# ---- shunt_fringe ----
**src/rtl/shunt_fringe.sv**
```systemverilog
// Fringe-link endpoint: a table of signal slots exchanged with a remote partition
// as {type, idx, payload} frames, gated by a post-reset registration handshake.
module shunt_fringe #(
   parameter int N_SIGNALS    = 10,
   parameter int PAYLOAD_W    = 9,
   parameter int IDX_W        = 4,
   parameter int IS_INITIATOR = 1,
   parameter int FRAME_W      = 2 + IDX_W + PAYLOAD_W
) (
   input  logic                 clk_i,
   input  logic                 rst_ni,
   input  logic                 put_req_i,
   input  logic [IDX_W-1:0]     put_idx_i,
   input  logic [PAYLOAD_W-1:0] put_data_i,
   output logic                 put_ack_o,
   input  logic [IDX_W-1:0]     get_idx_i,
   output logic [PAYLOAD_W-1:0] get_data_o,
   output logic                 get_valid_o,
   input  logic                 get_clr_i,
   output logic                 tx_valid_o,
   input  logic                 tx_ready_i,
   output logic [FRAME_W-1:0]   tx_data_o,
   input  logic                 rx_valid_i,
   output logic                 rx_ready_o,
   input  logic [FRAME_W-1:0]   rx_data_i,
   output logic                 reg_done_o,
   output logic                 err_o,
   output logic                 overrun_o
);

   localparam logic [1:0]       T_DATA   = 2'b00;
   localparam logic [1:0]       T_REG    = 2'b01;
   localparam logic [1:0]       T_ACK    = 2'b10;
   localparam logic [1:0]       T_BAD    = 2'b11;
   localparam logic [IDX_W:0]   N_LIM    = (IDX_W+1)'(N_SIGNALS);
   localparam logic [IDX_W-1:0] LAST_IDX = IDX_W'(N_SIGNALS - 1);

   typedef enum logic [1:0] {ST_SEND, ST_WAIT, ST_READY} state_t;

   state_t                 state_r, state_s;
   logic [IDX_W-1:0]       reg_idx_r, reg_idx_s;
   logic [PAYLOAD_W-1:0]   payload_db_r [N_SIGNALS];
   logic [N_SIGNALS-1:0]   valid_r;
   logic                   tx_valid_r, tx_last_r, rx_ready_r, reg_done_r, err_r, overrun_r;
   logic [FRAME_W-1:0]     tx_data_r, reg_frame_s;
   logic                   pend_r;
   logic [IDX_W-1:0]       pend_idx_r;
   logic                   reg_load_s, ack_err_s, last_load_s;

   logic [1:0]             rx_type_s;
   logic [IDX_W-1:0]       rx_idx_s;
   logic [PAYLOAD_W-1:0]   rx_pay_s;
   logic                   rx_fire_s, rx_in_range_s, rx_wr_s, rx_err_s, rx_reg_s, ovr_hit_s;
   logic                   tx_fire_s, tx_free_s;
   logic                   put_in_range_s, put_ok_s, put_err_s, get_in_range_s;

   assign rx_type_s      = rx_data_i[FRAME_W-1 -: 2];
   assign rx_idx_s       = rx_data_i[PAYLOAD_W +: IDX_W];
   assign rx_pay_s       = rx_data_i[PAYLOAD_W-1:0];
   assign rx_fire_s      = rx_valid_i & rx_ready_r;
   assign rx_in_range_s  = ({1'b0, rx_idx_s} < N_LIM);
   assign put_in_range_s = ({1'b0, put_idx_i} < N_LIM);
   assign get_in_range_s = ({1'b0, get_idx_i} < N_LIM);

   assign tx_fire_s = tx_valid_r & tx_ready_i;
   assign tx_free_s = ~tx_valid_r | tx_fire_s;

   assign rx_wr_s   = rx_fire_s & (rx_type_s == T_DATA) & reg_done_r & rx_in_range_s;
   assign rx_err_s  = rx_fire_s & (((rx_type_s == T_DATA) & ~(reg_done_r & rx_in_range_s)) |
                                   (rx_type_s == T_BAD));
   assign rx_reg_s  = rx_fire_s & (rx_type_s == T_REG) & (IS_INITIATOR == 0) & ~reg_done_r;
   // A same-cycle clear of the slot being written means the old value was consumed
   assign ovr_hit_s = rx_wr_s & valid_r[rx_idx_s] & ~(get_clr_i & (get_idx_i == rx_idx_s));

   // Registration frames take priority over puts for the shared TX register
   assign put_ok_s  = put_req_i & reg_done_r & put_in_range_s & tx_free_s & ~reg_load_s;
   assign put_err_s = put_req_i & ~(reg_done_r & put_in_range_s);
   assign put_ack_o = put_ok_s;

   assign tx_valid_o = tx_valid_r;
   assign tx_data_o  = tx_data_r;
   assign rx_ready_o = rx_ready_r;
   assign reg_done_o = reg_done_r;
   assign err_o      = err_r;
   assign overrun_o  = overrun_r;

   // Registration next-state: initiator walks the slot list, target echoes pending REGs
   always_comb begin
      state_s     = state_r;
      reg_idx_s   = reg_idx_r;
      reg_load_s  = 1'b0;
      reg_frame_s = {FRAME_W{1'b0}};
      ack_err_s   = 1'b0;
      last_load_s = 1'b0;
      if (IS_INITIATOR != 0) begin
         case (state_r)
            ST_SEND: begin
               if (tx_free_s) begin
                  reg_load_s  = 1'b1;
                  reg_frame_s = {T_REG, reg_idx_r, {PAYLOAD_W{1'b0}}};
                  state_s     = ST_WAIT;
               end else begin
                  state_s = ST_SEND;
               end
            end
            ST_WAIT: begin
               if (rx_fire_s && (rx_type_s == T_ACK)) begin
                  if (rx_idx_s != reg_idx_r) begin
                     ack_err_s = 1'b1;
                  end else if (reg_idx_r == LAST_IDX) begin
                     state_s = ST_READY;
                  end else begin
                     reg_idx_s = reg_idx_r + {{(IDX_W-1){1'b0}}, 1'b1};
                     state_s   = ST_SEND;
                  end
               end else begin
                  state_s = ST_WAIT;
               end
            end
            ST_READY: state_s = ST_READY;
            default: begin
               state_s   = ST_SEND;
               reg_idx_s = {IDX_W{1'b0}};
            end
         endcase
      end else begin
         if (pend_r && tx_free_s) begin
            reg_load_s  = 1'b1;
            reg_frame_s = {T_ACK, pend_idx_r, {PAYLOAD_W{1'b0}}};
            last_load_s = (pend_idx_r == LAST_IDX);
         end else begin
            reg_load_s = 1'b0;
         end
      end
   end

   // Control state: FSM, TX register, pending target ack and status flags
   always_ff @(posedge clk_i or negedge rst_ni) begin
      if (!rst_ni) begin
         state_r    <= ST_SEND;
         reg_idx_r  <= {IDX_W{1'b0}};
         tx_valid_r <= 1'b0;
         tx_data_r  <= {FRAME_W{1'b0}};
         tx_last_r  <= 1'b0;
         pend_r     <= 1'b0;
         pend_idx_r <= {IDX_W{1'b0}};
         rx_ready_r <= 1'b0;
         reg_done_r <= 1'b0;
         err_r      <= 1'b0;
         overrun_r  <= 1'b0;
      end else begin
         state_r    <= state_s;
         reg_idx_r  <= reg_idx_s;
         rx_ready_r <= 1'b1;
         err_r      <= put_err_s | rx_err_s | ack_err_s;
         overrun_r  <= overrun_r | ovr_hit_s;
         if (reg_load_s) begin
            tx_valid_r <= 1'b1;
            tx_data_r  <= reg_frame_s;
            tx_last_r  <= last_load_s;
         end else if (put_ok_s) begin
            tx_valid_r <= 1'b1;
            tx_data_r  <= {T_DATA, put_idx_i, put_data_i};
            tx_last_r  <= 1'b0;
         end else if (tx_fire_s) begin
            tx_valid_r <= 1'b0;
            tx_last_r  <= 1'b0;
         end else begin
            tx_valid_r <= tx_valid_r;
         end
         if (rx_reg_s) begin
            pend_r     <= 1'b1;
            pend_idx_r <= rx_idx_s;
         end else if (reg_load_s) begin
            pend_r <= 1'b0;
         end else begin
            pend_r <= pend_r;
         end
         if (IS_INITIATOR != 0) begin
            reg_done_r <= (state_s == ST_READY);
         end else begin
            reg_done_r <= reg_done_r | (tx_fire_s & tx_last_r);
         end
      end
   end

   // Slot table: a write in the same cycle as a clear of that slot leaves it valid
   always_ff @(posedge clk_i or negedge rst_ni) begin
      if (!rst_ni) begin
         valid_r <= {N_SIGNALS{1'b0}};
         for (int i = 0; i < N_SIGNALS; i++) begin
            payload_db_r[i] <= {PAYLOAD_W{1'b0}};
         end
      end else begin
         if (get_clr_i && get_in_range_s) begin
            valid_r[get_idx_i] <= 1'b0;
         end else begin
            valid_r <= valid_r;
         end
         if (rx_wr_s) begin
            payload_db_r[rx_idx_s] <= rx_pay_s;
            valid_r[rx_idx_s]      <= 1'b1;
         end else begin
            valid_r[0] <= valid_r[0] & ~(get_clr_i && (get_idx_i == {IDX_W{1'b0}}));
         end
      end
   end

   // Combinational slot read
   always_comb begin
      get_data_o  = {PAYLOAD_W{1'b0}};
      get_valid_o = 1'b0;
      if (get_in_range_s) begin
         get_data_o  = payload_db_r[get_idx_i];
         get_valid_o = valid_r[get_idx_i];
      end else begin
         get_data_o  = {PAYLOAD_W{1'b0}};
         get_valid_o = 1'b0;
      end
   end

endmodule

```
**config.mk**
```make
export PLATFORM = sky130hd
export DESIGN_NAME = shunt_fringe
export DESIGN_NICKNAME = d
export VERILOG_FILES = /design/src/rtl/shunt_fringe.sv
export SDC_FILE = /design/constraint.sdc
export NUM_CORES = 1
export LEC_CHECK = 0
export CAP_MARGIN = 20
export CORE_MARGIN = 2
export CORE_UTILIZATION = 33
export DETAILED_ROUTE_END_ITERATION = 8
export GPL_TIMING_DRIVEN = 0
export HOLD_SLACK_MARGIN = 0.15
export PLACE_DENSITY = 0.57
export SYNTH_ARGS = -nofsm -noshare
export SYNTH_HDL_FRONTEND = slang
export SYNTH_SLANG_ARGS = --single-unit
```
**constraint.sdc**
```tcl
create_clock -name clk_i -period 7 [get_ports clk_i]
set_clock_uncertainty 0.1 [all_clocks]
set_input_delay 2.1 -clock clk_i [delete_from_list [all_inputs] [get_ports clk_i]]
set_output_delay 2.1 -clock clk_i [all_outputs]
set_load 0.05 [all_outputs]
```
shunt_fringe/gate_families.png
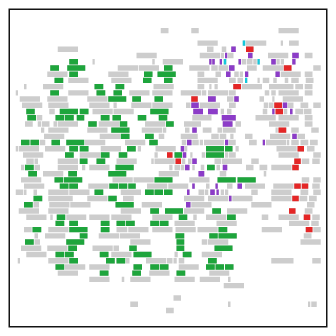
red -> AND-OR and OR-AND gates  # cells 18, most used a22o_1
cyan -> inverters  # cells 4, most used inv_1, where upper right
purple -> NAND gates  # cells 43
green -> multiplexers  # cells 124, most used mux2_2
top logic cell by instance count in the layout: dfrtp_1
multi-input gate share of total cell area: 0.363
Non-Filler Instances: 744

==> deck_impl_summary.md <==
Run Summary

Drt
  • Number of DRC markers after the initial detailed-route iteration: 286
  • Final Routed Wirelength: approximately 15000 um
  • DR WL met3: 796 um
  • Wire per inst: 19.6 um
  • Final routed DRC violation total: 0
  • Uppermost metal layer occupied by signal nets: met4
  • Antenna Violating Nets Remaining: 0

Worst setup path
  • Endpoint required time on the critical path: 4.80 ns
  • CP Max Fanout: 10
  • End point of the critical path: get_valid_o
  • Register-to-register path setup slack: 4.61 ns
  • Worst reg2reg path depth: 4
  • Delay of the slowest cell on the worst path: 0.76 ns
  • Count of cell instances traversed by the critical path: 7

Power
  • Highest ir drop seen on vdd: roughly 180 uV
  • Combinational power: 0.260 mW
  • Power density normalized to cell area: 261 nW/um2
  • Int Power: 1.43 mW
  • Net Switching: 0.504 mW
  • Largest power group: clock
  • Total Power: 1.93 mW

Synth
  • Main combinational cell family by area after synthesis: multiplexers
  • Post-synth tally of flip-flops with integrated enable: 0
  • Register share after synthesis: 0.526
  • Compound-gate portion of the synthesized area: 0.0753
  • #FFs+latches synth: 125
  • Net count entering floorplan: 468
  • Adder-Cell Fraction of Synth Area: 0.00421
  • Synthesized chip area reported by yosys: between 5000 and 6000 um2
  • Cell type with the largest total area: dfrtp_1
  • Area fraction in and, or, nand and nor cells: 0.0848
  • Multiplexer share of the synthesized area: 0.274

Timing
  • Relative max-transition margin: 0.340
  • Number of hold violations in the final report: 0
  • Final setup violation count: 0
  • Hold Worst Slack: about 0.40 ns
  • Total Neg Setup Slack: 0 ns

Clocking
  • Worst-case clock buffer depth: 2
  • CTS Root Buffer Type: clkbuf_16
  • H-tree depth reported by CTS: 4
  • Clock tree from TritonCTS: built
  • Count of hold-fix buffers inserted at cts: 0
  • Count of instances resized after the clock tree is built: 1

Placed design
  • HPWL after detailed placement: 9510 um
  • Total cell area at the placement stage: 6800 um2

Floorplan
  • Overall die area: about 19000 um2
  • Taps Inserted: 229
  • Die Y: 138 um
  • Standard cell core area: 17800 um2
  • Die Width: 138 um
  • Number of rows in the core area: 49

Global route
  • Wire length of the first global-routing pass: approximately 23000 um
  • Largest net degree at the start of global routing: 92
  • Overall track demand over capacity in global routing: 0.160
  • Top Usage Layer GRT: met2
  • Met1 routing resource usage after global routing: 0.220

Run
  • Max-capacitance violation count: 0
  • Warning total across the stage logs: 27

Layout
  • Buffers, non-clock: 83
  • Most frequent logic cells in the routed design: dfrtp_1 (125), mux2_2 (90), clkdlybuf4s50_1 (52)
  • Final Net Count: ~540
  • Post-synthesis to final-layout area growth: 24.4%
  • FFs & Latches: between 100 and 150
  • Number of ordinary inverters in the final layout: 4
  • # fillers: ~1700

Status
  • Outcome: complete, no violations

Min path
  • Worst hold path endpoint: overrun_o
  • Source of the worst hold timing path: overrun_o
shunt_fringe/met3.png
Scale bar: 50 um.
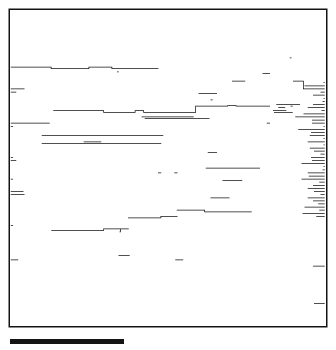
longest straight run = 52.9 um
wire length on this layer = 797 um
share of all routed wire = 5.5%
nets with wire on the layer = 76
main direction = horizontal
total number of vias: 3867
Global Route met3 Usage: 0.0485


# ---- demux1to16_deser ----
demux1to16_deser/gate_families.png
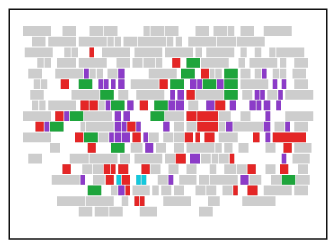
demux1to16_deser/met3.png
Scale bar: 20 um.
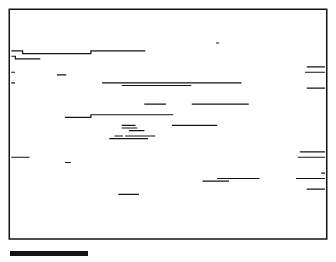
`config.mk`:
```
export PLATFORM = sky130hd
export DESIGN_NAME = demux1to16_deser
export DESIGN_NICKNAME = d
export VERILOG_FILES = /design/src/rtl/deser_pkg.sv /design/src/rtl/demux1to16_reg.sv /design/src/rtl/demux1to16_deser.sv
export SDC_FILE = /design/constraint.sdc
export NUM_CORES = 1
export LEC_CHECK = 0
export CORE_ASPECT_RATIO = 0.7
export CORE_MARGIN = 3
export CORE_UTILIZATION = 50
export CTS_CLUSTER_SIZE = 25
export DETAILED_ROUTE_END_ITERATION = 10
export PLACE_DENSITY = 0.77
export SLEW_MARGIN = 20
export SYNTH_ARGS = -nofsm -noshare
export SYNTH_HDL_FRONTEND = slang
export SYNTH_SLANG_ARGS = --single-unit
```
`constraint.sdc`:
```
create_clock -name clk -period 1.7 [get_ports clk]
set_input_delay 0.17 -clock clk [delete_from_list [all_inputs] [get_ports clk]]
set_output_delay 0.17 -clock clk [all_outputs]
set_load 0.01 [all_outputs]
```
`src/rtl/deser_pkg.sv`:
```
// rtl/deser_pkg.sv - shared constants, state type and demux index helper for the deserializer
package deser_pkg;

    localparam int WIDTH = 16;
    localparam int SEL_W = 4;

    typedef enum logic {
        COLLECT = 1'b0,
        HOLD    = 1'b1
    } state_t;

    // Shadow bit position for the cnt-th received bit of a word.
    function automatic logic [SEL_W-1:0] pos_of(input logic [SEL_W-1:0] cnt, input logic msb_first);
        return msb_first ? (SEL_W'(WIDTH - 1) - cnt) : cnt;
    endfunction

endpackage

```
`src/rtl/demux1to16_reg.sv`:
```
// rtl/demux1to16_reg.sv - 16-bit register written one bit at a time through a 1-to-16 demux
module demux1to16_reg
    import deser_pkg::*;
(
    input  logic             clk,
    input  logic             rst_n,
    input  logic             we,
    input  logic [SEL_W-1:0] sel,
    input  logic             d,
    output logic [WIDTH-1:0] q
);

    always_ff @(posedge clk) begin
        if (!rst_n) begin
            q <= '0;
        end else if (we) begin
            q[sel] <= d;
        end
    end

endmodule

```
`src/rtl/demux1to16_deser.sv`:
```
// rtl/demux1to16_deser.sv - bit-serial to 16-bit word deserializer with shadow/output double buffering
module demux1to16_deser
    import deser_pkg::*;
#(
    parameter int WIDTH     = deser_pkg::WIDTH,
    parameter int SEL_W     = deser_pkg::SEL_W,
    parameter bit MSB_FIRST = 1'b0
) (
    input  logic             clk,
    input  logic             rst_n,
    input  logic             bit_in,
    input  logic             bit_valid,
    output logic             bit_ready,
    input  logic             frame_sync,
    output logic [WIDTH-1:0] word_out,
    output logic             word_valid,
    input  logic             word_ready,
    output logic [SEL_W-1:0] bit_count,
    output logic             sync_err
);

    state_t           state, state_n;
    logic [SEL_W-1:0] cnt, cnt_n;
    logic [SEL_W-1:0] idx;
    logic [WIDTH-1:0] shadow, merged, word_n;
    logic             valid_n, sync_err_n, accept;

    assign bit_ready = (state == COLLECT);
    assign bit_count = (state == COLLECT) ? cnt : '0;
    assign accept    = bit_valid & bit_ready;
    // A sync bit always lands in the first slot regardless of the running count.
    assign idx       = pos_of(frame_sync ? '0 : cnt, MSB_FIRST);

    demux1to16_reg u_shadow (
        .clk   (clk),
        .rst_n (rst_n),
        .we    (accept),
        .sel   (idx),
        .d     (bit_in),
        .q     (shadow)
    );

    always_comb begin
        merged      = shadow;
        merged[idx] = bit_in;
    end

    always_comb begin
        state_n    = state;
        cnt_n      = cnt;
        word_n     = word_out;
        valid_n    = word_valid;
        sync_err_n = 1'b0;
        case (state)
            COLLECT: begin
                if (word_valid && word_ready) begin
                    valid_n = 1'b0;
                end
                if (accept) begin
                    if (frame_sync) begin
                        cnt_n      = SEL_W'(1);
                        sync_err_n = (cnt != '0);
                    end else begin
                        cnt_n = cnt + SEL_W'(1);
                        if (cnt == '1) begin
                            // Output free: load now; otherwise park the full word in shadow.
                            if (!word_valid || word_ready) begin
                                word_n  = merged;
                                valid_n = 1'b1;
                            end else begin
                                state_n = HOLD;
                            end
                        end
                    end
                end
            end
            HOLD: begin
                if (word_ready) begin
                    word_n  = shadow;
                    valid_n = 1'b1;
                    cnt_n   = '0;
                    state_n = COLLECT;
                end
            end
            default: state_n = COLLECT;
        endcase
    end

    always_ff @(posedge clk) begin
        if (!rst_n) begin
            state      <= COLLECT;
            cnt        <= '0;
            word_out   <= '0;
            word_valid <= 1'b0;
            sync_err   <= 1'b0;
        end else begin
            state      <= state_n;
            cnt        <= cnt_n;
            word_out   <= word_n;
            word_valid <= valid_n;
            sync_err   <= sync_err_n;
        end
    end

endmodule

```
==> deck_impl_summary.md <==
Run Summary

Worst setup path
  • Category of the worst setup path launch point: flop
  • Crit path cell chain: inv_1, clkdlybuf4s50_1
  • Register-to-register path setup slack: 0.25 ns
  • Count of cell instances traversed by the critical path: 2
  • Crit path kind: flop to output pin

Timing
  • Clock tree skew after final layout: 0.00560 ns
  • Hold Worst Slack: 0.460 ns
  • Number of hold violations in the final report: 0
  • Top achievable clock speed: 646 MHz
  • Relative max-transition margin: 0.717
  • Final cycle utilization of the critical path: 0.911

Layout
  • FFs & Latches: 39
  • Fraction of area in registers: 0.313
  • Multi-input gates: 166
  • Final Net Count: 280
  • Most frequent logic cells in the routed design: dfxtp_1 (37), buf_4 (28), nand2_1 (27)
  • Diode count: 0

Clocking
  • CTS Buf Count: 5
  • H-tree depth reported by CTS: 2
  • Sink Count: 39
  • CTS Root Buffer Type: clkbuf_8

Placed design
  • Gpl congestion: around 0.83

Synth
  • Predominant post-synthesis flop cell: dfxtp_1
  • #FFs+latches synth: 39
  • Avg Cell Area, Syn: 8.65 um2

Status
  • Outcome: complete, no violations

Drt
  • Final routed DRC violation total: 0
  • Antenna Violating Nets Remaining: 0
  • Number of DRC markers after the initial detailed-route iteration: roughly 120

Power
  • Highest ir drop seen on vdd: between 600 and 700 uV
  • Static Leakage: 1.07 nW
  • Proportion of power drawn by the clock network: 0.359
  • Seq. pwr: roughly 0.92 mW

Global route
  • Largest net degree at the start of global routing: 24
  • Overall track demand over capacity in global routing: 0.209
  • Number of global-route vias before repair: 1599
  • Global Route met2 Usage: 0.308

Min path
  • Cell depth of the worst hold path: 2
## Picture notes: demux1to16_deser/gate_families.png
red -> NOR gates  # cells 41, most used nor2b_1
purple -> NAND gates  # cells 51, most used nand2_1
green -> multiplexers  # cells 18, most used mux2i_1
cyan -> inverters  # cells 3, most used inv_1
multi-input gate share of total cell area: 0.419
Non-Filler Instances: 323

## Picture notes: demux1to16_deser/met3.png
longest straight run = 35.4 um
nets with wire on the layer = 25
share of all routed wire = 5.7%
Global Route met3 Usage: 0.0520
total number of vias: 1734
Final Routed Wirelength: 4430 um


# ---- keypad_entry_display_flat ----
keypad_entry_display_flat/met2.png
Cells faint in the background.
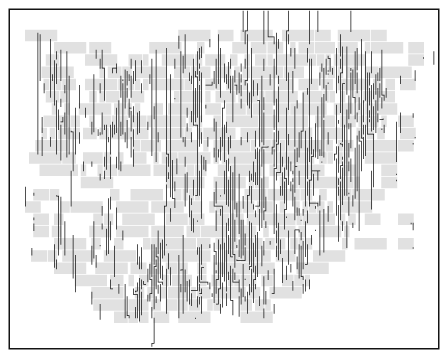
keypad_entry_display_flat/gate_families.png
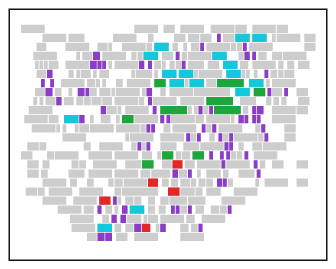
<file path="config.mk">
export PLATFORM = sky130hd
export DESIGN_NAME = keypad_entry_display_flat
export DESIGN_NICKNAME = d
export VERILOG_FILES = /design/src/rtl/keypad_entry_if.sv /design/src/rtl/keypad_entry_display.sv /design/src/flat_wrapper.sv
export SDC_FILE = /design/constraint.sdc
export NUM_CORES = 1
export LEC_CHECK = 0
export CAP_MARGIN = 30
export CORE_AREA = 3 3 92 72
export DETAILED_ROUTE_END_ITERATION = 16
export DIE_AREA = 0 0 95 75
export PLACE_DENSITY = 0.84
export SYNTH_ARGS = -nofsm -noshare
export SYNTH_HDL_FRONTEND = slang
export SYNTH_SLANG_ARGS = --single-unit
export TNS_END_PERCENT = 5
</file>
<file path="constraint.sdc">
create_clock -name clk -period 2.66 [get_ports clk]
set_clock_uncertainty 0.1 [all_clocks]
set_input_delay 0.532 -clock clk [delete_from_list [all_inputs] [get_ports clk]]
set_output_delay 0.532 -clock clk [all_outputs]
set_load 0.05 [all_outputs]
</file>
<file path="src/rtl/keypad_entry_if.sv">
// Scanner-side key inputs and display/entry outputs of the keypad entry block.
interface keypad_entry_if;
  logic       valid;
  logic [3:0] code;
  logic       key_strobe;
  logic [3:0] key_code;
  logic [2:0] count;
  logic [3:0] an;
  logic [6:0] seg;

  modport master (
    output valid,
    output code,
    input  key_strobe,
    input  key_code,
    input  count,
    input  an,
    input  seg
  );

  modport slave (
    input  valid,
    input  code,
    output key_strobe,
    output key_code,
    output count,
    output an,
    output seg
  );
endinterface

</file>
<file path="src/rtl/keypad_entry_display.sv">
// Debounces keypad scanner output into one event per press, keeps the last four keys and
// drives them onto a multiplexed common-anode 7-segment display.
module keypad_entry_display #(
  parameter int unsigned DEBOUNCE_CYCLES = 4,
  parameter int unsigned SCAN_DIV        = 1000
) (
  input logic           clk,
  input logic           reset,
  keypad_entry_if.slave bus
);

  typedef enum logic [1:0] {StIdle, StPress, StHeld, StRelease} state_e;

  localparam logic [7:0]  DbLimit  = 8'(DEBOUNCE_CYCLES);
  localparam logic [15:0] ScanLast = 16'(SCAN_DIV - 1);

  function automatic logic [6:0] hex7(input logic [3:0] d);
    logic [6:0] s;
    unique case (d)
      4'h0: s = 7'h40;
      4'h1: s = 7'h79;
      4'h2: s = 7'h24;
      4'h3: s = 7'h30;
      4'h4: s = 7'h19;
      4'h5: s = 7'h12;
      4'h6: s = 7'h02;
      4'h7: s = 7'h78;
      4'h8: s = 7'h00;
      4'h9: s = 7'h10;
      4'hA: s = 7'h08;
      4'hB: s = 7'h03;
      4'hC: s = 7'h46;
      4'hD: s = 7'h21;
      4'hE: s = 7'h06;
      4'hF: s = 7'h0E;
    endcase
    return s;
  endfunction

  logic       valid_s1_q, valid_s2_q;
  logic [3:0] code_s1_q, code_s2_q;

  state_e     state_q, state_d;
  logic [7:0] dcnt_q, dcnt_d;
  logic [3:0] pc_q, pc_d;
  logic       accept;

  logic            key_strobe_q;
  logic [3:0]      key_code_q;
  logic [2:0]      count_q;
  logic [3:0][3:0] digit_q;

  logic [15:0] scnt_q;
  logic [1:0]  si_q;
  logic [3:0]  an_q;
  logic [6:0]  seg_q;

  // Valid/Code arrive from another timing domain in effect; two flops before any use.
  always_ff @(posedge clk) begin
    if (reset) begin
      valid_s1_q <= 1'b0;
      valid_s2_q <= 1'b0;
      code_s1_q  <= 4'h0;
      code_s2_q  <= 4'h0;
    end else begin
      valid_s1_q <= bus.valid;
      valid_s2_q <= valid_s1_q;
      code_s1_q  <= bus.code;
      code_s2_q  <= code_s1_q;
    end
  end

  always_ff @(posedge clk) begin
    if (reset) begin
      state_q <= StIdle;
      dcnt_q  <= 8'd0;
      pc_q    <= 4'h0;
    end else begin
      state_q <= state_d;
      dcnt_q  <= dcnt_d;
      pc_q    <= pc_d;
    end
  end

  always_comb begin
    state_d = state_q;
    dcnt_d  = dcnt_q;
    pc_d    = pc_q;
    accept  = 1'b0;
    unique case (state_q)
      StIdle: begin
        if (valid_s2_q) begin
          pc_d    = code_s2_q;
          dcnt_d  = 8'd1;
          state_d = StPress;
        end
      end
      StPress: begin
        if (!valid_s2_q || (code_s2_q != pc_q)) begin
          state_d = StIdle;
        end else if (dcnt_q == DbLimit) begin
          accept  = 1'b1;
          state_d = StHeld;
        end else begin
          dcnt_d = dcnt_q + 8'd1;
        end
      end
      StHeld: begin
        if (!valid_s2_q) begin
          dcnt_d  = 8'd1;
          state_d = StRelease;
        end
      end
      StRelease: begin
        // Code changes during a bounce back to high are ignored: still the same press.
        if (valid_s2_q) begin
          state_d = StHeld;
        end else if (dcnt_q == DbLimit) begin
          state_d = StIdle;
        end else begin
          dcnt_d = dcnt_q + 8'd1;
        end
      end
      default: state_d = StIdle;
    endcase
  end

  always_ff @(posedge clk) begin
    if (reset) begin
      key_strobe_q <= 1'b0;
      key_code_q   <= 4'h0;
      count_q      <= 3'd0;
      digit_q      <= '0;
    end else begin
      key_strobe_q <= accept;
      if (accept) begin
        key_code_q <= pc_q;
        digit_q    <= {digit_q[2:0], pc_q};
        if (count_q != 3'd4) begin
          count_q <= count_q + 3'd1;
        end
      end
    end
  end

  always_ff @(posedge clk) begin
    if (reset) begin
      scnt_q <= 16'd0;
      si_q   <= 2'd0;
    end else if (scnt_q == ScanLast) begin
      scnt_q <= 16'd0;
      si_q   <= si_q + 2'd1;
    end else begin
      scnt_q <= scnt_q + 16'd1;
    end
  end

  // Positions not yet entered stay dark.
  always_ff @(posedge clk) begin
    if (reset) begin
      an_q  <= 4'hF;
      seg_q <= 7'h7F;
    end else if ({1'b0, si_q} < count_q) begin
      an_q  <= ~(4'b0001 << si_q);
      seg_q <= hex7(digit_q[si_q]);
    end else begin
      an_q  <= 4'hF;
      seg_q <= 7'h7F;
    end
  end

  assign bus.key_strobe = key_strobe_q;
  assign bus.key_code   = key_code_q;
  assign bus.count      = count_q;
  assign bus.an         = an_q;
  assign bus.seg        = seg_q;

endmodule

</file>
<file path="src/flat_wrapper.sv">
// flat-port wrapper written by rule: the top's interface ports become plain ports
module keypad_entry_display_flat 
#(
  parameter int unsigned DEBOUNCE_CYCLES = 4,
  parameter int unsigned SCAN_DIV        = 1000
)
  (clk, reset, bus_valid, bus_code, bus_key_strobe, bus_key_code, bus_count, bus_an, bus_seg);
  keypad_entry_if bus_i ();
  input logic clk;
  input logic reset;
  input wire logic [$bits(bus_i.valid)-1:0] bus_valid;
  input wire logic [$bits(bus_i.code)-1:0] bus_code;
  output wire logic [$bits(bus_i.key_strobe)-1:0] bus_key_strobe;
  output wire logic [$bits(bus_i.key_code)-1:0] bus_key_code;
  output wire logic [$bits(bus_i.count)-1:0] bus_count;
  output wire logic [$bits(bus_i.an)-1:0] bus_an;
  output wire logic [$bits(bus_i.seg)-1:0] bus_seg;
  assign bus_i.valid = bus_valid;
  assign bus_i.code = bus_code;
  assign bus_key_strobe = bus_i.key_strobe;
  assign bus_key_code = bus_i.key_code;
  assign bus_count = bus_i.count;
  assign bus_an = bus_i.an;
  assign bus_seg = bus_i.seg;
  keypad_entry_display #(.DEBOUNCE_CYCLES(DEBOUNCE_CYCLES), .SCAN_DIV(SCAN_DIV)) u_core (.clk(clk), .reset(reset), .bus(bus_i));
endmodule
</file>
==> deck_impl_summary.md <==
Run Summary

Status
  • Outcome: complete, no violations

Layout
  • Fraction of area in registers: 0.387
  • Top logic cell by instance count in the layout: dfxtp_1
  • Sequential cell area: 1460 um2
  • Final core area utilization: 0.651
  • Total non-filler cell area in the finished layout: about 3800 um2
  • Largest contributor to cell area by class: combinational gates
  • Proportion of final cell area spent on non-clock buffers: 0.0763
  • Final Net Count: slightly above 400
  • Proportion of layout cells with a drive suffix above 1: 0.0879
  • Tally of clock buffers in the finished layout: 10

Clocking
  • H-tree depth reported by CTS: 3
  • CTS Buf Count: 9
  • Latest clock arrival within the worst-skew pair: ~0.34 ns
  • Sink Count: around 73
  • Worst-case clock buffer depth: 2
  • CTS Root Buffer Type: clkbuf_8

Global route
  • Wire length of the first global-routing pass: 10800 um
  • Overflow left after global routing: 0
  • Number of global-route vias before repair: about 2300
  • Overall track demand over capacity in global routing: 0.197

Worst setup path
  • Arr. time, crit path: between 2 and 2.5 ns
  • Cell family contributing the most delay on the critical path: simple AND/OR/NAND/NOR gates
  • End point of the critical path: u_core.digit_q[13]
  • Worst setup path start: u_core.dcnt_q[0]
  • Slowest cell on the critical path: and3_1
  • Register-to-register path setup slack: between 0.4 and 0.5 ns
  • Launch point of the worst reg-to-reg path: u_core.dcnt_q[0]
  • Endpoint required time on the critical path: about 2.8 ns
  • CP Max Fanout: 12
  • Crit path cell chain: inv_1, ha_1, and4bb_1, nor4b_2, and3_1, buf_4, nand2_1, a21oi_1

Timing
  • Relative max-transition margin: 0.658
  • Final cycle utilization of the critical path: 0.847
  • RSZ-0062 raised after global routing: no
  • Final critical-path setup slack: 0.407 ns
  • Slew at the pin with the worst max-slew slack: between 0.5 and 0.6 ns
  • Total Neg Setup Slack: 0 ns

Drt
  • Total length of routed met2 wires: 2850 um
  • Number of iterations in the first detailed-routing pass: 4
  • Uppermost metal layer occupied by signal nets: met4

Synth
  • Top cells by area: dfxtp_1 (45%), nand2_1 (6.3%), ha_1 (6.1%), a21oi_1 (3.8%), xor2_1 (3.5%)
  • Yosys cell types: 49
  • XOR Share, Synth: 0.0509
  • Cell with the most instances after synthesis: dfxtp_1
  • Adder-Cell Fraction of Synth Area: 0.0612
  • Post-synth tally of flip-flops with integrated enable: 0
  • Avg Cell Area, Syn: 9.09 um2
  • Compound-gate portion of the synthesized area: 0.112
  • Area fraction in and, or, nand and nor cells: 0.239
  • Leading cell types by count after synthesis: dfxtp_1 (73), nand2_1 (55), nor2_1 (30)
  • Predominant post-synthesis flop cell: dfxtp_1
  • Net count entering floorplan: 383

Power
  • Largest power group: registers
  • Static Leakage: 1.34 nW
  • Share of total power in combinational logic: 0.040
  • Proportion of power drawn by the clock network: 0.433
  • Sequential power share: 0.527
  • Total Power: about 2.1 mW

Placed design
  • Gpl congestion: 0.832
  • HPWL after detailed placement: 4260 um

Floorplan
  • Taps Inserted: about 80
  • Standard cell core area: 5800 um2
  • FP Util: 0.565
  • Die Width: between 90 and 100 um

Run
  • Max-capacitance violation count: 0

Min path
  • Hold Crit Class: flop to flop
  • Source of the worst hold timing path: u_core.code_s1_q[0]
About keypad_entry_display_flat/met2.png:
nets with wire on the layer = 312
wire length on this layer = 2850 um
main direction = vertical
share of all routed wire = 45%
longest straight run = 27.2 um
Final Routed Wirelength: 6260 um
total number of vias: 2563
Global Route met2 Usage: 0.313

About keypad_entry_display_flat/gate_families.png:
cyan -> adder and majority cells  # cells 16, most used ha_1
green -> multiplexers  # cells 10, most used mux2i_1
red -> AND-OR and OR-AND gates  # cells 5, most used a211o_1, where bottom centre
purple -> NAND gates  # cells 77, most used nand2_1
Non-Filler Instances: 465
multi-input gate share of total cell area: 0.442


# ---- pwm_multi ----
pwm_multi/met3.png
Scale bar: 20 um.
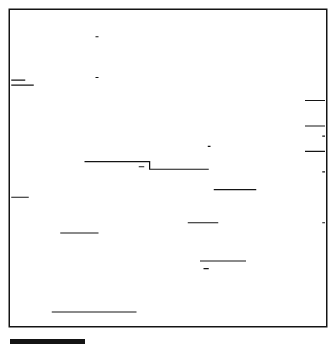
pwm_multi/registers.png
Other sequential cells in the stronger grey, the rest of the logic in the fainter grey.
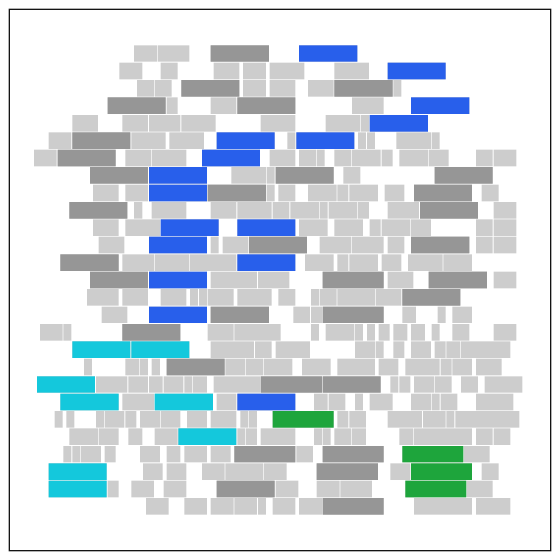
pwm_multi/final_congestion.png
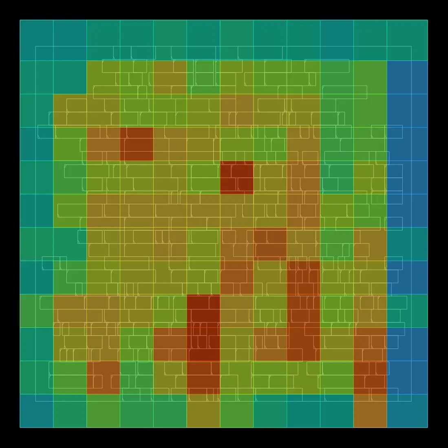
<file path="config.mk">
export PLATFORM = sky130hd
export DESIGN_NAME = pwm_multi
export DESIGN_NICKNAME = d
export VERILOG_FILES = /design/src/rtl/pwm_pkg.sv /design/src/rtl/pwm_channel.sv /design/src/rtl/pwm_multi.sv
export SDC_FILE = /design/constraint.sdc
export NUM_CORES = 1
export LEC_CHECK = 0
export CAP_MARGIN = 20
export CORE_MARGIN = 3
export CORE_UTILIZATION = 50
export CTS_BUF_LIST = sky130_fd_sc_hd__clkbuf_8
export DETAILED_ROUTE_END_ITERATION = 12
export GPL_TIMING_DRIVEN = 0
export PLACE_DENSITY = 0.74
export SYNTH_ARGS = -nofsm -noshare
export SYNTH_HDL_FRONTEND = slang
export SYNTH_SLANG_ARGS = --single-unit
</file>
<file path="constraint.sdc">
create_clock -name clk -period 2 [get_ports clk]
set_input_delay 0.4 -clock clk [delete_from_list [all_inputs] [get_ports clk]]
set_output_delay 0.4 -clock clk [all_outputs]
set_load 0.05 [all_outputs]
</file>
<file path="src/rtl/pwm_pkg.sv">
// Shared types for the multi-channel PWM block.
package pwm_pkg;

  typedef enum logic {
    PWM_EDGE   = 1'b0,
    PWM_CENTER = 1'b1
  } pwm_mode_e;

  typedef enum logic {
    CNT_UP   = 1'b0,
    CNT_DOWN = 1'b1
  } cnt_dir_e;

endpackage

</file>
<file path="src/rtl/pwm_channel.sv">
// One PWM channel: duty staging register, active (shadow) duty, compare and
// registered, polarity-adjusted output.
module pwm_channel
  import pwm_pkg::*;
#(
  parameter int   WIDTH = 4,
  parameter logic POL   = 1'b0
) (
  input  logic             clk,
  input  logic             rst,
  input  logic             i_en,
  input  logic             i_we,
  input  logic [WIDTH-1:0] i_data,
  input  logic             i_load,
  input  logic [WIDTH-1:0] i_cnt,
  output logic             o_pwm
);

  logic [WIDTH-1:0] r_stg;
  logic [WIDTH-1:0] r_duty;
  logic             r_out;

  // Stage writes, promote to active duty on load, register the compare result.
  always_ff @(posedge clk or posedge rst) begin
    if (rst) begin
      r_stg  <= '0;
      r_duty <= '0;
      r_out  <= POL;
    end else begin
      if (i_we)   r_stg  <= i_data;
      if (i_load) r_duty <= r_stg;
      r_out <= i_en ? ((i_cnt < r_duty) ^ POL) : POL;
    end
  end

  assign o_pwm = r_out;

endmodule

</file>
<file path="src/rtl/pwm_multi.sv">
// Multi-channel PWM: shared prescaler, edge/center-aligned period counter and
// boundary-synchronised shadow loading of period, mode and duties.
module pwm_multi
  import pwm_pkg::*;
#(
  parameter int                  WIDTH    = 4,
  parameter int                  CHANNELS = 4,
  parameter int                  PRESC_W  = 8,
  parameter logic [CHANNELS-1:0] POLARITY = '0,
  localparam int                 SEL_W    = (CHANNELS > 1) ? $clog2(CHANNELS) : 1
) (
  input  logic                clk,
  input  logic                rst,
  input  logic                en,
  input  logic [PRESC_W-1:0]  prescale,
  input  logic [WIDTH-1:0]    period,
  input  logic                mode,
  input  logic                duty_we,
  input  logic [SEL_W-1:0]    duty_sel,
  input  logic [WIDTH-1:0]    duty_data,
  output logic [CHANNELS-1:0] pwm_out,
  output logic                period_end
);

  logic [PRESC_W-1:0] r_presc;
  logic [WIDTH-1:0]   r_cnt;
  cnt_dir_e           r_dir;
  logic [WIDTH-1:0]   r_stg_period;
  pwm_mode_e          r_stg_mode;
  logic [WIDTH-1:0]   r_period;
  pwm_mode_e          r_mode;
  logic               r_pend;

  logic               w_tick;
  logic               w_boundary;
  logic               w_load;
  logic [WIDTH-1:0]   w_cnt_nxt;
  cnt_dir_e           w_dir_nxt;
  logic [CHANNELS-1:0] w_we;

  assign w_tick = (r_presc == prescale);
  assign w_load = !en || w_boundary;

  // Prescaler: free-runs 0..prescale while enabled, parked at 0 otherwise.
  always_ff @(posedge clk or posedge rst) begin
    if (rst) begin
      r_presc <= '0;
    end else if (!en || w_tick) begin
      r_presc <= '0;
    end else begin
      r_presc <= r_presc + 1'b1;
    end
  end

  // Counter next-state: edge wraps at P; center climbs to P then descends to 1.
  always_comb begin
    w_cnt_nxt  = r_cnt;
    w_dir_nxt  = r_dir;
    w_boundary = 1'b0;
    if (en && w_tick) begin
      if (r_mode == PWM_EDGE) begin
        if (r_cnt == r_period) w_boundary = 1'b1;
        else                   w_cnt_nxt  = r_cnt + 1'b1;
      end else if (r_dir == CNT_UP) begin
        if (r_cnt == r_period) begin
          if (r_period <= WIDTH'(1)) begin
            w_boundary = 1'b1;
          end else begin
            w_dir_nxt = CNT_DOWN;
            w_cnt_nxt = r_period - 1'b1;
          end
        end else begin
          w_cnt_nxt = r_cnt + 1'b1;
        end
      end else begin
        if (r_cnt == WIDTH'(1)) w_boundary = 1'b1;
        else                    w_cnt_nxt  = r_cnt - 1'b1;
      end
      if (w_boundary) begin
        w_cnt_nxt = '0;
        w_dir_nxt = CNT_UP;
      end
    end
    if (!en) begin
      w_cnt_nxt = '0;
      w_dir_nxt = CNT_UP;
    end
  end

  // Counter/direction state register and period boundary pulse.
  always_ff @(posedge clk or posedge rst) begin
    if (rst) begin
      r_cnt  <= '0;
      r_dir  <= CNT_UP;
      r_pend <= 1'b0;
    end else begin
      r_cnt  <= w_cnt_nxt;
      r_dir  <= w_dir_nxt;
      r_pend <= w_boundary;
    end
  end

  // Staging samples every cycle; active copies only at a boundary (or when idle),
  // so a write coinciding with a boundary waits for the following one.
  always_ff @(posedge clk or posedge rst) begin
    if (rst) begin
      r_stg_period <= '1;
      r_stg_mode   <= PWM_EDGE;
      r_period     <= '1;
      r_mode       <= PWM_EDGE;
    end else begin
      r_stg_period <= period;
      r_stg_mode   <= pwm_mode_e'(mode);
      if (w_load) begin
        r_period <= r_stg_period;
        r_mode   <= r_stg_mode;
      end
    end
  end

  assign period_end = r_pend;

  for (genvar gi = 0; gi < CHANNELS; gi++) begin : g_ch
    assign w_we[gi] = duty_we && (duty_sel == SEL_W'(gi));

    pwm_channel #(
      .WIDTH (WIDTH),
      .POL   (POLARITY[gi])
    ) u_ch (
      .clk    (clk),
      .rst    (rst),
      .i_en   (en),
      .i_we   (w_we[gi]),
      .i_data (duty_data),
      .i_load (w_load),
      .i_cnt  (r_cnt),
      .o_pwm  (pwm_out[gi])
    );
  end

endmodule

</file>
==> deck_impl_summary.md <==
Run Summary

Status
  • Outcome: finished, violations left
  • Failing checks: negative setup slack

Layout
  • Buffers, non-clock: 55
  • Final Net Count: 338
  • Logic area: between 1000 and 1500 um2
  • Tally of clock buffers in the finished layout: 12
  • Diode count: 0
  • Clock Network Area Fraction: 0.0466
  • Post-synthesis to final-layout area growth: 27.0%
  • Most frequent logic cells in the routed design: dfrtp_1 (49), clkdlybuf4s50_1 (27), inv_1 (21)
  • Largest regs: g_ch.u_ch.r_duty (16), g_ch.u_ch.r_stg (16), r_presc (8)
  • Number of ordinary inverters in the final layout: 21

Synth
  • XOR Share, Synth: 0.0657
  • Post-Synthesis Cells: 242
  • Leading cell types by count after synthesis: dfrtp_1 (52), inv_1 (21), mux2_4 (19)
  • Top cells by area: dfrtp_1 (42%), mux2_4 (9.3%), ha_1 (7.3%), dfstp_2 (6.9%), mux2_2 (6.6%)
  • Net count entering floorplan: roughly 280
  • Main combinational cell family by area after synthesis: multiplexers
  • Area fraction in and, or, nand and nor cells: 0.0743
  • Portion of synthesized cell area occupied by the leading cell type: 0.424
  • Multiplexer share of the synthesized area: 0.162
  • Cell with the most instances after synthesis: dfrtp_1
  • Avg Cell Area, Syn: 12.7 um2
  • Predominant post-synthesis flop cell: dfrtp_1
  • Adder-Cell Fraction of Synth Area: 0.0734

Worst setup path
  • End point of the critical path: g_ch[3].u_ch.r_duty[3]
  • Category of the worst setup path launch point: flop
  • Cell family contributing the most delay on the critical path: flip-flops
  • Most frequent cell on the critical path: buf_12
  • Reg-to-Reg End: g_ch[3].u_ch.r_duty[3]
  • Register-to-register path setup slack: -0.1 ns
  • CP Max Fanout: 10
  • Critical path buffers and inverters: 3
  • Slowest cell on the critical path: dfstp_2

Power
  • Int Power: 2.50 mW
  • Static Leakage: 1.79 nW
  • Total Power: roughly 3.5 mW
  • Largest power group: registers
  • Highest ir drop seen on vdd: 653 uV
  • Share of total power in combinational logic: 0.263

Global route
  • Wire length of the first global-routing pass: approximately 10000 um
  • Overflow left after global routing: 0
  • Number of global-route vias before repair: 2031
  • Largest net degree at the start of global routing: 46
  • Initial antenna violation count: 0

Placed design
  • Post-Place Worst Slack: -0.689 ns
  • Instance count after placement with tap cells included: 342

Timing
  • Final critical-path setup slack: -0.0983 ns
  • Hold Worst Slack: 0.346 ns
  • Final cycle utilization of the critical path: 1.05
  • Final setup violation count: 24
  • Slew Viols, Final: 0
  • Top achievable clock speed: 477 MHz
  • Relative max-transition margin: 0.542

Clocking
  • CTS Root Buffer Type: clkbuf_8
  • Count of hold-fix buffers inserted at cts: 0
  • Clock tree from TritonCTS: built
  • Clock slew seen by the registers of the worst setup and hold paths: 0.06 ns
  • Count of instances resized after the clock tree is built: 21

Drt
  • Number of iterations in the first detailed-routing pass: 4
  • Total length of routed met2 wires: 2970 um
  • Average via count per standard cell: approximately 5.2
  • Final routed DRC violation total: 0
  • Routed metal-1 wire length: 2800 um

Floorplan
  • Overall die area: 7110 um2
  • Die Width: about 84 um
## Picture notes: pwm_multi/met3.png
share of all routed wire = 2.2%
longest straight run = 22.3 um
main direction = horizontal
wire length on this layer = 131 um
nets with wire on the layer = 14
Final Routed Wirelength: 6030 um
total number of vias: 1934
Global Route met3 Usage: 0.0334

## Picture notes: pwm_multi/registers.png
cyan -> r_presc  # flops 8, where lower left
green -> r_period  # flops 4, where lower right
blue -> g_ch.u_ch.r_duty  # flops 16
sequential cell area: 1520 um2
fraction of area in registers: 0.389
Seq. pwr: 1.57 mW
final core area utilization: 0.682

## Picture notes: pwm_multi/final_congestion.png
met1 routing resource usage after global routing: 0.238
Top Usage Layer GRT: met2
wire per inst: 16.1 um
Global Route met2 Usage: 0.294
overall track demand over capacity in global routing: 0.185


# ---- bin_to_bcd_seq ----
bin_to_bcd_seq/final_congestion.png
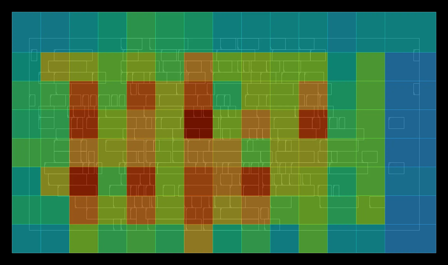
bin_to_bcd_seq/gate_families.png
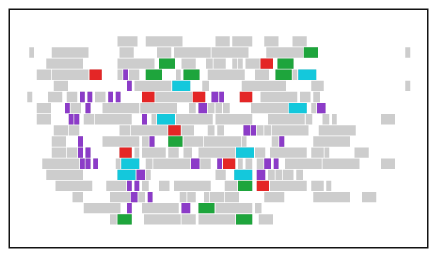
bin_to_bcd_seq/met3.png
Scale bar: 20 um.
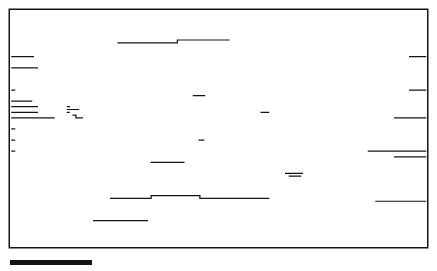
<file path="config.mk">
export PLATFORM = sky130hd
export DESIGN_NAME = bin_to_bcd_seq
export DESIGN_NICKNAME = d
export VERILOG_FILES = /design/src/rtl/bin_to_bcd_pkg.sv /design/src/rtl/bin_to_bcd_seq_add3.sv /design/src/rtl/bin_to_bcd_seq.sv
export SDC_FILE = /design/constraint.sdc
export NUM_CORES = 1
export LEC_CHECK = 0
export CORE_AREA = 4 4 98 54
export DETAILED_ROUTE_END_ITERATION = 10
export DIE_AREA = 0 0 102 58
export PLACE_DENSITY = 0.76
export SLEW_MARGIN = 10
export SYNTH_ARGS = -nofsm -noshare
export SYNTH_HDL_FRONTEND = slang
export SYNTH_SLANG_ARGS = --single-unit
</file>
<file path="constraint.sdc">
create_clock -name clk -period 4.1 [get_ports clk]
set_input_delay 1.23 -clock clk [delete_from_list [all_inputs] [get_ports clk]]
set_output_delay 1.23 -clock clk [all_outputs]
set_load 0.01 [all_outputs]
</file>
<file path="src/rtl/bin_to_bcd_pkg.sv">
// Shared types and constants for the sequential binary-to-BCD converter.
// Contents: FSM state enum, BCD digit width, add-3 threshold and the
// pow10_minus1() helper that gives the largest value D digits can show.
package bin_to_bcd_pkg;

  typedef enum logic [1:0] {
    IDLE  = 2'd0,
    SHIFT = 2'd1,
    DONE  = 2'd2
  } state_e;

  localparam int unsigned BCD_DIGIT_W = 4;
  localparam int unsigned ADD3_THRESH = 5;

  // 10^d - 1, evaluated at elaboration for the overflow limit.
  function automatic longint unsigned pow10_minus1(input int unsigned d);
    longint unsigned p;
    p = 64'd1;
    for (int unsigned i = 0; i < d; i++) begin
      p = p * 64'd10;
    end
    return p - 64'd1;
  endfunction

endpackage

</file>
<file path="src/rtl/bin_to_bcd_seq_add3.sv">
// Combinational double-dabble digit correction: digits of 5 or more get 3
// added so the following left shift carries correctly into the next digit.
// Ports:
//   digit_i  BCD digit before correction
//   digit_c  corrected digit (combinational)
module bcd_add3
  import bin_to_bcd_pkg::*;
(
  input  logic [BCD_DIGIT_W-1:0] digit_i,
  output logic [BCD_DIGIT_W-1:0] digit_c
);

  assign digit_c = (digit_i >= BCD_DIGIT_W'(ADD3_THRESH))
                 ? digit_i + BCD_DIGIT_W'(3)
                 : digit_i;

endmodule

</file>
<file path="src/rtl/bin_to_bcd_seq.sv">
// Sequential binary-to-BCD converter (shift-and-add-3, one bit per clock)
// with a start/busy/done handshake.
// Ports:
//   clk, rst_n  clock, asynchronous active-low reset
//   start       conversion request, accepted in IDLE or DONE
//   bin_in      unsigned W-bit value captured when start is accepted
//   busy        conversion in progress
//   done        one-cycle completion pulse; results valid from this cycle
//   bcd_out     D packed BCD digits, digit 0 in bits [3:0]
//   ovf         captured value exceeded 10^D-1 (bcd_out saturated to 9s)
//   blank       leading-zero mask per digit
// Optional feature macro: BIN_TO_BCD_LZB_EN enables leading-zero blanking;
// when undefined, blank is tied low.
module bin_to_bcd_seq
  import bin_to_bcd_pkg::*;
#(
  parameter int unsigned W = 9,
  parameter int unsigned D = 3
) (
  input  logic                     clk,
  input  logic                     rst_n,
  input  logic                     start,
  input  logic [W-1:0]             bin_in,
  output logic                     busy,
  output logic                     done,
  output logic [BCD_DIGIT_W*D-1:0] bcd_out,
  output logic                     ovf,
  output logic [D-1:0]             blank
);

  localparam int unsigned     ACC_W     = BCD_DIGIT_W * D;
  localparam int unsigned     CNT_W     = $clog2(W + 1);
  localparam longint unsigned OVF_LIMIT = pow10_minus1(D);
  localparam logic [ACC_W-1:0] ALL_NINES = {D{4'h9}};

  state_e             state_q;
  logic [W-1:0]       sr_q;
  logic [ACC_W-1:0]   acc_q;
  logic [CNT_W-1:0]   cnt_q;
  logic               ovf_next_q;
  logic               busy_q;
  logic               done_q;
  logic [ACC_W-1:0]   bcd_q;
  logic               ovf_q;

  logic [ACC_W-1:0]   acc_adj;
  logic [ACC_W+W-1:0] pair_d;
  logic [ACC_W-1:0]   acc_d;
  logic [W-1:0]       sr_d;
  logic               ovf_in_c;
  logic               last_shift_c;

  // Per-digit add-3 correction ahead of each shift.
  for (genvar g = 0; g < D; g++) begin : g_add3
    bcd_add3 u_add3 (
      .digit_i (acc_q[g*BCD_DIGIT_W +: BCD_DIGIT_W]),
      .digit_c (acc_adj[g*BCD_DIGIT_W +: BCD_DIGIT_W])
    );
  end

  // Shift the {accumulator, shift register} pair; the accumulator MSB drops.
  assign pair_d = {acc_adj, sr_q} << 1;
  assign acc_d  = pair_d[ACC_W+W-1:W];
  assign sr_d   = pair_d[W-1:0];

  // 64-bit compare holds both operands; folds to 0 when 10^D-1 >= 2^W-1.
  assign ovf_in_c     = (64'(bin_in) > OVF_LIMIT);
  assign last_shift_c = (state_q == SHIFT) && (cnt_q == CNT_W'(W - 1));

  // Control FSM, datapath and registered outputs.
  always_ff @(posedge clk or negedge rst_n) begin
    if (!rst_n) begin
      state_q    <= IDLE;
      sr_q       <= '0;
      acc_q      <= '0;
      cnt_q      <= '0;
      ovf_next_q <= 1'b0;
      busy_q     <= 1'b0;
      done_q     <= 1'b0;
      bcd_q      <= '0;
      ovf_q      <= 1'b0;
    end else begin
      done_q <= 1'b0;
      case (state_q)
        IDLE, DONE: begin
          if (start) begin
            sr_q       <= bin_in;
            acc_q      <= '0;
            cnt_q      <= '0;
            ovf_next_q <= ovf_in_c;
            busy_q     <= 1'b1;
            state_q    <= SHIFT;
          end else begin
            state_q <= IDLE;
          end
        end
        SHIFT: begin
          sr_q  <= sr_d;
          acc_q <= acc_d;
          cnt_q <= cnt_q + CNT_W'(1);
          if (last_shift_c) begin
            state_q <= DONE;
            busy_q  <= 1'b0;
            done_q  <= 1'b1;
            bcd_q   <= ovf_next_q ? ALL_NINES : acc_d;
            ovf_q   <= ovf_next_q;
          end
        end
        default: state_q <= IDLE;
      endcase
    end
  end

  assign busy    = busy_q;
  assign done    = done_q;
  assign bcd_out = bcd_q;
  assign ovf     = ovf_q;

`ifdef BIN_TO_BCD_LZB_EN
  localparam logic [D-1:0] BLANK_RST = ~D'(1);

  logic [D-1:0] blank_q;
  logic [D-1:0] blank_d;
  logic         zero_run;

  // Digit i (i>=1) blanks when it and every higher digit are zero.
  always_comb begin
    blank_d  = '0;
    zero_run = 1'b1;
    for (int i = D - 1; i >= 1; i--) begin
      zero_run   = zero_run && (acc_d[i*BCD_DIGIT_W +: BCD_DIGIT_W] == '0);
      blank_d[i] = zero_run;
    end
    if (ovf_next_q) begin
      blank_d = '0;
    end
  end

  always_ff @(posedge clk or negedge rst_n) begin
    if (!rst_n) begin
      blank_q <= BLANK_RST;
    end else if (last_shift_c) begin
      blank_q <= blank_d;
    end
  end

  assign blank = blank_q;
`else
  assign blank = '0;
`endif

endmodule

</file>
==> deck_impl_summary.md <==
Run Summary

Synth
  • Main combinational cell family by area after synthesis: AND-OR/OR-AND gates
  • Yosys warning total: 0
  • Leading cell types by count after synthesis: dfrtp_1 (41), nand2_1 (27), a21oi_1 (11)
  • Portion of synthesized cell area occupied by the leading cell type: 0.533
  • Predominant post-synthesis flop cell: dfrtp_1
  • Cell with the most instances after synthesis: dfrtp_1
  • Multiplexer share of the synthesized area: 0.0617
  • Adder-Cell Fraction of Synth Area: 0.0520
  • Post-Synthesis Cells: 181
  • Cell type with the largest total area: dfrtp_1
  • Yosys cell types: 26
  • Top cells by area: dfrtp_1 (53%), nand2_1 (5.3%), ha_1 (5.2%), a22o_1 (4.1%), mux2_2 (3.5%)
  • Avg Cell Area, Syn: 10.6 um2
  • XOR Share, Synth: 0.0136
  • Post-synth tally of flip-flops with integrated enable: 0

Run
  • Max-capacitance violation count: 0

Layout
  • Final Net Count: 227
  • Most frequent logic cells in the routed design: dfrtp_1 (41), nand2_1 (27), clkdlybuf4s50_1 (24)
  • Clock Network Area Fraction: 0.0503
  • Fraction of area in registers: 0.443
  • Sequential cell area: 1030 um2
  • Buffers, non-clock: 28
  • Largest contributor to cell area by class: sequential cells
  • Multi-input gates: about 120
  • Diode count: 0

Global route
  • Wire length of the first global-routing pass: 6390 um
  • Initial antenna violation count: 0
  • Top Usage Layer GRT: met2
  • Overflow left after global routing: 0

Status
  • Outcome: complete, no violations

Worst setup path
  • Worst setup path start: bcd_out[9]
  • Slowest cell on the critical path: clkdlybuf4s50_1
  • Launch point of the worst reg-to-reg path: cnt_q[0]
  • Endpoint type of the worst setup path: output pin
  • Crit path kind: flop to output pin

Floorplan
  • Standard cell core area: 4340 um2
  • Overall die area: around 5900 um2
  • FP Util: 0.444
  • Die Y: 58 um

Drt
  • Uppermost metal layer occupied by signal nets: met4
  • Total length of routed met2 wires: 1790 um

Clocking
  • Clock tree from TritonCTS: built
  • H-tree depth reported by CTS: 2
  • CTS Buf Count: 5
  • Buffers inserted by post-CTS timing repair: 0
  • Count of instances resized after the clock tree is built: 0
  • CTS Root Buffer Type: clkbuf_8

Power
  • Total Power: 1.88 mW
  • Net Switching: 0.699 mW
  • Proportion of power drawn by the clock network: 0.180
  • Highest ir drop seen on vdd: 289 uV
  • Power density normalized to cell area: 815 nW/um2
  • Largest power group: combinational cells
  • Int Power: around 1.2 mW

Min path
  • Source of the worst hold timing path: cnt_q[3]

Timing
  • RSZ-0062 raised after global routing: no
  • Final critical-path setup slack: 1.68 ns
  • Final cycle utilization of the critical path: 0.590
  • Relative max-transition margin: 0.410
  • Total Neg Setup Slack: 0 ns

Placed design
  • Instance count after placement with tap cells included: 257
  • Total cell area at the placement stage: 2200 um2
## Picture notes: bin_to_bcd_seq/final_congestion.png
Global Route met3 Usage: 0.0553
final core area utilization: 0.533
wire per inst: 13.9 um
Global Route met2 Usage: 0.238

## Picture notes: bin_to_bcd_seq/gate_families.png
purple -> NAND gates  # cells 37, most used nand2_1
cyan -> adder and majority cells  # cells 8, most used ha_1, where centre
red -> AND-OR and OR-AND gates  # cells 9, most used a22o_1
green -> multiplexers  # cells 11, most used mux2_2
top logic cell by instance count in the layout: dfrtp_1
multi-input gate share of total cell area: 0.345
Non-Filler Instances: 265

## Picture notes: bin_to_bcd_seq/met3.png
wire length on this layer = 199 um
nets with wire on the layer = 25
longest straight run = 16.8 um
share of all routed wire = 5.4%
Final Routed Wirelength: 3680 um
total number of vias: 1384


# ---- id_stall_sequencer ----
<file path="config.mk">
export PLATFORM = sky130hd
export DESIGN_NAME = id_stall_sequencer
export DESIGN_NICKNAME = d
export VERILOG_FILES = /design/src/rtl/id_stall_sequencer_pkg.sv /design/src/rtl/id_stall_sequencer_hazard_detect.sv /design/src/rtl/id_stall_sequencer.sv
export SDC_FILE = /design/constraint.sdc
export NUM_CORES = 1
export LEC_CHECK = 0
export CAP_MARGIN = 20
export CORE_UTILIZATION = 45
export CTS_BUF_LIST = sky130_fd_sc_hd__clkbuf_8
export DETAILED_ROUTE_END_ITERATION = 7
export PLACE_DENSITY = 0.88
export SLEW_MARGIN = 5
export SYNTH_ARGS = -nofsm -noshare
export SYNTH_HDL_FRONTEND = slang
export SYNTH_HIERARCHICAL = 1
export SYNTH_SLANG_ARGS = --single-unit
</file>
<file path="constraint.sdc">
create_clock -name CLK -period 1.8 [get_ports CLK]
set_input_delay 0.18 -clock CLK [delete_from_list [all_inputs] [get_ports CLK]]
set_output_delay 0.18 -clock CLK [all_outputs]
set_load 0.005 [all_outputs]
</file>
<file path="src/rtl/id_stall_sequencer_pkg.sv">
// rtl/id_stall_sequencer_pkg.sv - shared stall-sequencer types and ALU control constants
//
// Purpose: state encoding for the ID stall sequencer plus the LL/SC ALU
//          control codes that the decoder and MEM stage also use.
// Ports:   none (package).

package id_stall_sequencer_pkg;

  typedef enum logic [2:0] {
    ST_RUN       = 3'd0,
    ST_LU_STALL  = 3'd1,
    ST_DRAIN     = 3'd2,
    ST_SYS_PULSE = 3'd3,
    ST_RESUME    = 3'd4
  } state_t;

  localparam int unsigned CNT_W  = 3;
  localparam logic [5:0]  ALU_LL = 6'b101000;
  localparam logic [5:0]  ALU_SC = 6'b110110;

  // LL/SC drain the pipeline like a syscall but the simulator is not called.
  function automatic logic is_ll_sc(input logic [5:0] alu_ctrl);
    return (alu_ctrl == ALU_LL) || (alu_ctrl == ALU_SC);
  endfunction

endpackage

</file>
<file path="src/rtl/id_stall_sequencer_hazard_detect.sv">
// rtl/id_stall_sequencer_hazard_detect.sv - combinational EXE-load to ID-use hazard compare
//
// Purpose: flags an instruction in ID that reads the destination of a load
//          currently in EXE. Register $0 never creates a hazard.
// Ports:   id_valid       in  ID holds a real instruction
//          id_reg_a/b     in  source registers read by ID (0 = unused)
//          exe_mem_read   in  EXE instruction is a load
//          exe_write_reg  in  destination of EXE instruction
//          loaduse        out hazard present (forced 0 when EN=0)

module hazard_detect #(
  parameter bit EN = 1'b1
) (
  input  logic       id_valid,
  input  logic [4:0] id_reg_a,
  input  logic [4:0] id_reg_b,
  input  logic       exe_mem_read,
  input  logic [4:0] exe_write_reg,
  output logic       loaduse
);

  logic reg_match;

  assign reg_match = (exe_write_reg == id_reg_a) || (exe_write_reg == id_reg_b);
  assign loaduse   = EN && id_valid && exe_mem_read && (exe_write_reg != 5'd0) && reg_match;

endmodule

</file>
<file path="src/rtl/id_stall_sequencer.sv">
// rtl/id_stall_sequencer.sv - decode-stage stall controller for load-use and syscall/LL/SC drains
//
// Purpose: each cycle decides whether ID issues to EXE or sends a bubble, and
//          whether fetch freezes. A syscall drain freezes fetch, lets older
//          instructions retire, pulses SYS to the simulator, then releases.
// Ports:   CLK, RESET (async, active-low)
//          ID_Valid, ID_Syscall, ID_ALUControl, ID_RegA, ID_RegB  in  ID instruction
//          EXE_MemRead, EXE_WriteReg                               in  EXE instruction
//          WANT_FREEZE, ID_BUBBLE, ID_PASS_SYS                     out combinational
//          SYS, BUSY                                               out registered

module id_stall_sequencer
  import id_stall_sequencer_pkg::*;
#(
  parameter int unsigned DRAIN_CYCLES = 3,
  parameter bit          LOADUSE_EN   = 1'b1
) (
  input  logic       CLK,
  input  logic       RESET,
  input  logic       ID_Valid,
  input  logic       ID_Syscall,
  input  logic [5:0] ID_ALUControl,
  input  logic [4:0] ID_RegA,
  input  logic [4:0] ID_RegB,
  input  logic       EXE_MemRead,
  input  logic [4:0] EXE_WriteReg,
  output logic       WANT_FREEZE,
  output logic       ID_BUBBLE,
  output logic       ID_PASS_SYS,
  output logic       SYS,
  output logic       BUSY
);

  if (DRAIN_CYCLES < 1 || DRAIN_CYCLES > 7) begin : g_bad_drain_cycles
    $error("id_stall_sequencer: DRAIN_CYCLES must be 1..7");
  end

  localparam logic [CNT_W-1:0] DRAIN_M1 = CNT_W'(DRAIN_CYCLES - 1);

  state_t           state_q, state_d;
  logic [CNT_W-1:0] cnt_q, cnt_d;
  logic [5:0]       alu_q, alu_d;
  logic             sys_q, sys_d;
  logic             busy_q, busy_d;
  logic             freeze, bubble, pass_sys;
  logic             loaduse;

  hazard_detect #(
    .EN (LOADUSE_EN)
  ) u_hazard_detect (
    .id_valid      (ID_Valid),
    .id_reg_a      (ID_RegA),
    .id_reg_b      (ID_RegB),
    .exe_mem_read  (EXE_MemRead),
    .exe_write_reg (EXE_WriteReg),
    .loaduse       (loaduse)
  );

  always_comb begin
    state_d  = state_q;
    cnt_d    = cnt_q;
    alu_d    = alu_q;
    freeze   = 1'b0;
    bubble   = 1'b0;
    pass_sys = 1'b0;
    case (state_q)
      ST_RUN: begin
        // Syscall wins over a simultaneous load-use hazard.
        if (ID_Valid && ID_Syscall) begin
          freeze   = 1'b1;
          bubble   = 1'b1;
          pass_sys = 1'b1;
          cnt_d    = DRAIN_M1;
          alu_d    = ID_ALUControl;
          state_d  = (DRAIN_CYCLES == 1) ? ST_SYS_PULSE : ST_DRAIN;
        end else if (loaduse) begin
          freeze  = 1'b1;
          bubble  = 1'b1;
          state_d = ST_LU_STALL;
        end
      end
      // Load has moved to MEM; forwarding covers the use, so no second stall.
      ST_LU_STALL: state_d = ST_RUN;
      ST_DRAIN: begin
        freeze = 1'b1;
        bubble = 1'b1;
        cnt_d  = cnt_q - CNT_W'(1);
        if (cnt_q == CNT_W'(1)) state_d = ST_SYS_PULSE;
      end
      ST_SYS_PULSE: begin
        freeze  = 1'b1;
        bubble  = 1'b1;
        state_d = ST_RESUME;
      end
      // Fetch released; the held syscall in ID retires as a bubble.
      ST_RESUME: begin
        bubble  = 1'b1;
        state_d = ST_RUN;
      end
      default: state_d = ST_RUN;
    endcase
    sys_d  = (state_d == ST_SYS_PULSE) && (state_q != ST_SYS_PULSE) && !is_ll_sc(alu_d);
    busy_d = (state_d != ST_RUN);
  end

  always_ff @(posedge CLK or negedge RESET) begin
    if (!RESET) begin
      state_q <= ST_RUN;
      cnt_q   <= '0;
      alu_q   <= '0;
      sys_q   <= 1'b0;
      busy_q  <= 1'b0;
    end else begin
      state_q <= state_d;
      cnt_q   <= cnt_d;
      alu_q   <= alu_d;
      sys_q   <= sys_d;
      busy_q  <= busy_d;
    end
  end

  // Held in reset, RUN decoding must not leak a syscall/hazard request out.
  assign WANT_FREEZE = freeze && RESET;
  assign ID_BUBBLE   = bubble && RESET;
  assign ID_PASS_SYS = pass_sys && RESET;
  assign SYS         = sys_q;
  assign BUSY        = busy_q;

endmodule

</file>
id_stall_sequencer/met3.png
Scale bar: 10 um.
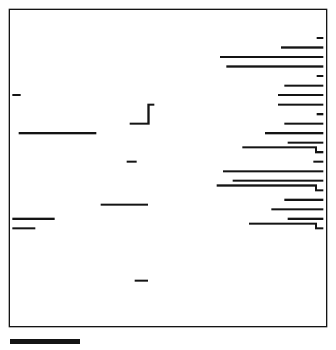
main direction = horizontal
nets with wire on the layer = 27
wire length on this layer = 191 um
longest straight run = 14.5 um
total number of vias: 817
Final Routed Wirelength: 2240 um
Global Route met3 Usage: 0.0560

id_stall_sequencer/gate_families.png
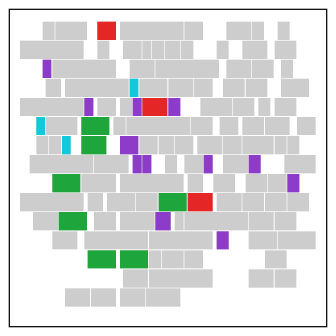
cyan -> inverters  # cells 3, most used inv_1
green -> multiplexers  # cells 7, most used mux2_2
red -> AND-OR and OR-AND gates  # cells 3
purple -> NAND gates  # cells 12, most used nand2_1
Non-Filler Instances: 150
top logic cell by instance count in the layout: dfrtp_1
multi-input gate share of total cell area: 0.390

==> deck_impl_summary.md <==
Run Summary

Synth
  • Post-Synthesis Cells: roughly 82
  • Top cells by area: dfrtp_1 (42%), mux2_2 (8.1%), xor2_1 (6.3%), nor3_1 (4.2%), xnor2_1 (4.2%)
  • Avg Cell Area, Syn: 10.2 um2
  • Synthesized chip area reported by yosys: 837 um2
  • Cell type with the largest total area: dfrtp_1
  • Predominant post-synthesis flop cell: dfrtp_1
  • Count of instantiated cells in the yosys netlist: ~80
  • Share of synthesized registers carrying an async set or reset: 1.00
  • Portion of synthesized cell area occupied by the leading cell type: 0.419
  • Leading cell types by count after synthesis: dfrtp_1 (14), nor3_1 (7), mux2_2 (6), nand2_1 (6), xor2_1 (6)

Layout
  • Number of ordinary inverters in the final layout: 3
  • Fraction of area in registers: 0.273
  • Tally of clock buffers in the finished layout: 4
  • Register ranked first by flip-flop count: alu_q
  • Proportion of final cell area spent on non-clock buffers: 0.260
  • Proportion of layout cells with a drive suffix above 1: 0.320
  • Buffers, non-clock: 39

Clocking
  • CTS Buf Count: 3
  • Latest clock arrival within the worst-skew pair: ~0.25 ns
  • Buffers inserted by post-CTS timing repair: 2
  • Count of hold-fix buffers inserted at cts: 0

Placed design
  • Input/output buffers: 30
  • Post-Place Worst Slack: -0.704 ns
  • HPWL after detailed placement: 1720 um
  • Instance count after placement with tap cells included: roughly 150

Floorplan
  • Die Y: 45.1 um

Timing
  • Minimum period implied by the final worst setup slack: between 1.5 and 2 ns
  • RSZ-0062 raised after global routing: yes
  • Number of hold violations in the final report: 0
  • Hold Worst Slack: 0.164 ns
  • Final critical-path setup slack: around 0.057 ns
  • Slew Viols, Final: 0

Power
  • Share of total power in combinational logic: 0.426
  • Switching share of power: 0.331
  • Combinational power: about 0.64 mW
  • Highest ir drop seen on vdd: 946 uV
  • Sequential power share: 0.366

Worst setup path
  • Arr. time, crit path: 1.56 ns
  • End point of the critical path: WANT_FREEZE
  • Endpoint required time on the critical path: 1.62 ns
  • Reg-to-Reg End: SYS
  • Worst setup path start: EXE_WriteReg[1]

Status
  • Outcome: complete, no violations

Drt
  • Average via count per standard cell: 5.45
  • Wire per inst: 15.0 um
  • Number of DRC markers after the initial detailed-route iteration: 16
  • Routed metal-1 wire length: approximately 810 um
  • Final routed DRC violation total: 0

Run
  • Warning total across the stage logs: 29

Global route
  • Met1 routing resource usage after global routing: 0.226
id_stall_sequencer/registers.png
Other sequential cells in the stronger grey, the rest of the logic in the fainter grey.
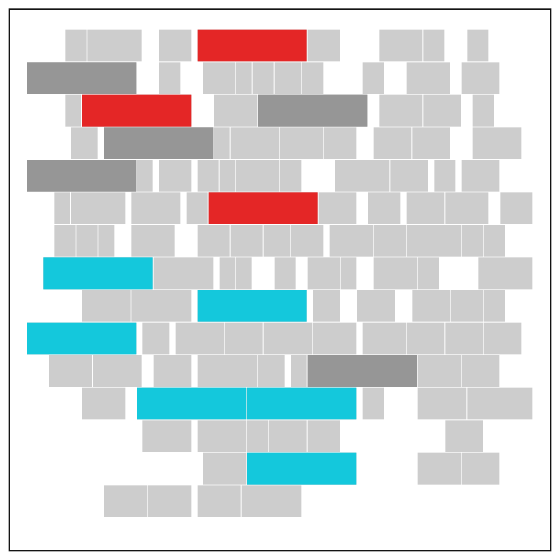
cyan -> alu_q  # flops 6
red -> state_q  # flops 3
not coloured = 5
Seq. pwr: 0.545 mW
final core area utilization: 0.743


# ---- tlp_tx_scheduler ----
File: config.mk
export PLATFORM = sky130hd
export DESIGN_NAME = tlp_tx_scheduler
export DESIGN_NICKNAME = d
export VERILOG_FILES = /design/src/rtl/tlp_tx_scheduler.sv
export SDC_FILE = /design/constraint.sdc
export NUM_CORES = 1
export LEC_CHECK = 0
export CORE_MARGIN = 4
export CORE_UTILIZATION = 49
export DETAILED_ROUTE_END_ITERATION = 6
export PLACE_DENSITY = 0.82
export SKIP_CTS_REPAIR_TIMING = 1
export SKIP_LAST_GASP = 1
export SYNTH_ARGS = -nofsm -noshare
export SYNTH_HDL_FRONTEND = slang
export SYNTH_SLANG_ARGS = --single-unit
File: constraint.sdc
create_clock -name clk -period 5.68 [get_ports clk]
set_input_delay 1.136 -clock clk [delete_from_list [all_inputs] [get_ports clk]]
set_output_delay 1.136 -clock clk [all_outputs]
set_load 0.02 [all_outputs]
File: src/rtl/tlp_tx_scheduler.sv
// TX-path arbiter between MWr and MRd requesters with NP flow-control credit tracking.
// Optional round-robin tie-break: define TX_ARB_ROUND_ROBIN_EN (default build is fixed MWr priority).
module tlp_tx_scheduler #(
    parameter int LIMIT_FC_MAX_NP = 18,
    parameter int TBUF_MIN        = 2
) (
    input  logic       clk,
    input  logic       rst_n,
    input  logic       init_rst_i,
    input  logic       mwr_req_i,
    input  logic       mrd_req_i,
    input  logic       tlp_done_i,
    input  logic       cpl_done_i,
    input  logic [5:0] trn_tbuf_av_i,
    output logic       mwr_gnt_o,
    output logic       mrd_gnt_o,
    output logic [5:0] np_pending_o,
    output logic       busy_o
);

    localparam logic [1:0] IDLE    = 2'd0;
    localparam logic [1:0] GNT_MWR = 2'd1;
    localparam logic [1:0] GNT_MRD = 2'd2;

    localparam logic [5:0] NP_LIM = 6'(LIMIT_FC_MAX_NP);
    localparam logic [5:0] TB_MIN = 6'(TBUF_MIN);

    logic [1:0] state_q, state_d;
    logic [5:0] np_q, np_d;
    logic       mwr_elig, mrd_elig, pick_mrd;
    logic       soft_clr;

    assign soft_clr = !rst_n || init_rst_i;
    assign mwr_elig = mwr_req_i && (trn_tbuf_av_i >= TB_MIN);
    assign mrd_elig = mrd_req_i && (trn_tbuf_av_i >= TB_MIN) && (np_q < NP_LIM);

`ifdef TX_ARB_ROUND_ROBIN_EN
    // last_mrd_q: 1 when the most recent grant went to MRd
    logic last_mrd_q, last_mrd_d;

    always_comb begin
        pick_mrd   = mrd_elig && (!mwr_elig || !last_mrd_q);
        last_mrd_d = last_mrd_q;
        if (state_q == IDLE && (mwr_elig || mrd_elig))
            last_mrd_d = pick_mrd;
    end

    always_ff @(posedge clk) begin
        if (soft_clr) last_mrd_q <= 1'b1;
        else          last_mrd_q <= last_mrd_d;
    end
`else
    assign pick_mrd = mrd_elig && !mwr_elig;
`endif

    always_comb begin
        state_d = state_q;
        case (state_q)
            IDLE: begin
                if (pick_mrd)      state_d = GNT_MRD;
                else if (mwr_elig) state_d = GNT_MWR;
            end
            GNT_MWR, GNT_MRD: begin
                if (tlp_done_i) state_d = IDLE;
            end
            default: state_d = IDLE;
        endcase
    end

    // Simultaneous issue and completion cancel, even at zero.
    always_comb begin
        logic inc;
        inc  = (state_q == IDLE) && (state_d == GNT_MRD);
        np_d = np_q;
        if (inc && !cpl_done_i)                     np_d = np_q + 6'd1;
        else if (!inc && cpl_done_i && np_q != '0)  np_d = np_q - 6'd1;
    end

    always_ff @(posedge clk) begin
        if (soft_clr) begin
            state_q      <= IDLE;
            np_q         <= '0;
            mwr_gnt_o    <= 1'b0;
            mrd_gnt_o    <= 1'b0;
            busy_o       <= 1'b0;
            np_pending_o <= '0;
        end else begin
            state_q      <= state_d;
            np_q         <= np_d;
            mwr_gnt_o    <= (state_d == GNT_MWR);
            mrd_gnt_o    <= (state_d == GNT_MRD);
            busy_o       <= (state_d != IDLE);
            np_pending_o <= np_d;
        end
    end

endmodule

tlp_tx_scheduler/met2.png
Cells faint in the background.
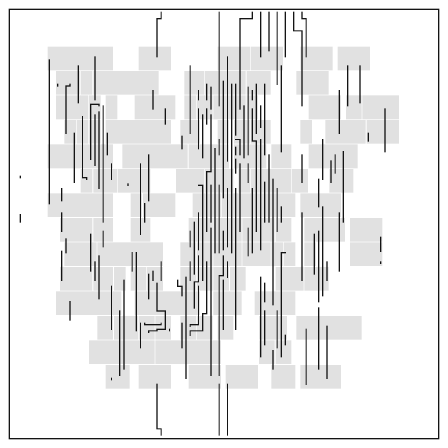
nets with wire on the layer = 102
main direction = vertical
wire length on this layer = 752 um
longest straight run = 18.7 um
Final Routed Wirelength: 1610 um
total number of vias: 683
Global Route met2 Usage: 0.249

tlp_tx_scheduler/registers.png
Other sequential cells in the stronger grey, the rest of the logic in the fainter grey.
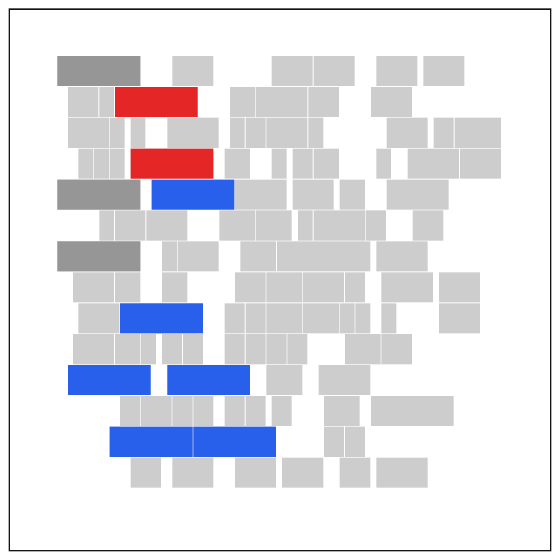
red -> state_q  # flops 2
blue -> np_q  # flops 6
not coloured = 3
fraction of area in registers: 0.220
final core area utilization: 0.672
sequential cell area: 220 um2

tlp_tx_scheduler/met3.png
Scale bar: 10 um.
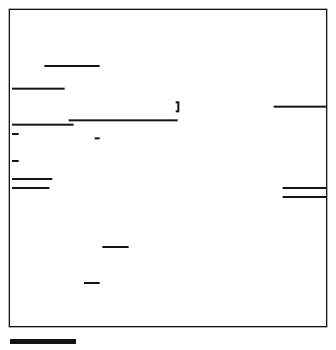
main direction = horizontal
nets with wire on the layer = 13
share of all routed wire = 5.0%
wire length on this layer = 80.9 um
longest straight run = 16.1 um
Global Route met3 Usage: 0.0263

==> deck_impl_summary.md <==
Run Summary

Drt
  • Total length of routed met2 wires: 751 um
  • Average via count per standard cell: 5.46
  • Uppermost metal layer occupied by signal nets: met4
  • Wire per inst: approximately 13 um
  • DR WL met3: 80 um
  • Routed metal-1 wire length: 741 um

Worst setup path
  • Worst setup path start: mwr_req_i
  • Crit path cell chain: clkdlybuf4s50_1, nor3b_2, o2111ai_2, o22ai_2, and3b_1, clkinv_4, ha_1, a21o_1, a21oi_1, o21bai_1, a21oi_1, mux2i_4, mux2i_1
  • Cell family contributing the most delay on the critical path: AND-OR/OR-AND gates
  • Worst reg2reg path depth: 14
  • Most frequent cell on the critical path: a21oi_1
  • Slowest cell on the critical path: clkdlybuf4s50_1
  • Launch point of the worst reg-to-reg path: state_q[0]
  • Reg-to-Reg End: np_q[5]
  • End point of the critical path: np_q[5]
  • Category of the worst setup path launch point: input pin

Status
  • Outcome: complete, no violations

Floorplan
  • Die Y: between 40 and 50 um
  • Taps Inserted: 16
  • Overall die area: 2260 um2
  • Die Width: 47.5 um

Synth
  • Count of instantiated cells in the yosys netlist: 86
  • Net count entering floorplan: 106
  • Main combinational cell family by area after synthesis: AND-OR/OR-AND gates
  • Adder-Cell Fraction of Synth Area: 0.124
  • Leading cell types by count after synthesis: dfxtp_1 (11), a21oi_1 (8)
  • XOR Share, Synth: 0.0343
  • Post-Synthesis Cells: 86
  • Yosys cell types: 37
  • Post-synth design cell area: 766 um2
  • Top cells by area: dfxtp_1 (29%), ha_1 (9.8%), a21oi_1 (5.2%), nor3_1 (3.9%), inv_1 (2.9%)
  • Area fraction in and, or, nand and nor cells: 0.217

Power
  • Share of total power in combinational logic: 0.375
  • Seq. pwr: 0.0890 mW
  • Static Leakage: 0.407 nW
  • Combinational power: 0.0838 mW
  • Proportion of power drawn by the clock network: 0.227
  • Power density normalized to cell area: 223 nW/um2
  • Clock group: roughly 0.051 mW
  • Net Switching: 0.0715 mW

Layout
  • Logic area: ~500 um2
  • Number of ordinary inverters in the final layout: 7
  • Post-synthesis to final-layout area growth: 30.7%
  • Most frequent logic cells in the routed design: clkdlybuf4s50_1 (20), dfxtp_1 (11), a21oi_1 (8)
  • Number of flip-flops in the largest register: 6
  • Tally of clock buffers in the finished layout: 4
  • Diode count: 0
  • Top logic cell by instance count in the layout: clkdlybuf4s50_1
  • Buffers, non-clock: 20

Global route
  • Initial antenna violation count: 0
  • Met1 routing resource usage after global routing: 0.211
  • Wire length of the first global-routing pass: 2570 um

Placed design
  • HPWL after detailed placement: 1330 um
  • Gpl congestion: approximately 0.76

Clocking
  • Sink Count: 11
  • Clock slew seen by the registers of the worst setup and hold paths: 0.06 ns
  • Latest clock arrival within the worst-skew pair: 0.26 ns
  • CTS Buf Count: 3

Timing
  • Final setup violation count: 0
  • Final cycle utilization of the critical path: 0.737
  • Minimum period implied by the final worst setup slack: 4.18 ns
  • Top achievable clock speed: 239 MHz
  • Slew at the pin with the worst max-slew slack: 0.475 ns

Min path
  • Worst hold path endpoint: np_q[5]
  • Hold Crit Class: flop to flop
  • Cell depth of the worst hold path: 2
  • Source of the worst hold timing path: np_q[5]

# ---- prog_clk_div_flat ----
prog_clk_div_flat/met2.png
Cells faint in the background.
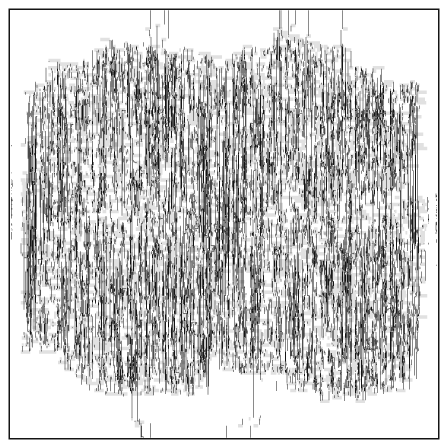
prog_clk_div_flat/registers.png
Other sequential cells in the stronger grey, the rest of the logic in the fainter grey.
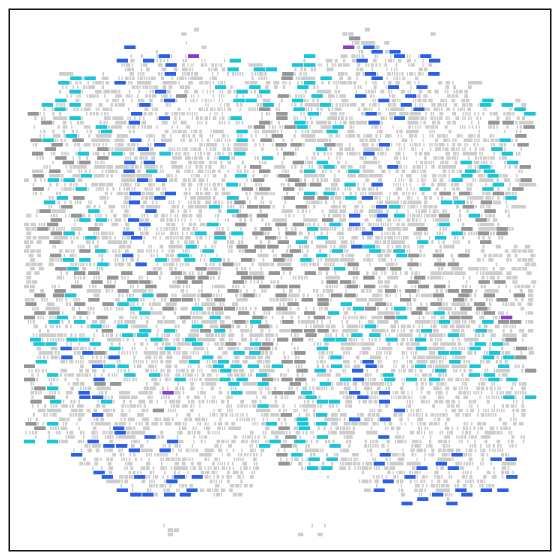
prog_clk_div_flat/met3.png
Scale bar: 100 um.
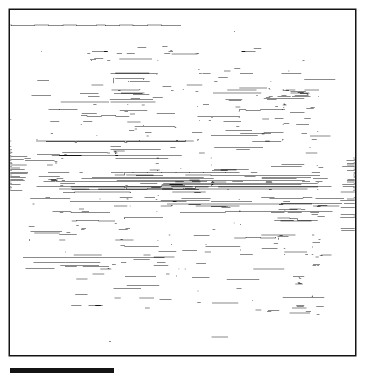
[config.mk]
export PLATFORM = sky130hd
export DESIGN_NAME = prog_clk_div_flat
export DESIGN_NICKNAME = d
export VERILOG_FILES = /design/src/rtl/clk_div_pkg.sv /design/src/rtl/prog_clk_div_if.sv /design/src/rtl/clk_div_ch.sv /design/src/rtl/prog_clk_div.sv /design/src/flat_wrapper.sv
export SDC_FILE = /design/constraint.sdc
export NUM_CORES = 2
export LEC_CHECK = 0
export ABC_AREA = 1
export CAP_MARGIN = 20
export CORE_MARGIN = 8
export CORE_UTILIZATION = 34
export DETAILED_ROUTE_END_ITERATION = 12
export PLACE_DENSITY_LB_ADDON = 0.15
export SYNTH_ARGS = -nofsm -noshare
export SYNTH_HDL_FRONTEND = slang
export SYNTH_SLANG_ARGS = --single-unit
[constraint.sdc]
create_clock -name clk -period 2.31 [get_ports clk]
set_input_delay 0.462 -clock clk [delete_from_list [all_inputs] [get_ports clk]]
set_output_delay 0.462 -clock clk [all_outputs]
set_load 0.02 [all_outputs]
[src/rtl/clk_div_pkg.sv]
// Shared definitions for the programmable clock divider.
// Holds the output-mode encoding, the divisor floor and a width helper.
package clk_div_pkg;

    localparam logic MODE_SQUARE = 1'b0;
    localparam logic MODE_PULSE  = 1'b1;

    // Smallest period a channel can run at; smaller writes are raised to it.
    localparam int DIV_MIN = 2;

    function automatic int ch_bits(input int n);
        return (n > 1) ? $clog2(n) : 1;
    endfunction

endpackage

[src/rtl/prog_clk_div_if.sv]
// Configuration write port of the divider bank.
// Ports: wr_en strobe, wr_ch channel select, wr_div / wr_duty / wr_mode data.
interface prog_clk_div_if #(
    parameter int WIDTH = 32,
    parameter int CH_W  = 2
);

    logic             wr_en;
    logic [CH_W-1:0]  wr_ch;
    logic [WIDTH-1:0] wr_div;
    logic [WIDTH-1:0] wr_duty;
    logic             wr_mode;

    modport master (
        output wr_en,
        output wr_ch,
        output wr_div,
        output wr_duty,
        output wr_mode
    );

    modport slave (
        input wr_en,
        input wr_ch,
        input wr_div,
        input wr_duty,
        input wr_mode
    );

endinterface

[src/rtl/clk_div_ch.sv]
// One divider channel: counter, active/pending configuration, output regs.
// Ports: clk, rst, en, sync, wr + wr_div/wr_duty/wr_mode in; out, tick out.
module clk_div_ch
    import clk_div_pkg::*;
#(
    parameter int WIDTH       = 32,
    parameter int DEFAULT_DIV = 50_000_000
) (
    input  logic             clk,
    input  logic             rst,
    input  logic             en,
    input  logic             sync,
    input  logic             wr,
    input  logic [WIDTH-1:0] wr_div,
    input  logic [WIDTH-1:0] wr_duty,
    input  logic             wr_mode,
    output logic             out,
    output logic             tick
);

    typedef struct packed {
        logic [WIDTH-1:0] div;
        logic [WIDTH-1:0] duty;
        logic             mode;
    } cfg_t;

    localparam logic [WIDTH-1:0] DIV_FLOOR = WIDTH'(DIV_MIN);
    localparam cfg_t CFG_RST = '{
        div:  WIDTH'(DEFAULT_DIV),
        duty: WIDTH'(DEFAULT_DIV / 2),
        mode: MODE_SQUARE
    };

    cfg_t             act;
    cfg_t             pend;
    cfg_t             wr_cfg;
    logic [WIDTH-1:0] cnt;
    logic             last;
    logic             level;

    always_comb begin
        wr_cfg.div  = (wr_div < DIV_FLOOR) ? DIV_FLOOR : wr_div;
        wr_cfg.duty = wr_duty;
        wr_cfg.mode = wr_mode;
    end

    assign last  = (cnt == act.div - WIDTH'(1));
    assign level = (act.mode == MODE_PULSE) ? last : (cnt < act.duty);

    // The active set always takes the pending value from before this edge,
    // so a write landing in a wrap/sync cycle waits for the next wrap.
    always_ff @(posedge clk) begin
        if (rst) begin
            cnt  <= '0;
            act  <= CFG_RST;
            pend <= CFG_RST;
            out  <= 1'b0;
            tick <= 1'b0;
        end else begin
            if (wr) begin
                pend <= wr_cfg;
            end
            if (!en) begin
                cnt  <= '0;
                act  <= pend;
                out  <= 1'b0;
                tick <= 1'b0;
            end else begin
                out  <= level;
                tick <= last;
                if (sync || last) begin
                    cnt <= '0;
                    act <= pend;
                end else begin
                    cnt <= cnt + WIDTH'(1);
                end
            end
        end
    end

endmodule

[src/rtl/prog_clk_div.sv]
// Bank of NUM_CH independent programmable clock dividers.
// Ports: clk, rst, en[NUM_CH], sync, cfg (write port); out, tick [NUM_CH].
module prog_clk_div
    import clk_div_pkg::*;
#(
    parameter int NUM_CH      = 4,
    parameter int WIDTH       = 32,
    parameter int DEFAULT_DIV = 50_000_000
) (
    input  logic              clk,
    input  logic              rst,
    input  logic [NUM_CH-1:0] en,
    input  logic              sync,
    prog_clk_div_if.slave     cfg,
    output logic [NUM_CH-1:0] out,
    output logic [NUM_CH-1:0] tick
);

    logic [NUM_CH-1:0] wr_hit;

    // Out-of-range channel numbers match no index and fall through.
    always_comb begin
        wr_hit = '0;
        for (int i = 0; i < NUM_CH; i++) begin
            if (cfg.wr_en && int'(cfg.wr_ch) == i) begin
                wr_hit[i] = 1'b1;
            end
        end
    end

    for (genvar g = 0; g < NUM_CH; g++) begin : g_ch
        clk_div_ch #(
            .WIDTH       (WIDTH),
            .DEFAULT_DIV (DEFAULT_DIV)
        ) u_ch (
            .clk     (clk),
            .rst     (rst),
            .en      (en[g]),
            .sync    (sync),
            .wr      (wr_hit[g]),
            .wr_div  (cfg.wr_div),
            .wr_duty (cfg.wr_duty),
            .wr_mode (cfg.wr_mode),
            .out     (out[g]),
            .tick    (tick[g])
        );
    end

endmodule
[src/flat_wrapper.sv]
// flat-port wrapper written by rule: the top's interface ports become plain ports
module prog_clk_div_flat import clk_div_pkg::*;
#(
    parameter int NUM_CH      = 4,
    parameter int WIDTH       = 32,
    parameter int DEFAULT_DIV = 50_000_000
)
  (clk, rst, en, sync, out, tick, cfg_wr_en, cfg_wr_ch, cfg_wr_div, cfg_wr_duty, cfg_wr_mode);
  prog_clk_div_if #(.WIDTH(WIDTH)) cfg_i ();
  input  logic clk;
  input  logic rst;
  input  logic [NUM_CH-1:0] en;
  input  logic sync;
  output logic [NUM_CH-1:0] out;
  output logic [NUM_CH-1:0] tick;
  input wire logic [$bits(cfg_i.wr_en)-1:0] cfg_wr_en;
  input wire logic [$bits(cfg_i.wr_ch)-1:0] cfg_wr_ch;
  input wire logic [$bits(cfg_i.wr_div)-1:0] cfg_wr_div;
  input wire logic [$bits(cfg_i.wr_duty)-1:0] cfg_wr_duty;
  input wire logic [$bits(cfg_i.wr_mode)-1:0] cfg_wr_mode;
  assign cfg_i.wr_en = cfg_wr_en;
  assign cfg_i.wr_ch = cfg_wr_ch;
  assign cfg_i.wr_div = cfg_wr_div;
  assign cfg_i.wr_duty = cfg_wr_duty;
  assign cfg_i.wr_mode = cfg_wr_mode;
  prog_clk_div #(.NUM_CH(NUM_CH), .WIDTH(WIDTH), .DEFAULT_DIV(DEFAULT_DIV)) u_core (.clk(clk), .rst(rst), .en(en), .sync(sync), .cfg(cfg_i), .out(out), .tick(tick));
endmodule
==> deck_impl_summary.md <==
Run Summary

Global route
  • Number of global-route vias before repair: 31065
  • Largest net degree at the start of global routing: approximately 60
  • Top Usage Layer GRT: met2

Synth
  • Count of instantiated cells in the yosys netlist: 4925
  • Cell type with the largest total area: dfxtp_1
  • Top cells by area: dfxtp_1 (39%), nand2_1 (12%), nor2_1 (9.1%), nand3_1 (8.8%), inv_1 (5.0%)
  • Avg Cell Area, Syn: 6.88 um2
  • Predominant post-synthesis flop cell: dfxtp_1
  • Adder-Cell Fraction of Synth Area: 0.0488
  • Register share after synthesis: 0.388
  • Leading cell types by count after synthesis: nand2_1 (1042), nor2_1 (825), dfxtp_1 (656)
  • Yosys warning total: 0

Floorplan
  • Taps Inserted: 1287
  • Number of rows in the core area: ~120

Placed design
  • Input/output buffers: 82
  • Gpl congestion: between 0.8 and 0.9
  • Instance count after placement with tap cells included: 6564

Layout
  • Diode count: 2
  • Top logic cell by instance count in the layout: nand2_1
  • Clock Network Area Fraction: 0.0593
  • Non-Filler Instances: 6763
  • Final Net Count: approximately 5600
  • Most frequent logic cells in the routed design: nand2_1 (979), nor2_1 (748), dfxtp_1 (636)
  • FFs & Latches: 656
  • Proportion of layout cells with a drive suffix above 1: 0.205
  • Multi-input gate share of total cell area: 0.432

Run
  • Max-capacitance violation count: 0

Worst setup path
  • Critical path buffers and inverters: 4
  • Register-to-register path setup slack: -0.29 ns
  • End point of the critical path: u_core.g_ch[1].u_ch.cnt[26]
  • CP Max Fanout: 8
  • Count of cell instances traversed by the critical path: 18
  • Delay of the slowest cell on the worst path: 0.32 ns
  • Endpoint type of the worst setup path: flop
  • Launch point of the worst reg-to-reg path: u_core.g_ch[1].u_ch.act[33]

Clocking
  • Clock tree from TritonCTS: built
  • Worst-case clock buffer depth: 3
  • CTS Buf Count: 77
  • Count of hold-fix buffers inserted at cts: 0

Timing
  • Final critical-path setup slack: -0.291 ns
  • Hold Worst Slack: 0.455 ns
  • Minimum period implied by the final worst setup slack: between 2 and 3 ns
  • Number of hold violations in the final report: 0
  • Final setup violation count: 395

Drt
  • Uppermost metal layer occupied by signal nets: met5
  • Number of DRC markers after the initial detailed-route iteration: 2591
  • Average via count per standard cell: roughly 4.9
  • Antenna Violating Nets Remaining: 0

Power
  • Int Power: 21.2 mW
  • Largest power group: clock
  • Combinational power: 3.78 mW
  • Proportion of power drawn by the clock network: 0.448
  • Clock group: 13.0 mW

Min path
  • Hold Crit Class: flop to flop
  • Cell depth of the worst hold path: 2
  • Worst hold path endpoint: u_core.g_ch[2].u_ch.act[20]
  • Source of the worst hold timing path: u_core.g_ch[2].u_ch.pend[20]

Status
  • Failing checks: negative setup slack
  • Outcome: finished, violations left
## Picture notes: prog_clk_div_flat/met2.png
main direction = vertical
share of all routed wire = 45%
wire length on this layer = 55.3 mm
longest straight run = 100 um
nets with wire on the layer = 4310
Global Route met2 Usage: 0.340
total number of vias: 33308
Final Routed Wirelength: 124000 um

## Picture notes: prog_clk_div_flat/registers.png
blue -> u_core.g_ch.u_ch.cnt  # flops 128, where all over the die
cyan -> u_core.g_ch.u_ch.act  # flops 260
purple -> u_core.g_ch.u_ch.tick  # flops 4
not coloured = 264
sequential cell area: 13200 um2
final core area utilization: 0.459
fraction of area in registers: 0.291
Seq. pwr: 12.2 mW

## Picture notes: prog_clk_div_flat/met3.png
share of all routed wire = 6.6%
main direction = horizontal
wire length on this layer = 8110 um
longest straight run = 180 um
Global Route met3 Usage: 0.0457


# ---- rst_sequencer ----
**src/rtl/rst_sequencer.sv**
```systemverilog
// rtl/rst_sequencer.sv - staggered multi-domain reset sequencer qualified by power-on hold and PLL lock (optional watchdog: RST_SEQ_WDT_EN)
module rst_sequencer #(
    parameter int NUM_CH       = 4,
    parameter int INIT_CYCLES  = 65535,
    parameter int LOCK_FILT    = 16,
    parameter int STAGE_CYCLES = 1024,
    parameter int MIN_ASSERT   = 256,
    parameter int CNT_W        = 16
`ifdef RST_SEQ_WDT_EN
    ,
    parameter int WDT_CYCLES   = 1 << 20
`endif
) (
    input  logic              clk_50,
    input  logic              por_reset_n,
    input  logic              pll_locked,
    input  logic              soft_rst_req,
`ifdef RST_SEQ_WDT_EN
    input  logic              wdt_kick,
    output logic              wdt_fired,
`endif
    output logic [NUM_CH-1:0] rst_n_out,
    output logic              all_released,
    output logic [2:0]        seq_state,
    output logic [7:0]        fault_cnt
);

    localparam int MAX_A     = (INIT_CYCLES > LOCK_FILT) ? INIT_CYCLES : LOCK_FILT;
    localparam int MAX_B     = (STAGE_CYCLES > MIN_ASSERT) ? STAGE_CYCLES : MIN_ASSERT;
    localparam int MAX_DELAY = (MAX_A > MAX_B) ? MAX_A : MAX_B;
    localparam int IDX_W     = (NUM_CH > 1) ? $clog2(NUM_CH) : 1;

    localparam logic [CNT_W-1:0] CNT_ONE     = CNT_W'(1);
    localparam logic [CNT_W-1:0] INIT_TERM   = CNT_W'(INIT_CYCLES - 1);
    localparam logic [CNT_W-1:0] FILT_TERM   = CNT_W'(LOCK_FILT - 1);
    localparam logic [CNT_W-1:0] STAGE_TERM  = CNT_W'(STAGE_CYCLES - 1);
    localparam logic [CNT_W-1:0] ASSERT_TERM = CNT_W'(MIN_ASSERT - 1);
    localparam logic [IDX_W-1:0] IDX_ONE     = IDX_W'(1);
    localparam logic [IDX_W-1:0] IDX_LAST    = IDX_W'(NUM_CH - 1);

    if ($clog2(MAX_DELAY) > CNT_W) begin : g_cnt_w_too_small
        $error("rst_sequencer: CNT_W too narrow for the largest delay parameter");
    end
    if (NUM_CH < 1 || NUM_CH > 16) begin : g_num_ch_range
        $error("rst_sequencer: NUM_CH must be 1..16");
    end

    typedef enum logic [2:0] {
        ST_HOLD      = 3'd0,
        ST_WAIT_LOCK = 3'd1,
        ST_RELEASE   = 3'd2,
        ST_RUN       = 3'd3,
        ST_ASSERT    = 3'd4
    } state_t;

    state_t             state_q, state_d;
    logic [CNT_W-1:0]   cnt_q, cnt_d;
    logic [IDX_W-1:0]   idx_q, idx_d;
    logic [NUM_CH-1:0]  rst_n_out_q, rst_n_out_d;
    logic               all_released_q, all_released_d;
    logic [7:0]         fault_cnt_q, fault_cnt_d;
    logic               lock_meta_q, lock_meta_d;
    logic               lock_s_q, lock_s_d;
    logic               abort;
`ifdef RST_SEQ_WDT_EN
    localparam logic [23:0] WDT_TERM = 24'(WDT_CYCLES - 1);
    logic [23:0]        wdt_cnt_q, wdt_cnt_d;
    logic               wdt_fired_q, wdt_fired_d;
    logic               wdt_trip;
`endif

    // Two-flop synchroniser inputs for the asynchronous PLL lock.
    always_comb begin
        lock_meta_d = pll_locked;
        lock_s_d    = lock_meta_q;
    end

    // Lock synchroniser registers.
    always_ff @(posedge clk_50 or negedge por_reset_n) begin
        if (!por_reset_n) begin
            lock_meta_q <= 1'b0;
            lock_s_q    <= 1'b0;
        end else begin
            lock_meta_q <= lock_meta_d;
            lock_s_q    <= lock_s_d;
        end
    end

    // Sequencer next-state: one shared counter serves hold, lock filter, stage and assert delays.
    always_comb begin
        state_d        = state_q;
        cnt_d          = cnt_q;
        idx_d          = idx_q;
        rst_n_out_d    = rst_n_out_q;
        all_released_d = all_released_q;
        fault_cnt_d    = fault_cnt_q;
        abort          = !lock_s_q || soft_rst_req;
`ifdef RST_SEQ_WDT_EN
        wdt_cnt_d   = '0;
        wdt_trip    = (state_q == ST_RUN) && !wdt_kick && (wdt_cnt_q == WDT_TERM);
        wdt_fired_d = wdt_fired_q | wdt_trip;
        abort       = abort || wdt_trip;
`endif
        unique case (state_q)
            ST_HOLD: begin
                if (cnt_q == INIT_TERM) begin
                    state_d = ST_WAIT_LOCK;
                    cnt_d   = '0;
                end else begin
                    cnt_d = cnt_q + CNT_ONE;
                end
            end
            ST_WAIT_LOCK: begin
                if (!lock_s_q) begin
                    cnt_d = '0;
                end else if (cnt_q == FILT_TERM) begin
                    state_d = ST_RELEASE;
                    cnt_d   = '0;
                    idx_d   = '0;
                end else begin
                    cnt_d = cnt_q + CNT_ONE;
                end
            end
            ST_RELEASE, ST_RUN: begin
                if (abort) begin
                    // Fault beats a stage release on the same edge; lock loss counts once even with a soft request.
                    state_d        = ST_ASSERT;
                    cnt_d          = '0;
                    idx_d          = '0;
                    rst_n_out_d    = '0;
                    all_released_d = 1'b0;
                    if (!lock_s_q && fault_cnt_q != 8'hFF) begin
                        fault_cnt_d = fault_cnt_q + 8'd1;
                    end
                end else if (state_q == ST_RELEASE) begin
                    if (cnt_q == STAGE_TERM) begin
                        cnt_d              = '0;
                        rst_n_out_d[idx_q] = 1'b1;
                        if (idx_q == IDX_LAST) begin
                            state_d        = ST_RUN;
                            all_released_d = 1'b1;
                        end else begin
                            idx_d = idx_q + IDX_ONE;
                        end
                    end else begin
                        cnt_d = cnt_q + CNT_ONE;
                    end
                end else begin
`ifdef RST_SEQ_WDT_EN
                    wdt_cnt_d = wdt_kick ? 24'd0 : wdt_cnt_q + 24'd1;
`endif
                end
            end
            ST_ASSERT: begin
                if (cnt_q == ASSERT_TERM) begin
                    state_d = ST_WAIT_LOCK;
                    cnt_d   = '0;
                end else begin
                    cnt_d = cnt_q + CNT_ONE;
                end
            end
            default: begin
                state_d = ST_HOLD;
                cnt_d   = '0;
            end
        endcase
    end

    // Sequencer state and registered outputs.
    always_ff @(posedge clk_50 or negedge por_reset_n) begin
        if (!por_reset_n) begin
            state_q        <= ST_HOLD;
            cnt_q          <= '0;
            idx_q          <= '0;
            rst_n_out_q    <= '0;
            all_released_q <= 1'b0;
            fault_cnt_q    <= 8'd0;
        end else begin
            state_q        <= state_d;
            cnt_q          <= cnt_d;
            idx_q          <= idx_d;
            rst_n_out_q    <= rst_n_out_d;
            all_released_q <= all_released_d;
            fault_cnt_q    <= fault_cnt_d;
        end
    end

`ifdef RST_SEQ_WDT_EN
    // Watchdog counter and sticky fired flag.
    always_ff @(posedge clk_50 or negedge por_reset_n) begin
        if (!por_reset_n) begin
            wdt_cnt_q   <= 24'd0;
            wdt_fired_q <= 1'b0;
        end else begin
            wdt_cnt_q   <= wdt_cnt_d;
            wdt_fired_q <= wdt_fired_d;
        end
    end

    assign wdt_fired = wdt_fired_q;
`endif

    assign rst_n_out    = rst_n_out_q;
    assign all_released = all_released_q;
    assign seq_state    = state_q;
    assign fault_cnt    = fault_cnt_q;

endmodule
```
**config.mk**
```make
export PLATFORM = sky130hd
export DESIGN_NAME = rst_sequencer
export DESIGN_NICKNAME = d
export VERILOG_FILES = /design/src/rtl/rst_sequencer.sv
export SDC_FILE = /design/constraint.sdc
export NUM_CORES = 1
export LEC_CHECK = 0
export CAP_MARGIN = 30
export CORE_MARGIN = 2
export CORE_UTILIZATION = 50
export DETAILED_ROUTE_END_ITERATION = 10
export PLACE_DENSITY = 0.77
export SLEW_MARGIN = 25
export SYNTH_ARGS = -nofsm -noshare
export SYNTH_HDL_FRONTEND = slang
export SYNTH_SLANG_ARGS = --single-unit
```
**constraint.sdc**
```tcl
create_clock -name clk_50 -period 5.74 [get_ports clk_50]
set_input_delay 1.435 -clock clk_50 [delete_from_list [all_inputs] [get_ports clk_50]]
set_output_delay 1.435 -clock clk_50 [all_outputs]
set_load 0.01 [all_outputs]
```
rst_sequencer/met3.png
Scale bar: 20 um.
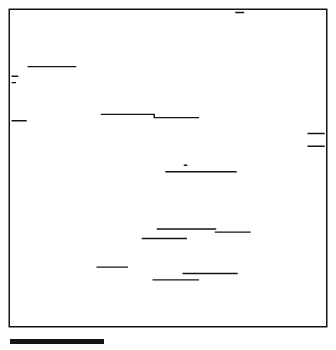
longest straight run = 14.9 um
share of all routed wire = 2.9%
main direction = horizontal
Global Route met3 Usage: 0.0533
Final Routed Wirelength: 4050 um
total number of vias: 1588

rst_sequencer/final_congestion.png
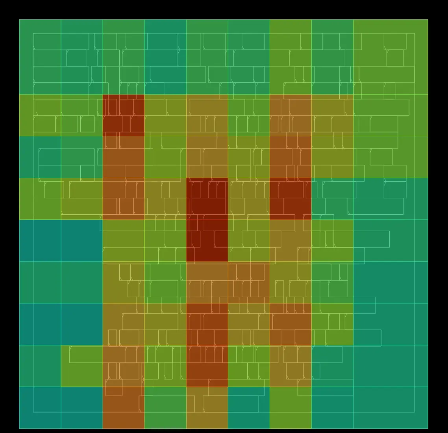
Global Route met2 Usage: 0.301
met1 routing resource usage after global routing: 0.266
final core area utilization: 0.605
Top Usage Layer GRT: met2
wire per inst: 14.5 um

==> deck_impl_summary.md <==
Run Summary

Clocking
  • CTS Root Buffer Type: clkbuf_8
  • Count of instances resized after the clock tree is built: 0

Timing
  • Final critical-path setup slack: 2.70 ns
  • Minimum period implied by the final worst setup slack: approximately 3.0 ns

Power
  • Combinational power: about 0.0087 mW
  • Seq. pwr: 0.255 mW

Placed design
  • HPWL after detailed placement: 2870 um

Layout
  • FFs & Latches: 36

Global route
  • Initial antenna violation count: 0

Status
  • Outcome: complete, no violations

Worst setup path
  • Critical path buffers and inverters: 1
  • Register-to-register path setup slack: 3.22 ns

Drt
  • Final routed DRC violation total: 0

Floorplan
  • Overall die area: roughly 4600 um2

Synth
  • Multiplexer share of the synthesized area: 0.0304
  • Top cells by area: dfrtp_1 (45%), nand2_1 (4.6%), ha_1 (4.3%), nor2_1 (3.3%), xnor2_1 (2.6%)

# ---- snn_output_accum_ram ----
==> src/rtl/snn_ram_pkg.sv <==
// Shared types, defaults and saturating-add helper for the SNN output accumulator RAM.
// Build option: define SNN_OUTPUT_RAM_SAT_EN to clamp overflowing accumulates instead of wrapping.
package snn_ram_pkg;

  localparam int unsigned DataWidthDef = 8;
  localparam int unsigned AddrWidthDef = 4;

`ifdef SNN_OUTPUT_RAM_SAT_EN
  localparam bit SatEn = 1'b1;
`else
  localparam bit SatEn = 1'b0;
`endif

  typedef enum logic {CLEAR, RUN} ram_state_e;

  // Largest and smallest signed values representable in w bits.
  function automatic int sat_max(input int unsigned w);
    return (1 << (w - 1)) - 1;
  endfunction

  function automatic int sat_min(input int unsigned w);
    return -(1 << (w - 1));
  endfunction

  // The sum is exact in 32 bits; the caller truncates to w bits, which wraps when not clamped.
  function automatic int sat_add(input int a, input int b, input int unsigned w);
    int sum;
    sum = a + b;
    if (SatEn) begin
      if (sum > sat_max(w)) begin
        sum = sat_max(w);
      end else if (sum < sat_min(w)) begin
        sum = sat_min(w);
      end
    end
    return sum;
  endfunction

endpackage

==> src/rtl/snn_ram_core.sv <==
// Storage array for the output accumulator: one synchronous write port, two async read ports.
module snn_ram_core #(
  parameter int unsigned DATA_WIDTH = 8,
  parameter int unsigned ADDR_WIDTH = 4
) (
  input  logic                  clk,
  input  logic                  we,
  input  logic [ADDR_WIDTH-1:0] waddr,
  input  logic [DATA_WIDTH-1:0] wdata,
  input  logic [ADDR_WIDTH-1:0] raddr0,
  output logic [DATA_WIDTH-1:0] rdata0,
  input  logic [ADDR_WIDTH-1:0] raddr1,
  output logic [DATA_WIDTH-1:0] rdata1
);

  localparam int unsigned DEPTH = 2 ** ADDR_WIDTH;

  logic [DATA_WIDTH-1:0] mem [DEPTH];

  always_ff @(posedge clk) begin
    if (we) begin
      mem[waddr] <= wdata;
    end
  end

  assign rdata0 = mem[raddr0];
  assign rdata1 = mem[raddr1];

endmodule

==> src/rtl/snn_output_accum_ram.sv <==
// Output-neuron score RAM: overwrite or accumulate writes through a 2-stage pipeline,
// self-clearing after reset. Build option: SNN_OUTPUT_RAM_SAT_EN selects saturating accumulate.
module snn_output_accum_ram
  import snn_ram_pkg::*;
#(
  parameter int unsigned DATA_WIDTH = DataWidthDef,
  parameter int unsigned ADDR_WIDTH = AddrWidthDef
) (
  input  logic                  clk,
  input  logic                  rst,
  input  logic                  wr_en,
  input  logic                  wr_acc,
  input  logic [ADDR_WIDTH-1:0] wr_addr,
  input  logic [DATA_WIDTH-1:0] wr_data,
  input  logic                  rd_en,
  input  logic [ADDR_WIDTH-1:0] rd_addr,
  output logic [DATA_WIDTH-1:0] rd_data,
  output logic                  rd_valid,
  output logic                  init_busy,
  output logic                  acc_ovf
);

  ram_state_e            state_q, state_d;
  logic [ADDR_WIDTH-1:0] clr_cnt_q, clr_cnt_d;

  logic                         s2_valid_q;
  logic                         s2_acc_q;
  logic [ADDR_WIDTH-1:0]        s2_addr_q;
  logic signed [DATA_WIDTH-1:0] s2_data_q;
  logic signed [DATA_WIDTH-1:0] s2_old_q;

  logic signed [DATA_WIDTH-1:0] mem_old, mem_rd;
  logic signed [DATA_WIDTH-1:0] s1_old, rd_val, commit_val;
  logic signed [DATA_WIDTH:0]   wide_sum;
  int                           sat_sum;
  logic                         ovf;

  logic                  mem_we;
  logic [ADDR_WIDTH-1:0] mem_waddr;
  logic [DATA_WIDTH-1:0] mem_wdata;
  logic                  running, wr_accept, rd_accept;

  assign running   = (state_q == RUN);
  assign init_busy = ~running;
  assign wr_accept = wr_en & running;
  assign rd_accept = rd_en & running;

  always_comb begin
    state_d   = state_q;
    clr_cnt_d = clr_cnt_q;
    case (state_q)
      CLEAR: begin
        clr_cnt_d = clr_cnt_q + 1'b1;
        if (clr_cnt_q == '1) begin
          state_d = RUN;
        end
      end
      RUN:     state_d = RUN;
      default: state_d = CLEAR;
    endcase
  end

  // S2 arithmetic: overflow from the extended sum, commit value optionally clamped.
  always_comb begin
    wide_sum   = {s2_old_q[DATA_WIDTH-1], s2_old_q} + {s2_data_q[DATA_WIDTH-1], s2_data_q};
    ovf        = wide_sum[DATA_WIDTH] ^ wide_sum[DATA_WIDTH-1];
    sat_sum    = sat_add(int'(s2_old_q), int'(s2_data_q), DATA_WIDTH);
    commit_val = s2_acc_q ? DATA_WIDTH'(sat_sum) : s2_data_q;
  end

  assign acc_ovf = s2_valid_q & s2_acc_q & ovf;

  // A commit in flight is newer than the array contents for both S1 and the read port.
  assign s1_old = (s2_valid_q && s2_addr_q == wr_addr) ? commit_val : mem_old;
  assign rd_val = (s2_valid_q && s2_addr_q == rd_addr) ? commit_val : mem_rd;

  always_comb begin
    mem_we    = 1'b0;
    mem_waddr = s2_addr_q;
    mem_wdata = commit_val;
    if (!rst) begin
      if (!running) begin
        mem_we    = 1'b1;
        mem_waddr = clr_cnt_q;
        mem_wdata = '0;
      end else begin
        mem_we = s2_valid_q;
      end
    end
  end

  snn_ram_core #(
    .DATA_WIDTH(DATA_WIDTH),
    .ADDR_WIDTH(ADDR_WIDTH)
  ) u_core (
    .clk   (clk),
    .we    (mem_we),
    .waddr (mem_waddr),
    .wdata (mem_wdata),
    .raddr0(wr_addr),
    .rdata0(mem_old),
    .raddr1(rd_addr),
    .rdata1(mem_rd)
  );

  always_ff @(posedge clk) begin
    if (rst) begin
      state_q    <= CLEAR;
      clr_cnt_q  <= '0;
      s2_valid_q <= 1'b0;
      rd_valid   <= 1'b0;
      rd_data    <= '0;
    end else begin
      state_q    <= state_d;
      clr_cnt_q  <= clr_cnt_d;
      s2_valid_q <= wr_accept;
      rd_valid   <= rd_accept;
      if (rd_accept) begin
        rd_data <= rd_val;
      end
    end
  end

  always_ff @(posedge clk) begin
    if (wr_accept) begin
      s2_acc_q  <= wr_acc;
      s2_addr_q <= wr_addr;
      s2_data_q <= wr_data;
      s2_old_q  <= s1_old;
    end
  end

endmodule

==> config.mk <==
export PLATFORM = sky130hd
export DESIGN_NAME = snn_output_accum_ram
export DESIGN_NICKNAME = d
export VERILOG_FILES = /design/src/rtl/snn_ram_pkg.sv /design/src/rtl/snn_ram_core.sv /design/src/rtl/snn_output_accum_ram.sv
export SDC_FILE = /design/constraint.sdc
export NUM_CORES = 1
export LEC_CHECK = 0
export ABC_AREA = 1
export ABC_CLOCK_PERIOD_IN_PS = 2700
export CAP_MARGIN = 20
export CORE_UTILIZATION = 30
export CTS_CLUSTER_SIZE = 10
export DETAILED_ROUTE_END_ITERATION = 8
export GPL_TIMING_DRIVEN = 0
export PLACE_DENSITY_LB_ADDON = 0.25
export SYNTH_ARGS = -nofsm -noshare
export SYNTH_HDL_FRONTEND = slang
export SYNTH_HIERARCHICAL = 1
export SYNTH_SLANG_ARGS = --single-unit
==> constraint.sdc <==
create_clock -name clk -period 2.7 [get_ports clk]
set_input_delay 0.54 -clock clk [delete_from_list [all_inputs] [get_ports clk]]
set_output_delay 0.54 -clock clk [all_outputs]
set_load 0.005 [all_outputs]
snn_output_accum_ram/met3.png
Scale bar: 50 um.
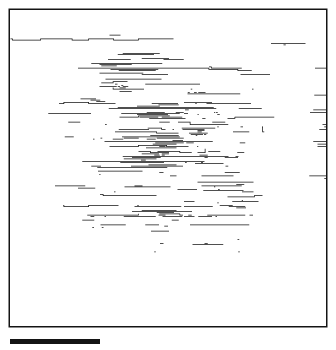
main direction = horizontal
wire length on this layer = 2580 um
total number of vias: 7857
Final Routed Wirelength: 32000 um

snn_output_accum_ram/final_congestion.png
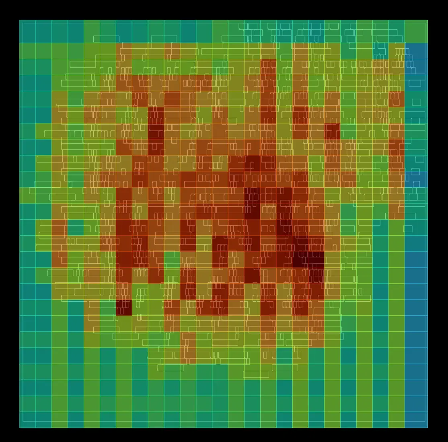
overall track demand over capacity in global routing: 0.212
Top Usage Layer GRT: met2
Global Route met2 Usage: 0.323
wire per inst: 20.5 um
Global Route met3 Usage: 0.0478

==> deck_impl_summary.md <==
Run Summary

Drt
  • Total length of routed met2 wires: 14100 um
  • Final routed DRC violation total: 0

Floorplan
  • I/O pin count: 32

Clocking
  • CTS Buf Count: 17

Placed design
  • Total cell area at the placement stage: 9950 um2
  • Post-Place Worst Slack: -0.231 ns

Layout
  • Number of ordinary inverters in the final layout: 177
  • Diode count: 0
  • Multi-input gates: 701
  • FFs & Latches: 164

Worst setup path
  • Worst reg2reg path depth: 5

Timing
  • Final critical-path setup slack: -0.0549 ns
  • Final setup violation count: 1

Power
  • Proportion of power drawn by the clock network: 0.428

Status
  • Failing checks: negative setup slack
  • Outcome: finished, violations left

Min path
  • Worst hold path endpoint: rd_data[7]

# ---- uart_tx_arbiter_flat ----
uart_tx_arbiter_flat/gate_families.png
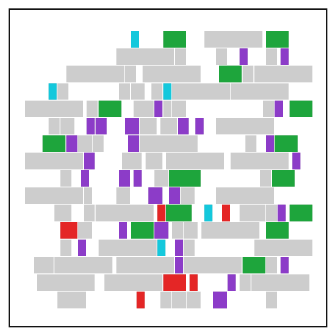
uart_tx_arbiter_flat/met3.png
Scale bar: 10 um.
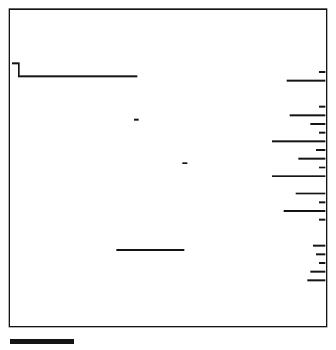
==> config.mk <==
export PLATFORM = sky130hd
export DESIGN_NAME = uart_tx_arbiter_flat
export DESIGN_NICKNAME = d
export VERILOG_FILES = /design/src/rtl/uart_tx_arbiter_if.sv /design/src/rtl/uart_tx_arbiter.sv /design/src/flat_wrapper.sv
export SDC_FILE = /design/constraint.sdc
export NUM_CORES = 1
export LEC_CHECK = 0
export CAP_MARGIN = 10
export CORE_MARGIN = 2
export CORE_UTILIZATION = 55
export CTS_BUF_LIST = sky130_fd_sc_hd__clkbuf_16
export DETAILED_ROUTE_END_ITERATION = 8
export DONT_BUFFER_PORTS = 1
export GPL_TIMING_DRIVEN = 0
export PLACE_DENSITY_LB_ADDON = 0.08
export SLEW_MARGIN = 20
export SYNTH_ARGS = -nofsm -noshare
export SYNTH_HDL_FRONTEND = slang
export SYNTH_SLANG_ARGS = --single-unit
==> constraint.sdc <==
create_clock -name clk_i -period 2.02 [get_ports clk_i]
set_clock_uncertainty 0.15 [all_clocks]
set_input_delay 0.404 -clock clk_i [delete_from_list [all_inputs] [get_ports clk_i]]
set_output_delay 0.404 -clock clk_i [all_outputs]
set_load 0.02 [all_outputs]
==> src/rtl/uart_tx_arbiter_if.sv <==
// Byte-stream bundle between the requesters, the arbiter and the UART transmitter.
// The slave modport is the arbiter's view. The master modport is the system/requester view.
interface uart_tx_arbiter_if #(
   parameter int NumReq = 2
);
   logic [NumReq-1:0]   req_valid_i;
   logic [8*NumReq-1:0] req_data_i;
   logic [NumReq-1:0]   req_last_i;
   logic [NumReq-1:0]   req_ready_o;
   logic                tx_valid_o;
   logic [7:0]          tx_data_o;
   logic                tx_ready_i;
   logic [NumReq-1:0]   grant_o;
   logic                busy_o;

   modport slave (
      input  req_valid_i, req_data_i, req_last_i, tx_ready_i,
      output req_ready_o, tx_valid_o, tx_data_o, grant_o, busy_o
   );

   modport master (
      output req_valid_i, req_data_i, req_last_i, tx_ready_i,
      input  req_ready_o, tx_valid_o, tx_data_o, grant_o, busy_o
   );
endinterface

==> src/rtl/uart_tx_arbiter.sv <==
// Shares one UART transmitter among NumReq byte streams. A requester holds the lock
// for a whole message. The lock is released on a last byte or after an idle timeout.
module uart_tx_arbiter #(
   parameter int NumReq      = 2,
   parameter int LockTimeout = 1024
) (
   input  logic             clk_i,
   input  logic             rst_ni,
   uart_tx_arbiter_if.slave bus
);
   localparam int PtrW = $clog2(NumReq);
   localparam int CntW = $clog2(LockTimeout);

   typedef enum logic {IDLE, LOCKED} state_t;

   state_t          state_reg, state_next;
   logic [PtrW-1:0] rr_ptr_reg, rr_ptr_next;
   logic [PtrW-1:0] owner_reg, owner_next;
   logic [CntW-1:0] idle_cnt_reg, idle_cnt_next;
   logic            buf_valid_reg, buf_valid_next;
   logic [7:0]      buf_data_reg, buf_data_next;

   logic            locked;
   logic            slot_free;
   logic            owner_valid;
   logic            owner_last;
   logic [7:0]      owner_data;
   logic            owner_hs;
   logic            timeout_hit;
   logic [PtrW-1:0] sel;
   logic [PtrW-1:0] owner_inc;

   assign locked      = (state_reg == LOCKED);
   assign slot_free   = !buf_valid_reg || bus.tx_ready_i;
   assign owner_valid = bus.req_valid_i[owner_reg];
   assign owner_last  = bus.req_last_i[owner_reg];
   assign owner_data  = bus.req_data_i[{owner_reg, 3'b000} +: 8];
   assign owner_hs    = locked && owner_valid && slot_free;
   assign timeout_hit = locked && !owner_valid && (idle_cnt_reg == CntW'(LockTimeout - 1));
   assign owner_inc   = (owner_reg == PtrW'(NumReq - 1)) ? '0 : owner_reg + 1'b1;

   // Round-robin pick: scan downward so the candidate closest to rr_ptr wins.
   always_comb begin
      int idx;
      sel = rr_ptr_reg;
      idx = 0;
      for (int k = NumReq - 1; k >= 0; k--) begin
         idx = int'(rr_ptr_reg) + k;
         if (idx >= NumReq) idx = idx - NumReq;
         if (bus.req_valid_i[idx]) sel = PtrW'(idx);
      end
   end

   generate
      for (genvar gi = 0; gi < NumReq; gi++) begin : g_req
         assign bus.grant_o[gi]     = locked && (owner_reg == PtrW'(gi));
         assign bus.req_ready_o[gi] = locked && (owner_reg == PtrW'(gi)) && slot_free;
      end
   endgenerate

   assign bus.busy_o     = locked;
   assign bus.tx_valid_o = buf_valid_reg;
   assign bus.tx_data_o  = buf_data_reg;

   always_comb begin
      state_next     = state_reg;
      rr_ptr_next    = rr_ptr_reg;
      owner_next     = owner_reg;
      idle_cnt_next  = idle_cnt_reg;
      buf_valid_next = buf_valid_reg;
      buf_data_next  = buf_data_reg;

      // The buffer drains in either state so a release never strands a byte.
      if (owner_hs) begin
         buf_valid_next = 1'b1;
         buf_data_next  = owner_data;
      end else if (bus.tx_ready_i) begin
         buf_valid_next = 1'b0;
      end

      case (state_reg)
         IDLE: begin
            if (|bus.req_valid_i) begin
               state_next    = LOCKED;
               owner_next    = sel;
               idle_cnt_next = '0;
            end
         end
         LOCKED: begin
            idle_cnt_next = owner_valid ? '0 : idle_cnt_reg + 1'b1;
            if ((owner_hs && owner_last) || timeout_hit) begin
               state_next  = IDLE;
               rr_ptr_next = owner_inc;
            end
         end
         default: state_next = IDLE;
      endcase
   end

   always_ff @(posedge clk_i or negedge rst_ni) begin
      if (!rst_ni) begin
         state_reg     <= IDLE;
         rr_ptr_reg    <= '0;
         owner_reg     <= '0;
         idle_cnt_reg  <= '0;
         buf_valid_reg <= 1'b0;
         buf_data_reg  <= 8'h00;
      end else begin
         state_reg     <= state_next;
         rr_ptr_reg    <= rr_ptr_next;
         owner_reg     <= owner_next;
         idle_cnt_reg  <= idle_cnt_next;
         buf_valid_reg <= buf_valid_next;
         buf_data_reg  <= buf_data_next;
      end
   end
endmodule

==> src/flat_wrapper.sv <==
// flat-port wrapper written by rule: the top's interface ports become plain ports
module uart_tx_arbiter_flat 
#(
   parameter int NumReq      = 2,
   parameter int LockTimeout = 1024
)
  (clk_i, rst_ni, bus_req_valid_i, bus_req_data_i, bus_req_last_i, bus_tx_ready_i, bus_req_ready_o, bus_tx_valid_o, bus_tx_data_o, bus_grant_o, bus_busy_o);
  uart_tx_arbiter_if #(.NumReq(NumReq)) bus_i ();
  input  logic clk_i;
  input  logic rst_ni;
  input wire logic [$bits(bus_i.req_valid_i)-1:0] bus_req_valid_i;
  input wire logic [$bits(bus_i.req_data_i)-1:0] bus_req_data_i;
  input wire logic [$bits(bus_i.req_last_i)-1:0] bus_req_last_i;
  input wire logic [$bits(bus_i.tx_ready_i)-1:0] bus_tx_ready_i;
  output wire logic [$bits(bus_i.req_ready_o)-1:0] bus_req_ready_o;
  output wire logic [$bits(bus_i.tx_valid_o)-1:0] bus_tx_valid_o;
  output wire logic [$bits(bus_i.tx_data_o)-1:0] bus_tx_data_o;
  output wire logic [$bits(bus_i.grant_o)-1:0] bus_grant_o;
  output wire logic [$bits(bus_i.busy_o)-1:0] bus_busy_o;
  assign bus_i.req_valid_i = bus_req_valid_i;
  assign bus_i.req_data_i = bus_req_data_i;
  assign bus_i.req_last_i = bus_req_last_i;
  assign bus_i.tx_ready_i = bus_tx_ready_i;
  assign bus_req_ready_o = bus_i.req_ready_o;
  assign bus_tx_valid_o = bus_i.tx_valid_o;
  assign bus_tx_data_o = bus_i.tx_data_o;
  assign bus_grant_o = bus_i.grant_o;
  assign bus_busy_o = bus_i.busy_o;
  uart_tx_arbiter #(.NumReq(NumReq), .LockTimeout(LockTimeout)) u_core (.clk_i(clk_i), .rst_ni(rst_ni), .bus(bus_i));
endmodule
==> deck_impl_summary.md <==
Run Summary

Global route
  • Top Usage Layer GRT: met2
  • Initial antenna violation count: 0
  • Number of global-route vias before repair: 842
  • Met1 routing resource usage after global routing: 0.242

Power
  • Clock group: 0.407 mW
  • Largest power group: registers
  • Highest ir drop seen on vdd: approximately 930 uV

Clocking
  • CTS Buf Count: 3
  • Worst-case clock buffer depth: 2
  • Latest clock arrival within the worst-skew pair: about 0.25 ns
  • Count of hold-fix buffers inserted at cts: 1
  • Buffers inserted by post-CTS timing repair: 0
  • CTS Root Buffer Type: clkbuf_16

Worst setup path
  • Delay of the slowest cell on the worst path: about 0.44 ns
  • CP Max Fanout: 9
  • Worst reg2reg path depth: 5
  • Category of the worst setup path launch point: flop
  • Endpoint type of the worst setup path: output pin
  • Register-to-register path setup slack: 0.23 ns
  • End point of the critical path: bus_grant_o[0]
  • Crit path kind: flop to output pin
  • Critical path buffers and inverters: 2

Layout
  • Fraction of area in registers: 0.438
  • Sequential cell area: 551 um2
  • Largest contributor to cell area by class: sequential cells
  • # fillers: between 150 and 200
  • Diode count: 0
  • Number of flip-flops in the largest register: 10
  • Final Net Count: 149

Synth
  • Cell type with the largest total area: dfrtp_1
  • Main combinational cell family by area after synthesis: simple AND/OR/NAND/NOR gates
  • Cell with the most instances after synthesis: dfrtp_1
  • Post-synth tally of flip-flops with integrated enable: 0
  • Post-Synthesis Cells: 120
  • Count of instantiated cells in the yosys netlist: 120
  • Leading cell types by count after synthesis: dfrtp_1 (22), nand2_1 (17), o21ai_0 (14)
  • Avg Cell Area, Syn: 9.48 um2
  • Synthesized chip area reported by yosys: 1140 um2

Drt
  • Wire per inst: 14.0 um
  • Number of iterations in the first detailed-routing pass: 4
  • Routed metal-1 wire length: approximately 970 um
  • Number of DRC markers after the initial detailed-route iteration: 4
  • Antenna Violating Nets Remaining: 0
  • Average via count per standard cell: 5.75

Min path
  • Hold Crit Class: input pin to asynchronous set/reset pin

Floorplan
  • Number of rows in the core area: 16
  • Die Y: just under 50 um
  • Overall die area: 2450 um2
  • I/O pin count: 37
  • FP Util: 0.580

Placed design
  • Gpl congestion: between 0.7 and 0.8
  • Total cell area at the placement stage: between 1000 and 1500 um2

Timing
  • Relative max-transition margin: 0.590
  • Hold Worst Slack: -0.0434 ns
  • Number of hold violations in the final report: 22
  • Total Neg Setup Slack: 0 ns
  • Top achievable clock speed: 517 MHz
  • Final critical-path setup slack: 0.0842 ns

Status
  • Outcome: finished, violations left
  • Failing checks: negative hold slack
## Picture notes: uart_tx_arbiter_flat/gate_families.png
green -> multiplexers  # cells 14, most used mux2i_1
purple -> NAND gates  # cells 28, most used nand2_1
red -> NOR gates  # cells 6, most used nor2_1, where bottom centre
cyan -> inverters  # cells 5, most used inv_1
multi-input gate share of total cell area: 0.423
Non-Filler Instances: 151
top logic cell by instance count in the layout: dfrtp_1

## Picture notes: uart_tx_arbiter_flat/met3.png
wire length on this layer = 89.2 um
main direction = horizontal
total number of vias: 869
Global Route met3 Usage: 0.0333
Final Routed Wirelength: 2110 um


# ---- bin_ram ----
[config.mk]
export PLATFORM = sky130hd
export DESIGN_NAME = bin_ram
export DESIGN_NICKNAME = d
export VERILOG_FILES = /design/src/rtl/bin_ram.sv
export SDC_FILE = /design/constraint.sdc
export NUM_CORES = 1
export LEC_CHECK = 0
export ABC_AREA = 1
export CORE_ASPECT_RATIO = 0.8
export CORE_MARGIN = 3
export CORE_UTILIZATION = 30
export CTS_CLUSTER_DIAMETER = 100
export DETAILED_ROUTE_END_ITERATION = 8
export GPL_TIMING_DRIVEN = 1
export SYNTH_ARGS = -nofsm -noshare
export SYNTH_HDL_FRONTEND = slang
export SYNTH_SLANG_ARGS = --single-unit
[constraint.sdc]
create_clock -name CLK -period 1.8 [get_ports CLK]
set_clock_uncertainty 0.1 [all_clocks]
set_input_delay 0.27 -clock CLK [delete_from_list [all_inputs] [get_ports CLK]]
set_output_delay 0.27 -clock CLK [all_outputs]
set_load 0.03 [all_outputs]
[src/rtl/bin_ram.sv]
// Word-addressable RAM with a registered read port and a one-word-per-cycle sweep clear.
// Define BIN_RAM_BYPASS_EN to make a same-cycle read and write return the incoming write data.
module bin_ram #(
    parameter int WIDTH = 4,
    parameter int DEPTH = 8
) (
    input  logic                     CLK,
    input  logic                     RST_N,
    input  logic                     CS,
    input  logic                     W,
    input  logic                     R,
    input  logic                     CLR,
    input  logic [$clog2(DEPTH)-1:0] ADDR,
    input  logic [WIDTH-1:0]         D,
    output logic [WIDTH-1:0]         O,
    output logic                     VALID,
    output logic                     BUSY
);
    localparam int ADDR_W = $clog2(DEPTH);

    typedef enum logic {IDLE, SWEEP} state_t;

    state_t            state_reg, state_next;
    logic [ADDR_W-1:0] ptr_reg, ptr_next;
    logic [WIDTH-1:0]  mem [DEPTH];
    logic [WIDTH-1:0]  o_reg;
    logic [WIDTH-1:0]  rd_data;
    logic              valid_reg;
    logic              idle, addr_ok, clr_go, wr_go, rd_go, sweeping;

    assign idle     = (state_reg == IDLE);
    assign sweeping = (state_reg == SWEEP);
    assign addr_ok  = ({1'b0, ADDR} < (ADDR_W+1)'(DEPTH));
    // CLR wins over R and W in the cycle it is accepted
    assign clr_go   = idle && CS && CLR;
    assign wr_go    = idle && CS && W && !CLR && addr_ok;
    assign rd_go    = idle && CS && R && !CLR;

    always_ff @(posedge CLK or negedge RST_N) begin
        if (!RST_N) begin
            state_reg <= IDLE;
            ptr_reg   <= '0;
        end else begin
            state_reg <= state_next;
            ptr_reg   <= ptr_next;
        end
    end

    always_comb begin
        state_next = state_reg;
        ptr_next   = ptr_reg;
        case (state_reg)
            IDLE: begin
                if (clr_go) begin
                    state_next = SWEEP;
                    ptr_next   = '0;
                end
            end
            SWEEP: begin
                if (ptr_reg == ADDR_W'(DEPTH - 1)) begin
                    state_next = IDLE;
                    ptr_next   = '0;
                end else begin
                    ptr_next = ptr_reg + ADDR_W'(1);
                end
            end
            default: begin
                state_next = IDLE;
                ptr_next   = '0;
            end
        endcase
    end

    // Each word is its own register so reset can clear the whole array at once
    generate
        for (genvar gi = 0; gi < DEPTH; gi++) begin : g_word
            logic [WIDTH-1:0] word_reg;
            always_ff @(posedge CLK or negedge RST_N) begin
                if (!RST_N) begin
                    word_reg <= '0;
                end else if (sweeping && (ptr_reg == ADDR_W'(gi))) begin
                    word_reg <= '0;
                end else if (wr_go && (ADDR == ADDR_W'(gi))) begin
                    word_reg <= D;
                end
            end
            assign mem[gi] = word_reg;
        end
    endgenerate

    always_comb begin
        rd_data = '0;
        if (addr_ok) begin
`ifdef BIN_RAM_BYPASS_EN
            rd_data = wr_go ? D : mem[ADDR];
`else
            rd_data = mem[ADDR];
`endif
        end
    end

    always_ff @(posedge CLK or negedge RST_N) begin
        if (!RST_N) begin
            o_reg     <= '0;
            valid_reg <= 1'b0;
        end else begin
            valid_reg <= rd_go;
            if (rd_go) begin
                o_reg <= rd_data;
            end
        end
    end

    assign O     = o_reg;
    assign VALID = valid_reg;
    assign BUSY  = sweeping;
endmodule
==> deck_impl_summary.md <==
Run Summary

Layout
  • Clock Network Area Fraction: 0.0376
  • Sequential cell area: 1030 um2
  • Final Net Count: around 350
  • Logic area: 1040 um2
  • Non-Filler Instances: 421
  • Total non-filler cell area in the finished layout: 2700 um2

Clocking
  • Buffers inserted by post-CTS timing repair: 0
  • Clock slew seen by the registers of the worst setup and hold paths: 0.08 ns
  • CTS Buf Count: 5
  • Latest clock arrival within the worst-skew pair: around 0.30 ns
  • Sink Count: 41

Floorplan
  • Overall die area: ~8400 um2
  • Taps Inserted: 87

Power
  • Sequential power share: 0.442
  • Highest ir drop seen on vdd: 382 uV
  • Proportion of power drawn by the clock network: 0.234
  • Switching share of power: 0.364
  • Share of total power in combinational logic: 0.324

Drt
  • Number of iterations in the first detailed-routing pass: 4
  • Routed metal-1 wire length: 2970 um
  • Antenna Violating Nets Remaining: 0
  • Number of DRC markers after the initial detailed-route iteration: 156

Worst setup path
  • Cell family contributing the most delay on the critical path: buffers and inverters
  • Crit path cell chain: clkdlybuf4s50_1
  • Worst setup path start: O[0]

Synth
  • Yosys warning total: 0
  • Cell type with the largest total area: dfrtp_1
  • Area fraction in and, or, nand and nor cells: 0.425
  • Predominant post-synthesis flop cell: dfrtp_1
  • Register share after synthesis: 0.467
  • XOR Share, Synth: 0
  • Net count entering floorplan: between 300 and 400
  • Share of synthesized registers carrying an async set or reset: 1.00

Placed design
  • Instance count after placement with tap cells included: a little over 400
  • HPWL after detailed placement: 4460 um
  • Gpl congestion: 0.929

Timing
  • Relative max-transition margin: 0.688
  • Slew at the pin with the worst max-slew slack: 0.467 ns
  • Minimum period implied by the final worst setup slack: ~1.7 ns
  • Hold Worst Slack: 0.371 ns
  • Final setup violation count: 0

Status
  • Outcome: complete, no violations
bin_ram/met2.png
Cells faint in the background.
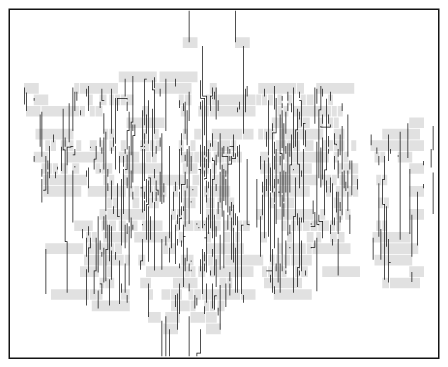
share of all routed wire = 43%
main direction = vertical
nets with wire on the layer = 250
Global Route met2 Usage: 0.245
Final Routed Wirelength: 5910 um
total number of vias: 1994

bin_ram/final_congestion.png
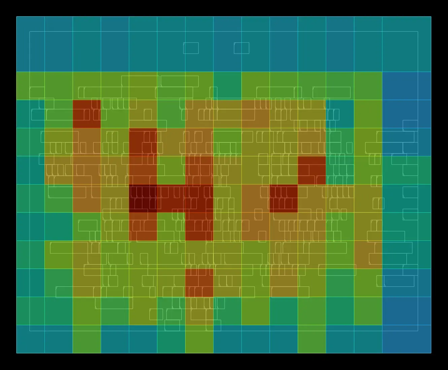
final core area utilization: 0.386
met1 routing resource usage after global routing: 0.223
Top Usage Layer GRT: met2
wire per inst: 14.0 um
Global Route met3 Usage: 0.0302

bin_ram/met3.png
Scale bar: 20 um.
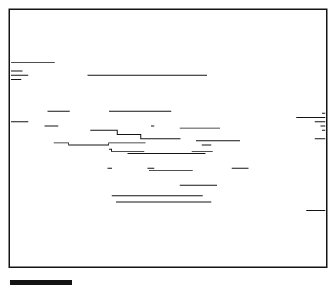
share of all routed wire = 5.9%
nets with wire on the layer = 24
main direction = horizontal
longest straight run = 38.2 um
wire length on this layer = 352 um


# ---- spi_cmd_sequencer ----
<file path="src/rtl/spi_cmd_sequencer_pkg.sv">
// Shared definitions for the SPI command sequencer: FSM encoding, command word
// field positions and default sizing.
package spi_cmd_sequencer_pkg;

   typedef enum logic [1:0] {
      StIdle,
      StIssue,
      StWaitStart,
      StWaitDone
   } state_e;

   localparam int unsigned CMD_CS_BIT    = 15;
   localparam int unsigned CMD_CNT_MSB   = 11;
   localparam int unsigned CMD_CNT_LSB   = 8;
   localparam int unsigned CMD_CS_LVL    = 0;

   localparam int unsigned DEFAULT_DEPTH = 16;
   localparam int unsigned DEFAULT_WDOG  = 4;

endpackage

</file>
<file path="src/rtl/spi_cmd_sequencer_sync_fifo.sv">
// Single-clock show-ahead FIFO with full/empty/count; a write while full is
// accepted only when a read frees a slot in the same cycle.
module sync_fifo #(
   parameter int unsigned WIDTH = 8,
   parameter int unsigned DEPTH = 16
) (
   input  logic                     clk_i,
   input  logic                     rst_i,
   input  logic                     wr_i,
   input  logic [WIDTH-1:0]         wdata_i,
   input  logic                     rd_i,
   output logic [WIDTH-1:0]         rdata_o,
   output logic                     full_o,
   output logic                     empty_o,
   output logic [$clog2(DEPTH):0]   count_o
);

   localparam int unsigned AW = $clog2(DEPTH);
   localparam logic [AW:0] FULL_CNT = (AW+1)'(DEPTH);

   logic [WIDTH-1:0] mem_q [DEPTH];
   logic [AW-1:0]    wr_ptr_q, wr_ptr_d;
   logic [AW-1:0]    rd_ptr_q, rd_ptr_d;
   logic [AW:0]      count_q, count_d;
   logic             do_wr, do_rd;

   always_comb begin
      do_rd    = rd_i && (count_q != '0);
      do_wr    = wr_i && ((count_q != FULL_CNT) || do_rd);
      wr_ptr_d = wr_ptr_q;
      rd_ptr_d = rd_ptr_q;
      count_d  = count_q;
      if (do_wr) wr_ptr_d = wr_ptr_q + AW'(1);
      if (do_rd) rd_ptr_d = rd_ptr_q + AW'(1);
      case ({do_wr, do_rd})
         2'b10:   count_d = count_q + (AW+1)'(1);
         2'b01:   count_d = count_q - (AW+1)'(1);
         default: count_d = count_q;
      endcase
   end

   always_ff @(posedge clk_i) begin
      if (rst_i) begin
         wr_ptr_q <= '0;
         rd_ptr_q <= '0;
         count_q  <= '0;
      end else begin
         wr_ptr_q <= wr_ptr_d;
         rd_ptr_q <= rd_ptr_d;
         count_q  <= count_d;
      end
   end

   always_ff @(posedge clk_i) begin
      if (do_wr) mem_q[wr_ptr_q] <= wdata_i;
   end

   assign rdata_o = mem_q[rd_ptr_q];
   assign full_o  = (count_q == FULL_CNT);
   assign empty_o = (count_q == '0);
   assign count_o = count_q;

endmodule

</file>
<file path="src/rtl/spi_cmd_sequencer.sv">
// Pulls command words from a FIFO, hands them to an SPI engine one at a time and
// queues the bytes received by data commands into a result FIFO.
module spi_cmd_sequencer
   import spi_cmd_sequencer_pkg::*;
#(
   parameter int unsigned DEPTH = DEFAULT_DEPTH,
   parameter int unsigned WDOG  = DEFAULT_WDOG
) (
   input  logic        clkin,
   input  logic        rst,
   input  logic        cmd_wr,
   input  logic [15:0] cmd_data,
   output logic        cmd_full,
   input  logic        res_rd,
   output logic [7:0]  res_data,
   output logic        res_empty,
   output logic        go,
   output logic [15:0] spi_data,
   input  logic        spi_state,
   input  logic [7:0]  spi_rdata,
   output logic        busy,
   output logic        err_ovf,
   output logic        err_wdog,
   input  logic        err_clr
);

   localparam int unsigned WW = $clog2(WDOG + 1);
   localparam logic [WW-1:0] WDOG_LAST = WW'(WDOG - 1);

   state_e              state_q, state_d;
   logic [15:0]         spi_data_q, spi_data_d;
   logic [WW-1:0]       wdog_q, wdog_d;
   logic                err_ovf_q, err_ovf_d;
   logic                err_wdog_q, err_wdog_d;
   logic                cmd_pop, res_push, wdog_fire;
   logic                cmd_empty, res_full;
   logic [15:0]         cmd_head;
   logic [$clog2(DEPTH):0] cmd_count_unused, res_count_unused;

   sync_fifo #(
      .WIDTH (16),
      .DEPTH (DEPTH)
   ) u_cmd_fifo (
      .clk_i   (clkin),
      .rst_i   (rst),
      .wr_i    (cmd_wr),
      .wdata_i (cmd_data),
      .rd_i    (cmd_pop),
      .rdata_o (cmd_head),
      .full_o  (cmd_full),
      .empty_o (cmd_empty),
      .count_o (cmd_count_unused)
   );

   sync_fifo #(
      .WIDTH (8),
      .DEPTH (DEPTH)
   ) u_res_fifo (
      .clk_i   (clkin),
      .rst_i   (rst),
      .wr_i    (res_push),
      .wdata_i (spi_rdata),
      .rd_i    (res_rd),
      .rdata_o (res_data),
      .full_o  (res_full),
      .empty_o (res_empty),
      .count_o (res_count_unused)
   );

   always_ff @(posedge clkin) begin
      if (rst) begin
         state_q    <= StIdle;
         spi_data_q <= '0;
         wdog_q     <= '0;
         err_ovf_q  <= 1'b0;
         err_wdog_q <= 1'b0;
      end else begin
         state_q    <= state_d;
         spi_data_q <= spi_data_d;
         wdog_q     <= wdog_d;
         err_ovf_q  <= err_ovf_d;
         err_wdog_q <= err_wdog_d;
      end
   end

   always_comb begin
      state_d    = state_q;
      spi_data_d = spi_data_q;
      wdog_d     = '0;
      cmd_pop    = 1'b0;
      res_push   = 1'b0;
      wdog_fire  = 1'b0;
      unique case (state_q)
         StIdle: begin
            // A data command needs a free result slot before it may start.
            if (!cmd_empty && (cmd_head[CMD_CS_BIT] || !res_full)) begin
               cmd_pop    = 1'b1;
               spi_data_d = cmd_head;
               state_d    = StIssue;
            end
         end
         StIssue: state_d = spi_data_q[CMD_CS_BIT] ? StIdle : StWaitStart;
         StWaitStart: begin
            if (spi_state) begin
               state_d = StWaitDone;
            end else if (wdog_q == WDOG_LAST) begin
               wdog_fire = 1'b1;
               state_d   = StIdle;
            end else begin
               wdog_d = wdog_q + WW'(1);
            end
         end
         StWaitDone: begin
            if (!spi_state) begin
               res_push = 1'b1;
               state_d  = StIdle;
            end
         end
         default: state_d = StIdle;
      endcase

      // A set event in the same cycle as err_clr takes priority.
      err_ovf_d  = (cmd_wr && cmd_full && !cmd_pop) || (err_ovf_q && !err_clr);
      err_wdog_d = wdog_fire || (err_wdog_q && !err_clr);
   end

   always_comb begin
      go       = (state_q == StIssue);
      spi_data = spi_data_q;
      busy     = (state_q != StIdle) || !cmd_empty;
      err_ovf  = err_ovf_q;
      err_wdog = err_wdog_q;
   end

endmodule

</file>
<file path="config.mk">
export PLATFORM = sky130hd
export DESIGN_NAME = spi_cmd_sequencer
export DESIGN_NICKNAME = d
export VERILOG_FILES = /design/src/rtl/spi_cmd_sequencer_pkg.sv /design/src/rtl/spi_cmd_sequencer_sync_fifo.sv /design/src/rtl/spi_cmd_sequencer.sv
export SDC_FILE = /design/constraint.sdc
export NUM_CORES = 1
export LEC_CHECK = 0
export CAP_MARGIN = 10
export CORE_UTILIZATION = 60
export CTS_CLUSTER_SIZE = 12
export DETAILED_ROUTE_END_ITERATION = 16
export GPL_TIMING_DRIVEN = 1
export PLACE_DENSITY_LB_ADDON = 0.05
export SLEW_MARGIN = 5
export SYNTH_ARGS = -nofsm -noshare
export SYNTH_HDL_FRONTEND = slang
export SYNTH_HIERARCHICAL = 1
export SYNTH_SLANG_ARGS = --single-unit
</file>
<file path="constraint.sdc">
create_clock -name clkin -period 6.3 [get_ports clkin]
set_clock_uncertainty 0.1 [all_clocks]
set_input_delay 0.63 -clock clkin [delete_from_list [all_inputs] [get_ports clkin]]
set_output_delay 0.63 -clock clkin [all_outputs]
set_load 0.005 [all_outputs]
</file>
spi_cmd_sequencer/met3.png
Scale bar: 50 um.
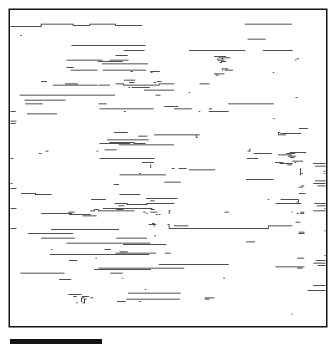
share of all routed wire = 5.5%
main direction = horizontal
wire length on this layer = 1960 um
longest straight run = 54.3 um
Global Route met3 Usage: 0.0341
Final Routed Wirelength: 36000 um
total number of vias: 8818

spi_cmd_sequencer/met2.png
Cells faint in the background.
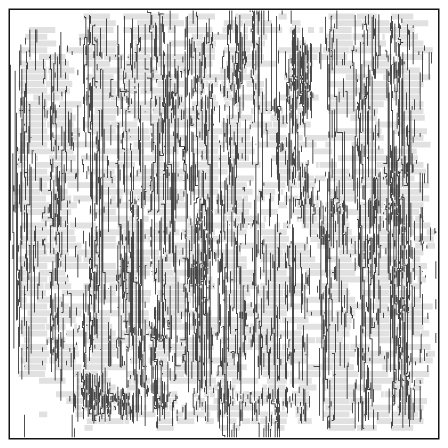
longest straight run = 84.5 um
wire length on this layer = 18400 um
share of all routed wire = 51%
nets with wire on the layer = 948
main direction = vertical
Global Route met2 Usage: 0.421

==> deck_impl_summary.md <==
Run Summary

Status
  • Outcome: complete, no violations

Worst setup path
  • Count of cell instances traversed by the critical path: 14
  • Slowest cell on the critical path: dfxtp_2
  • Register-to-register path setup slack: 1.80 ns
  • Most frequent cell on the critical path: ha_1
  • Crit path cell chain: mux4_2, a22oi_1, nand2_1, and2b_1, or4_4, clkinv_8, o31ai_4, ha_1, xor2_1, ha_1, o21ai_0, or3_1, a2111o_1, nand4_1
  • Reg-to-Reg End: u_cmd_fifo/count_o[4]
  • CP Max Fanout: 35
  • Worst reg2reg path depth: 14
  • Delay of the slowest cell on the worst path: 0.93 ns
  • Critical path buffers and inverters: 1

Clocking
  • Count of instances resized after the clock tree is built: 0
  • H-tree depth reported by CTS: 2
  • Latest clock arrival within the worst-skew pair: 0.53 ns
  • Count of hold-fix buffers inserted at cts: 0

Floorplan
  • Overall die area: 29800 um2
  • Taps Inserted: 384
  • Standard cell core area: 28700 um2

Power
  • Highest ir drop seen on vdd: approximately 250 uV
  • Static Leakage: 6.34 nW
  • Int Power: 5.45 mW
  • Clock group: 2.37 mW
  • Seq. pwr: between 3 and 4 mW
  • Largest power group: registers
  • Proportion of power drawn by the clock network: 0.318

Run
  • Max-capacitance violation count: 0
  • Warning total across the stage logs: 33

Timing
  • Total Neg Setup Slack: 0 ns
  • Slew at the pin with the worst max-slew slack: 0.961 ns
  • Top achievable clock speed: around 220 MHz
  • Final cycle utilization of the critical path: 0.714
  • Minimum period implied by the final worst setup slack: 4.50 ns
  • Final setup violation count: 0
  • Final critical-path setup slack: 1.80 ns
  • Hold Worst Slack: roughly 0.34 ns

Layout
  • Most frequent logic cells in the routed design: edfxtp_1 (384), mux4_2 (96), clkdlybuf4s50_1 (58)
  • Final Net Count: approximately 1100
  • Clock Network Area Fraction: 0.0660
  • Tally of clock buffers in the finished layout: ~75
  • Proportion of layout cells with a drive suffix above 1: 0.163
  • Final core area utilization: 0.685
  • Diode count: 0

Placed design
  • Total cell area at the placement stage: 18400 um2
  • Input/output buffers: 59
  • Post-Place Worst Slack: 1.89 ns
  • Gpl congestion: 0.882

Synth
  • Adder-Cell Fraction of Synth Area: 0.0148
  • Post-synth tally of flip-flops with integrated enable: approximately 380
  • Avg Cell Area, Syn: 18.7 um2
  • Predominant post-synthesis flop cell: edfxtp_1
  • Count of instantiated cells in the yosys netlist: 934
  • Top cells by area: edfxtp_1 (66%), mux4_2 (12%), dfxtp_1 (6.5%), a22oi_1 (2.1%), ha_1 (1.4%)
  • Yosys warning total: 6

Min path
  • Worst hold path endpoint: wdog_q[0]
  • Hold Crit Class: flop to flop
  • Source of the worst hold timing path: wdog_q[0]

Drt
  • Wire per inst: 25.4 um
  • Average via count per standard cell: 6.22
  • Total length of routed met2 wires: approximately 18000 um
  • Number of DRC markers after the initial detailed-route iteration: 797

Global route
  • Wire length of the first global-routing pass: 54700 um
  • Initial antenna violation count: 0
spi_cmd_sequencer/gate_families.png
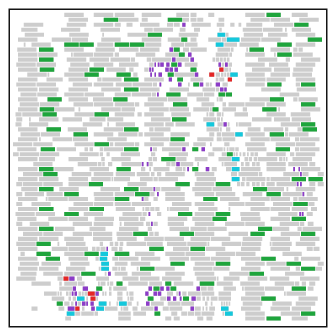
cyan -> adder and majority cells  # cells 20, most used ha_1
red -> AND-OR and OR-AND gates  # cells 7
green -> multiplexers  # cells 119, most used mux4_2, where all over the die
purple -> NAND gates  # cells 80, most used nand2b_1
Non-Filler Instances: 1418
multi-input gate share of total cell area: 0.230
top logic cell by instance count in the layout: edfxtp_1


# ---- stopwatch_controller ----
stopwatch_controller/final_congestion.png
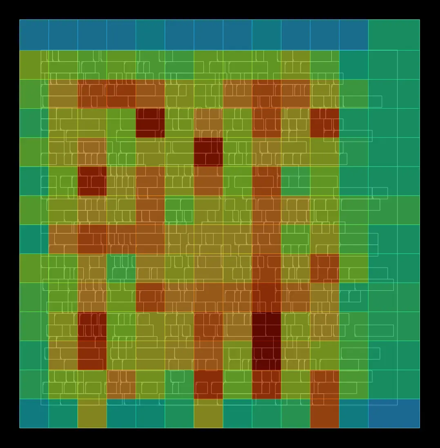
==> src/rtl/stopwatch_pkg.sv <==
// rtl/stopwatch_pkg.sv - shared state encoding, digit limits and BCD helper
//
// Purpose:
//   Common definitions for the stopwatch controller slice: the 2-bit FSM
//   state encoding, the per-digit maximum values and a BCD increment helper
//   used by every digit counter.
// Ports:
//   none (package)

package stopwatch_pkg;

  // FSM state encoding (2 bits)
  localparam logic [1:0] ST_IDLE   = 2'd0;
  localparam logic [1:0] ST_RUN    = 2'd1;
  localparam logic [1:0] ST_PAUSE  = 2'd2;
  localparam logic [1:0] ST_ADJUST = 2'd3;

  // Largest legal value of a ones digit and of a tens digit in MM:SS
  localparam logic [3:0] DIGIT_MAX_ONES = 4'd9;
  localparam logic [3:0] DIGIT_MAX_TENS = 4'd5;

  // Next value of a wrapping BCD digit whose top value is max_val
  function automatic logic [3:0] bcd_next(input logic [3:0] value,
                                          input logic [3:0] max_val);
    return (value == max_val) ? 4'd0 : value + 4'd1;
  endfunction

endpackage

==> src/rtl/bcd_digit_counter.sv <==
// rtl/bcd_digit_counter.sv - single wrapping BCD digit with carry out
//
// Purpose:
//   One decimal digit that counts 0..MAX and wraps to 0. The carry output is
//   combinational so a chain of these digits ripples within one clock edge.
// Ports:
//   src_clk  in   1  clock, rising edge
//   src_rst  in   1  asynchronous active-high reset, value -> 0
//   clr      in   1  synchronous clear, value -> 0 (wins over inc)
//   inc      in   1  advance by one this cycle
//   value    out  4  registered digit value, 0..MAX
//   carry    out  1  inc & (value == MAX): this digit wraps on the next edge

module bcd_digit_counter
  import stopwatch_pkg::*;
#(
  parameter logic [3:0] MAX = DIGIT_MAX_ONES
) (
  input  logic       src_clk,
  input  logic       src_rst,
  input  logic       clr,
  input  logic       inc,
  output logic [3:0] value,
  output logic       carry
);

  assign carry = inc & (value == MAX);

  always_ff @(posedge src_clk or posedge src_rst) begin
    if (src_rst) begin
      value <= 4'd0;
    end else if (clr) begin
      value <= 4'd0;
    end else if (inc) begin
      value <= bcd_next(value, MAX);
    end
  end

endmodule

==> src/rtl/stopwatch_controller.sv <==
// rtl/stopwatch_controller.sv - MM:SS stopwatch sequencer (FSM, prescaler, carry chain)
//
// Purpose:
//   Runs the IDLE/RUN/PAUSE/ADJUST state machine from the user controls,
//   divides src_clk down to the count tick, chains four BCD digits into
//   MM:SS and generates the ADJUST blink square wave. All outputs are
//   registered and feed the seven-segment mux directly.
// Parameters:
//   CLK_HZ    src_clk frequency in Hz
//   TICK_HZ   count rate; DIV = CLK_HZ/TICK_HZ (must be >= 2)
//   BLINK_HZ  blink toggle rate; BDIV = CLK_HZ/(2*BLINK_HZ)
// Ports:
//   src_clk     in   1  system clock
//   src_rst     in   1  asynchronous active-high reset
//   start_stop  in   1  pulse, toggles RUN/PAUSE (ignored in ADJUST)
//   clear       in   1  pulse, zero digits and go IDLE; beats everything
//   adj_en      in   1  level, request ADJUST from IDLE/PAUSE
//   adj_sel     in   1  0 = minutes field, 1 = seconds field
//   adj_step    in   1  pulse, +1 on the selected field in ADJUST
//   sec_ones    out  4  BCD 0..9
//   sec_tens    out  4  BCD 0..5
//   min_ones    out  4  BCD 0..9
//   min_tens    out  4  BCD 0..5
//   running     out  1  state == RUN
//   blink       out  1  BLINK_HZ square wave in ADJUST, else 0
//   rollover    out  1  one-cycle pulse on 59:59 -> 00:00 while running

module stopwatch_controller
  import stopwatch_pkg::*;
#(
  parameter int CLK_HZ   = 100_000_000,
  parameter int TICK_HZ  = 1,
  parameter int BLINK_HZ = 2
) (
  input  logic       src_clk,
  input  logic       src_rst,
  input  logic       start_stop,
  input  logic       clear,
  input  logic       adj_en,
  input  logic       adj_sel,
  input  logic       adj_step,
  output logic [3:0] sec_ones,
  output logic [3:0] sec_tens,
  output logic [3:0] min_ones,
  output logic [3:0] min_tens,
  output logic       running,
  output logic       blink,
  output logic       rollover
);

  localparam int DIV  = CLK_HZ / TICK_HZ;
  localparam int BDIV = CLK_HZ / (2 * BLINK_HZ);
  localparam int CW   = (DIV > 1) ? $clog2(DIV) : 1;
  localparam int BW   = (BDIV > 1) ? $clog2(BDIV) : 1;

  localparam logic [CW-1:0] DIV_LAST  = CW'(DIV - 1);
  localparam logic [BW-1:0] BDIV_LAST = BW'(BDIV - 1);

  logic [1:0]    state;
  logic [1:0]    state_nxt;
  logic [CW-1:0] cnt;
  logic [BW-1:0] bcnt;

  logic run_entry;
  logic adj_entry;
  logic adj_stay;
  logic run_tick;
  logic adj_inc;

  logic sec_ones_inc;
  logic min_ones_inc;
  logic sec_ones_carry;
  logic sec_tens_carry;
  logic min_ones_carry;
  logic min_tens_carry;

  // Next-state logic. clear dominates; adj_en is checked before start_stop
  // so a simultaneous request lands in ADJUST rather than RUN.
  always_comb begin
    state_nxt = state;
    if (clear) begin
      state_nxt = ST_IDLE;
    end else begin
      case (state)
        ST_IDLE, ST_PAUSE: begin
          if (adj_en) begin
            state_nxt = ST_ADJUST;
          end else if (start_stop) begin
            state_nxt = ST_RUN;
          end
        end
        ST_RUN: begin
          if (start_stop) begin
            state_nxt = ST_PAUSE;
          end
        end
        ST_ADJUST: begin
          if (!adj_en) begin
            state_nxt = ST_PAUSE;
          end
        end
        default: state_nxt = ST_IDLE;
      endcase
    end
  end

  assign run_entry = (state != ST_RUN) && (state_nxt == ST_RUN);
  assign adj_entry = (state != ST_ADJUST) && (state_nxt == ST_ADJUST);
  assign adj_stay  = (state == ST_ADJUST) && (state_nxt == ST_ADJUST);

  // The tick is decoded from the prescaler and acted on at the same edge
  // that wraps it, so digits show the new value one cycle after the tick.
  assign run_tick = (state == ST_RUN) && (cnt == DIV_LAST) && !clear;

  // A step is only honoured while ADJUST is still requested; a step in the
  // cycle adj_en drops would otherwise land as the state leaves ADJUST.
  assign adj_inc = (state == ST_ADJUST) && adj_en && adj_step && !clear;

  // Seconds and minutes are driven independently in ADJUST. The seconds to
  // minutes link is gated by run_tick, so a seconds wrap while adjusting
  // never disturbs the minutes field.
  assign sec_ones_inc = run_tick | (adj_inc & adj_sel);
  assign min_ones_inc = (run_tick & sec_tens_carry) | (adj_inc & ~adj_sel);

  bcd_digit_counter #(.MAX(DIGIT_MAX_ONES)) u_sec_ones (
    .src_clk (src_clk),
    .src_rst (src_rst),
    .clr     (clear),
    .inc     (sec_ones_inc),
    .value   (sec_ones),
    .carry   (sec_ones_carry)
  );

  bcd_digit_counter #(.MAX(DIGIT_MAX_TENS)) u_sec_tens (
    .src_clk (src_clk),
    .src_rst (src_rst),
    .clr     (clear),
    .inc     (sec_ones_carry),
    .value   (sec_tens),
    .carry   (sec_tens_carry)
  );

  bcd_digit_counter #(.MAX(DIGIT_MAX_ONES)) u_min_ones (
    .src_clk (src_clk),
    .src_rst (src_rst),
    .clr     (clear),
    .inc     (min_ones_inc),
    .value   (min_ones),
    .carry   (min_ones_carry)
  );

  bcd_digit_counter #(.MAX(DIGIT_MAX_TENS)) u_min_tens (
    .src_clk (src_clk),
    .src_rst (src_rst),
    .clr     (clear),
    .inc     (min_ones_carry),
    .value   (min_tens),
    .carry   (min_tens_carry)
  );

  always_ff @(posedge src_clk or posedge src_rst) begin
    if (src_rst) begin
      state   <= ST_IDLE;
      running <= 1'b0;
    end else begin
      state   <= state_nxt;
      running <= (state_nxt == ST_RUN);
    end
  end

  // Prescaler: restarts from 0 on every RUN entry so the first increment is
  // a full DIV cycles away; holds its value outside RUN.
  always_ff @(posedge src_clk or posedge src_rst) begin
    if (src_rst) begin
      cnt <= '0;
    end else if (clear || run_entry) begin
      cnt <= '0;
    end else if (state == ST_RUN) begin
      cnt <= (cnt == DIV_LAST) ? '0 : cnt + CW'(1);
    end
  end

  // Rollover can only come from the running chain: the minutes field wrapping
  // in ADJUST does not assert run_tick.
  always_ff @(posedge src_clk or posedge src_rst) begin
    if (src_rst) begin
      rollover <= 1'b0;
    end else begin
      rollover <= run_tick & min_tens_carry;
    end
  end

  // Blink divider: phase restarts on ADJUST entry and output drops to 0 on
  // the edge that leaves ADJUST.
  always_ff @(posedge src_clk or posedge src_rst) begin
    if (src_rst) begin
      bcnt  <= '0;
      blink <= 1'b0;
    end else if (adj_stay) begin
      if (bcnt == BDIV_LAST) begin
        bcnt  <= '0;
        blink <= ~blink;
      end else begin
        bcnt <= bcnt + BW'(1);
      end
    end else begin
      bcnt  <= '0;
      blink <= 1'b0;
    end
  end

  // adj_entry is implied by the else branch above (state was not ADJUST);
  // kept as a named term for readability of the FSM intent.
  logic unused_adj_entry;
  assign unused_adj_entry = adj_entry;

endmodule
==> config.mk <==
export PLATFORM = sky130hd
export DESIGN_NAME = stopwatch_controller
export DESIGN_NICKNAME = d
export VERILOG_FILES = /design/src/rtl/stopwatch_pkg.sv /design/src/rtl/bcd_digit_counter.sv /design/src/rtl/stopwatch_controller.sv
export SDC_FILE = /design/constraint.sdc
export NUM_CORES = 1
export LEC_CHECK = 0
export CORE_AREA = 5 5 90 92
export CTS_BUF_LIST = sky130_fd_sc_hd__clkbuf_2 sky130_fd_sc_hd__clkbuf_4 sky130_fd_sc_hd__clkbuf_8
export CTS_CLUSTER_DIAMETER = 80
export DETAILED_ROUTE_END_ITERATION = 10
export DIE_AREA = 0 0 95 97
export PLACE_DENSITY = 0.76
export SLEW_MARGIN = 20
export SYNTH_ARGS = -nofsm -noshare
export SYNTH_HDL_FRONTEND = slang
export SYNTH_HIERARCHICAL = 1
export SYNTH_SLANG_ARGS = --single-unit
==> constraint.sdc <==
create_clock -name src_clk -period 6.8 [get_ports src_clk]
set_input_delay 1.02 -clock src_clk [delete_from_list [all_inputs] [get_ports src_clk]]
set_output_delay 1.02 -clock src_clk [all_outputs]
set_load 0.01 [all_outputs]
==> deck_impl_summary.md <==
Run Summary

Status
  • Outcome: complete, no violations

Worst setup path
  • Crit path cell chain: clkdlybuf4s50_1, nand2b_1, o21ai_0, inv_1, nor2_1, nand2_1, nor2_1, a31o_2, inv_1, nor2_1, nand4_1, or3_1, a21oi_2
  • Launch point of the worst reg-to-reg path: cnt[25]
  • Endpoint required time on the critical path: between 7 and 8 ns
  • Most frequent cell on the critical path: nor2_1
  • Count of cell instances traversed by the critical path: 13
  • Register-to-register path setup slack: 2.35 ns

Layout
  • Diode count: 0
  • Final Net Count: approximately 500
  • Proportion of final cell area spent on non-clock buffers: 0.0608
  • Tally of clock buffers in the finished layout: 10
  • Fraction of area in registers: 0.386
  • FFs & Latches: approximately 73
  • Multi-input gates: 351
  • Post-synthesis to final-layout area growth: 13.2%
  • Number of ordinary inverters in the final layout: 19

Drt
  • Final routed DRC violation total: 0
  • Average via count per standard cell: 6.20

Power
  • Clock group: around 0.35 mW
  • Switching share of power: 0.243
  • Share of total power in combinational logic: 0.044
  • Net Switching: about 0.20 mW
  • Proportion of power drawn by the clock network: 0.424

Global route
  • Top Usage Layer GRT: met1
  • Overflow left after global routing: 0
  • Number of global-route vias before repair: 3441
  • Met1 routing resource usage after global routing: 0.318
  • Largest net degree at the start of global routing: 58
  • Wire length of the first global-routing pass: between 15000 and 20000 um

Synth
  • XOR Share, Synth: 0.0314
  • Adder-Cell Fraction of Synth Area: 0.0299
  • Share of synthesized registers carrying an async set or reset: 1.00
  • Net count entering floorplan: 476
  • Yosys cell types: 49

Timing
  • Hold Worst Slack: 0.493 ns
  • Slew Viols, Final: 0
  • Slew at the pin with the worst max-slew slack: between 0.9 and 1 ns
  • RSZ-0062 raised after global routing: no
  • Final cycle utilization of the critical path: 0.661
  • Relative max-transition margin: 0.374
  • Top achievable clock speed: 222 MHz

Clocking
  • Sink Count: 73
  • Clock tree from TritonCTS: built
  • H-tree depth reported by CTS: 3

Placed design
  • HPWL after detailed placement: between 6000 and 7000 um

Run
  • Max-capacitance violation count: 0
Notes on stopwatch_controller/final_congestion.png above:
overall track demand over capacity in global routing: 0.219
Global Route met2 Usage: 0.317


# ---- wf_burst_feeder ----
wf_burst_feeder/registers.png
Other sequential cells in the stronger grey, the rest of the logic in the fainter grey.
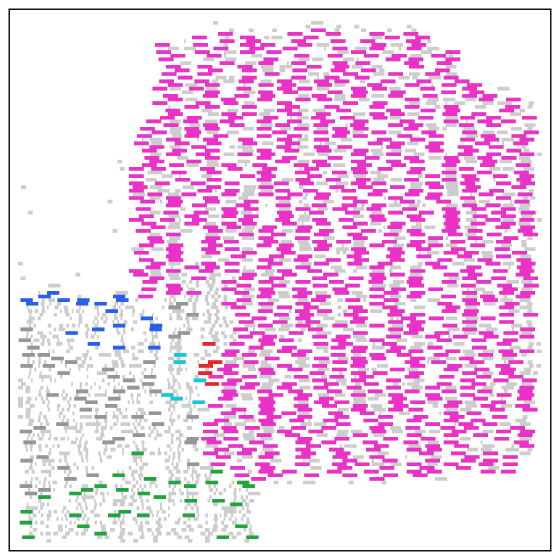
wf_burst_feeder/met3.png
Scale bar: 100 um.
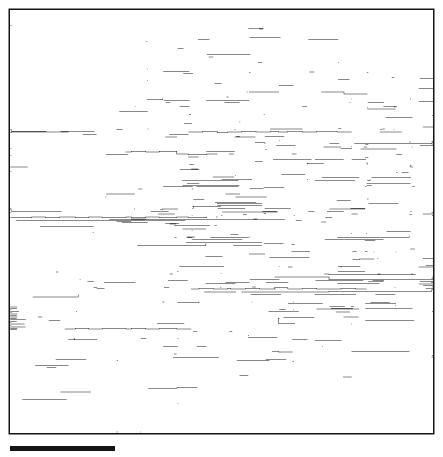
## config.mk

```make
export PLATFORM = sky130hd
export DESIGN_NAME = wf_burst_feeder
export DESIGN_NICKNAME = d
export VERILOG_FILES = /design/src/rtl/wf_burst_feeder.sv
export SDC_FILE = /design/constraint.sdc
export NUM_CORES = 1
export LEC_CHECK = 0
export CAP_MARGIN = 20
export CELL_PAD_IN_SITES_DETAIL_PLACEMENT = 2
export CELL_PAD_IN_SITES_GLOBAL_PLACEMENT = 2
export CORE_MARGIN = 5
export CORE_UTILIZATION = 30
export DETAILED_ROUTE_END_ITERATION = 7
export PLACE_DENSITY = 0.55
export SLEW_MARGIN = 0
export SYNTH_ARGS = -nofsm -noshare
export SYNTH_HDL_FRONTEND = slang
export SYNTH_SLANG_ARGS = --single-unit
```

## constraint.sdc

```tcl
create_clock -name clk -period 13.1 [get_ports clk]
set_input_delay 3.93 -clock clk [delete_from_list [all_inputs] [get_ports clk]]
set_output_delay 3.93 -clock clk [all_outputs]
set_load 0.01 [all_outputs]
```

## src/rtl/wf_burst_feeder.sv

```systemverilog
// Burst feeder: buffers a word stream in a show-ahead FIFO and slices each frame
// into bursts for an Avalon-MM burst writer (ctrl_start / ctrl_busy / ctrl_read).
module wf_burst_feeder #(
  parameter int ADDRESS_WIDTH = 32,
  parameter int DATA_WIDTH    = 32,
  parameter int BURST_WIDTH   = 4,
  parameter int BURST_COUNT   = 8,
  parameter int FIFO_AW       = 5,
  parameter int FRAME_WIDTH   = 20
) (
  input  logic                     clk,
  input  logic                     reset_n,
  input  logic                     frame_start,
  input  logic [ADDRESS_WIDTH-1:0] frame_base,
  input  logic [FRAME_WIDTH-1:0]   frame_words,
  output logic                     frame_active,
  output logic                     frame_done,
  input  logic                     in_valid,
  input  logic [DATA_WIDTH-1:0]    in_data,
  output logic                     in_ready,
  output logic                     wr_start,
  output logic [ADDRESS_WIDTH-1:0] wr_baseaddress,
  output logic [BURST_WIDTH-1:0]   wr_burstcount,
  input  logic                     wr_busy,
  input  logic                     wr_read,
  output logic [DATA_WIDTH-1:0]    wr_writedata,
  output logic                     underflow
);
  localparam int DEPTH = 1 << FIFO_AW;
  localparam int BYTES = DATA_WIDTH / 8;
  localparam logic [FIFO_AW:0]         DEPTH_C = (FIFO_AW+1)'(DEPTH);
  localparam logic [FRAME_WIDTH-1:0]   BC_F    = FRAME_WIDTH'(BURST_COUNT);
  localparam logic [ADDRESS_WIDTH-1:0] BYTES_A = ADDRESS_WIDTH'(BYTES);

  typedef enum logic [2:0] {S_IDLE, S_FILL, S_ARM, S_BURST, S_DONE} state_t;
  state_t state_q, state_d;

  logic [DATA_WIDTH-1:0]    mem_q [DEPTH];
  logic [FIFO_AW-1:0]       wptr_q, rptr_q;
  logic [FIFO_AW:0]         count_q;
  logic                     push, pop, underflow_q;
  logic [ADDRESS_WIDTH-1:0] addr_q, addr_d;
  logic [FRAME_WIDTH-1:0]   remaining_q, remaining_d;
  logic [FRAME_WIDTH-1:0]   words_q, words_d;
  logic [FRAME_WIDTH-1:0]   accepted_q, accepted_d;
  logic [BURST_WIDTH-1:0]   len_q, len_d;
  logic                     active_q, active_d;

  function automatic logic [BURST_WIDTH-1:0] burst_len(input logic [FRAME_WIDTH-1:0] rem);
    if (rem < BC_F) return BURST_WIDTH'(rem);
    return BURST_WIDTH'(BURST_COUNT);
  endfunction

  assign in_ready       = active_q && (count_q < DEPTH_C) && (accepted_q < words_q);
  assign push           = in_valid && in_ready;
  assign pop            = wr_read && (count_q != '0);
  assign wr_writedata   = mem_q[rptr_q];
  assign frame_active   = active_q;
  assign wr_baseaddress = addr_q;
  assign wr_burstcount  = len_q;
  assign underflow      = underflow_q;

  always_ff @(posedge clk) begin
    if (push) mem_q[wptr_q] <= in_data;
  end

  // A read against an empty FIFO never moves the pointers; it only latches the flag.
  always_ff @(posedge clk or negedge reset_n) begin
    if (!reset_n) begin
      wptr_q      <= '0;
      rptr_q      <= '0;
      count_q     <= '0;
      underflow_q <= 1'b0;
    end else begin
      if (push) wptr_q <= wptr_q + FIFO_AW'(1);
      if (pop)  rptr_q <= rptr_q + FIFO_AW'(1);
      case ({push, pop})
        2'b10:   count_q <= count_q + (FIFO_AW+1)'(1);
        2'b01:   count_q <= count_q - (FIFO_AW+1)'(1);
        default: count_q <= count_q;
      endcase
      if (wr_read && (count_q == '0)) underflow_q <= 1'b1;
    end
  end

  always_ff @(posedge clk or negedge reset_n) begin
    if (!reset_n) begin
      state_q     <= S_IDLE;
      addr_q      <= '0;
      remaining_q <= '0;
      words_q     <= '0;
      accepted_q  <= '0;
      len_q       <= '0;
      active_q    <= 1'b0;
    end else begin
      state_q     <= state_d;
      addr_q      <= addr_d;
      remaining_q <= remaining_d;
      words_q     <= words_d;
      accepted_q  <= accepted_d;
      len_q       <= len_d;
      active_q    <= active_d;
    end
  end

  // len_q is computed on entry to FILL so wr_burstcount is stable from wr_start to burst end.
  always_comb begin
    state_d     = state_q;
    addr_d      = addr_q;
    remaining_d = remaining_q;
    words_d     = words_q;
    accepted_d  = accepted_q;
    len_d       = len_q;
    active_d    = active_q;
    wr_start    = 1'b0;
    frame_done  = 1'b0;
    if (push) accepted_d = accepted_q + FRAME_WIDTH'(1);
    case (state_q)
      S_IDLE: begin
        if (frame_start) begin
          if (frame_words == '0) begin
            state_d = S_DONE;
          end else begin
            addr_d      = frame_base;
            remaining_d = frame_words;
            words_d     = frame_words;
            accepted_d  = '0;
            len_d       = burst_len(frame_words);
            active_d    = 1'b1;
            state_d     = S_FILL;
          end
        end
      end
      S_FILL: begin
        if ((32'(count_q) >= 32'(len_q)) && !wr_busy) begin
          wr_start = 1'b1;
          state_d  = S_ARM;
        end
      end
      S_ARM: begin
        if (wr_busy) state_d = S_BURST;
      end
      S_BURST: begin
        if (!wr_busy) begin
          addr_d      = addr_q + ADDRESS_WIDTH'(len_q) * BYTES_A;
          remaining_d = remaining_q - FRAME_WIDTH'(len_q);
          len_d       = burst_len(remaining_d);
          state_d     = (remaining_d == '0) ? S_DONE : S_FILL;
        end
      end
      S_DONE: begin
        frame_done = 1'b1;
        active_d   = 1'b0;
        state_d    = S_IDLE;
      end
      default: state_d = S_IDLE;
    endcase
  end
endmodule

```

==> deck_impl_summary.md <==
Run Summary

Layout
  • Logic area: 11900 um2
  • # fillers: 14905
  • Proportion of layout cells with a drive suffix above 1: 0.243
  • Proportion of final cell area spent on non-clock buffers: 0.0396
  • Top logic cell by instance count in the layout: edfxtp_1
  • Multi-input gates: 1025
  • Diode count: 1
  • Post-synthesis to final-layout area growth: 18.2%

Power
  • Share of total power in combinational logic: 0.305
  • Int Power: 8.03 mW
  • Proportion of power drawn by the clock network: 0.302
  • Combinational power: 3.57 mW
  • Clock group: roughly 3.5 mW
  • Net Switching: 3.67 mW
  • Total Power: 11.7 mW
  • Static Leakage: roughly 18 nW

Timing
  • RSZ-0062 raised after global routing: no
  • Relative max-transition margin: 0.279
  • Final critical-path setup slack: around 3.4 ns
  • Hold Worst Slack: 0.477 ns
  • Slew Viols, Final: 0
  • Minimum period implied by the final worst setup slack: 9.66 ns
  • Clock tree skew after final layout: around 0.032 ns
  • Slew at the pin with the worst max-slew slack: 1.08 ns
  • Final setup violation count: 0
  • Final cycle utilization of the critical path: 0.737

Synth
  • Area fraction in and, or, nand and nor cells: 0.0375
  • Net count entering floorplan: 2482
  • Count of instantiated cells in the yosys netlist: 2347
  • XOR Share, Synth: 0.00511
  • Post-Synthesis Cells: between 2000 and 2500
  • #FFs+latches synth: 1141
  • Share of synthesized registers carrying an async set or reset: 0.103
  • Cell type with the largest total area: edfxtp_1
  • Yosys warning total: 0
  • Synthesized chip area reported by yosys: roughly 46000 um2

Clocking
  • Buffers inserted by post-CTS timing repair: 0
  • Count of hold-fix buffers inserted at cts: 0
  • Count of instances resized after the clock tree is built: 0
  • Clock slew seen by the registers of the worst setup and hold paths: 0.05 ns
  • Clock tree from TritonCTS: built

Floorplan
  • Die Width: ~400 um
  • Taps Inserted: just over 2000
  • Die Y: a little over 400 um
  • I/O pin count: 163

Min path
  • Source of the worst hold timing path: underflow

Worst setup path
  • Delay of the slowest cell on the worst path: between 0.5 and 0.6 ns
  • Endpoint type of the worst setup path: output pin
  • Crit path kind: input pin to output pin
  • Critical path buffers and inverters: 2

Drt
  • Uppermost metal layer occupied by signal nets: met5
  • Wire per inst: 28.5 um

Global route
  • Top Usage Layer GRT: met2
  • Wire length of the first global-routing pass: ~200000 um
  • Largest net degree at the start of global routing: 105

Run
  • Max-capacitance violation count: 0

Status
  • Outcome: complete, no violations
## Picture notes: wf_burst_feeder/registers.png
green -> wr_baseaddress  # flops 32
magenta -> mem_q  # flops 1024
cyan -> count_q  # flops 6
blue -> accepted_q  # flops 20, where middle left
red -> rptr_q  # flops 5
fraction of area in registers: 0.616
final core area utilization: 0.356
sequential cell area: 33700 um2

## Picture notes: wf_burst_feeder/met3.png
nets with wire on the layer = 153
wire length on this layer = 6260 um
total number of vias: 24166
Final Routed Wirelength: 135000 um
Global Route met3 Usage: 0.0319


# ---- i2c_reg_arbiter ----
i2c_reg_arbiter/gate_families.png
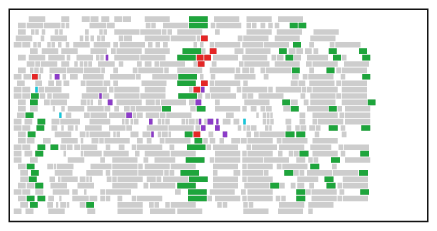
i2c_reg_arbiter/registers.png
Other sequential cells in the stronger grey, the rest of the logic in the fainter grey.
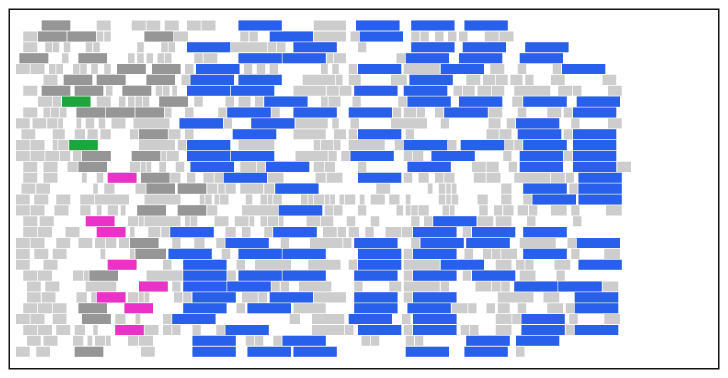
[src/rtl/i2c_reg_arbiter.sv]
// Register bank shared by an I2C slave port and a local host port: one access per
// transaction, IDLE -> ACCESS -> RESP, round-robin on contention. Optional macro: I2C_ARB_WPROT_EN.
module i2c_reg_arbiter #(
    parameter int NUM_REGS   = 16,
    parameter int WPROT_REGS = 2
) (
    input  logic       CLK,
    input  logic       Reset,
    input  logic       i2c_req,
    input  logic       i2c_we,
    input  logic [7:0] i2c_addr,
    input  logic [7:0] i2c_wdata,
    output logic       i2c_ack,
    output logic [7:0] i2c_rdata,
    input  logic       host_req,
    input  logic       host_we,
    input  logic [7:0] host_addr,
    input  logic [7:0] host_wdata,
    output logic       host_ack,
    output logic [7:0] host_rdata,
    output logic       err,
    output logic [1:0] dbg_state_o
);
    typedef enum logic [1:0] {IDLE = 2'd0, ACCESS = 2'd1, RESP = 2'd2} state_t;
    typedef enum logic {OWN_I2C = 1'b0, OWN_HOST = 1'b1} owner_t;

    localparam int         IDX_W   = (NUM_REGS > 1) ? $clog2(NUM_REGS) : 1;
    localparam logic [8:0] NUM_LIM = 9'(NUM_REGS);
    localparam logic [8:0] WP_LIM  = 9'(WPROT_REGS);
`ifdef I2C_ARB_WPROT_EN
    localparam bit WPROT_ON = 1'b1;
`else
    localparam bit WPROT_ON = 1'b0;
`endif

    // Handshake: req/we/addr/wdata are held by the requester from req until its ack
    // is seen; ack is a single-cycle pulse and req must be low again by the next IDLE
    // cycle or it is taken as a fresh request.
    state_t     state_q, state_d;
    owner_t     owner_q, owner_d, last_owner_q, last_owner_d;
    logic       we_q, we_d;
    logic [7:0] addr_q, addr_d, wdata_q, wdata_d;
    logic       i2c_ack_q, i2c_ack_d, host_ack_q, host_ack_d, err_q, err_d;
    logic [7:0] i2c_rdata_q, i2c_rdata_d, host_rdata_q, host_rdata_d;
    logic [7:0] regs_q [NUM_REGS];

    logic             in_range, wprot_hit, reject, grant_i2c, wr_en;
    logic [IDX_W-1:0] idx;
    logic [7:0]       rd_val;

    assign in_range  = {1'b0, addr_q} < NUM_LIM;
    assign idx       = addr_q[IDX_W-1:0];
    assign rd_val    = in_range ? regs_q[idx] : 8'hFF;
    assign wprot_hit = WPROT_ON && (owner_q == OWN_I2C) && we_q && ({1'b0, addr_q} < WP_LIM);
    assign reject    = !in_range || wprot_hit;

    always_comb begin
        state_d      = state_q;
        owner_d      = owner_q;
        last_owner_d = last_owner_q;
        we_d         = we_q;
        addr_d       = addr_q;
        wdata_d      = wdata_q;
        i2c_rdata_d  = i2c_rdata_q;
        host_rdata_d = host_rdata_q;
        i2c_ack_d    = 1'b0;
        host_ack_d   = 1'b0;
        err_d        = 1'b0;
        wr_en        = 1'b0;
        grant_i2c    = 1'b0;
        case (state_q)
            IDLE: begin
                if (i2c_req || host_req) begin
                    // On a tie the port that did not own the previous transaction wins.
                    grant_i2c    = i2c_req && (!host_req || last_owner_q == OWN_HOST);
                    owner_d      = grant_i2c ? OWN_I2C : OWN_HOST;
                    last_owner_d = grant_i2c ? OWN_I2C : OWN_HOST;
                    we_d         = grant_i2c ? i2c_we    : host_we;
                    addr_d       = grant_i2c ? i2c_addr  : host_addr;
                    wdata_d      = grant_i2c ? i2c_wdata : host_wdata;
                    state_d      = ACCESS;
                end
            end
            ACCESS: begin
                state_d = RESP;
                err_d   = reject;
                if (we_q) begin
                    wr_en = !reject;
                end else if (owner_q == OWN_I2C) begin
                    i2c_rdata_d = rd_val;
                end else begin
                    host_rdata_d = rd_val;
                end
                i2c_ack_d  = (owner_q == OWN_I2C);
                host_ack_d = (owner_q == OWN_HOST);
            end
            RESP:    state_d = IDLE;
            default: state_d = IDLE;
        endcase
    end

    always_ff @(posedge CLK) begin
        if (Reset) begin
            state_q      <= IDLE;
            owner_q      <= OWN_HOST;
            last_owner_q <= OWN_HOST;
            we_q         <= 1'b0;
            addr_q       <= 8'h00;
            wdata_q      <= 8'h00;
            i2c_ack_q    <= 1'b0;
            host_ack_q   <= 1'b0;
            err_q        <= 1'b0;
            i2c_rdata_q  <= 8'h00;
            host_rdata_q <= 8'h00;
            for (int i = 0; i < NUM_REGS; i++) regs_q[i] <= 8'h00;
        end else begin
            state_q      <= state_d;
            owner_q      <= owner_d;
            last_owner_q <= last_owner_d;
            we_q         <= we_d;
            addr_q       <= addr_d;
            wdata_q      <= wdata_d;
            i2c_ack_q    <= i2c_ack_d;
            host_ack_q   <= host_ack_d;
            err_q        <= err_d;
            i2c_rdata_q  <= i2c_rdata_d;
            host_rdata_q <= host_rdata_d;
            if (wr_en) regs_q[idx] <= wdata_q;
        end
    end

    assign i2c_ack     = i2c_ack_q;
    assign host_ack    = host_ack_q;
    assign err         = err_q;
    assign i2c_rdata   = i2c_rdata_q;
    assign host_rdata  = host_rdata_q;
    assign dbg_state_o = state_q;
endmodule
[config.mk]
export PLATFORM = sky130hd
export DESIGN_NAME = i2c_reg_arbiter
export DESIGN_NICKNAME = d
export VERILOG_FILES = /design/src/rtl/i2c_reg_arbiter.sv
export SDC_FILE = /design/constraint.sdc
export NUM_CORES = 1
export LEC_CHECK = 0
export CAP_MARGIN = 20
export CORE_ASPECT_RATIO = 0.5
export CORE_UTILIZATION = 49
export DETAILED_ROUTE_END_ITERATION = 16
export PLACE_DENSITY = 0.69
export SYNTH_ARGS = -nofsm -noshare
export SYNTH_HDL_FRONTEND = slang
export SYNTH_SLANG_ARGS = --single-unit
[constraint.sdc]
create_clock -name CLK -period 2.99 [get_ports CLK]
set_input_delay 0.897 -clock CLK [delete_from_list [all_inputs] [get_ports CLK]]
set_output_delay 0.897 -clock CLK [all_outputs]
set_load 0.01 [all_outputs]
==> deck_impl_summary.md <==
Run Summary

Layout
  • Total non-filler cell area in the finished layout: 9010 um2
  • Proportion of layout cells with a drive suffix above 1: 0.161
  • FFs & Latches: 171
  • Clock Network Area Fraction: 0.0656

Clocking
  • Sink Count: 171
  • Clock tree from TritonCTS: built
  • CTS Root Buffer Type: clkbuf_16

Synth
  • Share of synthesized registers carrying an async set or reset: 0
  • Yosys warning total: 0
  • Predominant post-synthesis flop cell: edfxtp_1
  • Cell with the most instances after synthesis: and2_1
  • Portion of synthesized cell area occupied by the leading cell type: 0.511
  • Net count entering floorplan: 606

Drt
  • Routed metal-1 wire length: 7800 um

Min path
  • Hold Crit Class: flop to flop

Power
  • Largest power group: registers

Floorplan
  • Number of rows in the core area: 31
  • Taps Inserted: between 150 and 200
  • I/O pin count: 59

Worst setup path
  • Count of cell instances traversed by the critical path: 6
  • Category of the worst setup path launch point: input pin
  • Slowest cell on the critical path: clkdlybuf4s50_1

Timing
  • Slew Viols, Final: 0

Global route
  • Top Usage Layer GRT: met1
  • Overall track demand over capacity in global routing: 0.216

Status
  • Outcome: complete, no violations

Placed design
  • Total cell area at the placement stage: between 8000 and 9000 um2
About i2c_reg_arbiter/gate_families.png:
green -> multiplexers  # cells 67, most used mux2i_1, where all over the die
cyan -> inverters  # cells 3, most used inv_1
purple -> NAND gates  # cells 15, where centre
red -> AND-OR and OR-AND gates  # cells 9, most used o22a_1, where top centre
Non-Filler Instances: 850
top logic cell by instance count in the layout: and2_1
multi-input gate share of total cell area: 0.295

About i2c_reg_arbiter/registers.png:
green -> dbg_state_o  # flops 2
blue -> regs_q  # flops 128
magenta -> wdata_q  # flops 8
not coloured = 33
sequential cell area: 4710 um2
final core area utilization: 0.613
Seq. pwr: 2.81 mW


# ---- key_debounce_ext ----
key_debounce_ext/met3.png
Scale bar: 50 um.
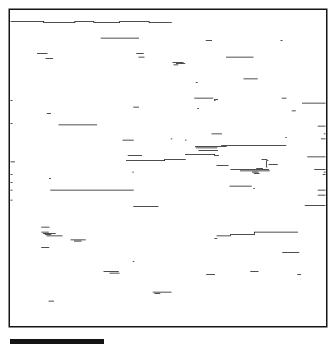
===== src/rtl/key_debounce_ext.sv =====
// key_debounce_ext: N-channel key debouncer with press/release
// debounce, long-press and auto-repeat events per channel.
module key_debounce_ext #(
    parameter int N          = 4,
    parameter int ACTIVE_LOW = 1,
    parameter int CNT_NUM    = 240000,
    parameter int WIDTH      = 18,
    parameter int LONG_NUM   = 24000000,
    parameter int REPEAT_NUM = 4800000,
    parameter int HWIDTH     = 25
) (
    input  logic         clk,
    input  logic         rst_n,
    input  logic [N-1:0] key_in,
    input  logic [N-1:0] repeat_en,
    output logic [N-1:0] key_state,
    output logic [N-1:0] press_pulse,
    output logic [N-1:0] release_pulse,
    output logic [N-1:0] long_pulse,
    output logic [N-1:0] repeat_pulse
);

    typedef enum logic [2:0] {
        IDLE,
        PRESS_WAIT,
        PRESSED,
        REPEAT,
        RELEASE_WAIT
    } state_t;

    localparam logic REL = (ACTIVE_LOW != 0);
    localparam logic [WIDTH-1:0]  CNT_LAST  = WIDTH'(CNT_NUM - 1);
    localparam logic [HWIDTH-1:0] LONG_LAST = HWIDTH'(LONG_NUM - 1);
    localparam logic [HWIDTH-1:0] REP_LAST  = HWIDTH'(REPEAT_NUM - 1);

    logic [N-1:0] sync1;
    logic [N-1:0] sync2;
    logic [N-1:0] kp;

    // Two-flop synchroniser, parked at the released level in reset
    always_ff @(posedge clk) begin
        if (!rst_n) begin
            sync1 <= {N{REL}};
            sync2 <= {N{REL}};
        end else begin
            sync1 <= key_in;
            sync2 <= sync1;
        end
    end

    assign kp = REL ? ~sync2 : sync2;

    for (genvar g = 0; g < N; g++) begin : g_ch
        state_t            state, state_nx;
        logic [WIDTH-1:0]  cnt, cnt_nx;
        logic [HWIDTH-1:0] hcnt, hcnt_nx;
        logic              long_done, long_done_nx;
        logic              ks, ks_nx;
        logic              prs, prs_nx;
        logic              rls, rls_nx;
        logic              lng, lng_nx;
        logic              rpt, rpt_nx;
        logic              hold_adv;

        // Channel state, counters and registered event outputs
        always_ff @(posedge clk) begin
            if (!rst_n) begin
                state     <= IDLE;
                cnt       <= '0;
                hcnt      <= '0;
                long_done <= 1'b0;
                ks        <= 1'b0;
                prs       <= 1'b0;
                rls       <= 1'b0;
                lng       <= 1'b0;
                rpt       <= 1'b0;
            end else begin
                state     <= state_nx;
                cnt       <= cnt_nx;
                hcnt      <= hcnt_nx;
                long_done <= long_done_nx;
                ks        <= ks_nx;
                prs       <= prs_nx;
                rls       <= rls_nx;
                lng       <= lng_nx;
                rpt       <= rpt_nx;
            end
        end

        // Next state; a return from a release glitch advances the
        // hold count that same cycle so the delay equals the glitch
        always_comb begin
            state_nx     = state;
            cnt_nx       = cnt;
            hcnt_nx      = hcnt;
            long_done_nx = long_done;
            ks_nx        = ks;
            prs_nx       = 1'b0;
            rls_nx       = 1'b0;
            lng_nx       = 1'b0;
            rpt_nx       = 1'b0;
            hold_adv     = 1'b0;
            unique case (state)
                IDLE: begin
                    ks_nx = 1'b0;
                    if (kp[g]) begin
                        state_nx = PRESS_WAIT;
                        cnt_nx   = '0;
                    end
                end
                PRESS_WAIT: begin
                    if (!kp[g]) begin
                        state_nx = IDLE;
                    end else if (cnt == CNT_LAST) begin
                        state_nx     = PRESSED;
                        prs_nx       = 1'b1;
                        ks_nx        = 1'b1;
                        hcnt_nx      = '0;
                        long_done_nx = 1'b0;
                    end else begin
                        cnt_nx = cnt + WIDTH'(1);
                    end
                end
                PRESSED, REPEAT: begin
                    if (!kp[g]) begin
                        state_nx = RELEASE_WAIT;
                        cnt_nx   = '0;
                    end else begin
                        hold_adv = 1'b1;
                    end
                end
                RELEASE_WAIT: begin
                    if (kp[g]) begin
                        hold_adv = 1'b1;
                    end else if (cnt == CNT_LAST) begin
                        state_nx = IDLE;
                        rls_nx   = 1'b1;
                        ks_nx    = 1'b0;
                    end else begin
                        cnt_nx = cnt + WIDTH'(1);
                    end
                end
                default: begin
                    state_nx = IDLE;
                end
            endcase
            if (hold_adv) begin
                if (!long_done) begin
                    if (hcnt == LONG_LAST) begin
                        state_nx     = REPEAT;
                        lng_nx       = 1'b1;
                        hcnt_nx      = '0;
                        long_done_nx = 1'b1;
                    end else begin
                        state_nx = PRESSED;
                        hcnt_nx  = hcnt + HWIDTH'(1);
                    end
                end else begin
                    state_nx = REPEAT;
                    if (hcnt == REP_LAST) begin
                        hcnt_nx = '0;
                        rpt_nx  = repeat_en[g];
                    end else begin
                        hcnt_nx = hcnt + HWIDTH'(1);
                    end
                end
            end
        end

        assign key_state[g]     = ks;
        assign press_pulse[g]   = prs;
        assign release_pulse[g] = rls;
        assign long_pulse[g]    = lng;
        assign repeat_pulse[g]  = rpt;
    end

endmodule


===== config.mk =====
export PLATFORM = sky130hd
export DESIGN_NAME = key_debounce_ext
export DESIGN_NICKNAME = d
export VERILOG_FILES = /design/src/rtl/key_debounce_ext.sv
export SDC_FILE = /design/constraint.sdc
export NUM_CORES = 1
export LEC_CHECK = 0
export CORE_MARGIN = 2
export CORE_UTILIZATION = 40
export DETAILED_ROUTE_END_ITERATION = 10
export PLACE_DENSITY_LB_ADDON = 0.08
export SLEW_MARGIN = 20
export SYNTH_ARGS = -nofsm -noshare
export SYNTH_HDL_FRONTEND = slang
export SYNTH_SLANG_ARGS = --single-unit

===== constraint.sdc =====
create_clock -name clk -period 4.9 [get_ports clk]
set_input_delay 0.735 -clock clk [delete_from_list [all_inputs] [get_ports clk]]
set_output_delay 0.735 -clock clk [all_outputs]
set_load 0.01 [all_outputs]

==> deck_impl_summary.md <==
Run Summary

Status
  • Outcome: complete, no violations

Timing
  • Clock tree skew after final layout: 0.0125 ns

Layout
  • Logic area: 5980 um2
  • Top logic cell by instance count in the layout: dfxtp_1
  • Multi-input gates: 988
  • Sequential cell area: 4320 um2

Power
  • Static Leakage: 3.89 nW

Synth
  • Synthesized chip area reported by yosys: 10800 um2
  • #FFs+latches synth: 216

Floorplan
  • Number of rows in the core area: 60

Drt
  • Average via count per standard cell: 5.57
  • Final routed DRC violation total: 0

Global route
  • Met1 routing resource usage after global routing: 0.255

Worst setup path
  • Crit path kind: flop to flop
  • Endpoint type of the worst setup path: flop

Clocking
  • Latest clock arrival within the worst-skew pair: 0.52 ns
## Picture notes: key_debounce_ext/met3.png
wire length on this layer = 674 um
main direction = horizontal
share of all routed wire = 2.7%
nets with wire on the layer = 58
Final Routed Wirelength: 25200 um
total number of vias: 9280
Global Route met3 Usage: 0.0212


# ---- cordic_sequencer ----
==> src/rtl/cordic_pkg.sv <==
// Shared types, sizing and arctangent table for the iterative CORDIC rotator.
package cordic_pkg;

  localparam int WIDTH  = 13;
  localparam int ITER   = 12;
  localparam int ITER_W = $clog2(ITER);

  typedef logic signed [WIDTH-1:0] coord_t;
  typedef logic signed [WIDTH-1:0] angle_t;
  typedef logic [ITER_W-1:0]       iter_t;

  typedef enum logic [1:0] {
    IDLE   = 2'd0,
    ROTATE = 2'd1,
    DONE   = 2'd2
  } state_t;

  localparam iter_t ITER_LAST = iter_t'(ITER - 1);

  // atan(2^-i) in 1/64-degree units; indices past the table contribute nothing
  function automatic angle_t atan_lut(input iter_t i);
    angle_t a;
    case (i)
      4'd0:    a = 13'sd2880;
      4'd1:    a = 13'sd1700;
      4'd2:    a = 13'sd898;
      4'd3:    a = 13'sd456;
      4'd4:    a = 13'sd229;
      4'd5:    a = 13'sd115;
      4'd6:    a = 13'sd57;
      4'd7:    a = 13'sd29;
      4'd8:    a = 13'sd14;
      4'd9:    a = 13'sd7;
      4'd10:   a = 13'sd4;
      4'd11:   a = 13'sd2;
      default: a = 13'sd0;
    endcase
    return a;
  endfunction

endpackage

==> src/rtl/cordic_stage.sv <==
// One combinational CORDIC micro-rotation; the sequencer reuses it every cycle.
module cordic_stage
  import cordic_pkg::*;
(
  input  logic signed [WIDTH-1:0] x,
  input  logic signed [WIDTH-1:0] y,
  input  logic signed [WIDTH-1:0] z,
  input  logic [ITER_W-1:0]       shift,
  input  logic signed [WIDTH-1:0] atan_val,
  output logic signed [WIDTH-1:0] x_next,
  output logic signed [WIDTH-1:0] y_next,
  output logic signed [WIDTH-1:0] z_next
);

  coord_t x_sh_s;
  coord_t y_sh_s;
  logic   d_s;

  assign x_sh_s = x >>> shift;
  assign y_sh_s = y >>> shift;
  assign d_s    = ~z[WIDTH-1];

  // Rotate toward zero residual angle; both updates read the pre-update x and y
  always_comb begin
    x_next = x;
    y_next = y;
    z_next = z;
    if (d_s) begin
      x_next = x - y_sh_s;
      y_next = y + x_sh_s;
      z_next = z - atan_val;
    end else begin
      x_next = x + y_sh_s;
      y_next = y - x_sh_s;
      z_next = z + atan_val;
    end
  end

endmodule

==> src/rtl/cordic_sequencer.sv <==
// Iterative CORDIC rotation controller: accepts one job, runs ITER micro-rotations
// through a single shared stage, then pulses done and holds the result.
module cordic_sequencer
  import cordic_pkg::*;
(
  input  logic                    clk,
  input  logic                    rst,
  input  logic                    start,
  input  logic signed [WIDTH-1:0] x_in,
  input  logic signed [WIDTH-1:0] y_in,
  input  logic signed [WIDTH-1:0] z_in,
  output logic                    ready,
  output logic                    busy,
  output logic                    done,
  output logic signed [WIDTH-1:0] x_out,
  output logic signed [WIDTH-1:0] y_out,
  output logic signed [WIDTH-1:0] z_out
);

  state_t state_r;
  state_t state_next_s;
  logic   accept_s;
  logic   last_s;
  iter_t  iter_r;
  coord_t x_r, y_r;
  angle_t z_r;
  coord_t x_nx_s, y_nx_s;
  angle_t z_nx_s;
  angle_t atan_s;
  coord_t x_out_r, y_out_r;
  angle_t z_out_r;
  logic   ready_r, busy_r, done_r;

  assign last_s = (iter_r == ITER_LAST);
  assign atan_s = atan_lut(iter_r);

  cordic_stage u_stage (
    .x        (x_r),
    .y        (y_r),
    .z        (z_r),
    .shift    (iter_r),
    .atan_val (atan_s),
    .x_next   (x_nx_s),
    .y_next   (y_nx_s),
    .z_next   (z_nx_s)
  );

  // Next-state decode; DONE with start accepts the following job on the same edge
  always_comb begin
    state_next_s = state_r;
    accept_s     = 1'b0;
    case (state_r)
      IDLE: begin
        if (start) begin
          state_next_s = ROTATE;
          accept_s     = 1'b1;
        end else begin
          state_next_s = IDLE;
        end
      end
      ROTATE: begin
        if (last_s) begin
          state_next_s = DONE;
        end else begin
          state_next_s = ROTATE;
        end
      end
      DONE: begin
        if (start) begin
          state_next_s = ROTATE;
          accept_s     = 1'b1;
        end else begin
          state_next_s = IDLE;
        end
      end
      default: begin
        state_next_s = IDLE;
      end
    endcase
  end

  // State register; status flags are decoded from the next state so they leave flops
  always_ff @(posedge clk) begin
    if (rst) begin
      state_r <= IDLE;
      ready_r <= 1'b1;
      busy_r  <= 1'b0;
      done_r  <= 1'b0;
    end else begin
      state_r <= state_next_s;
      ready_r <= (state_next_s == IDLE) || (state_next_s == DONE);
      busy_r  <= (state_next_s == ROTATE);
      done_r  <= (state_next_s == DONE);
    end
  end

  // Working registers, iteration counter and result capture
  always_ff @(posedge clk) begin
    if (rst) begin
      iter_r  <= '0;
      x_r     <= '0;
      y_r     <= '0;
      z_r     <= '0;
      x_out_r <= '0;
      y_out_r <= '0;
      z_out_r <= '0;
    end else if (accept_s) begin
      iter_r <= '0;
      x_r    <= x_in;
      y_r    <= y_in;
      z_r    <= z_in;
    end else if (state_r == ROTATE) begin
      x_r <= x_nx_s;
      y_r <= y_nx_s;
      z_r <= z_nx_s;
      if (last_s) begin
        iter_r  <= '0;
        x_out_r <= x_nx_s;
        y_out_r <= y_nx_s;
        z_out_r <= z_nx_s;
      end else begin
        iter_r <= iter_r + iter_t'(1);
      end
    end
  end

  assign ready = ready_r;
  assign busy  = busy_r;
  assign done  = done_r;
  assign x_out = x_out_r;
  assign y_out = y_out_r;
  assign z_out = z_out_r;

endmodule

==> config.mk <==
export PLATFORM = sky130hd
export DESIGN_NAME = cordic_sequencer
export DESIGN_NICKNAME = d
export VERILOG_FILES = /design/src/rtl/cordic_pkg.sv /design/src/rtl/cordic_stage.sv /design/src/rtl/cordic_sequencer.sv
export SDC_FILE = /design/constraint.sdc
export NUM_CORES = 1
export LEC_CHECK = 0
export CELL_PAD_IN_SITES_DETAIL_PLACEMENT = 1
export CELL_PAD_IN_SITES_GLOBAL_PLACEMENT = 1
export CORE_UTILIZATION = 39
export DETAILED_ROUTE_END_ITERATION = 12
export GPL_TIMING_DRIVEN = 1
export PLACE_DENSITY = 0.79
export REMOVE_ABC_BUFFERS = 1
export SLEW_MARGIN = 20
export SYNTH_ARGS = -nofsm -noshare
export SYNTH_HDL_FRONTEND = slang
export SYNTH_HIERARCHICAL = 1
export SYNTH_SLANG_ARGS = --single-unit
==> constraint.sdc <==
create_clock -name clk -period 4.4 [get_ports clk]
set_input_delay 0.88 -clock clk [delete_from_list [all_inputs] [get_ports clk]]
set_output_delay 0.88 -clock clk [all_outputs]
set_load 0.02 [all_outputs]
cordic_sequencer/met3.png
Scale bar: 50 um.
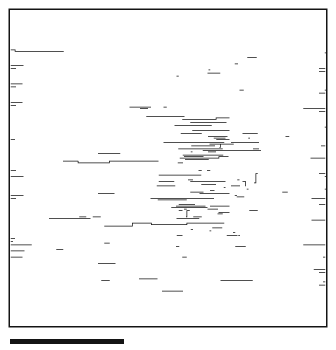
longest straight run = 27.6 um
share of all routed wire = 3.8%
nets with wire on the layer = 94
main direction = horizontal
Global Route met3 Usage: 0.0256
Final Routed Wirelength: 23100 um
total number of vias: 7071

==> deck_impl_summary.md <==
Run Summary

Synth
  • Post-synth design cell area: 7310 um2
  • Post-synth tally of flip-flops with integrated enable: 0
  • Avg Cell Area, Syn: ~8 um2
  • Area fraction in and, or, nand and nor cells: 0.167
  • Top cells by area: dfxtp_1 (27%), a21oi_1 (8.4%), ha_1 (8.0%), nand2_1 (7.4%), mux4_2 (6.5%)
  • Count of instantiated cells in the yosys netlist: roughly 890
  • Compound-gate portion of the synthesized area: 0.238
  • Yosys warning total: 6
  • Multiplexer share of the synthesized area: 0.0979
  • Register share after synthesis: 0.271
  • #FFs+latches synth: 99
  • Main combinational cell family by area after synthesis: AND-OR/OR-AND gates

Worst setup path
  • Crit path kind: flop to flop
  • Category of the worst setup path launch point: flop
  • Launch point of the worst reg-to-reg path: iter_r[0]
  • Endpoint type of the worst setup path: flop
  • Endpoint required time on the critical path: between 4 and 5 ns
  • Worst reg2reg path depth: 19
  • Most frequent cell on the critical path: buf_4
  • Critical path buffers and inverters: 4
  • Count of cell instances traversed by the critical path: 19
  • Arr. time, crit path: 4.55 ns
  • Delay of the slowest cell on the worst path: 0.54 ns

Power
  • Switching share of power: 0.426
  • Static Leakage: 3.59 nW
  • Proportion of power drawn by the clock network: 0.192
  • Highest ir drop seen on vdd: around 210 uV
  • Total Power: between 4 and 5 mW
  • Net Switching: 1.90 mW
  • Int Power: 2.56 mW
  • Combinational power: 2.50 mW

Layout
  • Non-Filler Instances: 1210
  • Number of ordinary inverters in the final layout: 37
  • FFs & Latches: 99
  • Diode count: 0
  • Most frequent logic cells in the routed design: nand2_1 (145), a21oi_1 (120), dfxtp_1 (97)
  • Logic area: slightly below 5000 um2
  • Clock Network Area Fraction: 0.0348
  • Proportion of final cell area spent on non-clock buffers: 0.137
  • Buffers, non-clock: 132
  • Top logic cell by instance count in the layout: nand2_1
  • Multi-input gate share of total cell area: 0.557
  • Largest contributor to cell area by class: combinational gates
  • Post-synthesis to final-layout area growth: 22.0%
  • Total non-filler cell area in the finished layout: 8910 um2

Run
  • Warning total across the stage logs: 31

Global route
  • Initial antenna violation count: 0
  • Number of global-route vias before repair: around 7100
  • Top Usage Layer GRT: met2

Clocking
  • Sink Count: 99
  • Clock slew seen by the registers of the worst setup and hold paths: 0.07 ns
  • Latest clock arrival within the worst-skew pair: 0.36 ns
  • Count of instances resized after the clock tree is built: 1
  • Worst-case clock buffer depth: 2
  • Clock tree from TritonCTS: built

Timing
  • Relative max-transition margin: 0.259
  • Slew Viols, Final: 0
  • Clock tree skew after final layout: 0.00650 ns
  • Hold Worst Slack: 0.453 ns

Placed design
  • Gpl congestion: between 0.9 and 1
  • Input/output buffers: 83
  • Instance count after placement with tap cells included: ~1200

Floorplan
  • I/O pin count: 84
  • Die Y: roughly 140 um

Drt
  • Routed metal-1 wire length: 9930 um
  • Final routed DRC violation total: 0
  • Average via count per standard cell: 5.84
  • Number of DRC markers after the initial detailed-route iteration: 394

Status
  • Outcome: complete, no violations

Min path
  • Cell depth of the worst hold path: 2
cordic_sequencer/registers.png
Other sequential cells in the stronger grey, the rest of the logic in the fainter grey.
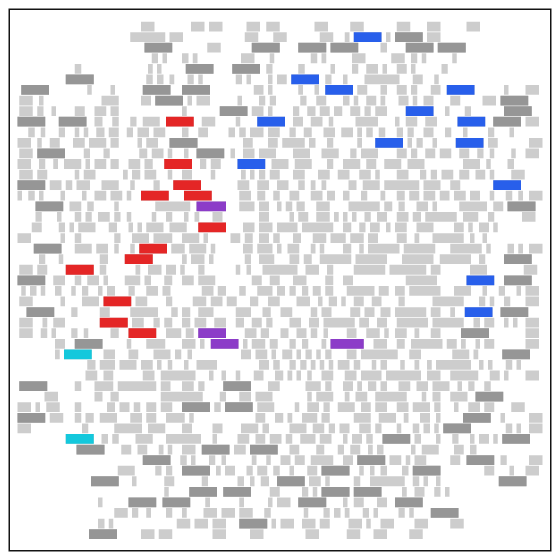
red -> atan_s  # flops 12, where middle left
cyan -> state_r  # flops 2
blue -> x_r  # flops 13
purple -> iter_r  # flops 4, where centre
final core area utilization: 0.491
sequential cell area: 1990 um2
Seq. pwr: 1.11 mW


# ---- id_ex_stage ----
id_ex_stage/registers.png
Other sequential cells in the stronger grey, the rest of the logic in the fainter grey.
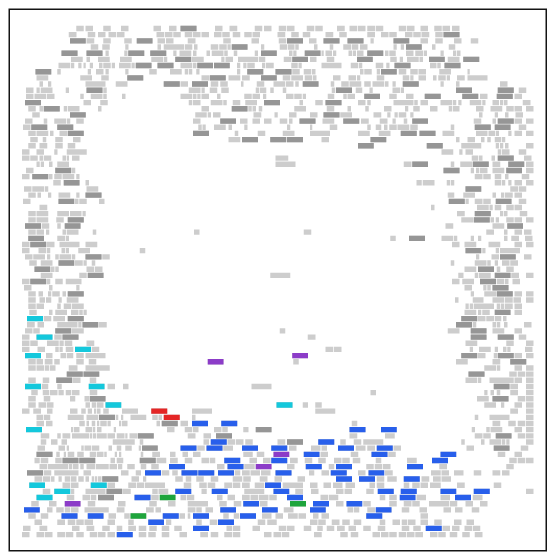
id_ex_stage/met3.png
Scale bar: 50 um.
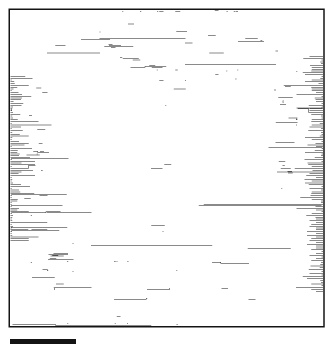
`src/rtl/rv_pkg.sv`:
```
// Shared RV64 pipeline definitions: base opcodes, ALU-op encodings and the
// decoded control bundle that travels down the pipeline.
package rv_pkg;

   localparam logic [6:0] OP_R      = 7'b0110011;
   localparam logic [6:0] OP_IMM    = 7'b0010011;
   localparam logic [6:0] OP_LOAD   = 7'b0000011;
   localparam logic [6:0] OP_STORE  = 7'b0100011;
   localparam logic [6:0] OP_BRANCH = 7'b1100011;

   localparam logic [1:0] ALUOP_ADD    = 2'b00;
   localparam logic [1:0] ALUOP_BRANCH = 2'b01;
   localparam logic [1:0] ALUOP_R      = 2'b10;
   localparam logic [1:0] ALUOP_IMM    = 2'b11;

   typedef struct packed {
      logic       alu_src;
      logic       mem_read;
      logic       mem_write;
      logic       reg_write;
      logic       mem_to_reg;
      logic       branch;
      logic [1:0] alu_op;
   } ctrl_t;

endpackage

```
`src/rtl/imm_gen.sv`:
```
// Immediate generator: sign-extends the I/S/B-type immediate of an instruction
// to XLEN bits; formats without an immediate produce zero.
module imm_gen
   import rv_pkg::*;
#(
   parameter int XLEN = 64
) (
   input  logic [31:0]     instr,
   output logic [XLEN-1:0] imm
);

   always_comb begin
      imm = '0;
      case (instr[6:0])
         OP_IMM, OP_LOAD: imm = {{(XLEN-12){instr[31]}}, instr[31:20]};
         OP_STORE:        imm = {{(XLEN-12){instr[31]}}, instr[31:25], instr[11:7]};
         OP_BRANCH:       imm = {{(XLEN-13){instr[31]}}, instr[31], instr[7],
                                 instr[30:25], instr[11:8], 1'b0};
         default:         imm = '0;
      endcase
   end

endmodule

```
`src/rtl/id_ex_stage.sv`:
```
// Decode stage and ID/EX pipeline register: decodes the IF/ID instruction,
// bypasses write-back data, detects load-use hazards and honours EX flushes.
module id_ex_stage
   import rv_pkg::*;
#(
   parameter int XLEN           = 64,
   parameter int NOP_ON_ILLEGAL = 1
) (
   input  logic            clk,
   input  logic            reset,
   input  logic            if_valid,
   input  logic [XLEN-1:0] if_pc,
   input  logic [31:0]     if_instr,
   output logic [4:0]      rf_rs1,
   output logic [4:0]      rf_rs2,
   input  logic [XLEN-1:0] rf_rdata1,
   input  logic [XLEN-1:0] rf_rdata2,
   input  logic            wb_reg_write,
   input  logic [4:0]      wb_rd,
   input  logic [XLEN-1:0] wb_data,
   input  logic            ex_flush,
   output logic            stall_if,
   output logic            ex_valid,
   output logic [XLEN-1:0] ex_pc,
   output logic [XLEN-1:0] ex_rdata1,
   output logic [XLEN-1:0] ex_rdata2,
   output logic [XLEN-1:0] ex_imm,
   output logic [4:0]      ex_rs1,
   output logic [4:0]      ex_rs2,
   output logic [4:0]      ex_rd,
   output logic [2:0]      ex_funct3,
   output logic            ex_funct7b5,
   output logic [1:0]      ex_alu_op,
   output logic            ex_alu_src,
   output logic            ex_mem_read,
   output logic            ex_mem_write,
   output logic            ex_reg_write,
   output logic            ex_mem_to_reg,
   output logic            ex_branch,
   output logic            ex_illegal
);

   logic [6:0]      opcode;
   ctrl_t           dec_ctrl;
   logic            supported;
   logic            rs2_used;
   logic            hz;
   logic            drop_illegal;
   logic [XLEN-1:0] imm;
   ctrl_t           ex_ctrl_reg;

   logic [4:0]      rs_addr [2];
   logic [XLEN-1:0] rf_data [2];
   logic [XLEN-1:0] op_data [2];

   assign opcode  = if_instr[6:0];
   assign rf_rs1  = if_instr[19:15];
   assign rf_rs2  = if_instr[24:20];
   assign rs_addr[0] = rf_rs1;
   assign rs_addr[1] = rf_rs2;
   assign rf_data[0] = rf_rdata1;
   assign rf_data[1] = rf_rdata2;

   always_comb begin
      dec_ctrl  = '0;
      supported = 1'b1;
      rs2_used  = 1'b0;
      case (opcode)
         OP_R: begin
            dec_ctrl.reg_write = 1'b1;
            dec_ctrl.alu_op    = ALUOP_R;
            rs2_used           = 1'b1;
         end
         OP_IMM: begin
            dec_ctrl.alu_src   = 1'b1;
            dec_ctrl.reg_write = 1'b1;
            dec_ctrl.alu_op    = ALUOP_IMM;
         end
         OP_LOAD: begin
            dec_ctrl.alu_src    = 1'b1;
            dec_ctrl.mem_read   = 1'b1;
            dec_ctrl.reg_write  = 1'b1;
            dec_ctrl.mem_to_reg = 1'b1;
            dec_ctrl.alu_op     = ALUOP_ADD;
         end
         OP_STORE: begin
            dec_ctrl.alu_src   = 1'b1;
            dec_ctrl.mem_write = 1'b1;
            dec_ctrl.alu_op    = ALUOP_ADD;
            rs2_used           = 1'b1;
         end
         OP_BRANCH: begin
            dec_ctrl.branch = 1'b1;
            dec_ctrl.alu_op = ALUOP_BRANCH;
            rs2_used        = 1'b1;
         end
         default: supported = 1'b0;
      endcase
   end

   assign drop_illegal = !supported && (NOP_ON_ILLEGAL != 0);

   // x0 is hard zero and must win over a (bogus) write-back to x0.
   generate
      for (genvar gi = 0; gi < 2; gi++) begin : g_bypass
         always_comb begin
            if (rs_addr[gi] == 5'd0)
               op_data[gi] = '0;
            else if (wb_reg_write && (wb_rd == rs_addr[gi]))
               op_data[gi] = wb_data;
            else
               op_data[gi] = rf_data[gi];
         end
      end
   endgenerate

   imm_gen #(.XLEN(XLEN)) u_imm_gen (
      .instr (if_instr),
      .imm   (imm)
   );

   assign hz = ex_valid && ex_ctrl_reg.mem_read && (ex_rd != 5'd0) && if_valid &&
               ((ex_rd == rf_rs1) || ((ex_rd == rf_rs2) && rs2_used));

   assign stall_if = hz && !ex_flush && !reset;

   always_ff @(posedge clk) begin
      if (reset || ex_flush || hz || !if_valid) begin
         ex_valid    <= 1'b0;
         ex_pc       <= '0;
         ex_rdata1   <= '0;
         ex_rdata2   <= '0;
         ex_imm      <= '0;
         ex_rs1      <= '0;
         ex_rs2      <= '0;
         ex_rd       <= '0;
         ex_funct3   <= '0;
         ex_funct7b5 <= 1'b0;
         ex_ctrl_reg <= '0;
         ex_illegal  <= 1'b0;
      end else begin
         ex_valid    <= 1'b1;
         ex_pc       <= if_pc;
         ex_rdata1   <= op_data[0];
         ex_rdata2   <= op_data[1];
         ex_imm      <= imm;
         ex_rs1      <= rf_rs1;
         ex_rs2      <= rf_rs2;
         ex_rd       <= drop_illegal ? 5'd0 : if_instr[11:7];
         ex_funct3   <= if_instr[14:12];
         ex_funct7b5 <= if_instr[30];
         ex_ctrl_reg <= drop_illegal ? '0 : dec_ctrl;
         ex_illegal  <= !supported;
      end
   end

   assign ex_alu_op     = ex_ctrl_reg.alu_op;
   assign ex_alu_src    = ex_ctrl_reg.alu_src;
   assign ex_mem_read   = ex_ctrl_reg.mem_read;
   assign ex_mem_write  = ex_ctrl_reg.mem_write;
   assign ex_reg_write  = ex_ctrl_reg.reg_write;
   assign ex_mem_to_reg = ex_ctrl_reg.mem_to_reg;
   assign ex_branch     = ex_ctrl_reg.branch;

endmodule

```
`config.mk`:
```
export PLATFORM = sky130hd
export DESIGN_NAME = id_ex_stage
export DESIGN_NICKNAME = d
export VERILOG_FILES = /design/src/rtl/rv_pkg.sv /design/src/rtl/imm_gen.sv /design/src/rtl/id_ex_stage.sv
export SDC_FILE = /design/constraint.sdc
export NUM_CORES = 1
export LEC_CHECK = 0
export ABC_CLOCK_PERIOD_IN_PS = 5970
export CAP_MARGIN = 20
export CORE_AREA = 5 5 231 233
export DETAILED_ROUTE_END_ITERATION = 7
export DIE_AREA = 0 0 236 238
export GPL_ROUTABILITY_DRIVEN = 0
export PLACE_DENSITY = 0.56
export SYNTH_ARGS = -nofsm -noshare
export SYNTH_HDL_FRONTEND = slang
export SYNTH_SLANG_ARGS = --single-unit
```
`constraint.sdc`:
```
create_clock -name clk -period 5.97 [get_ports clk]
set_input_delay 0.597 -clock clk [delete_from_list [all_inputs] [get_ports clk]]
set_output_delay 0.597 -clock clk [all_outputs]
set_load 0.05 [all_outputs]
```
==> deck_impl_summary.md <==
Run Summary

Timing
  • Number of hold violations in the final report: 0
  • Total Neg Setup Slack: 0 ns

Power
  • Clock group: 1.76 mW
  • Net Switching: 1.09 mW
  • Static Leakage: 5.26 nW
  • Proportion of power drawn by the clock network: 0.433
  • Total Power: 4.06 mW

Layout
  • Top logic cell by instance count in the layout: clkdlybuf4s50_1

Synth
  • Avg Cell Area, Syn: 10.5 um2
  • #FFs+latches synth: 233

Floorplan
  • Die Y: about 240 um
  • Standard cell core area: 51000 um2

Global route
  • Initial antenna violation count: 0

Run
  • Max-capacitance violation count: 0

Status
  • Outcome: complete, no violations
Notes on id_ex_stage/registers.png above:
cyan -> ex_imm  # flops 13
green -> ex_funct3  # flops 3
blue -> ex_pc  # flops 64
purple -> ex_rs1  # flops 5, where bottom centre
red -> ex_alu_op  # flops 2
not coloured = 146
Seq. pwr: 1.61 mW
fraction of area in registers: 0.273

Notes on id_ex_stage/met3.png above:
share of all routed wire = 6.6%
longest straight run = 92.0 um
main direction = horizontal
wire length on this layer = 3120 um
nets with wire on the layer = 275
Global Route met3 Usage: 0.0395
Final Routed Wirelength: 47300 um
total number of vias: 9874


# ---- arb_requester ----
arb_requester/gate_families.png
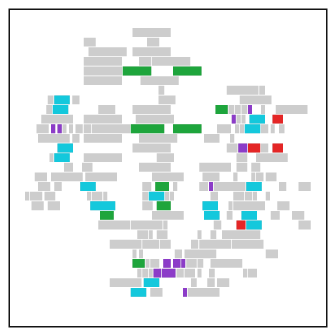
arb_requester/registers.png
Other sequential cells in the stronger grey, the rest of the logic in the fainter grey.
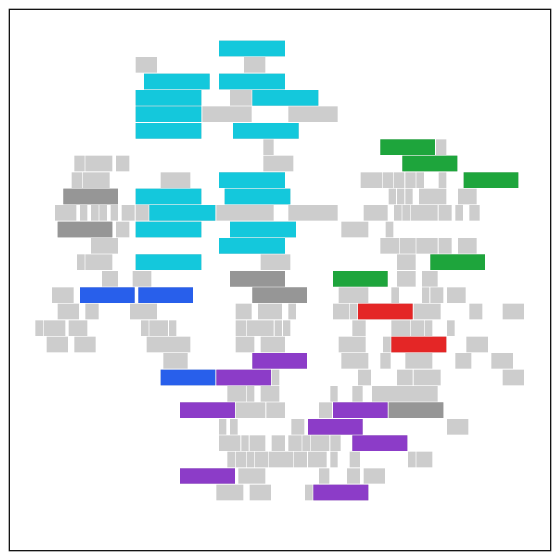
--- config.mk ---
export PLATFORM = sky130hd
export DESIGN_NAME = arb_requester
export DESIGN_NICKNAME = d
export VERILOG_FILES = /design/src/rtl/arb_requester.sv
export SDC_FILE = /design/constraint.sdc
export NUM_CORES = 1
export LEC_CHECK = 0
export CORE_MARGIN = 4
export CORE_UTILIZATION = 30
export DETAILED_ROUTE_END_ITERATION = 8
export GPL_TIMING_DRIVEN = 1
export HOLD_SLACK_MARGIN = 0.03
export PLACE_DENSITY_LB_ADDON = 0.2
export SYNTH_ARGS = -nofsm -noshare
export SYNTH_HDL_FRONTEND = slang
export SYNTH_SLANG_ARGS = --single-unit
--- constraint.sdc ---
create_clock -name clk -period 2.54 [get_ports clk]
set_input_delay 0.254 -clock clk [delete_from_list [all_inputs] [get_ports clk]]
set_output_delay 0.254 -clock clk [all_outputs]
set_load 0.005 [all_outputs]
--- src/rtl/arb_requester.sv ---
// Client-side requester for a round-robin arbiter: queues jobs, requests the bus,
// streams one beat per granted cycle, and releases req for one cycle between jobs.
module arb_requester #(
    parameter int DEPTH   = 4,
    parameter int LEN_W   = 4,
    parameter int CNT_W   = 3,
    parameter int TIMEOUT = 16
) (
    input  logic             clk,
    input  logic             res,
    input  logic             job_valid,
    input  logic [LEN_W-1:0] job_len,
    output logic             job_ready,
    output logic             req,
    input  logic             grant,
    output logic             beat,
    output logic             last,
    output logic             busy,
    output logic             starve,
    output logic [CNT_W-1:0] pending_cnt
);

    // state | meaning
    // IDLE  | no active job, req low
    // REQ   | job loaded, req high, waiting for first grant
    // XFER  | streaming beats on granted cycles
    // REL   | one-cycle req drop so the arbiter can rotate
    typedef enum logic [1:0] {S_IDLE, S_REQ, S_XFER, S_REL} state_t;

    localparam int PTR_W  = (DEPTH > 1) ? $clog2(DEPTH) : 1;
    localparam int WAIT_W = 8;

    state_t             state_q, state_d;
    logic [LEN_W:0]     rem_q, rem_d;
    logic [WAIT_W-1:0]  wait_q, wait_d;
    logic               req_q, req_d;
    logic [CNT_W-1:0]   count_q, count_d;
    logic [PTR_W-1:0]   wr_ptr_q, wr_ptr_d;
    logic [PTR_W-1:0]   rd_ptr_q, rd_ptr_d;
    logic [LEN_W-1:0]   fifo_q [DEPTH];

    logic               push;
    logic               pop;
    logic [LEN_W-1:0]   head_len;
    logic [LEN_W:0]     load_len;

    assign job_ready   = (count_q < CNT_W'(DEPTH));
    assign push        = job_valid && job_ready;
    assign pop         = ((state_q == S_IDLE) || (state_q == S_REL)) && (count_q != '0);
    assign head_len    = fifo_q[rd_ptr_q];
    // A zero length field means the full 2^LEN_W beats.
    assign load_len    = {(head_len == '0), head_len};

    assign req         = req_q;
    assign beat        = (state_q == S_XFER) && grant;
    assign last        = beat && (rem_q == (LEN_W+1)'(1));
    assign busy        = (state_q != S_IDLE);
    assign starve      = (wait_q == WAIT_W'(TIMEOUT));
    assign pending_cnt = count_q;

    always_comb begin
        wr_ptr_d = wr_ptr_q;
        rd_ptr_d = rd_ptr_q;
        count_d  = count_q;
        if (push)
            wr_ptr_d = (wr_ptr_q == PTR_W'(DEPTH-1)) ? '0 : wr_ptr_q + PTR_W'(1);
        if (pop)
            rd_ptr_d = (rd_ptr_q == PTR_W'(DEPTH-1)) ? '0 : rd_ptr_q + PTR_W'(1);
        if (push && !pop)
            count_d = count_q + CNT_W'(1);
        else if (pop && !push)
            count_d = count_q - CNT_W'(1);
    end

    always_comb begin
        state_d = state_q;
        rem_d   = rem_q;
        case (state_q)
            S_IDLE, S_REL: begin
                state_d = S_IDLE;
                if (pop) begin
                    rem_d   = load_len;
                    state_d = S_REQ;
                end
            end
            S_REQ: begin
                if (grant)
                    state_d = S_XFER;
            end
            S_XFER: begin
                if (beat) begin
                    rem_d = rem_q - (LEN_W+1)'(1);
                    if (last)
                        state_d = S_REL;
                end
            end
            default: state_d = S_IDLE;
        endcase

        wait_d = wait_q;
        if (grant || (state_d == S_IDLE) || (state_d == S_REL))
            wait_d = '0;
        else if (((state_q == S_REQ) || (state_q == S_XFER)) && (wait_q != WAIT_W'(TIMEOUT)))
            wait_d = wait_q + WAIT_W'(1);

        req_d = (state_d == S_REQ) || (state_d == S_XFER);
    end

    always_ff @(posedge clk or posedge res) begin
        if (res) begin
            state_q  <= S_IDLE;
            rem_q    <= '0;
            wait_q   <= '0;
            req_q    <= 1'b0;
            count_q  <= '0;
            wr_ptr_q <= '0;
            rd_ptr_q <= '0;
        end else begin
            state_q  <= state_d;
            rem_q    <= rem_d;
            wait_q   <= wait_d;
            req_q    <= req_d;
            count_q  <= count_d;
            wr_ptr_q <= wr_ptr_d;
            rd_ptr_q <= rd_ptr_d;
        end
    end

    // Payload storage needs no reset; occupancy is tracked by the pointers.
    always_ff @(posedge clk) begin
        if (push)
            fifo_q[wr_ptr_q] <= job_len;
    end

endmodule

==> deck_impl_summary.md <==
Run Summary

Synth
  • Top cells by area: dfrtp_1 (29%), edfxtp_1 (24%), ha_1 (9.5%), mux4_2 (3.4%), inv_1 (3.0%)
  • Post-synth tally of flip-flops with integrated enable: 16
  • Net count entering floorplan: between 150 and 200
  • Predominant post-synthesis flop cell: dfrtp_1
  • Avg Cell Area, Syn: between 10 and 15 um2
  • Register share after synthesis: 0.532

Power
  • Total Power: 2.59 mW
  • Combinational power: 1.10 mW
  • Share of total power in combinational logic: 0.423
  • Clock group: 0.511 mW
  • Int Power: 1.68 mW
  • Highest ir drop seen on vdd: roughly 470 uV
  • Switching share of power: 0.351

Timing
  • Relative max-transition margin: 0.744
  • RSZ-0062 raised after global routing: no
  • Number of hold violations in the final report: 0
  • Minimum period implied by the final worst setup slack: 2.26 ns
  • Slew at the pin with the worst max-slew slack: approximately 0.38 ns
  • Hold Worst Slack: roughly 0.31 ns

Layout
  • Number of flip-flops in the largest register: 16
  • Buffers, non-clock: 20
  • Tally of clock buffers in the finished layout: 5
  • Number of ordinary inverters in the final layout: 16
  • Total non-filler cell area in the finished layout: 2360 um2
  • Multi-input gates: 104
  • # fillers: 609
  • FFs & Latches: 39

Global route
  • Met1 routing resource usage after global routing: 0.133
  • Global Route met3 Usage: 0.0359
  • Largest net degree at the start of global routing: 24
  • Overall track demand over capacity in global routing: 0.102
  • Top Usage Layer GRT: met2

Drt
  • Wire per inst: approximately 13 um
  • Final routed DRC violation total: 0
  • Average via count per standard cell: 4.72
  • Antenna Violating Nets Remaining: 0

Clocking
  • H-tree depth reported by CTS: 2
  • Latest clock arrival within the worst-skew pair: 0.29 ns
  • CTS Root Buffer Type: clkbuf_8
  • Sink Count: 39
  • Count of instances resized after the clock tree is built: 0
  • CTS Buf Count: 5

Floorplan
  • Standard cell core area: 6390 um2
  • Taps Inserted: between 70 and 80

Worst setup path
  • End point of the critical path: wait_q[5]
  • Endpoint type of the worst setup path: flop
  • Crit path cell chain: inv_1, ha_1, nor4b_1, and3_1, o221ai_1, and2_1, ha_1, or3_1, a21oi_1
  • CP Max Fanout: 8
  • Arr. time, crit path: 2.47 ns
  • Most frequent cell on the critical path: ha_1

Placed design
  • HPWL after detailed placement: 2720 um
  • Total cell area at the placement stage: ~2200 um2

Run
  • Warning total across the stage logs: 34

Status
  • Outcome: complete, no violations
Notes on arb_requester/gate_families.png above:
green -> multiplexers  # cells 9, most used mux4_2
red -> AND-OR and OR-AND gates  # cells 4, most used o22a_1, where middle right
purple -> NAND gates  # cells 12, most used nand2_1
cyan -> adder and majority cells  # cells 16, most used ha_1
Non-Filler Instances: 264
top logic cell by instance count in the layout: dfrtp_1
multi-input gate share of total cell area: 0.357

Notes on arb_requester/registers.png above:
red -> state_q  # flops 2
blue -> pending_cnt  # flops 3
cyan -> fifo_q  # flops 16
green -> rem_q  # flops 5
purple -> wait_q  # flops 8, where bottom centre
fraction of area in registers: 0.448
sequential cell area: 1060 um2
Seq. pwr: 0.982 mW


# ---- gpa_spi_multi_iface_flat ----
[src/rtl/gpa_spi_multi_iface_if.sv]
// rtl/gpa_spi_multi_iface_if.sv - request/readback bundle between sequencer word path and SPI engine
// Member names keep the engine's point of view (_i into the engine, _o out of it).
interface gpa_spi_multi_iface_if #(
   parameter int FRAME_W = 24,
   parameter int CSW     = 1
);
   logic [FRAME_W-1:0] data_i;
   logic [CSW-1:0]     cs_sel_i;
   logic               rd_en_i;
   logic               valid_i;
   logic               busy_o;
   logic [FRAME_W-1:0] rd_data_o;
   logic [CSW-1:0]     rd_cs_o;
   logic               rd_valid_o;

   modport master (
      output data_i, cs_sel_i, rd_en_i, valid_i,
      input  busy_o, rd_data_o, rd_cs_o, rd_valid_o
   );

   modport slave (
      input  data_i, cs_sel_i, rd_en_i, valid_i,
      output busy_o, rd_data_o, rd_cs_o, rd_valid_o
   );
endinterface

[src/rtl/gpa_spi_multi_iface.sv]
// rtl/gpa_spi_multi_iface.sv - multi-chip-select SPI master (CPOL=0, CPHA=1) for gradient boards
// One frame per accept: SETUP, FRAME_W SCLK periods, HOLD, then an all-high CSn gap.
module gpa_spi_multi_iface #(
   parameter int NCS     = 2,
   parameter int FRAME_W = 24,
   parameter int DIV_W   = 6,
   parameter int CS_GAP  = 2,
   localparam int CSW    = (NCS > 1) ? $clog2(NCS) : 1
) (
   input  logic                clk,
   input  logic                rst,
   gpa_spi_multi_iface_if.slave req,
   input  logic [DIV_W-1:0]    spi_clk_div_i,
   input  logic                clr_err_i,
   output logic                err_o,
   output logic                fhd_clk_o,
   output logic                fhd_sdo_o,
   output logic [NCS-1:0]      fhd_csn_o,
   input  logic                fhd_sdi_i
);
   localparam int GW = $clog2(CS_GAP + 1);
   localparam int CW = (DIV_W > GW) ? DIV_W : GW;
   localparam int BW = $clog2(FRAME_W);

   typedef enum logic [2:0] {IDLE, SETUP, SHIFT, HOLD, GAP} state_t;

   state_t             state_q, state_d;
   logic [CW-1:0]      cnt_q, cnt_d;
   logic [BW-1:0]      bit_q, bit_d;
   logic [DIV_W-1:0]   div_q, div_d;
   logic [FRAME_W-1:0] tx_q, tx_d;
   logic [FRAME_W-1:0] rx_q, rx_d;
   logic [CSW-1:0]     sel_q, sel_d;
   logic               rden_q, rden_d;
   logic               busy_q, busy_d;
   logic [NCS-1:0]     csn_q, csn_d;
   logic               sclk_q, sclk_d;
   logic               sdo_q, sdo_d;
   logic [FRAME_W-1:0] rd_data_q, rd_data_d;
   logic [CSW-1:0]     rd_cs_q, rd_cs_d;
   logic               rd_valid_q, rd_valid_d;
   logic               err_q, err_d;
   logic               sel_bad;

   always_ff @(posedge clk or posedge rst) begin
      if (rst) begin
         state_q    <= IDLE;
         cnt_q      <= '0;
         bit_q      <= '0;
         div_q      <= '0;
         tx_q       <= '0;
         rx_q       <= '0;
         sel_q      <= '0;
         rden_q     <= 1'b0;
         busy_q     <= 1'b0;
         csn_q      <= '1;
         sclk_q     <= 1'b0;
         sdo_q      <= 1'b0;
         rd_data_q  <= '0;
         rd_cs_q    <= '0;
         rd_valid_q <= 1'b0;
         err_q      <= 1'b0;
      end else begin
         state_q    <= state_d;
         cnt_q      <= cnt_d;
         bit_q      <= bit_d;
         div_q      <= div_d;
         tx_q       <= tx_d;
         rx_q       <= rx_d;
         sel_q      <= sel_d;
         rden_q     <= rden_d;
         busy_q     <= busy_d;
         csn_q      <= csn_d;
         sclk_q     <= sclk_d;
         sdo_q      <= sdo_d;
         rd_data_q  <= rd_data_d;
         rd_cs_q    <= rd_cs_d;
         rd_valid_q <= rd_valid_d;
         err_q      <= err_d;
      end
   end

   always_comb begin
      state_d    = state_q;
      cnt_d      = cnt_q;
      bit_d      = bit_q;
      div_d      = div_q;
      tx_d       = tx_q;
      rx_d       = rx_q;
      sel_d      = sel_q;
      rden_d     = rden_q;
      busy_d     = busy_q;
      csn_d      = csn_q;
      sclk_d     = sclk_q;
      sdo_d      = sdo_q;
      rd_data_d  = rd_data_q;
      rd_cs_d    = rd_cs_q;
      rd_valid_d = 1'b0;
      err_d      = err_q;
      sel_bad    = (int'(req.cs_sel_i) >= NCS);

      // Clear first so a simultaneous bad request below still leaves err set.
      if (clr_err_i) err_d = 1'b0;

      case (state_q)
         IDLE: begin
            if (req.valid_i) begin
               if (sel_bad) begin
                  err_d = 1'b1;
               end else begin
                  tx_d     = req.data_i;
                  rx_d     = '0;
                  sel_d    = req.cs_sel_i;
                  rden_d   = req.rd_en_i;
                  div_d    = spi_clk_div_i;
                  cnt_d    = CW'(spi_clk_div_i);
                  bit_d    = '0;
                  csn_d    = '1;
                  csn_d[req.cs_sel_i] = 1'b0;
                  busy_d   = 1'b1;
                  state_d  = SETUP;
               end
            end
         end
         SETUP: begin
            if (cnt_q == '0) begin
               cnt_d   = CW'(div_q);
               state_d = SHIFT;
            end else begin
               cnt_d = cnt_q - CW'(1);
            end
         end
         SHIFT: begin
            if (cnt_q != '0) begin
               cnt_d = cnt_q - CW'(1);
            end else if (!sclk_q) begin
               sclk_d = 1'b1;
               sdo_d  = tx_q[FRAME_W-1];
               tx_d   = {tx_q[FRAME_W-2:0], 1'b0};
               cnt_d  = CW'(div_q);
            end else begin
               sclk_d = 1'b0;
               rx_d   = {rx_q[FRAME_W-2:0], fhd_sdi_i};
               cnt_d  = CW'(div_q);
               if (bit_q == BW'(FRAME_W - 1)) state_d = HOLD;
               else                           bit_d   = bit_q + BW'(1);
            end
         end
         HOLD: begin
            if (cnt_q == '0) begin
               csn_d   = '1;
               sdo_d   = 1'b0;
               cnt_d   = CW'(CS_GAP - 1);
               state_d = GAP;
               if (rden_q) begin
                  rd_data_d  = rx_q;
                  rd_cs_d    = sel_q;
                  rd_valid_d = 1'b1;
               end
            end else begin
               cnt_d = cnt_q - CW'(1);
            end
         end
         GAP: begin
            if (cnt_q == '0) begin
               busy_d  = 1'b0;
               state_d = IDLE;
            end else begin
               cnt_d = cnt_q - CW'(1);
            end
         end
         default: state_d = IDLE;
      endcase
   end

   assign req.busy_o     = busy_q;
   assign req.rd_data_o  = rd_data_q;
   assign req.rd_cs_o    = rd_cs_q;
   assign req.rd_valid_o = rd_valid_q;
   assign err_o          = err_q;
   assign fhd_clk_o      = sclk_q;
   assign fhd_sdo_o      = sdo_q;
   assign fhd_csn_o      = csn_q;
endmodule

[src/flat_wrapper.sv]
// flat-port wrapper written by rule: the top's interface ports become plain ports
module gpa_spi_multi_iface_flat 
#(
   parameter int NCS     = 2,
   parameter int FRAME_W = 24,
   parameter int DIV_W   = 6,
   parameter int CS_GAP  = 2,
   localparam int CSW    = (NCS > 1) ? $clog2(NCS) : 1
)
  (clk, rst, spi_clk_div_i, clr_err_i, err_o, fhd_clk_o, fhd_sdo_o, fhd_csn_o, fhd_sdi_i, req_data_i, req_cs_sel_i, req_rd_en_i, req_valid_i, req_busy_o, req_rd_data_o, req_rd_cs_o, req_rd_valid_o);
  gpa_spi_multi_iface_if #(.FRAME_W(FRAME_W), .CSW(1)) req_i ();
  input  logic clk;
  input  logic rst;
  input  logic [DIV_W-1:0] spi_clk_div_i;
  input  logic clr_err_i;
  output logic err_o;
  output logic fhd_clk_o;
  output logic fhd_sdo_o;
  output logic [NCS-1:0] fhd_csn_o;
  input  logic fhd_sdi_i;
  input wire logic [$bits(req_i.data_i)-1:0] req_data_i;
  input wire logic [$bits(req_i.cs_sel_i)-1:0] req_cs_sel_i;
  input wire logic [$bits(req_i.rd_en_i)-1:0] req_rd_en_i;
  input wire logic [$bits(req_i.valid_i)-1:0] req_valid_i;
  output wire logic [$bits(req_i.busy_o)-1:0] req_busy_o;
  output wire logic [$bits(req_i.rd_data_o)-1:0] req_rd_data_o;
  output wire logic [$bits(req_i.rd_cs_o)-1:0] req_rd_cs_o;
  output wire logic [$bits(req_i.rd_valid_o)-1:0] req_rd_valid_o;
  assign req_i.data_i = req_data_i;
  assign req_i.cs_sel_i = req_cs_sel_i;
  assign req_i.rd_en_i = req_rd_en_i;
  assign req_i.valid_i = req_valid_i;
  assign req_busy_o = req_i.busy_o;
  assign req_rd_data_o = req_i.rd_data_o;
  assign req_rd_cs_o = req_i.rd_cs_o;
  assign req_rd_valid_o = req_i.rd_valid_o;
  gpa_spi_multi_iface #(.NCS(NCS), .FRAME_W(FRAME_W), .DIV_W(DIV_W), .CS_GAP(CS_GAP)) u_core (.clk(clk), .rst(rst), .req(req_i), .spi_clk_div_i(spi_clk_div_i), .clr_err_i(clr_err_i), .err_o(err_o), .fhd_clk_o(fhd_clk_o), .fhd_sdo_o(fhd_sdo_o), .fhd_csn_o(fhd_csn_o), .fhd_sdi_i(fhd_sdi_i));
endmodule
[config.mk]
export PLATFORM = sky130hd
export DESIGN_NAME = gpa_spi_multi_iface_flat
export DESIGN_NICKNAME = d
export VERILOG_FILES = /design/src/rtl/gpa_spi_multi_iface_if.sv /design/src/rtl/gpa_spi_multi_iface.sv /design/src/flat_wrapper.sv
export SDC_FILE = /design/constraint.sdc
export NUM_CORES = 1
export LEC_CHECK = 0
export CORE_ASPECT_RATIO = 2
export CORE_MARGIN = 5
export CORE_UTILIZATION = 49
export CTS_CLUSTER_DIAMETER = 40
export CTS_CLUSTER_SIZE = 28
export DETAILED_ROUTE_END_ITERATION = 8
export GPL_TIMING_DRIVEN = 0
export PLACE_DENSITY = 0.76
export RECOVER_POWER = 100
export SLEW_MARGIN = 5
export SYNTH_ARGS = -nofsm -noshare
export SYNTH_HDL_FRONTEND = slang
export SYNTH_SLANG_ARGS = --single-unit
[constraint.sdc]
create_clock -name clk -period 2.67 [get_ports clk]
set_input_delay 0.267 -clock clk [delete_from_list [all_inputs] [get_ports clk]]
set_output_delay 0.267 -clock clk [all_outputs]
set_load 0.005 [all_outputs]
gpa_spi_multi_iface_flat/met3.png
Scale bar: 20 um.
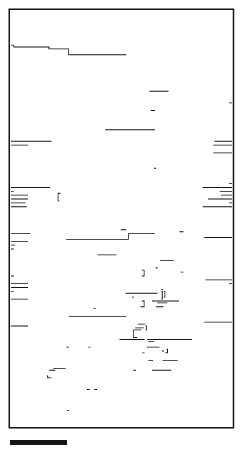
wire length on this layer = 430 um
nets with wire on the layer = 64
Final Routed Wirelength: 10500 um
total number of vias: 3741
Global Route met3 Usage: 0.0415

gpa_spi_multi_iface_flat/final_congestion.png
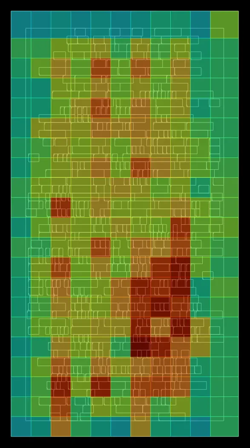
wire per inst: 15.6 um
overall track demand over capacity in global routing: 0.189

==> deck_impl_summary.md <==
Run Summary

Clocking
  • Sink Count: 101
  • Buffers inserted by post-CTS timing repair: 0
  • CTS Root Buffer Type: clkbuf_16
  • Count of instances resized after the clock tree is built: 0

Placed design
  • HPWL after detailed placement: 7530 um
  • Post-Place Worst Slack: 0.0482 ns
  • Total cell area at the placement stage: 5460 um2

Layout
  • Logic area: ~1900 um2
  • Diode count: 0
  • Tally of clock buffers in the finished layout: 9
  • Most frequent logic cells in the routed design: nand2_1 (131), dfrtp_1 (99), nor2_1 (35)
  • Largest contributor to cell area by class: sequential cells
  • Total non-filler cell area in the finished layout: 5780 um2
  • Proportion of layout cells with a drive suffix above 1: 0.140
  • Number of ordinary inverters in the final layout: 7

Worst setup path
  • Worst setup path start: u_core.cnt_q[0]
  • Reg-to-Reg End: u_core.rx_q[14]
  • Arr. time, crit path: 2.74 ns
  • CP Max Fanout: 10
  • Slowest cell on the critical path: dfrtp_1

Synth
  • Post-Synthesis Cells: 478
  • Area fraction in and, or, nand and nor cells: 0.190
  • Net count entering floorplan: between 500 and 600
  • Adder-Cell Fraction of Synth Area: 0.00758
  • Register share after synthesis: 0.547

Drt
  • Antenna Violating Nets Remaining: 0

Timing
  • Number of hold violations in the final report: 0
  • Final critical-path setup slack: about 0.14 ns
  • Slew Viols, Final: 0

Floorplan
  • Overall die area: 11600 um2
  • FP Util: 0.496
  • I/O pin count: 69

Min path
  • Hold Crit Class: input pin to flop
  • Source of the worst hold timing path: fhd_sdi_i
  • Worst hold path endpoint: u_core.rx_q[0]

Run
  • Warning total across the stage logs: 27

Power
  • Sequential power share: 0.445
  • Proportion of power drawn by the clock network: 0.258
  • Combinational power: around 1.5 mW
  • Highest ir drop seen on vdd: about 550 uV

Global route
  • Global Route met2 Usage: 0.322

Status
  • Outcome: complete, no violations
gpa_spi_multi_iface_flat/registers.png
Other sequential cells in the stronger grey, the rest of the logic in the fainter grey.
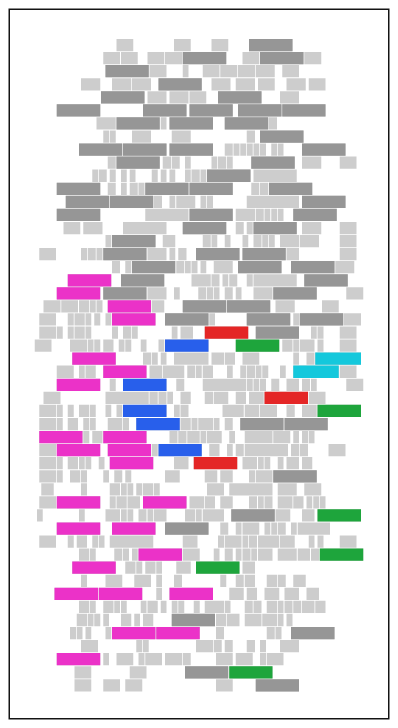
blue -> u_core.bit_q  # flops 5, where centre
red -> u_core.state_q  # flops 3
green -> u_core.div_q  # flops 6
magenta -> u_core.tx_q  # flops 24
cyan -> u_core.fhd_csn_o  # flops 2
not coloured = 61
final core area utilization: 0.620
Seq. pwr: 2.31 mW


# ---- char_decipher_flat ----
char_decipher_flat/registers.png
Other sequential cells in the stronger grey, the rest of the logic in the fainter grey.
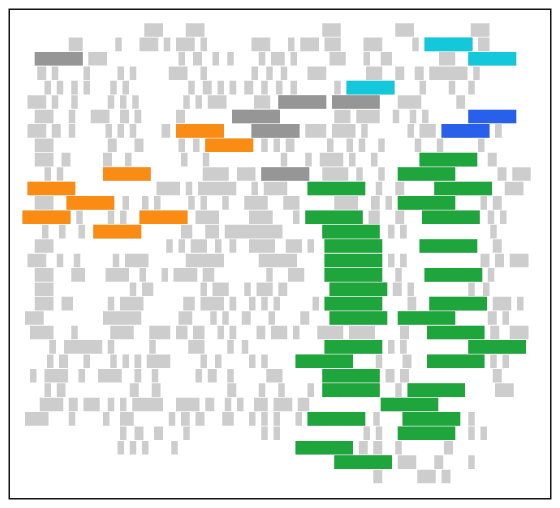
char_decipher_flat/final_congestion.png
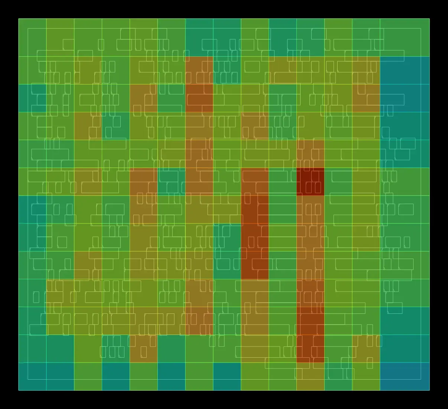
## src/rtl/char_decipher_if.sv

```systemverilog
// Handshake bundle for char_decipher: key intake, ciphertext in, plaintext out, status.
// The slave modport is the decipher block; master is whatever drives it.
// Optional CHAR_DECIPHER_COUNT_EN adds the chars_done counter signal.
interface char_decipher_if;
  logic [1:0]  mode;
  logic [7:0]  pk_in;
  logic        pk_ready;
  logic        ct_valid;
  logic [7:0]  ct_data;
  logic        ct_ready;
  logic        pt_valid;
  logic [7:0]  pt_data;
  logic        pt_ready;
  logic        key_loaded;
  logic        err_invalid_key;
  logic        err_invalid_char;
`ifdef CHAR_DECIPHER_COUNT_EN
  logic [15:0] chars_done;
`endif

  modport master (
    output mode,
    output pk_in,
    output pk_ready,
    output ct_valid,
    output ct_data,
    output pt_ready,
    input  ct_ready,
    input  pt_valid,
    input  pt_data,
    input  key_loaded,
    input  err_invalid_key,
    input  err_invalid_char
`ifdef CHAR_DECIPHER_COUNT_EN
    , input chars_done
`endif
  );

  modport slave (
    input  mode,
    input  pk_in,
    input  pk_ready,
    input  ct_valid,
    input  ct_data,
    input  pt_ready,
    output ct_ready,
    output pt_valid,
    output pt_data,
    output key_loaded,
    output err_invalid_key,
    output err_invalid_char
`ifdef CHAR_DECIPHER_COUNT_EN
    , output chars_done
`endif
  );
endinterface

```

## src/rtl/char_decipher.sv

```systemverilog
// Streaming modular decipher: P = (C - key) mod P_MOD, with a plaintext output FIFO.
// Key is taken from public_key_gen in decrypt mode; leaving decrypt mode drains the FIFO
// and then waits for a fresh key.
// Optional CHAR_DECIPHER_COUNT_EN adds a saturating count of accepted in-range bytes.
module char_decipher #(
  parameter int unsigned P_MOD      = 227,
  parameter int unsigned FIFO_DEPTH = 4
) (
  input logic            clk,
  input logic            rst_n,
  char_decipher_if.slave bus
);

  localparam int unsigned PtrW = (FIFO_DEPTH > 1) ? $clog2(FIFO_DEPTH) : 1;
  localparam int unsigned CntW = $clog2(FIFO_DEPTH) + 1;
  localparam logic [8:0]  PMod = 9'(P_MOD);
  localparam logic [CntW-1:0] CntFull = CntW'(FIFO_DEPTH);

  typedef enum logic [1:0] {StWaitKey, StRun, StDrain} state_e;

  state_e          state_q, state_d;
  logic [7:0]      key_q, key_d;
  logic            err_key_q, err_key_d;
  logic            err_char_q, err_char_d;

  logic [7:0]      mem_q [FIFO_DEPTH];
  logic [PtrW-1:0] wr_ptr_q, rd_ptr_q;
  logic [CntW-1:0] count_q, count_d;

  logic            mode_dec;
  logic            fifo_full, fifo_empty;
  logic            ct_rdy;
  logic            accept, ct_bad, push, pop;
  logic            key_offer, key_ok;
  logic [7:0]      pt_byte;

  assign mode_dec   = (bus.mode == 2'b01);
  assign fifo_full  = (count_q == CntFull);
  assign fifo_empty = (count_q == '0);

  // Readiness depends only on registered state, never on pt_ready.
  assign ct_rdy  = (state_q == StRun) && !fifo_full;
  assign accept  = bus.ct_valid && ct_rdy;
  assign ct_bad  = ({1'b0, bus.ct_data} >= PMod);
  assign push    = accept && !ct_bad;
  assign pop     = !fifo_empty && bus.pt_ready;

  assign key_offer = (state_q == StWaitKey) && mode_dec && bus.pk_ready;
  assign key_ok    = (bus.pk_in != 8'd0) && ({1'b0, bus.pk_in} < PMod);

  // Modular subtraction; the wrapped sum is formed 9 bits wide and always lands below P_MOD.
  always_comb begin
    pt_byte = 8'd0;
    if (bus.ct_data >= key_q) begin
      pt_byte = bus.ct_data - key_q;
    end else begin
      pt_byte = 8'({1'b0, bus.ct_data} + PMod - {1'b0, key_q});
    end
  end

  // Next-state logic: key intake, run, and drain-before-rekey.
  always_comb begin
    state_d   = state_q;
    key_d     = key_q;
    err_key_d = err_key_q;
    unique case (state_q)
      StWaitKey: begin
        if (key_offer) begin
          if (key_ok) begin
            key_d     = bus.pk_in;
            err_key_d = 1'b0;
            state_d   = StRun;
          end else begin
            err_key_d = 1'b1;
          end
        end
      end
      StRun: begin
        // An accept in this same cycle still completes via push.
        if (!mode_dec) begin
          state_d = StDrain;
        end
      end
      StDrain: begin
        if (fifo_empty) begin
          state_d = StWaitKey;
          key_d   = 8'd0;
        end
      end
      default: begin
        state_d = StWaitKey;
        key_d   = 8'd0;
      end
    endcase
  end

  // Control state registers.
  always_ff @(posedge clk or negedge rst_n) begin
    if (!rst_n) begin
      state_q    <= StWaitKey;
      key_q      <= 8'd0;
      err_key_q  <= 1'b0;
      err_char_q <= 1'b0;
    end else begin
      state_q    <= state_d;
      key_q      <= key_d;
      err_key_q  <= err_key_d;
      err_char_q <= err_char_d;
    end
  end

  // A rejected byte produces exactly one pulse, one cycle after it was consumed.
  always_comb begin
    err_char_d = accept && ct_bad;
  end

  // FIFO occupancy; push and pop together leave the count unchanged.
  always_comb begin
    count_d = count_q;
    unique case ({push, pop})
      2'b10:   count_d = count_q + 1'b1;
      2'b01:   count_d = count_q - 1'b1;
      default: count_d = count_q;
    endcase
  end

  // FIFO pointers and count; pointers wrap naturally since depth is a power of two.
  always_ff @(posedge clk or negedge rst_n) begin
    if (!rst_n) begin
      wr_ptr_q <= '0;
      rd_ptr_q <= '0;
      count_q  <= '0;
    end else begin
      if (push) begin
        wr_ptr_q <= wr_ptr_q + 1'b1;
      end
      if (pop) begin
        rd_ptr_q <= rd_ptr_q + 1'b1;
      end
      count_q <= count_d;
    end
  end

  // FIFO storage; contents are don't-care whenever the count says empty.
  always_ff @(posedge clk) begin
    if (push) begin
      mem_q[wr_ptr_q] <= pt_byte;
    end
  end

  assign bus.ct_ready         = ct_rdy;
  assign bus.pt_valid         = !fifo_empty;
  assign bus.pt_data          = fifo_empty ? 8'h00 : mem_q[rd_ptr_q];
  assign bus.key_loaded       = (state_q == StRun);
  assign bus.err_invalid_key  = err_key_q;
  assign bus.err_invalid_char = err_char_q;

`ifdef CHAR_DECIPHER_COUNT_EN
  logic [15:0] done_q;

  // Saturating count of pushed bytes; restarts with each new key session.
  always_ff @(posedge clk or negedge rst_n) begin
    if (!rst_n) begin
      done_q <= 16'd0;
    end else if ((state_q == StDrain) && (state_d == StWaitKey)) begin
      done_q <= 16'd0;
    end else if (push && (done_q != 16'hFFFF)) begin
      done_q <= done_q + 16'd1;
    end
  end

  assign bus.chars_done = done_q;
`endif

endmodule

```

## src/flat_wrapper.sv

```systemverilog
// flat-port wrapper written by rule: the top's interface ports become plain ports
module char_decipher_flat 
#(
  parameter int unsigned P_MOD      = 227,
  parameter int unsigned FIFO_DEPTH = 4
)
  (clk, rst_n, bus_mode, bus_pk_in, bus_pk_ready, bus_ct_valid, bus_ct_data, bus_pt_ready, bus_ct_ready, bus_pt_valid, bus_pt_data, bus_key_loaded, bus_err_invalid_key, bus_err_invalid_char);
  char_decipher_if bus_i ();
  input logic clk;
  input logic rst_n;
  input wire logic [$bits(bus_i.mode)-1:0] bus_mode;
  input wire logic [$bits(bus_i.pk_in)-1:0] bus_pk_in;
  input wire logic [$bits(bus_i.pk_ready)-1:0] bus_pk_ready;
  input wire logic [$bits(bus_i.ct_valid)-1:0] bus_ct_valid;
  input wire logic [$bits(bus_i.ct_data)-1:0] bus_ct_data;
  input wire logic [$bits(bus_i.pt_ready)-1:0] bus_pt_ready;
  output wire logic [$bits(bus_i.ct_ready)-1:0] bus_ct_ready;
  output wire logic [$bits(bus_i.pt_valid)-1:0] bus_pt_valid;
  output wire logic [$bits(bus_i.pt_data)-1:0] bus_pt_data;
  output wire logic [$bits(bus_i.key_loaded)-1:0] bus_key_loaded;
  output wire logic [$bits(bus_i.err_invalid_key)-1:0] bus_err_invalid_key;
  output wire logic [$bits(bus_i.err_invalid_char)-1:0] bus_err_invalid_char;
  assign bus_i.mode = bus_mode;
  assign bus_i.pk_in = bus_pk_in;
  assign bus_i.pk_ready = bus_pk_ready;
  assign bus_i.ct_valid = bus_ct_valid;
  assign bus_i.ct_data = bus_ct_data;
  assign bus_i.pt_ready = bus_pt_ready;
  assign bus_ct_ready = bus_i.ct_ready;
  assign bus_pt_valid = bus_i.pt_valid;
  assign bus_pt_data = bus_i.pt_data;
  assign bus_key_loaded = bus_i.key_loaded;
  assign bus_err_invalid_key = bus_i.err_invalid_key;
  assign bus_err_invalid_char = bus_i.err_invalid_char;
  char_decipher #(.P_MOD(P_MOD), .FIFO_DEPTH(FIFO_DEPTH)) u_core (.clk(clk), .rst_n(rst_n), .bus(bus_i));
endmodule
```

## config.mk

```make
export PLATFORM = sky130hd
export DESIGN_NAME = char_decipher_flat
export DESIGN_NICKNAME = d
export VERILOG_FILES = /design/src/rtl/char_decipher_if.sv /design/src/rtl/char_decipher.sv /design/src/flat_wrapper.sv
export SDC_FILE = /design/constraint.sdc
export NUM_CORES = 1
export LEC_CHECK = 0
export ABC_AREA = 1
export CELL_PAD_IN_SITES_DETAIL_PLACEMENT = 1
export CELL_PAD_IN_SITES_GLOBAL_PLACEMENT = 2
export CORE_ASPECT_RATIO = 0.9
export CORE_MARGIN = 2
export CORE_UTILIZATION = 37
export CTS_CLUSTER_SIZE = 10
export DETAILED_ROUTE_END_ITERATION = 10
export PLACE_DENSITY_LB_ADDON = 0.2
export SLEW_MARGIN = 10
export SYNTH_ARGS = -nofsm -noshare
export SYNTH_HDL_FRONTEND = slang
export SYNTH_SLANG_ARGS = --single-unit
```

## constraint.sdc

```tcl
create_clock -name clk -period 6.1 [get_ports clk]
set_clock_uncertainty 0.05 [all_clocks]
set_input_delay 1.22 -clock clk [delete_from_list [all_inputs] [get_ports clk]]
set_output_delay 1.22 -clock clk [all_outputs]
set_load 0.02 [all_outputs]
```

==> deck_impl_summary.md <==
Run Summary

Status
  • Outcome: complete, no violations

Drt
  • Total number of vias: roughly 2400

Clocking
  • H-tree depth reported by CTS: 2
  • Sink Count: 51
  • CTS Root Buffer Type: clkbuf_8
  • Clock slew seen by the registers of the worst setup and hold paths: 0.09 ns

Layout
  • FFs & Latches: 51
  • Total non-filler cell area in the finished layout: 3780 um2
  • Final Net Count: between 400 and 500
  • Non-Filler Instances: 530

Power
  • Highest ir drop seen on vdd: 159 uV
  • Total Power: ~1.9 mW
  • Net Switching: roughly 0.84 mW

Placed design
  • HPWL after detailed placement: 5500 um

Synth
  • Compound-gate portion of the synthesized area: 0.0744
  • Post-Synthesis Cells: between 300 and 400
  • Post-synth design cell area: 3200 um2
  • Main combinational cell family by area after synthesis: simple AND/OR/NAND/NOR gates

Worst setup path
  • Register-to-register path setup slack: ~3.8 ns
  • Endpoint required time on the critical path: 4.83 ns

Global route
  • Global Route met2 Usage: 0.263
## Picture notes: char_decipher_flat/registers.png
orange -> u_core.key_q  # flops 8
blue -> u_core.rd_ptr_q  # flops 2
cyan -> u_core.count_q  # flops 3
green -> u_core.mem_q  # flops 32
sequential cell area: 1440 um2
fraction of area in registers: 0.380
Seq. pwr: 0.597 mW
final core area utilization: 0.446

## Picture notes: char_decipher_flat/final_congestion.png
overall track demand over capacity in global routing: 0.161
Top Usage Layer GRT: met2
Global Route met3 Usage: 0.0259


# ---- cross_bar_arbiter ----
cross_bar_arbiter/met2.png
Cells faint in the background.
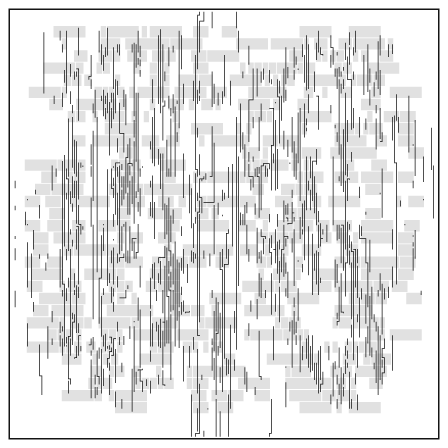
cross_bar_arbiter/gate_families.png
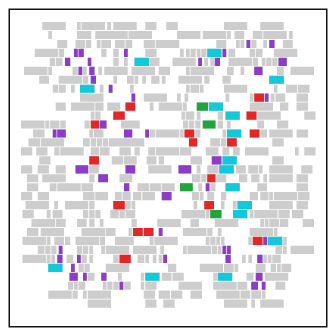
File: config.mk
export PLATFORM = sky130hd
export DESIGN_NAME = cross_bar_arbiter
export DESIGN_NICKNAME = d
export VERILOG_FILES = /design/src/rtl/cross_bar_arbiter.sv
export SDC_FILE = /design/constraint.sdc
export NUM_CORES = 1
export LEC_CHECK = 0
export CORE_MARGIN = 3
export CORE_UTILIZATION = 45
export CTS_BUF_LIST = sky130_fd_sc_hd__clkbuf_2
export CTS_CLUSTER_DIAMETER = 150
export DETAILED_ROUTE_END_ITERATION = 10
export GPL_TIMING_DRIVEN = 0
export PLACE_DENSITY_LB_ADDON = 0.05
export SETUP_SLACK_MARGIN = 0.4
export SLEW_MARGIN = 0
export SYNTH_ARGS = -nofsm -noshare
export SYNTH_HDL_FRONTEND = slang
export SYNTH_SLANG_ARGS = --single-unit
File: constraint.sdc
create_clock -name clk -period 3.77 [get_ports clk]
set_input_delay 0.377 -clock clk [delete_from_list [all_inputs] [get_ports clk]]
set_output_delay 0.377 -clock clk [all_outputs]
set_load 0.03 [all_outputs]
File: src/rtl/cross_bar_arbiter.sv
// Per-slave round-robin arbiter producing the 4x4 cross-bar grant matrix; each grant is held until the session ends or the watchdog fires.
// Latency: a request visible in cycle t is granted in cycle t+1; a release takes effect one edge after done or expiry.
// Backpressure: a requesting master simply waits while its target slave is busy or another master wins the round-robin scan.
module cross_bar_arbiter #(
  parameter int N_MASTERS = 4,
  parameter int N_SLAVES  = 4,
  parameter int TIMEOUT   = 256
) (
  input  logic                                          clk,
  input  logic                                          rst,
  input  logic [N_MASTERS-1:0]                          master_req,
  input  logic [N_MASTERS-1:0][$clog2(N_SLAVES)-1:0]    master_sel,
  input  logic [N_SLAVES-1:0]                           session_is_finished,
  output logic [N_SLAVES-1:0][N_MASTERS-1:0]            granted_matrix,
  output logic [N_MASTERS-1:0]                          master_granted,
  output logic [N_SLAVES-1:0]                           timeout_err
);

  localparam int MW = $clog2(N_MASTERS);
  localparam int SW = $clog2(N_SLAVES);
  // Keep at least one counter bit so TIMEOUT=0 still elaborates; the counter then never moves.
  localparam int CW = (TIMEOUT > 0) ? $clog2(TIMEOUT + 1) : 1;
  localparam logic [CW-1:0] CNT_LAST = (TIMEOUT > 0) ? CW'(TIMEOUT - 1) : '0;

  typedef enum logic {IDLE, BUSY} state_t;

  state_t                             state_q  [N_SLAVES];
  state_t                             state_d  [N_SLAVES];
  logic   [MW-1:0]                    ptr_q    [N_SLAVES];
  logic   [MW-1:0]                    ptr_d    [N_SLAVES];
  logic   [CW-1:0]                    cnt_q    [N_SLAVES];
  logic   [CW-1:0]                    cnt_d    [N_SLAVES];
  logic   [N_MASTERS-1:0]             cand     [N_SLAVES];
  logic                               pick_vld [N_SLAVES];
  logic   [MW-1:0]                    pick_idx [N_SLAVES];
  logic                               done     [N_SLAVES];
  logic                               expire   [N_SLAVES];
  logic   [N_SLAVES-1:0][N_MASTERS-1:0] row_d;
  logic   [N_SLAVES-1:0]              terr_d;
  logic   [N_MASTERS-1:0]             mg_d;

  // Round-robin pick per slave: first candidate at or after ptr, wrapping mod N_MASTERS (power of two).
  always_comb begin
    for (int s = 0; s < N_SLAVES; s++) begin
      cand[s]     = '0;
      pick_vld[s] = 1'b0;
      pick_idx[s] = '0;
      for (int m = 0; m < N_MASTERS; m++) begin
        cand[s][m] = master_req[m] && (master_sel[m] == SW'(s)) && !master_granted[m];
      end
      // Scan from farthest to nearest so the nearest candidate overwrites the rest.
      for (int off = N_MASTERS - 1; off >= 0; off--) begin
        if (cand[s][ptr_q[s] + MW'(off)]) begin
          pick_vld[s] = 1'b1;
          pick_idx[s] = ptr_q[s] + MW'(off);
        end
      end
    end
  end

  // Next-state logic: IDLE leaves on a pick, BUSY leaves on done (priority) or watchdog expiry.
  always_comb begin
    for (int s = 0; s < N_SLAVES; s++) begin
      done[s]    = (state_q[s] == BUSY) && session_is_finished[s];
      expire[s]  = (TIMEOUT != 0) && (state_q[s] == BUSY) && !session_is_finished[s] &&
                   (cnt_q[s] == CNT_LAST);
      state_d[s] = state_q[s];
      case (state_q[s])
        IDLE:    if (pick_vld[s]) state_d[s] = BUSY;
        BUSY:    if (done[s] || expire[s]) state_d[s] = IDLE;
        default: state_d[s] = IDLE;
      endcase
    end
  end

  // Output/datapath next values: grant row, pointer, hold counter and watchdog pulse.
  always_comb begin
    mg_d = '0;
    for (int s = 0; s < N_SLAVES; s++) begin
      row_d[s]  = granted_matrix[s];
      ptr_d[s]  = ptr_q[s];
      cnt_d[s]  = cnt_q[s];
      terr_d[s] = 1'b0;
      if (state_q[s] == IDLE) begin
        row_d[s] = '0;
        if (pick_vld[s]) begin
          row_d[s][pick_idx[s]] = 1'b1;
          ptr_d[s] = pick_idx[s] + MW'(1);
          cnt_d[s] = '0;
        end
      end else if (done[s] || expire[s]) begin
        row_d[s]  = '0;
        terr_d[s] = expire[s];
      end else if (TIMEOUT != 0) begin
        cnt_d[s] = cnt_q[s] + CW'(1);
      end
      mg_d = mg_d | row_d[s];
    end
  end

  // State register: matrix and per-master summary update on the same edge so they always agree.
  always_ff @(posedge clk) begin
    if (rst) begin
      for (int s = 0; s < N_SLAVES; s++) begin
        state_q[s] <= IDLE;
        ptr_q[s]   <= '0;
        cnt_q[s]   <= '0;
      end
      granted_matrix <= '0;
      master_granted <= '0;
      timeout_err    <= '0;
    end else begin
      for (int s = 0; s < N_SLAVES; s++) begin
        state_q[s] <= state_d[s];
        ptr_q[s]   <= ptr_d[s];
        cnt_q[s]   <= cnt_d[s];
      end
      granted_matrix <= row_d;
      master_granted <= mg_d;
      timeout_err    <= terr_d;
    end
  end

endmodule
==> deck_impl_summary.md <==
Run Summary

Synth
  • Synthesized chip area reported by yosys: 3640 um2
  • Share of synthesized registers carrying an async set or reset: 0
  • Avg Cell Area, Syn: a little under 9 um2
  • Predominant post-synthesis flop cell: dfxtp_1
  • Post-synth tally of flip-flops with integrated enable: 0
  • XOR Share, Synth: 0.0457
  • Main combinational cell family by area after synthesis: simple AND/OR/NAND/NOR gates
  • Count of instantiated cells in the yosys netlist: 416
  • Net count entering floorplan: 450

Drt
  • Final routed DRC violation total: 0
  • Number of iterations in the first detailed-routing pass: 4
  • Wire per inst: ~16 um

Worst setup path
  • End point of the critical path: master_granted[0]
  • Launch point of the worst reg-to-reg path: cnt_q[2][0]
  • Critical path buffers and inverters: 2
  • Reg-to-Reg End: master_granted[1]
  • Crit path kind: input pin to flop
  • Endpoint type of the worst setup path: flop
  • Slowest cell on the critical path: clkdlybuf4s50_1
  • Category of the worst setup path launch point: input pin
  • Cell family contributing the most delay on the critical path: AND-OR/OR-AND gates

Floorplan
  • FP Util: 0.467
  • Die Width: 96.0 um
  • Overall die area: 9220 um2
  • Standard cell core area: a little under 8000 um2
  • Taps Inserted: 102
  • I/O pin count: roughly 42

Timing
  • Hold Worst Slack: 0.325 ns
  • Top achievable clock speed: 337 MHz
  • Total Neg Setup Slack: 0 ns
  • Slew at the pin with the worst max-slew slack: roughly 1.1 ns

Layout
  • Largest regs: cnt_q (36), granted_matrix (16), ptr_q (8)
  • FFs & Latches: between 70 and 80
  • Fraction of area in registers: 0.338
  • # fillers: 749
  • Post-synthesis to final-layout area growth: 17.1%
  • Number of ordinary inverters in the final layout: 15
  • Proportion of final cell area spent on non-clock buffers: 0.110
  • Final core area utilization: 0.547
  • Clock Network Area Fraction: 0.0226

Placed design
  • Input/output buffers: 40
  • Gpl congestion: 0.812
  • Post-Place Worst Slack: 0.345 ns

Status
  • Outcome: complete, no violations

Clocking
  • CTS Root Buffer Type: clkbuf_2
  • Clock slew seen by the registers of the worst setup and hold paths: 0.20 ns
  • Worst-case clock buffer depth: 2

Global route
  • Overflow left after global routing: 0
  • Wire length of the first global-routing pass: 14500 um
  • Global Route met3 Usage: 0.0383
  • Initial antenna violation count: 0
  • Overall track demand over capacity in global routing: 0.204

Power
  • Int Power: 1.06 mW
  • Net Switching: ~0.49 mW
  • Static Leakage: ~1.5 nW
  • Highest ir drop seen on vdd: 171 uV
  • Combinational power: 0.300 mW
  • Total Power: 1.54 mW

Min path
  • Hold Crit Class: input pin to flop
  • Source of the worst hold timing path: rst
Notes on cross_bar_arbiter/met2.png above:
nets with wire on the layer = 398
share of all routed wire = 43%
main direction = vertical
wire length on this layer = 3850 um
total number of vias: 3213
Global Route met2 Usage: 0.298
Final Routed Wirelength: 8970 um

Notes on cross_bar_arbiter/gate_families.png above:
red -> AND-OR and OR-AND gates  # cells 17, most used o22a_1
green -> multiplexers  # cells 4
purple -> NAND gates  # cells 49, most used nand2_1
cyan -> adder and majority cells  # cells 16, most used ha_1
Non-Filler Instances: 573
multi-input gate share of total cell area: 0.487
top logic cell by instance count in the layout: dfxtp_1



==> notes/layouts.md <==
Pictures saved along the way, in no particular order.

The metal 2 layer.
Cells faint in the background.
(a)
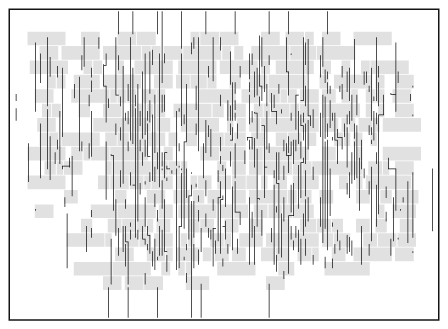
(b)
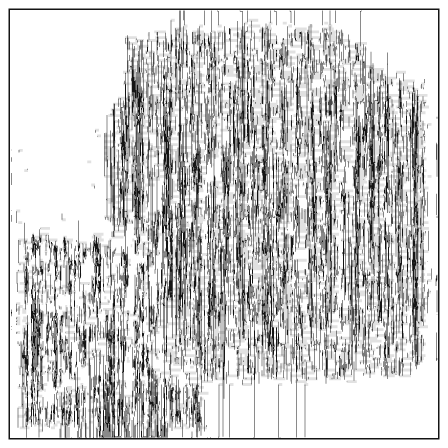
(c)
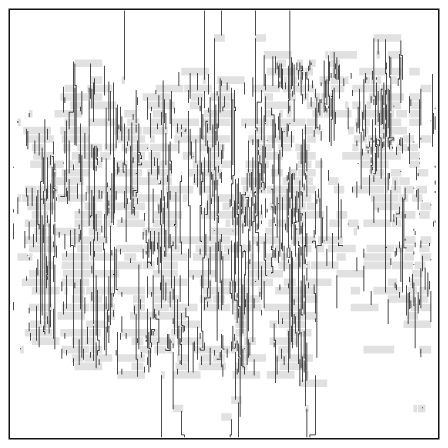
(d)
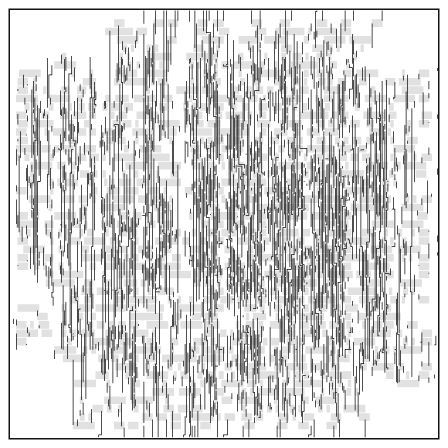
(e)
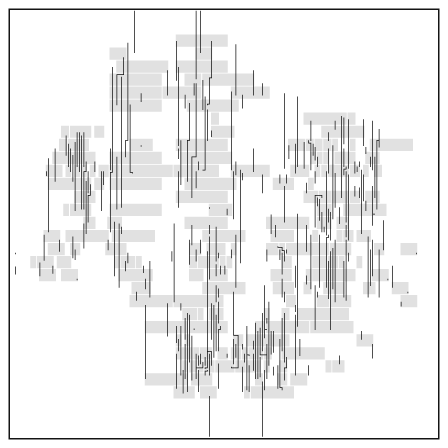
(f)
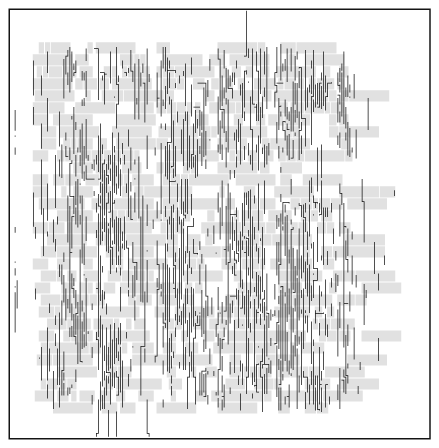
- cordic_sequencer = (d)
- stopwatch_controller = (f)
- shunt_fringe = (c)
- wf_burst_feeder = (b)
- demux1to16_deser = (a)
- arb_requester = (e)


==> notes/layouts.md <==
Pictures saved along the way, in no particular order.

Sequential cells grouped by signal name.
Other sequential cells in the stronger grey, the rest of the logic in the fainter grey.
Plate I
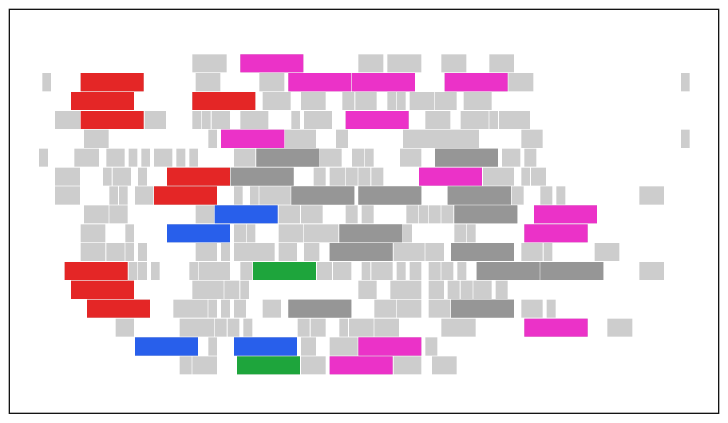
Plate II
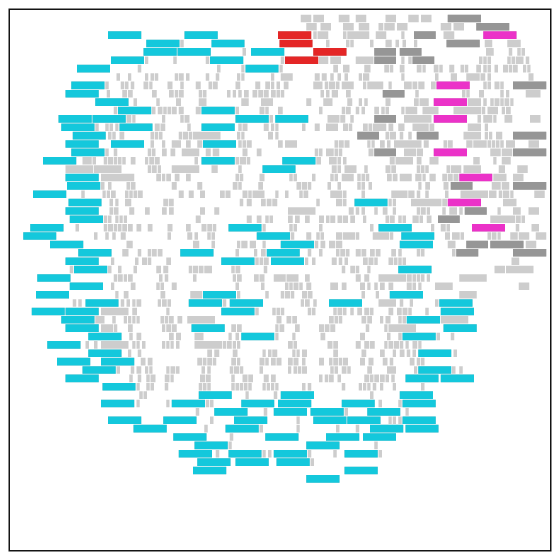
Plate III
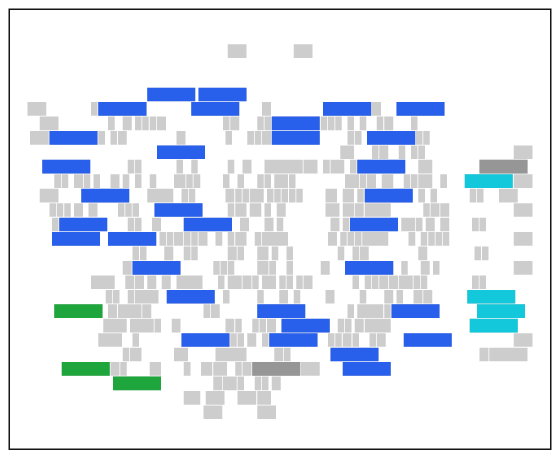
Plate IV
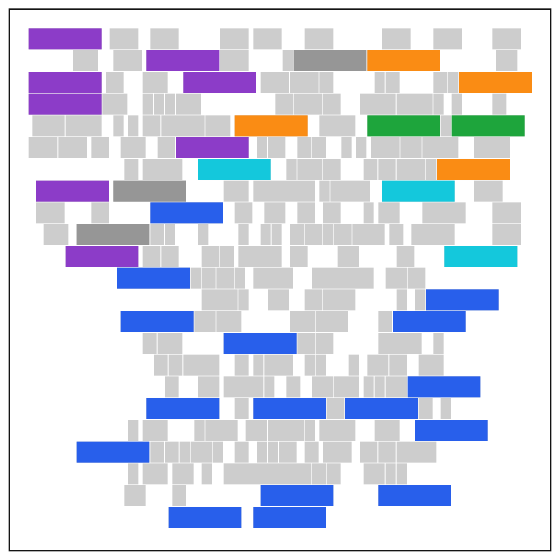
Plate V
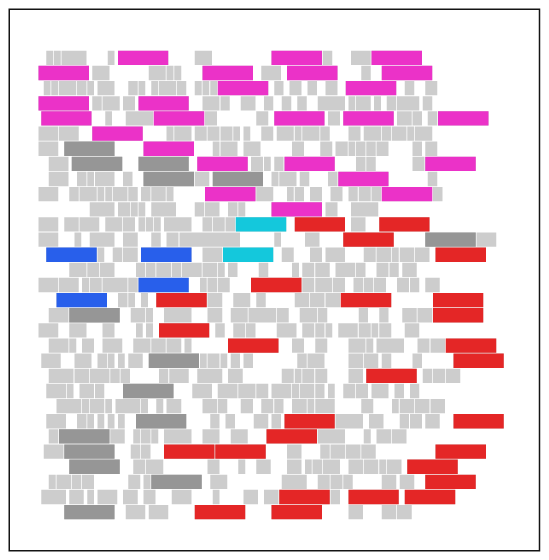
Plate VI
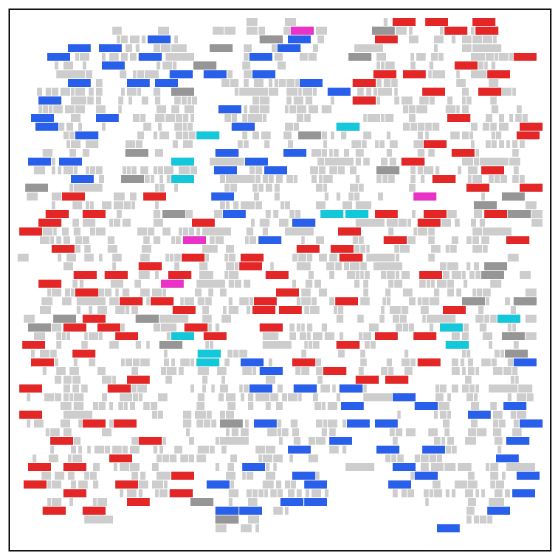
- Plate IV = rst_sequencer
- Plate II = snn_output_accum_ram
- Plate III = bin_ram
- Plate VI = key_debounce_ext
- Plate I = bin_to_bcd_seq
- Plate V = stopwatch_controller

Key to Plate IV:
purple -> fault_cnt  # flops 8, where upper left
blue -> cnt_q  # flops 16
orange -> rst_n_out  # flops 4, where upper right
cyan -> seq_state  # flops 3
green -> idx_q  # flops 2
not coloured = 3

Power and IR drop assume default switching activity.
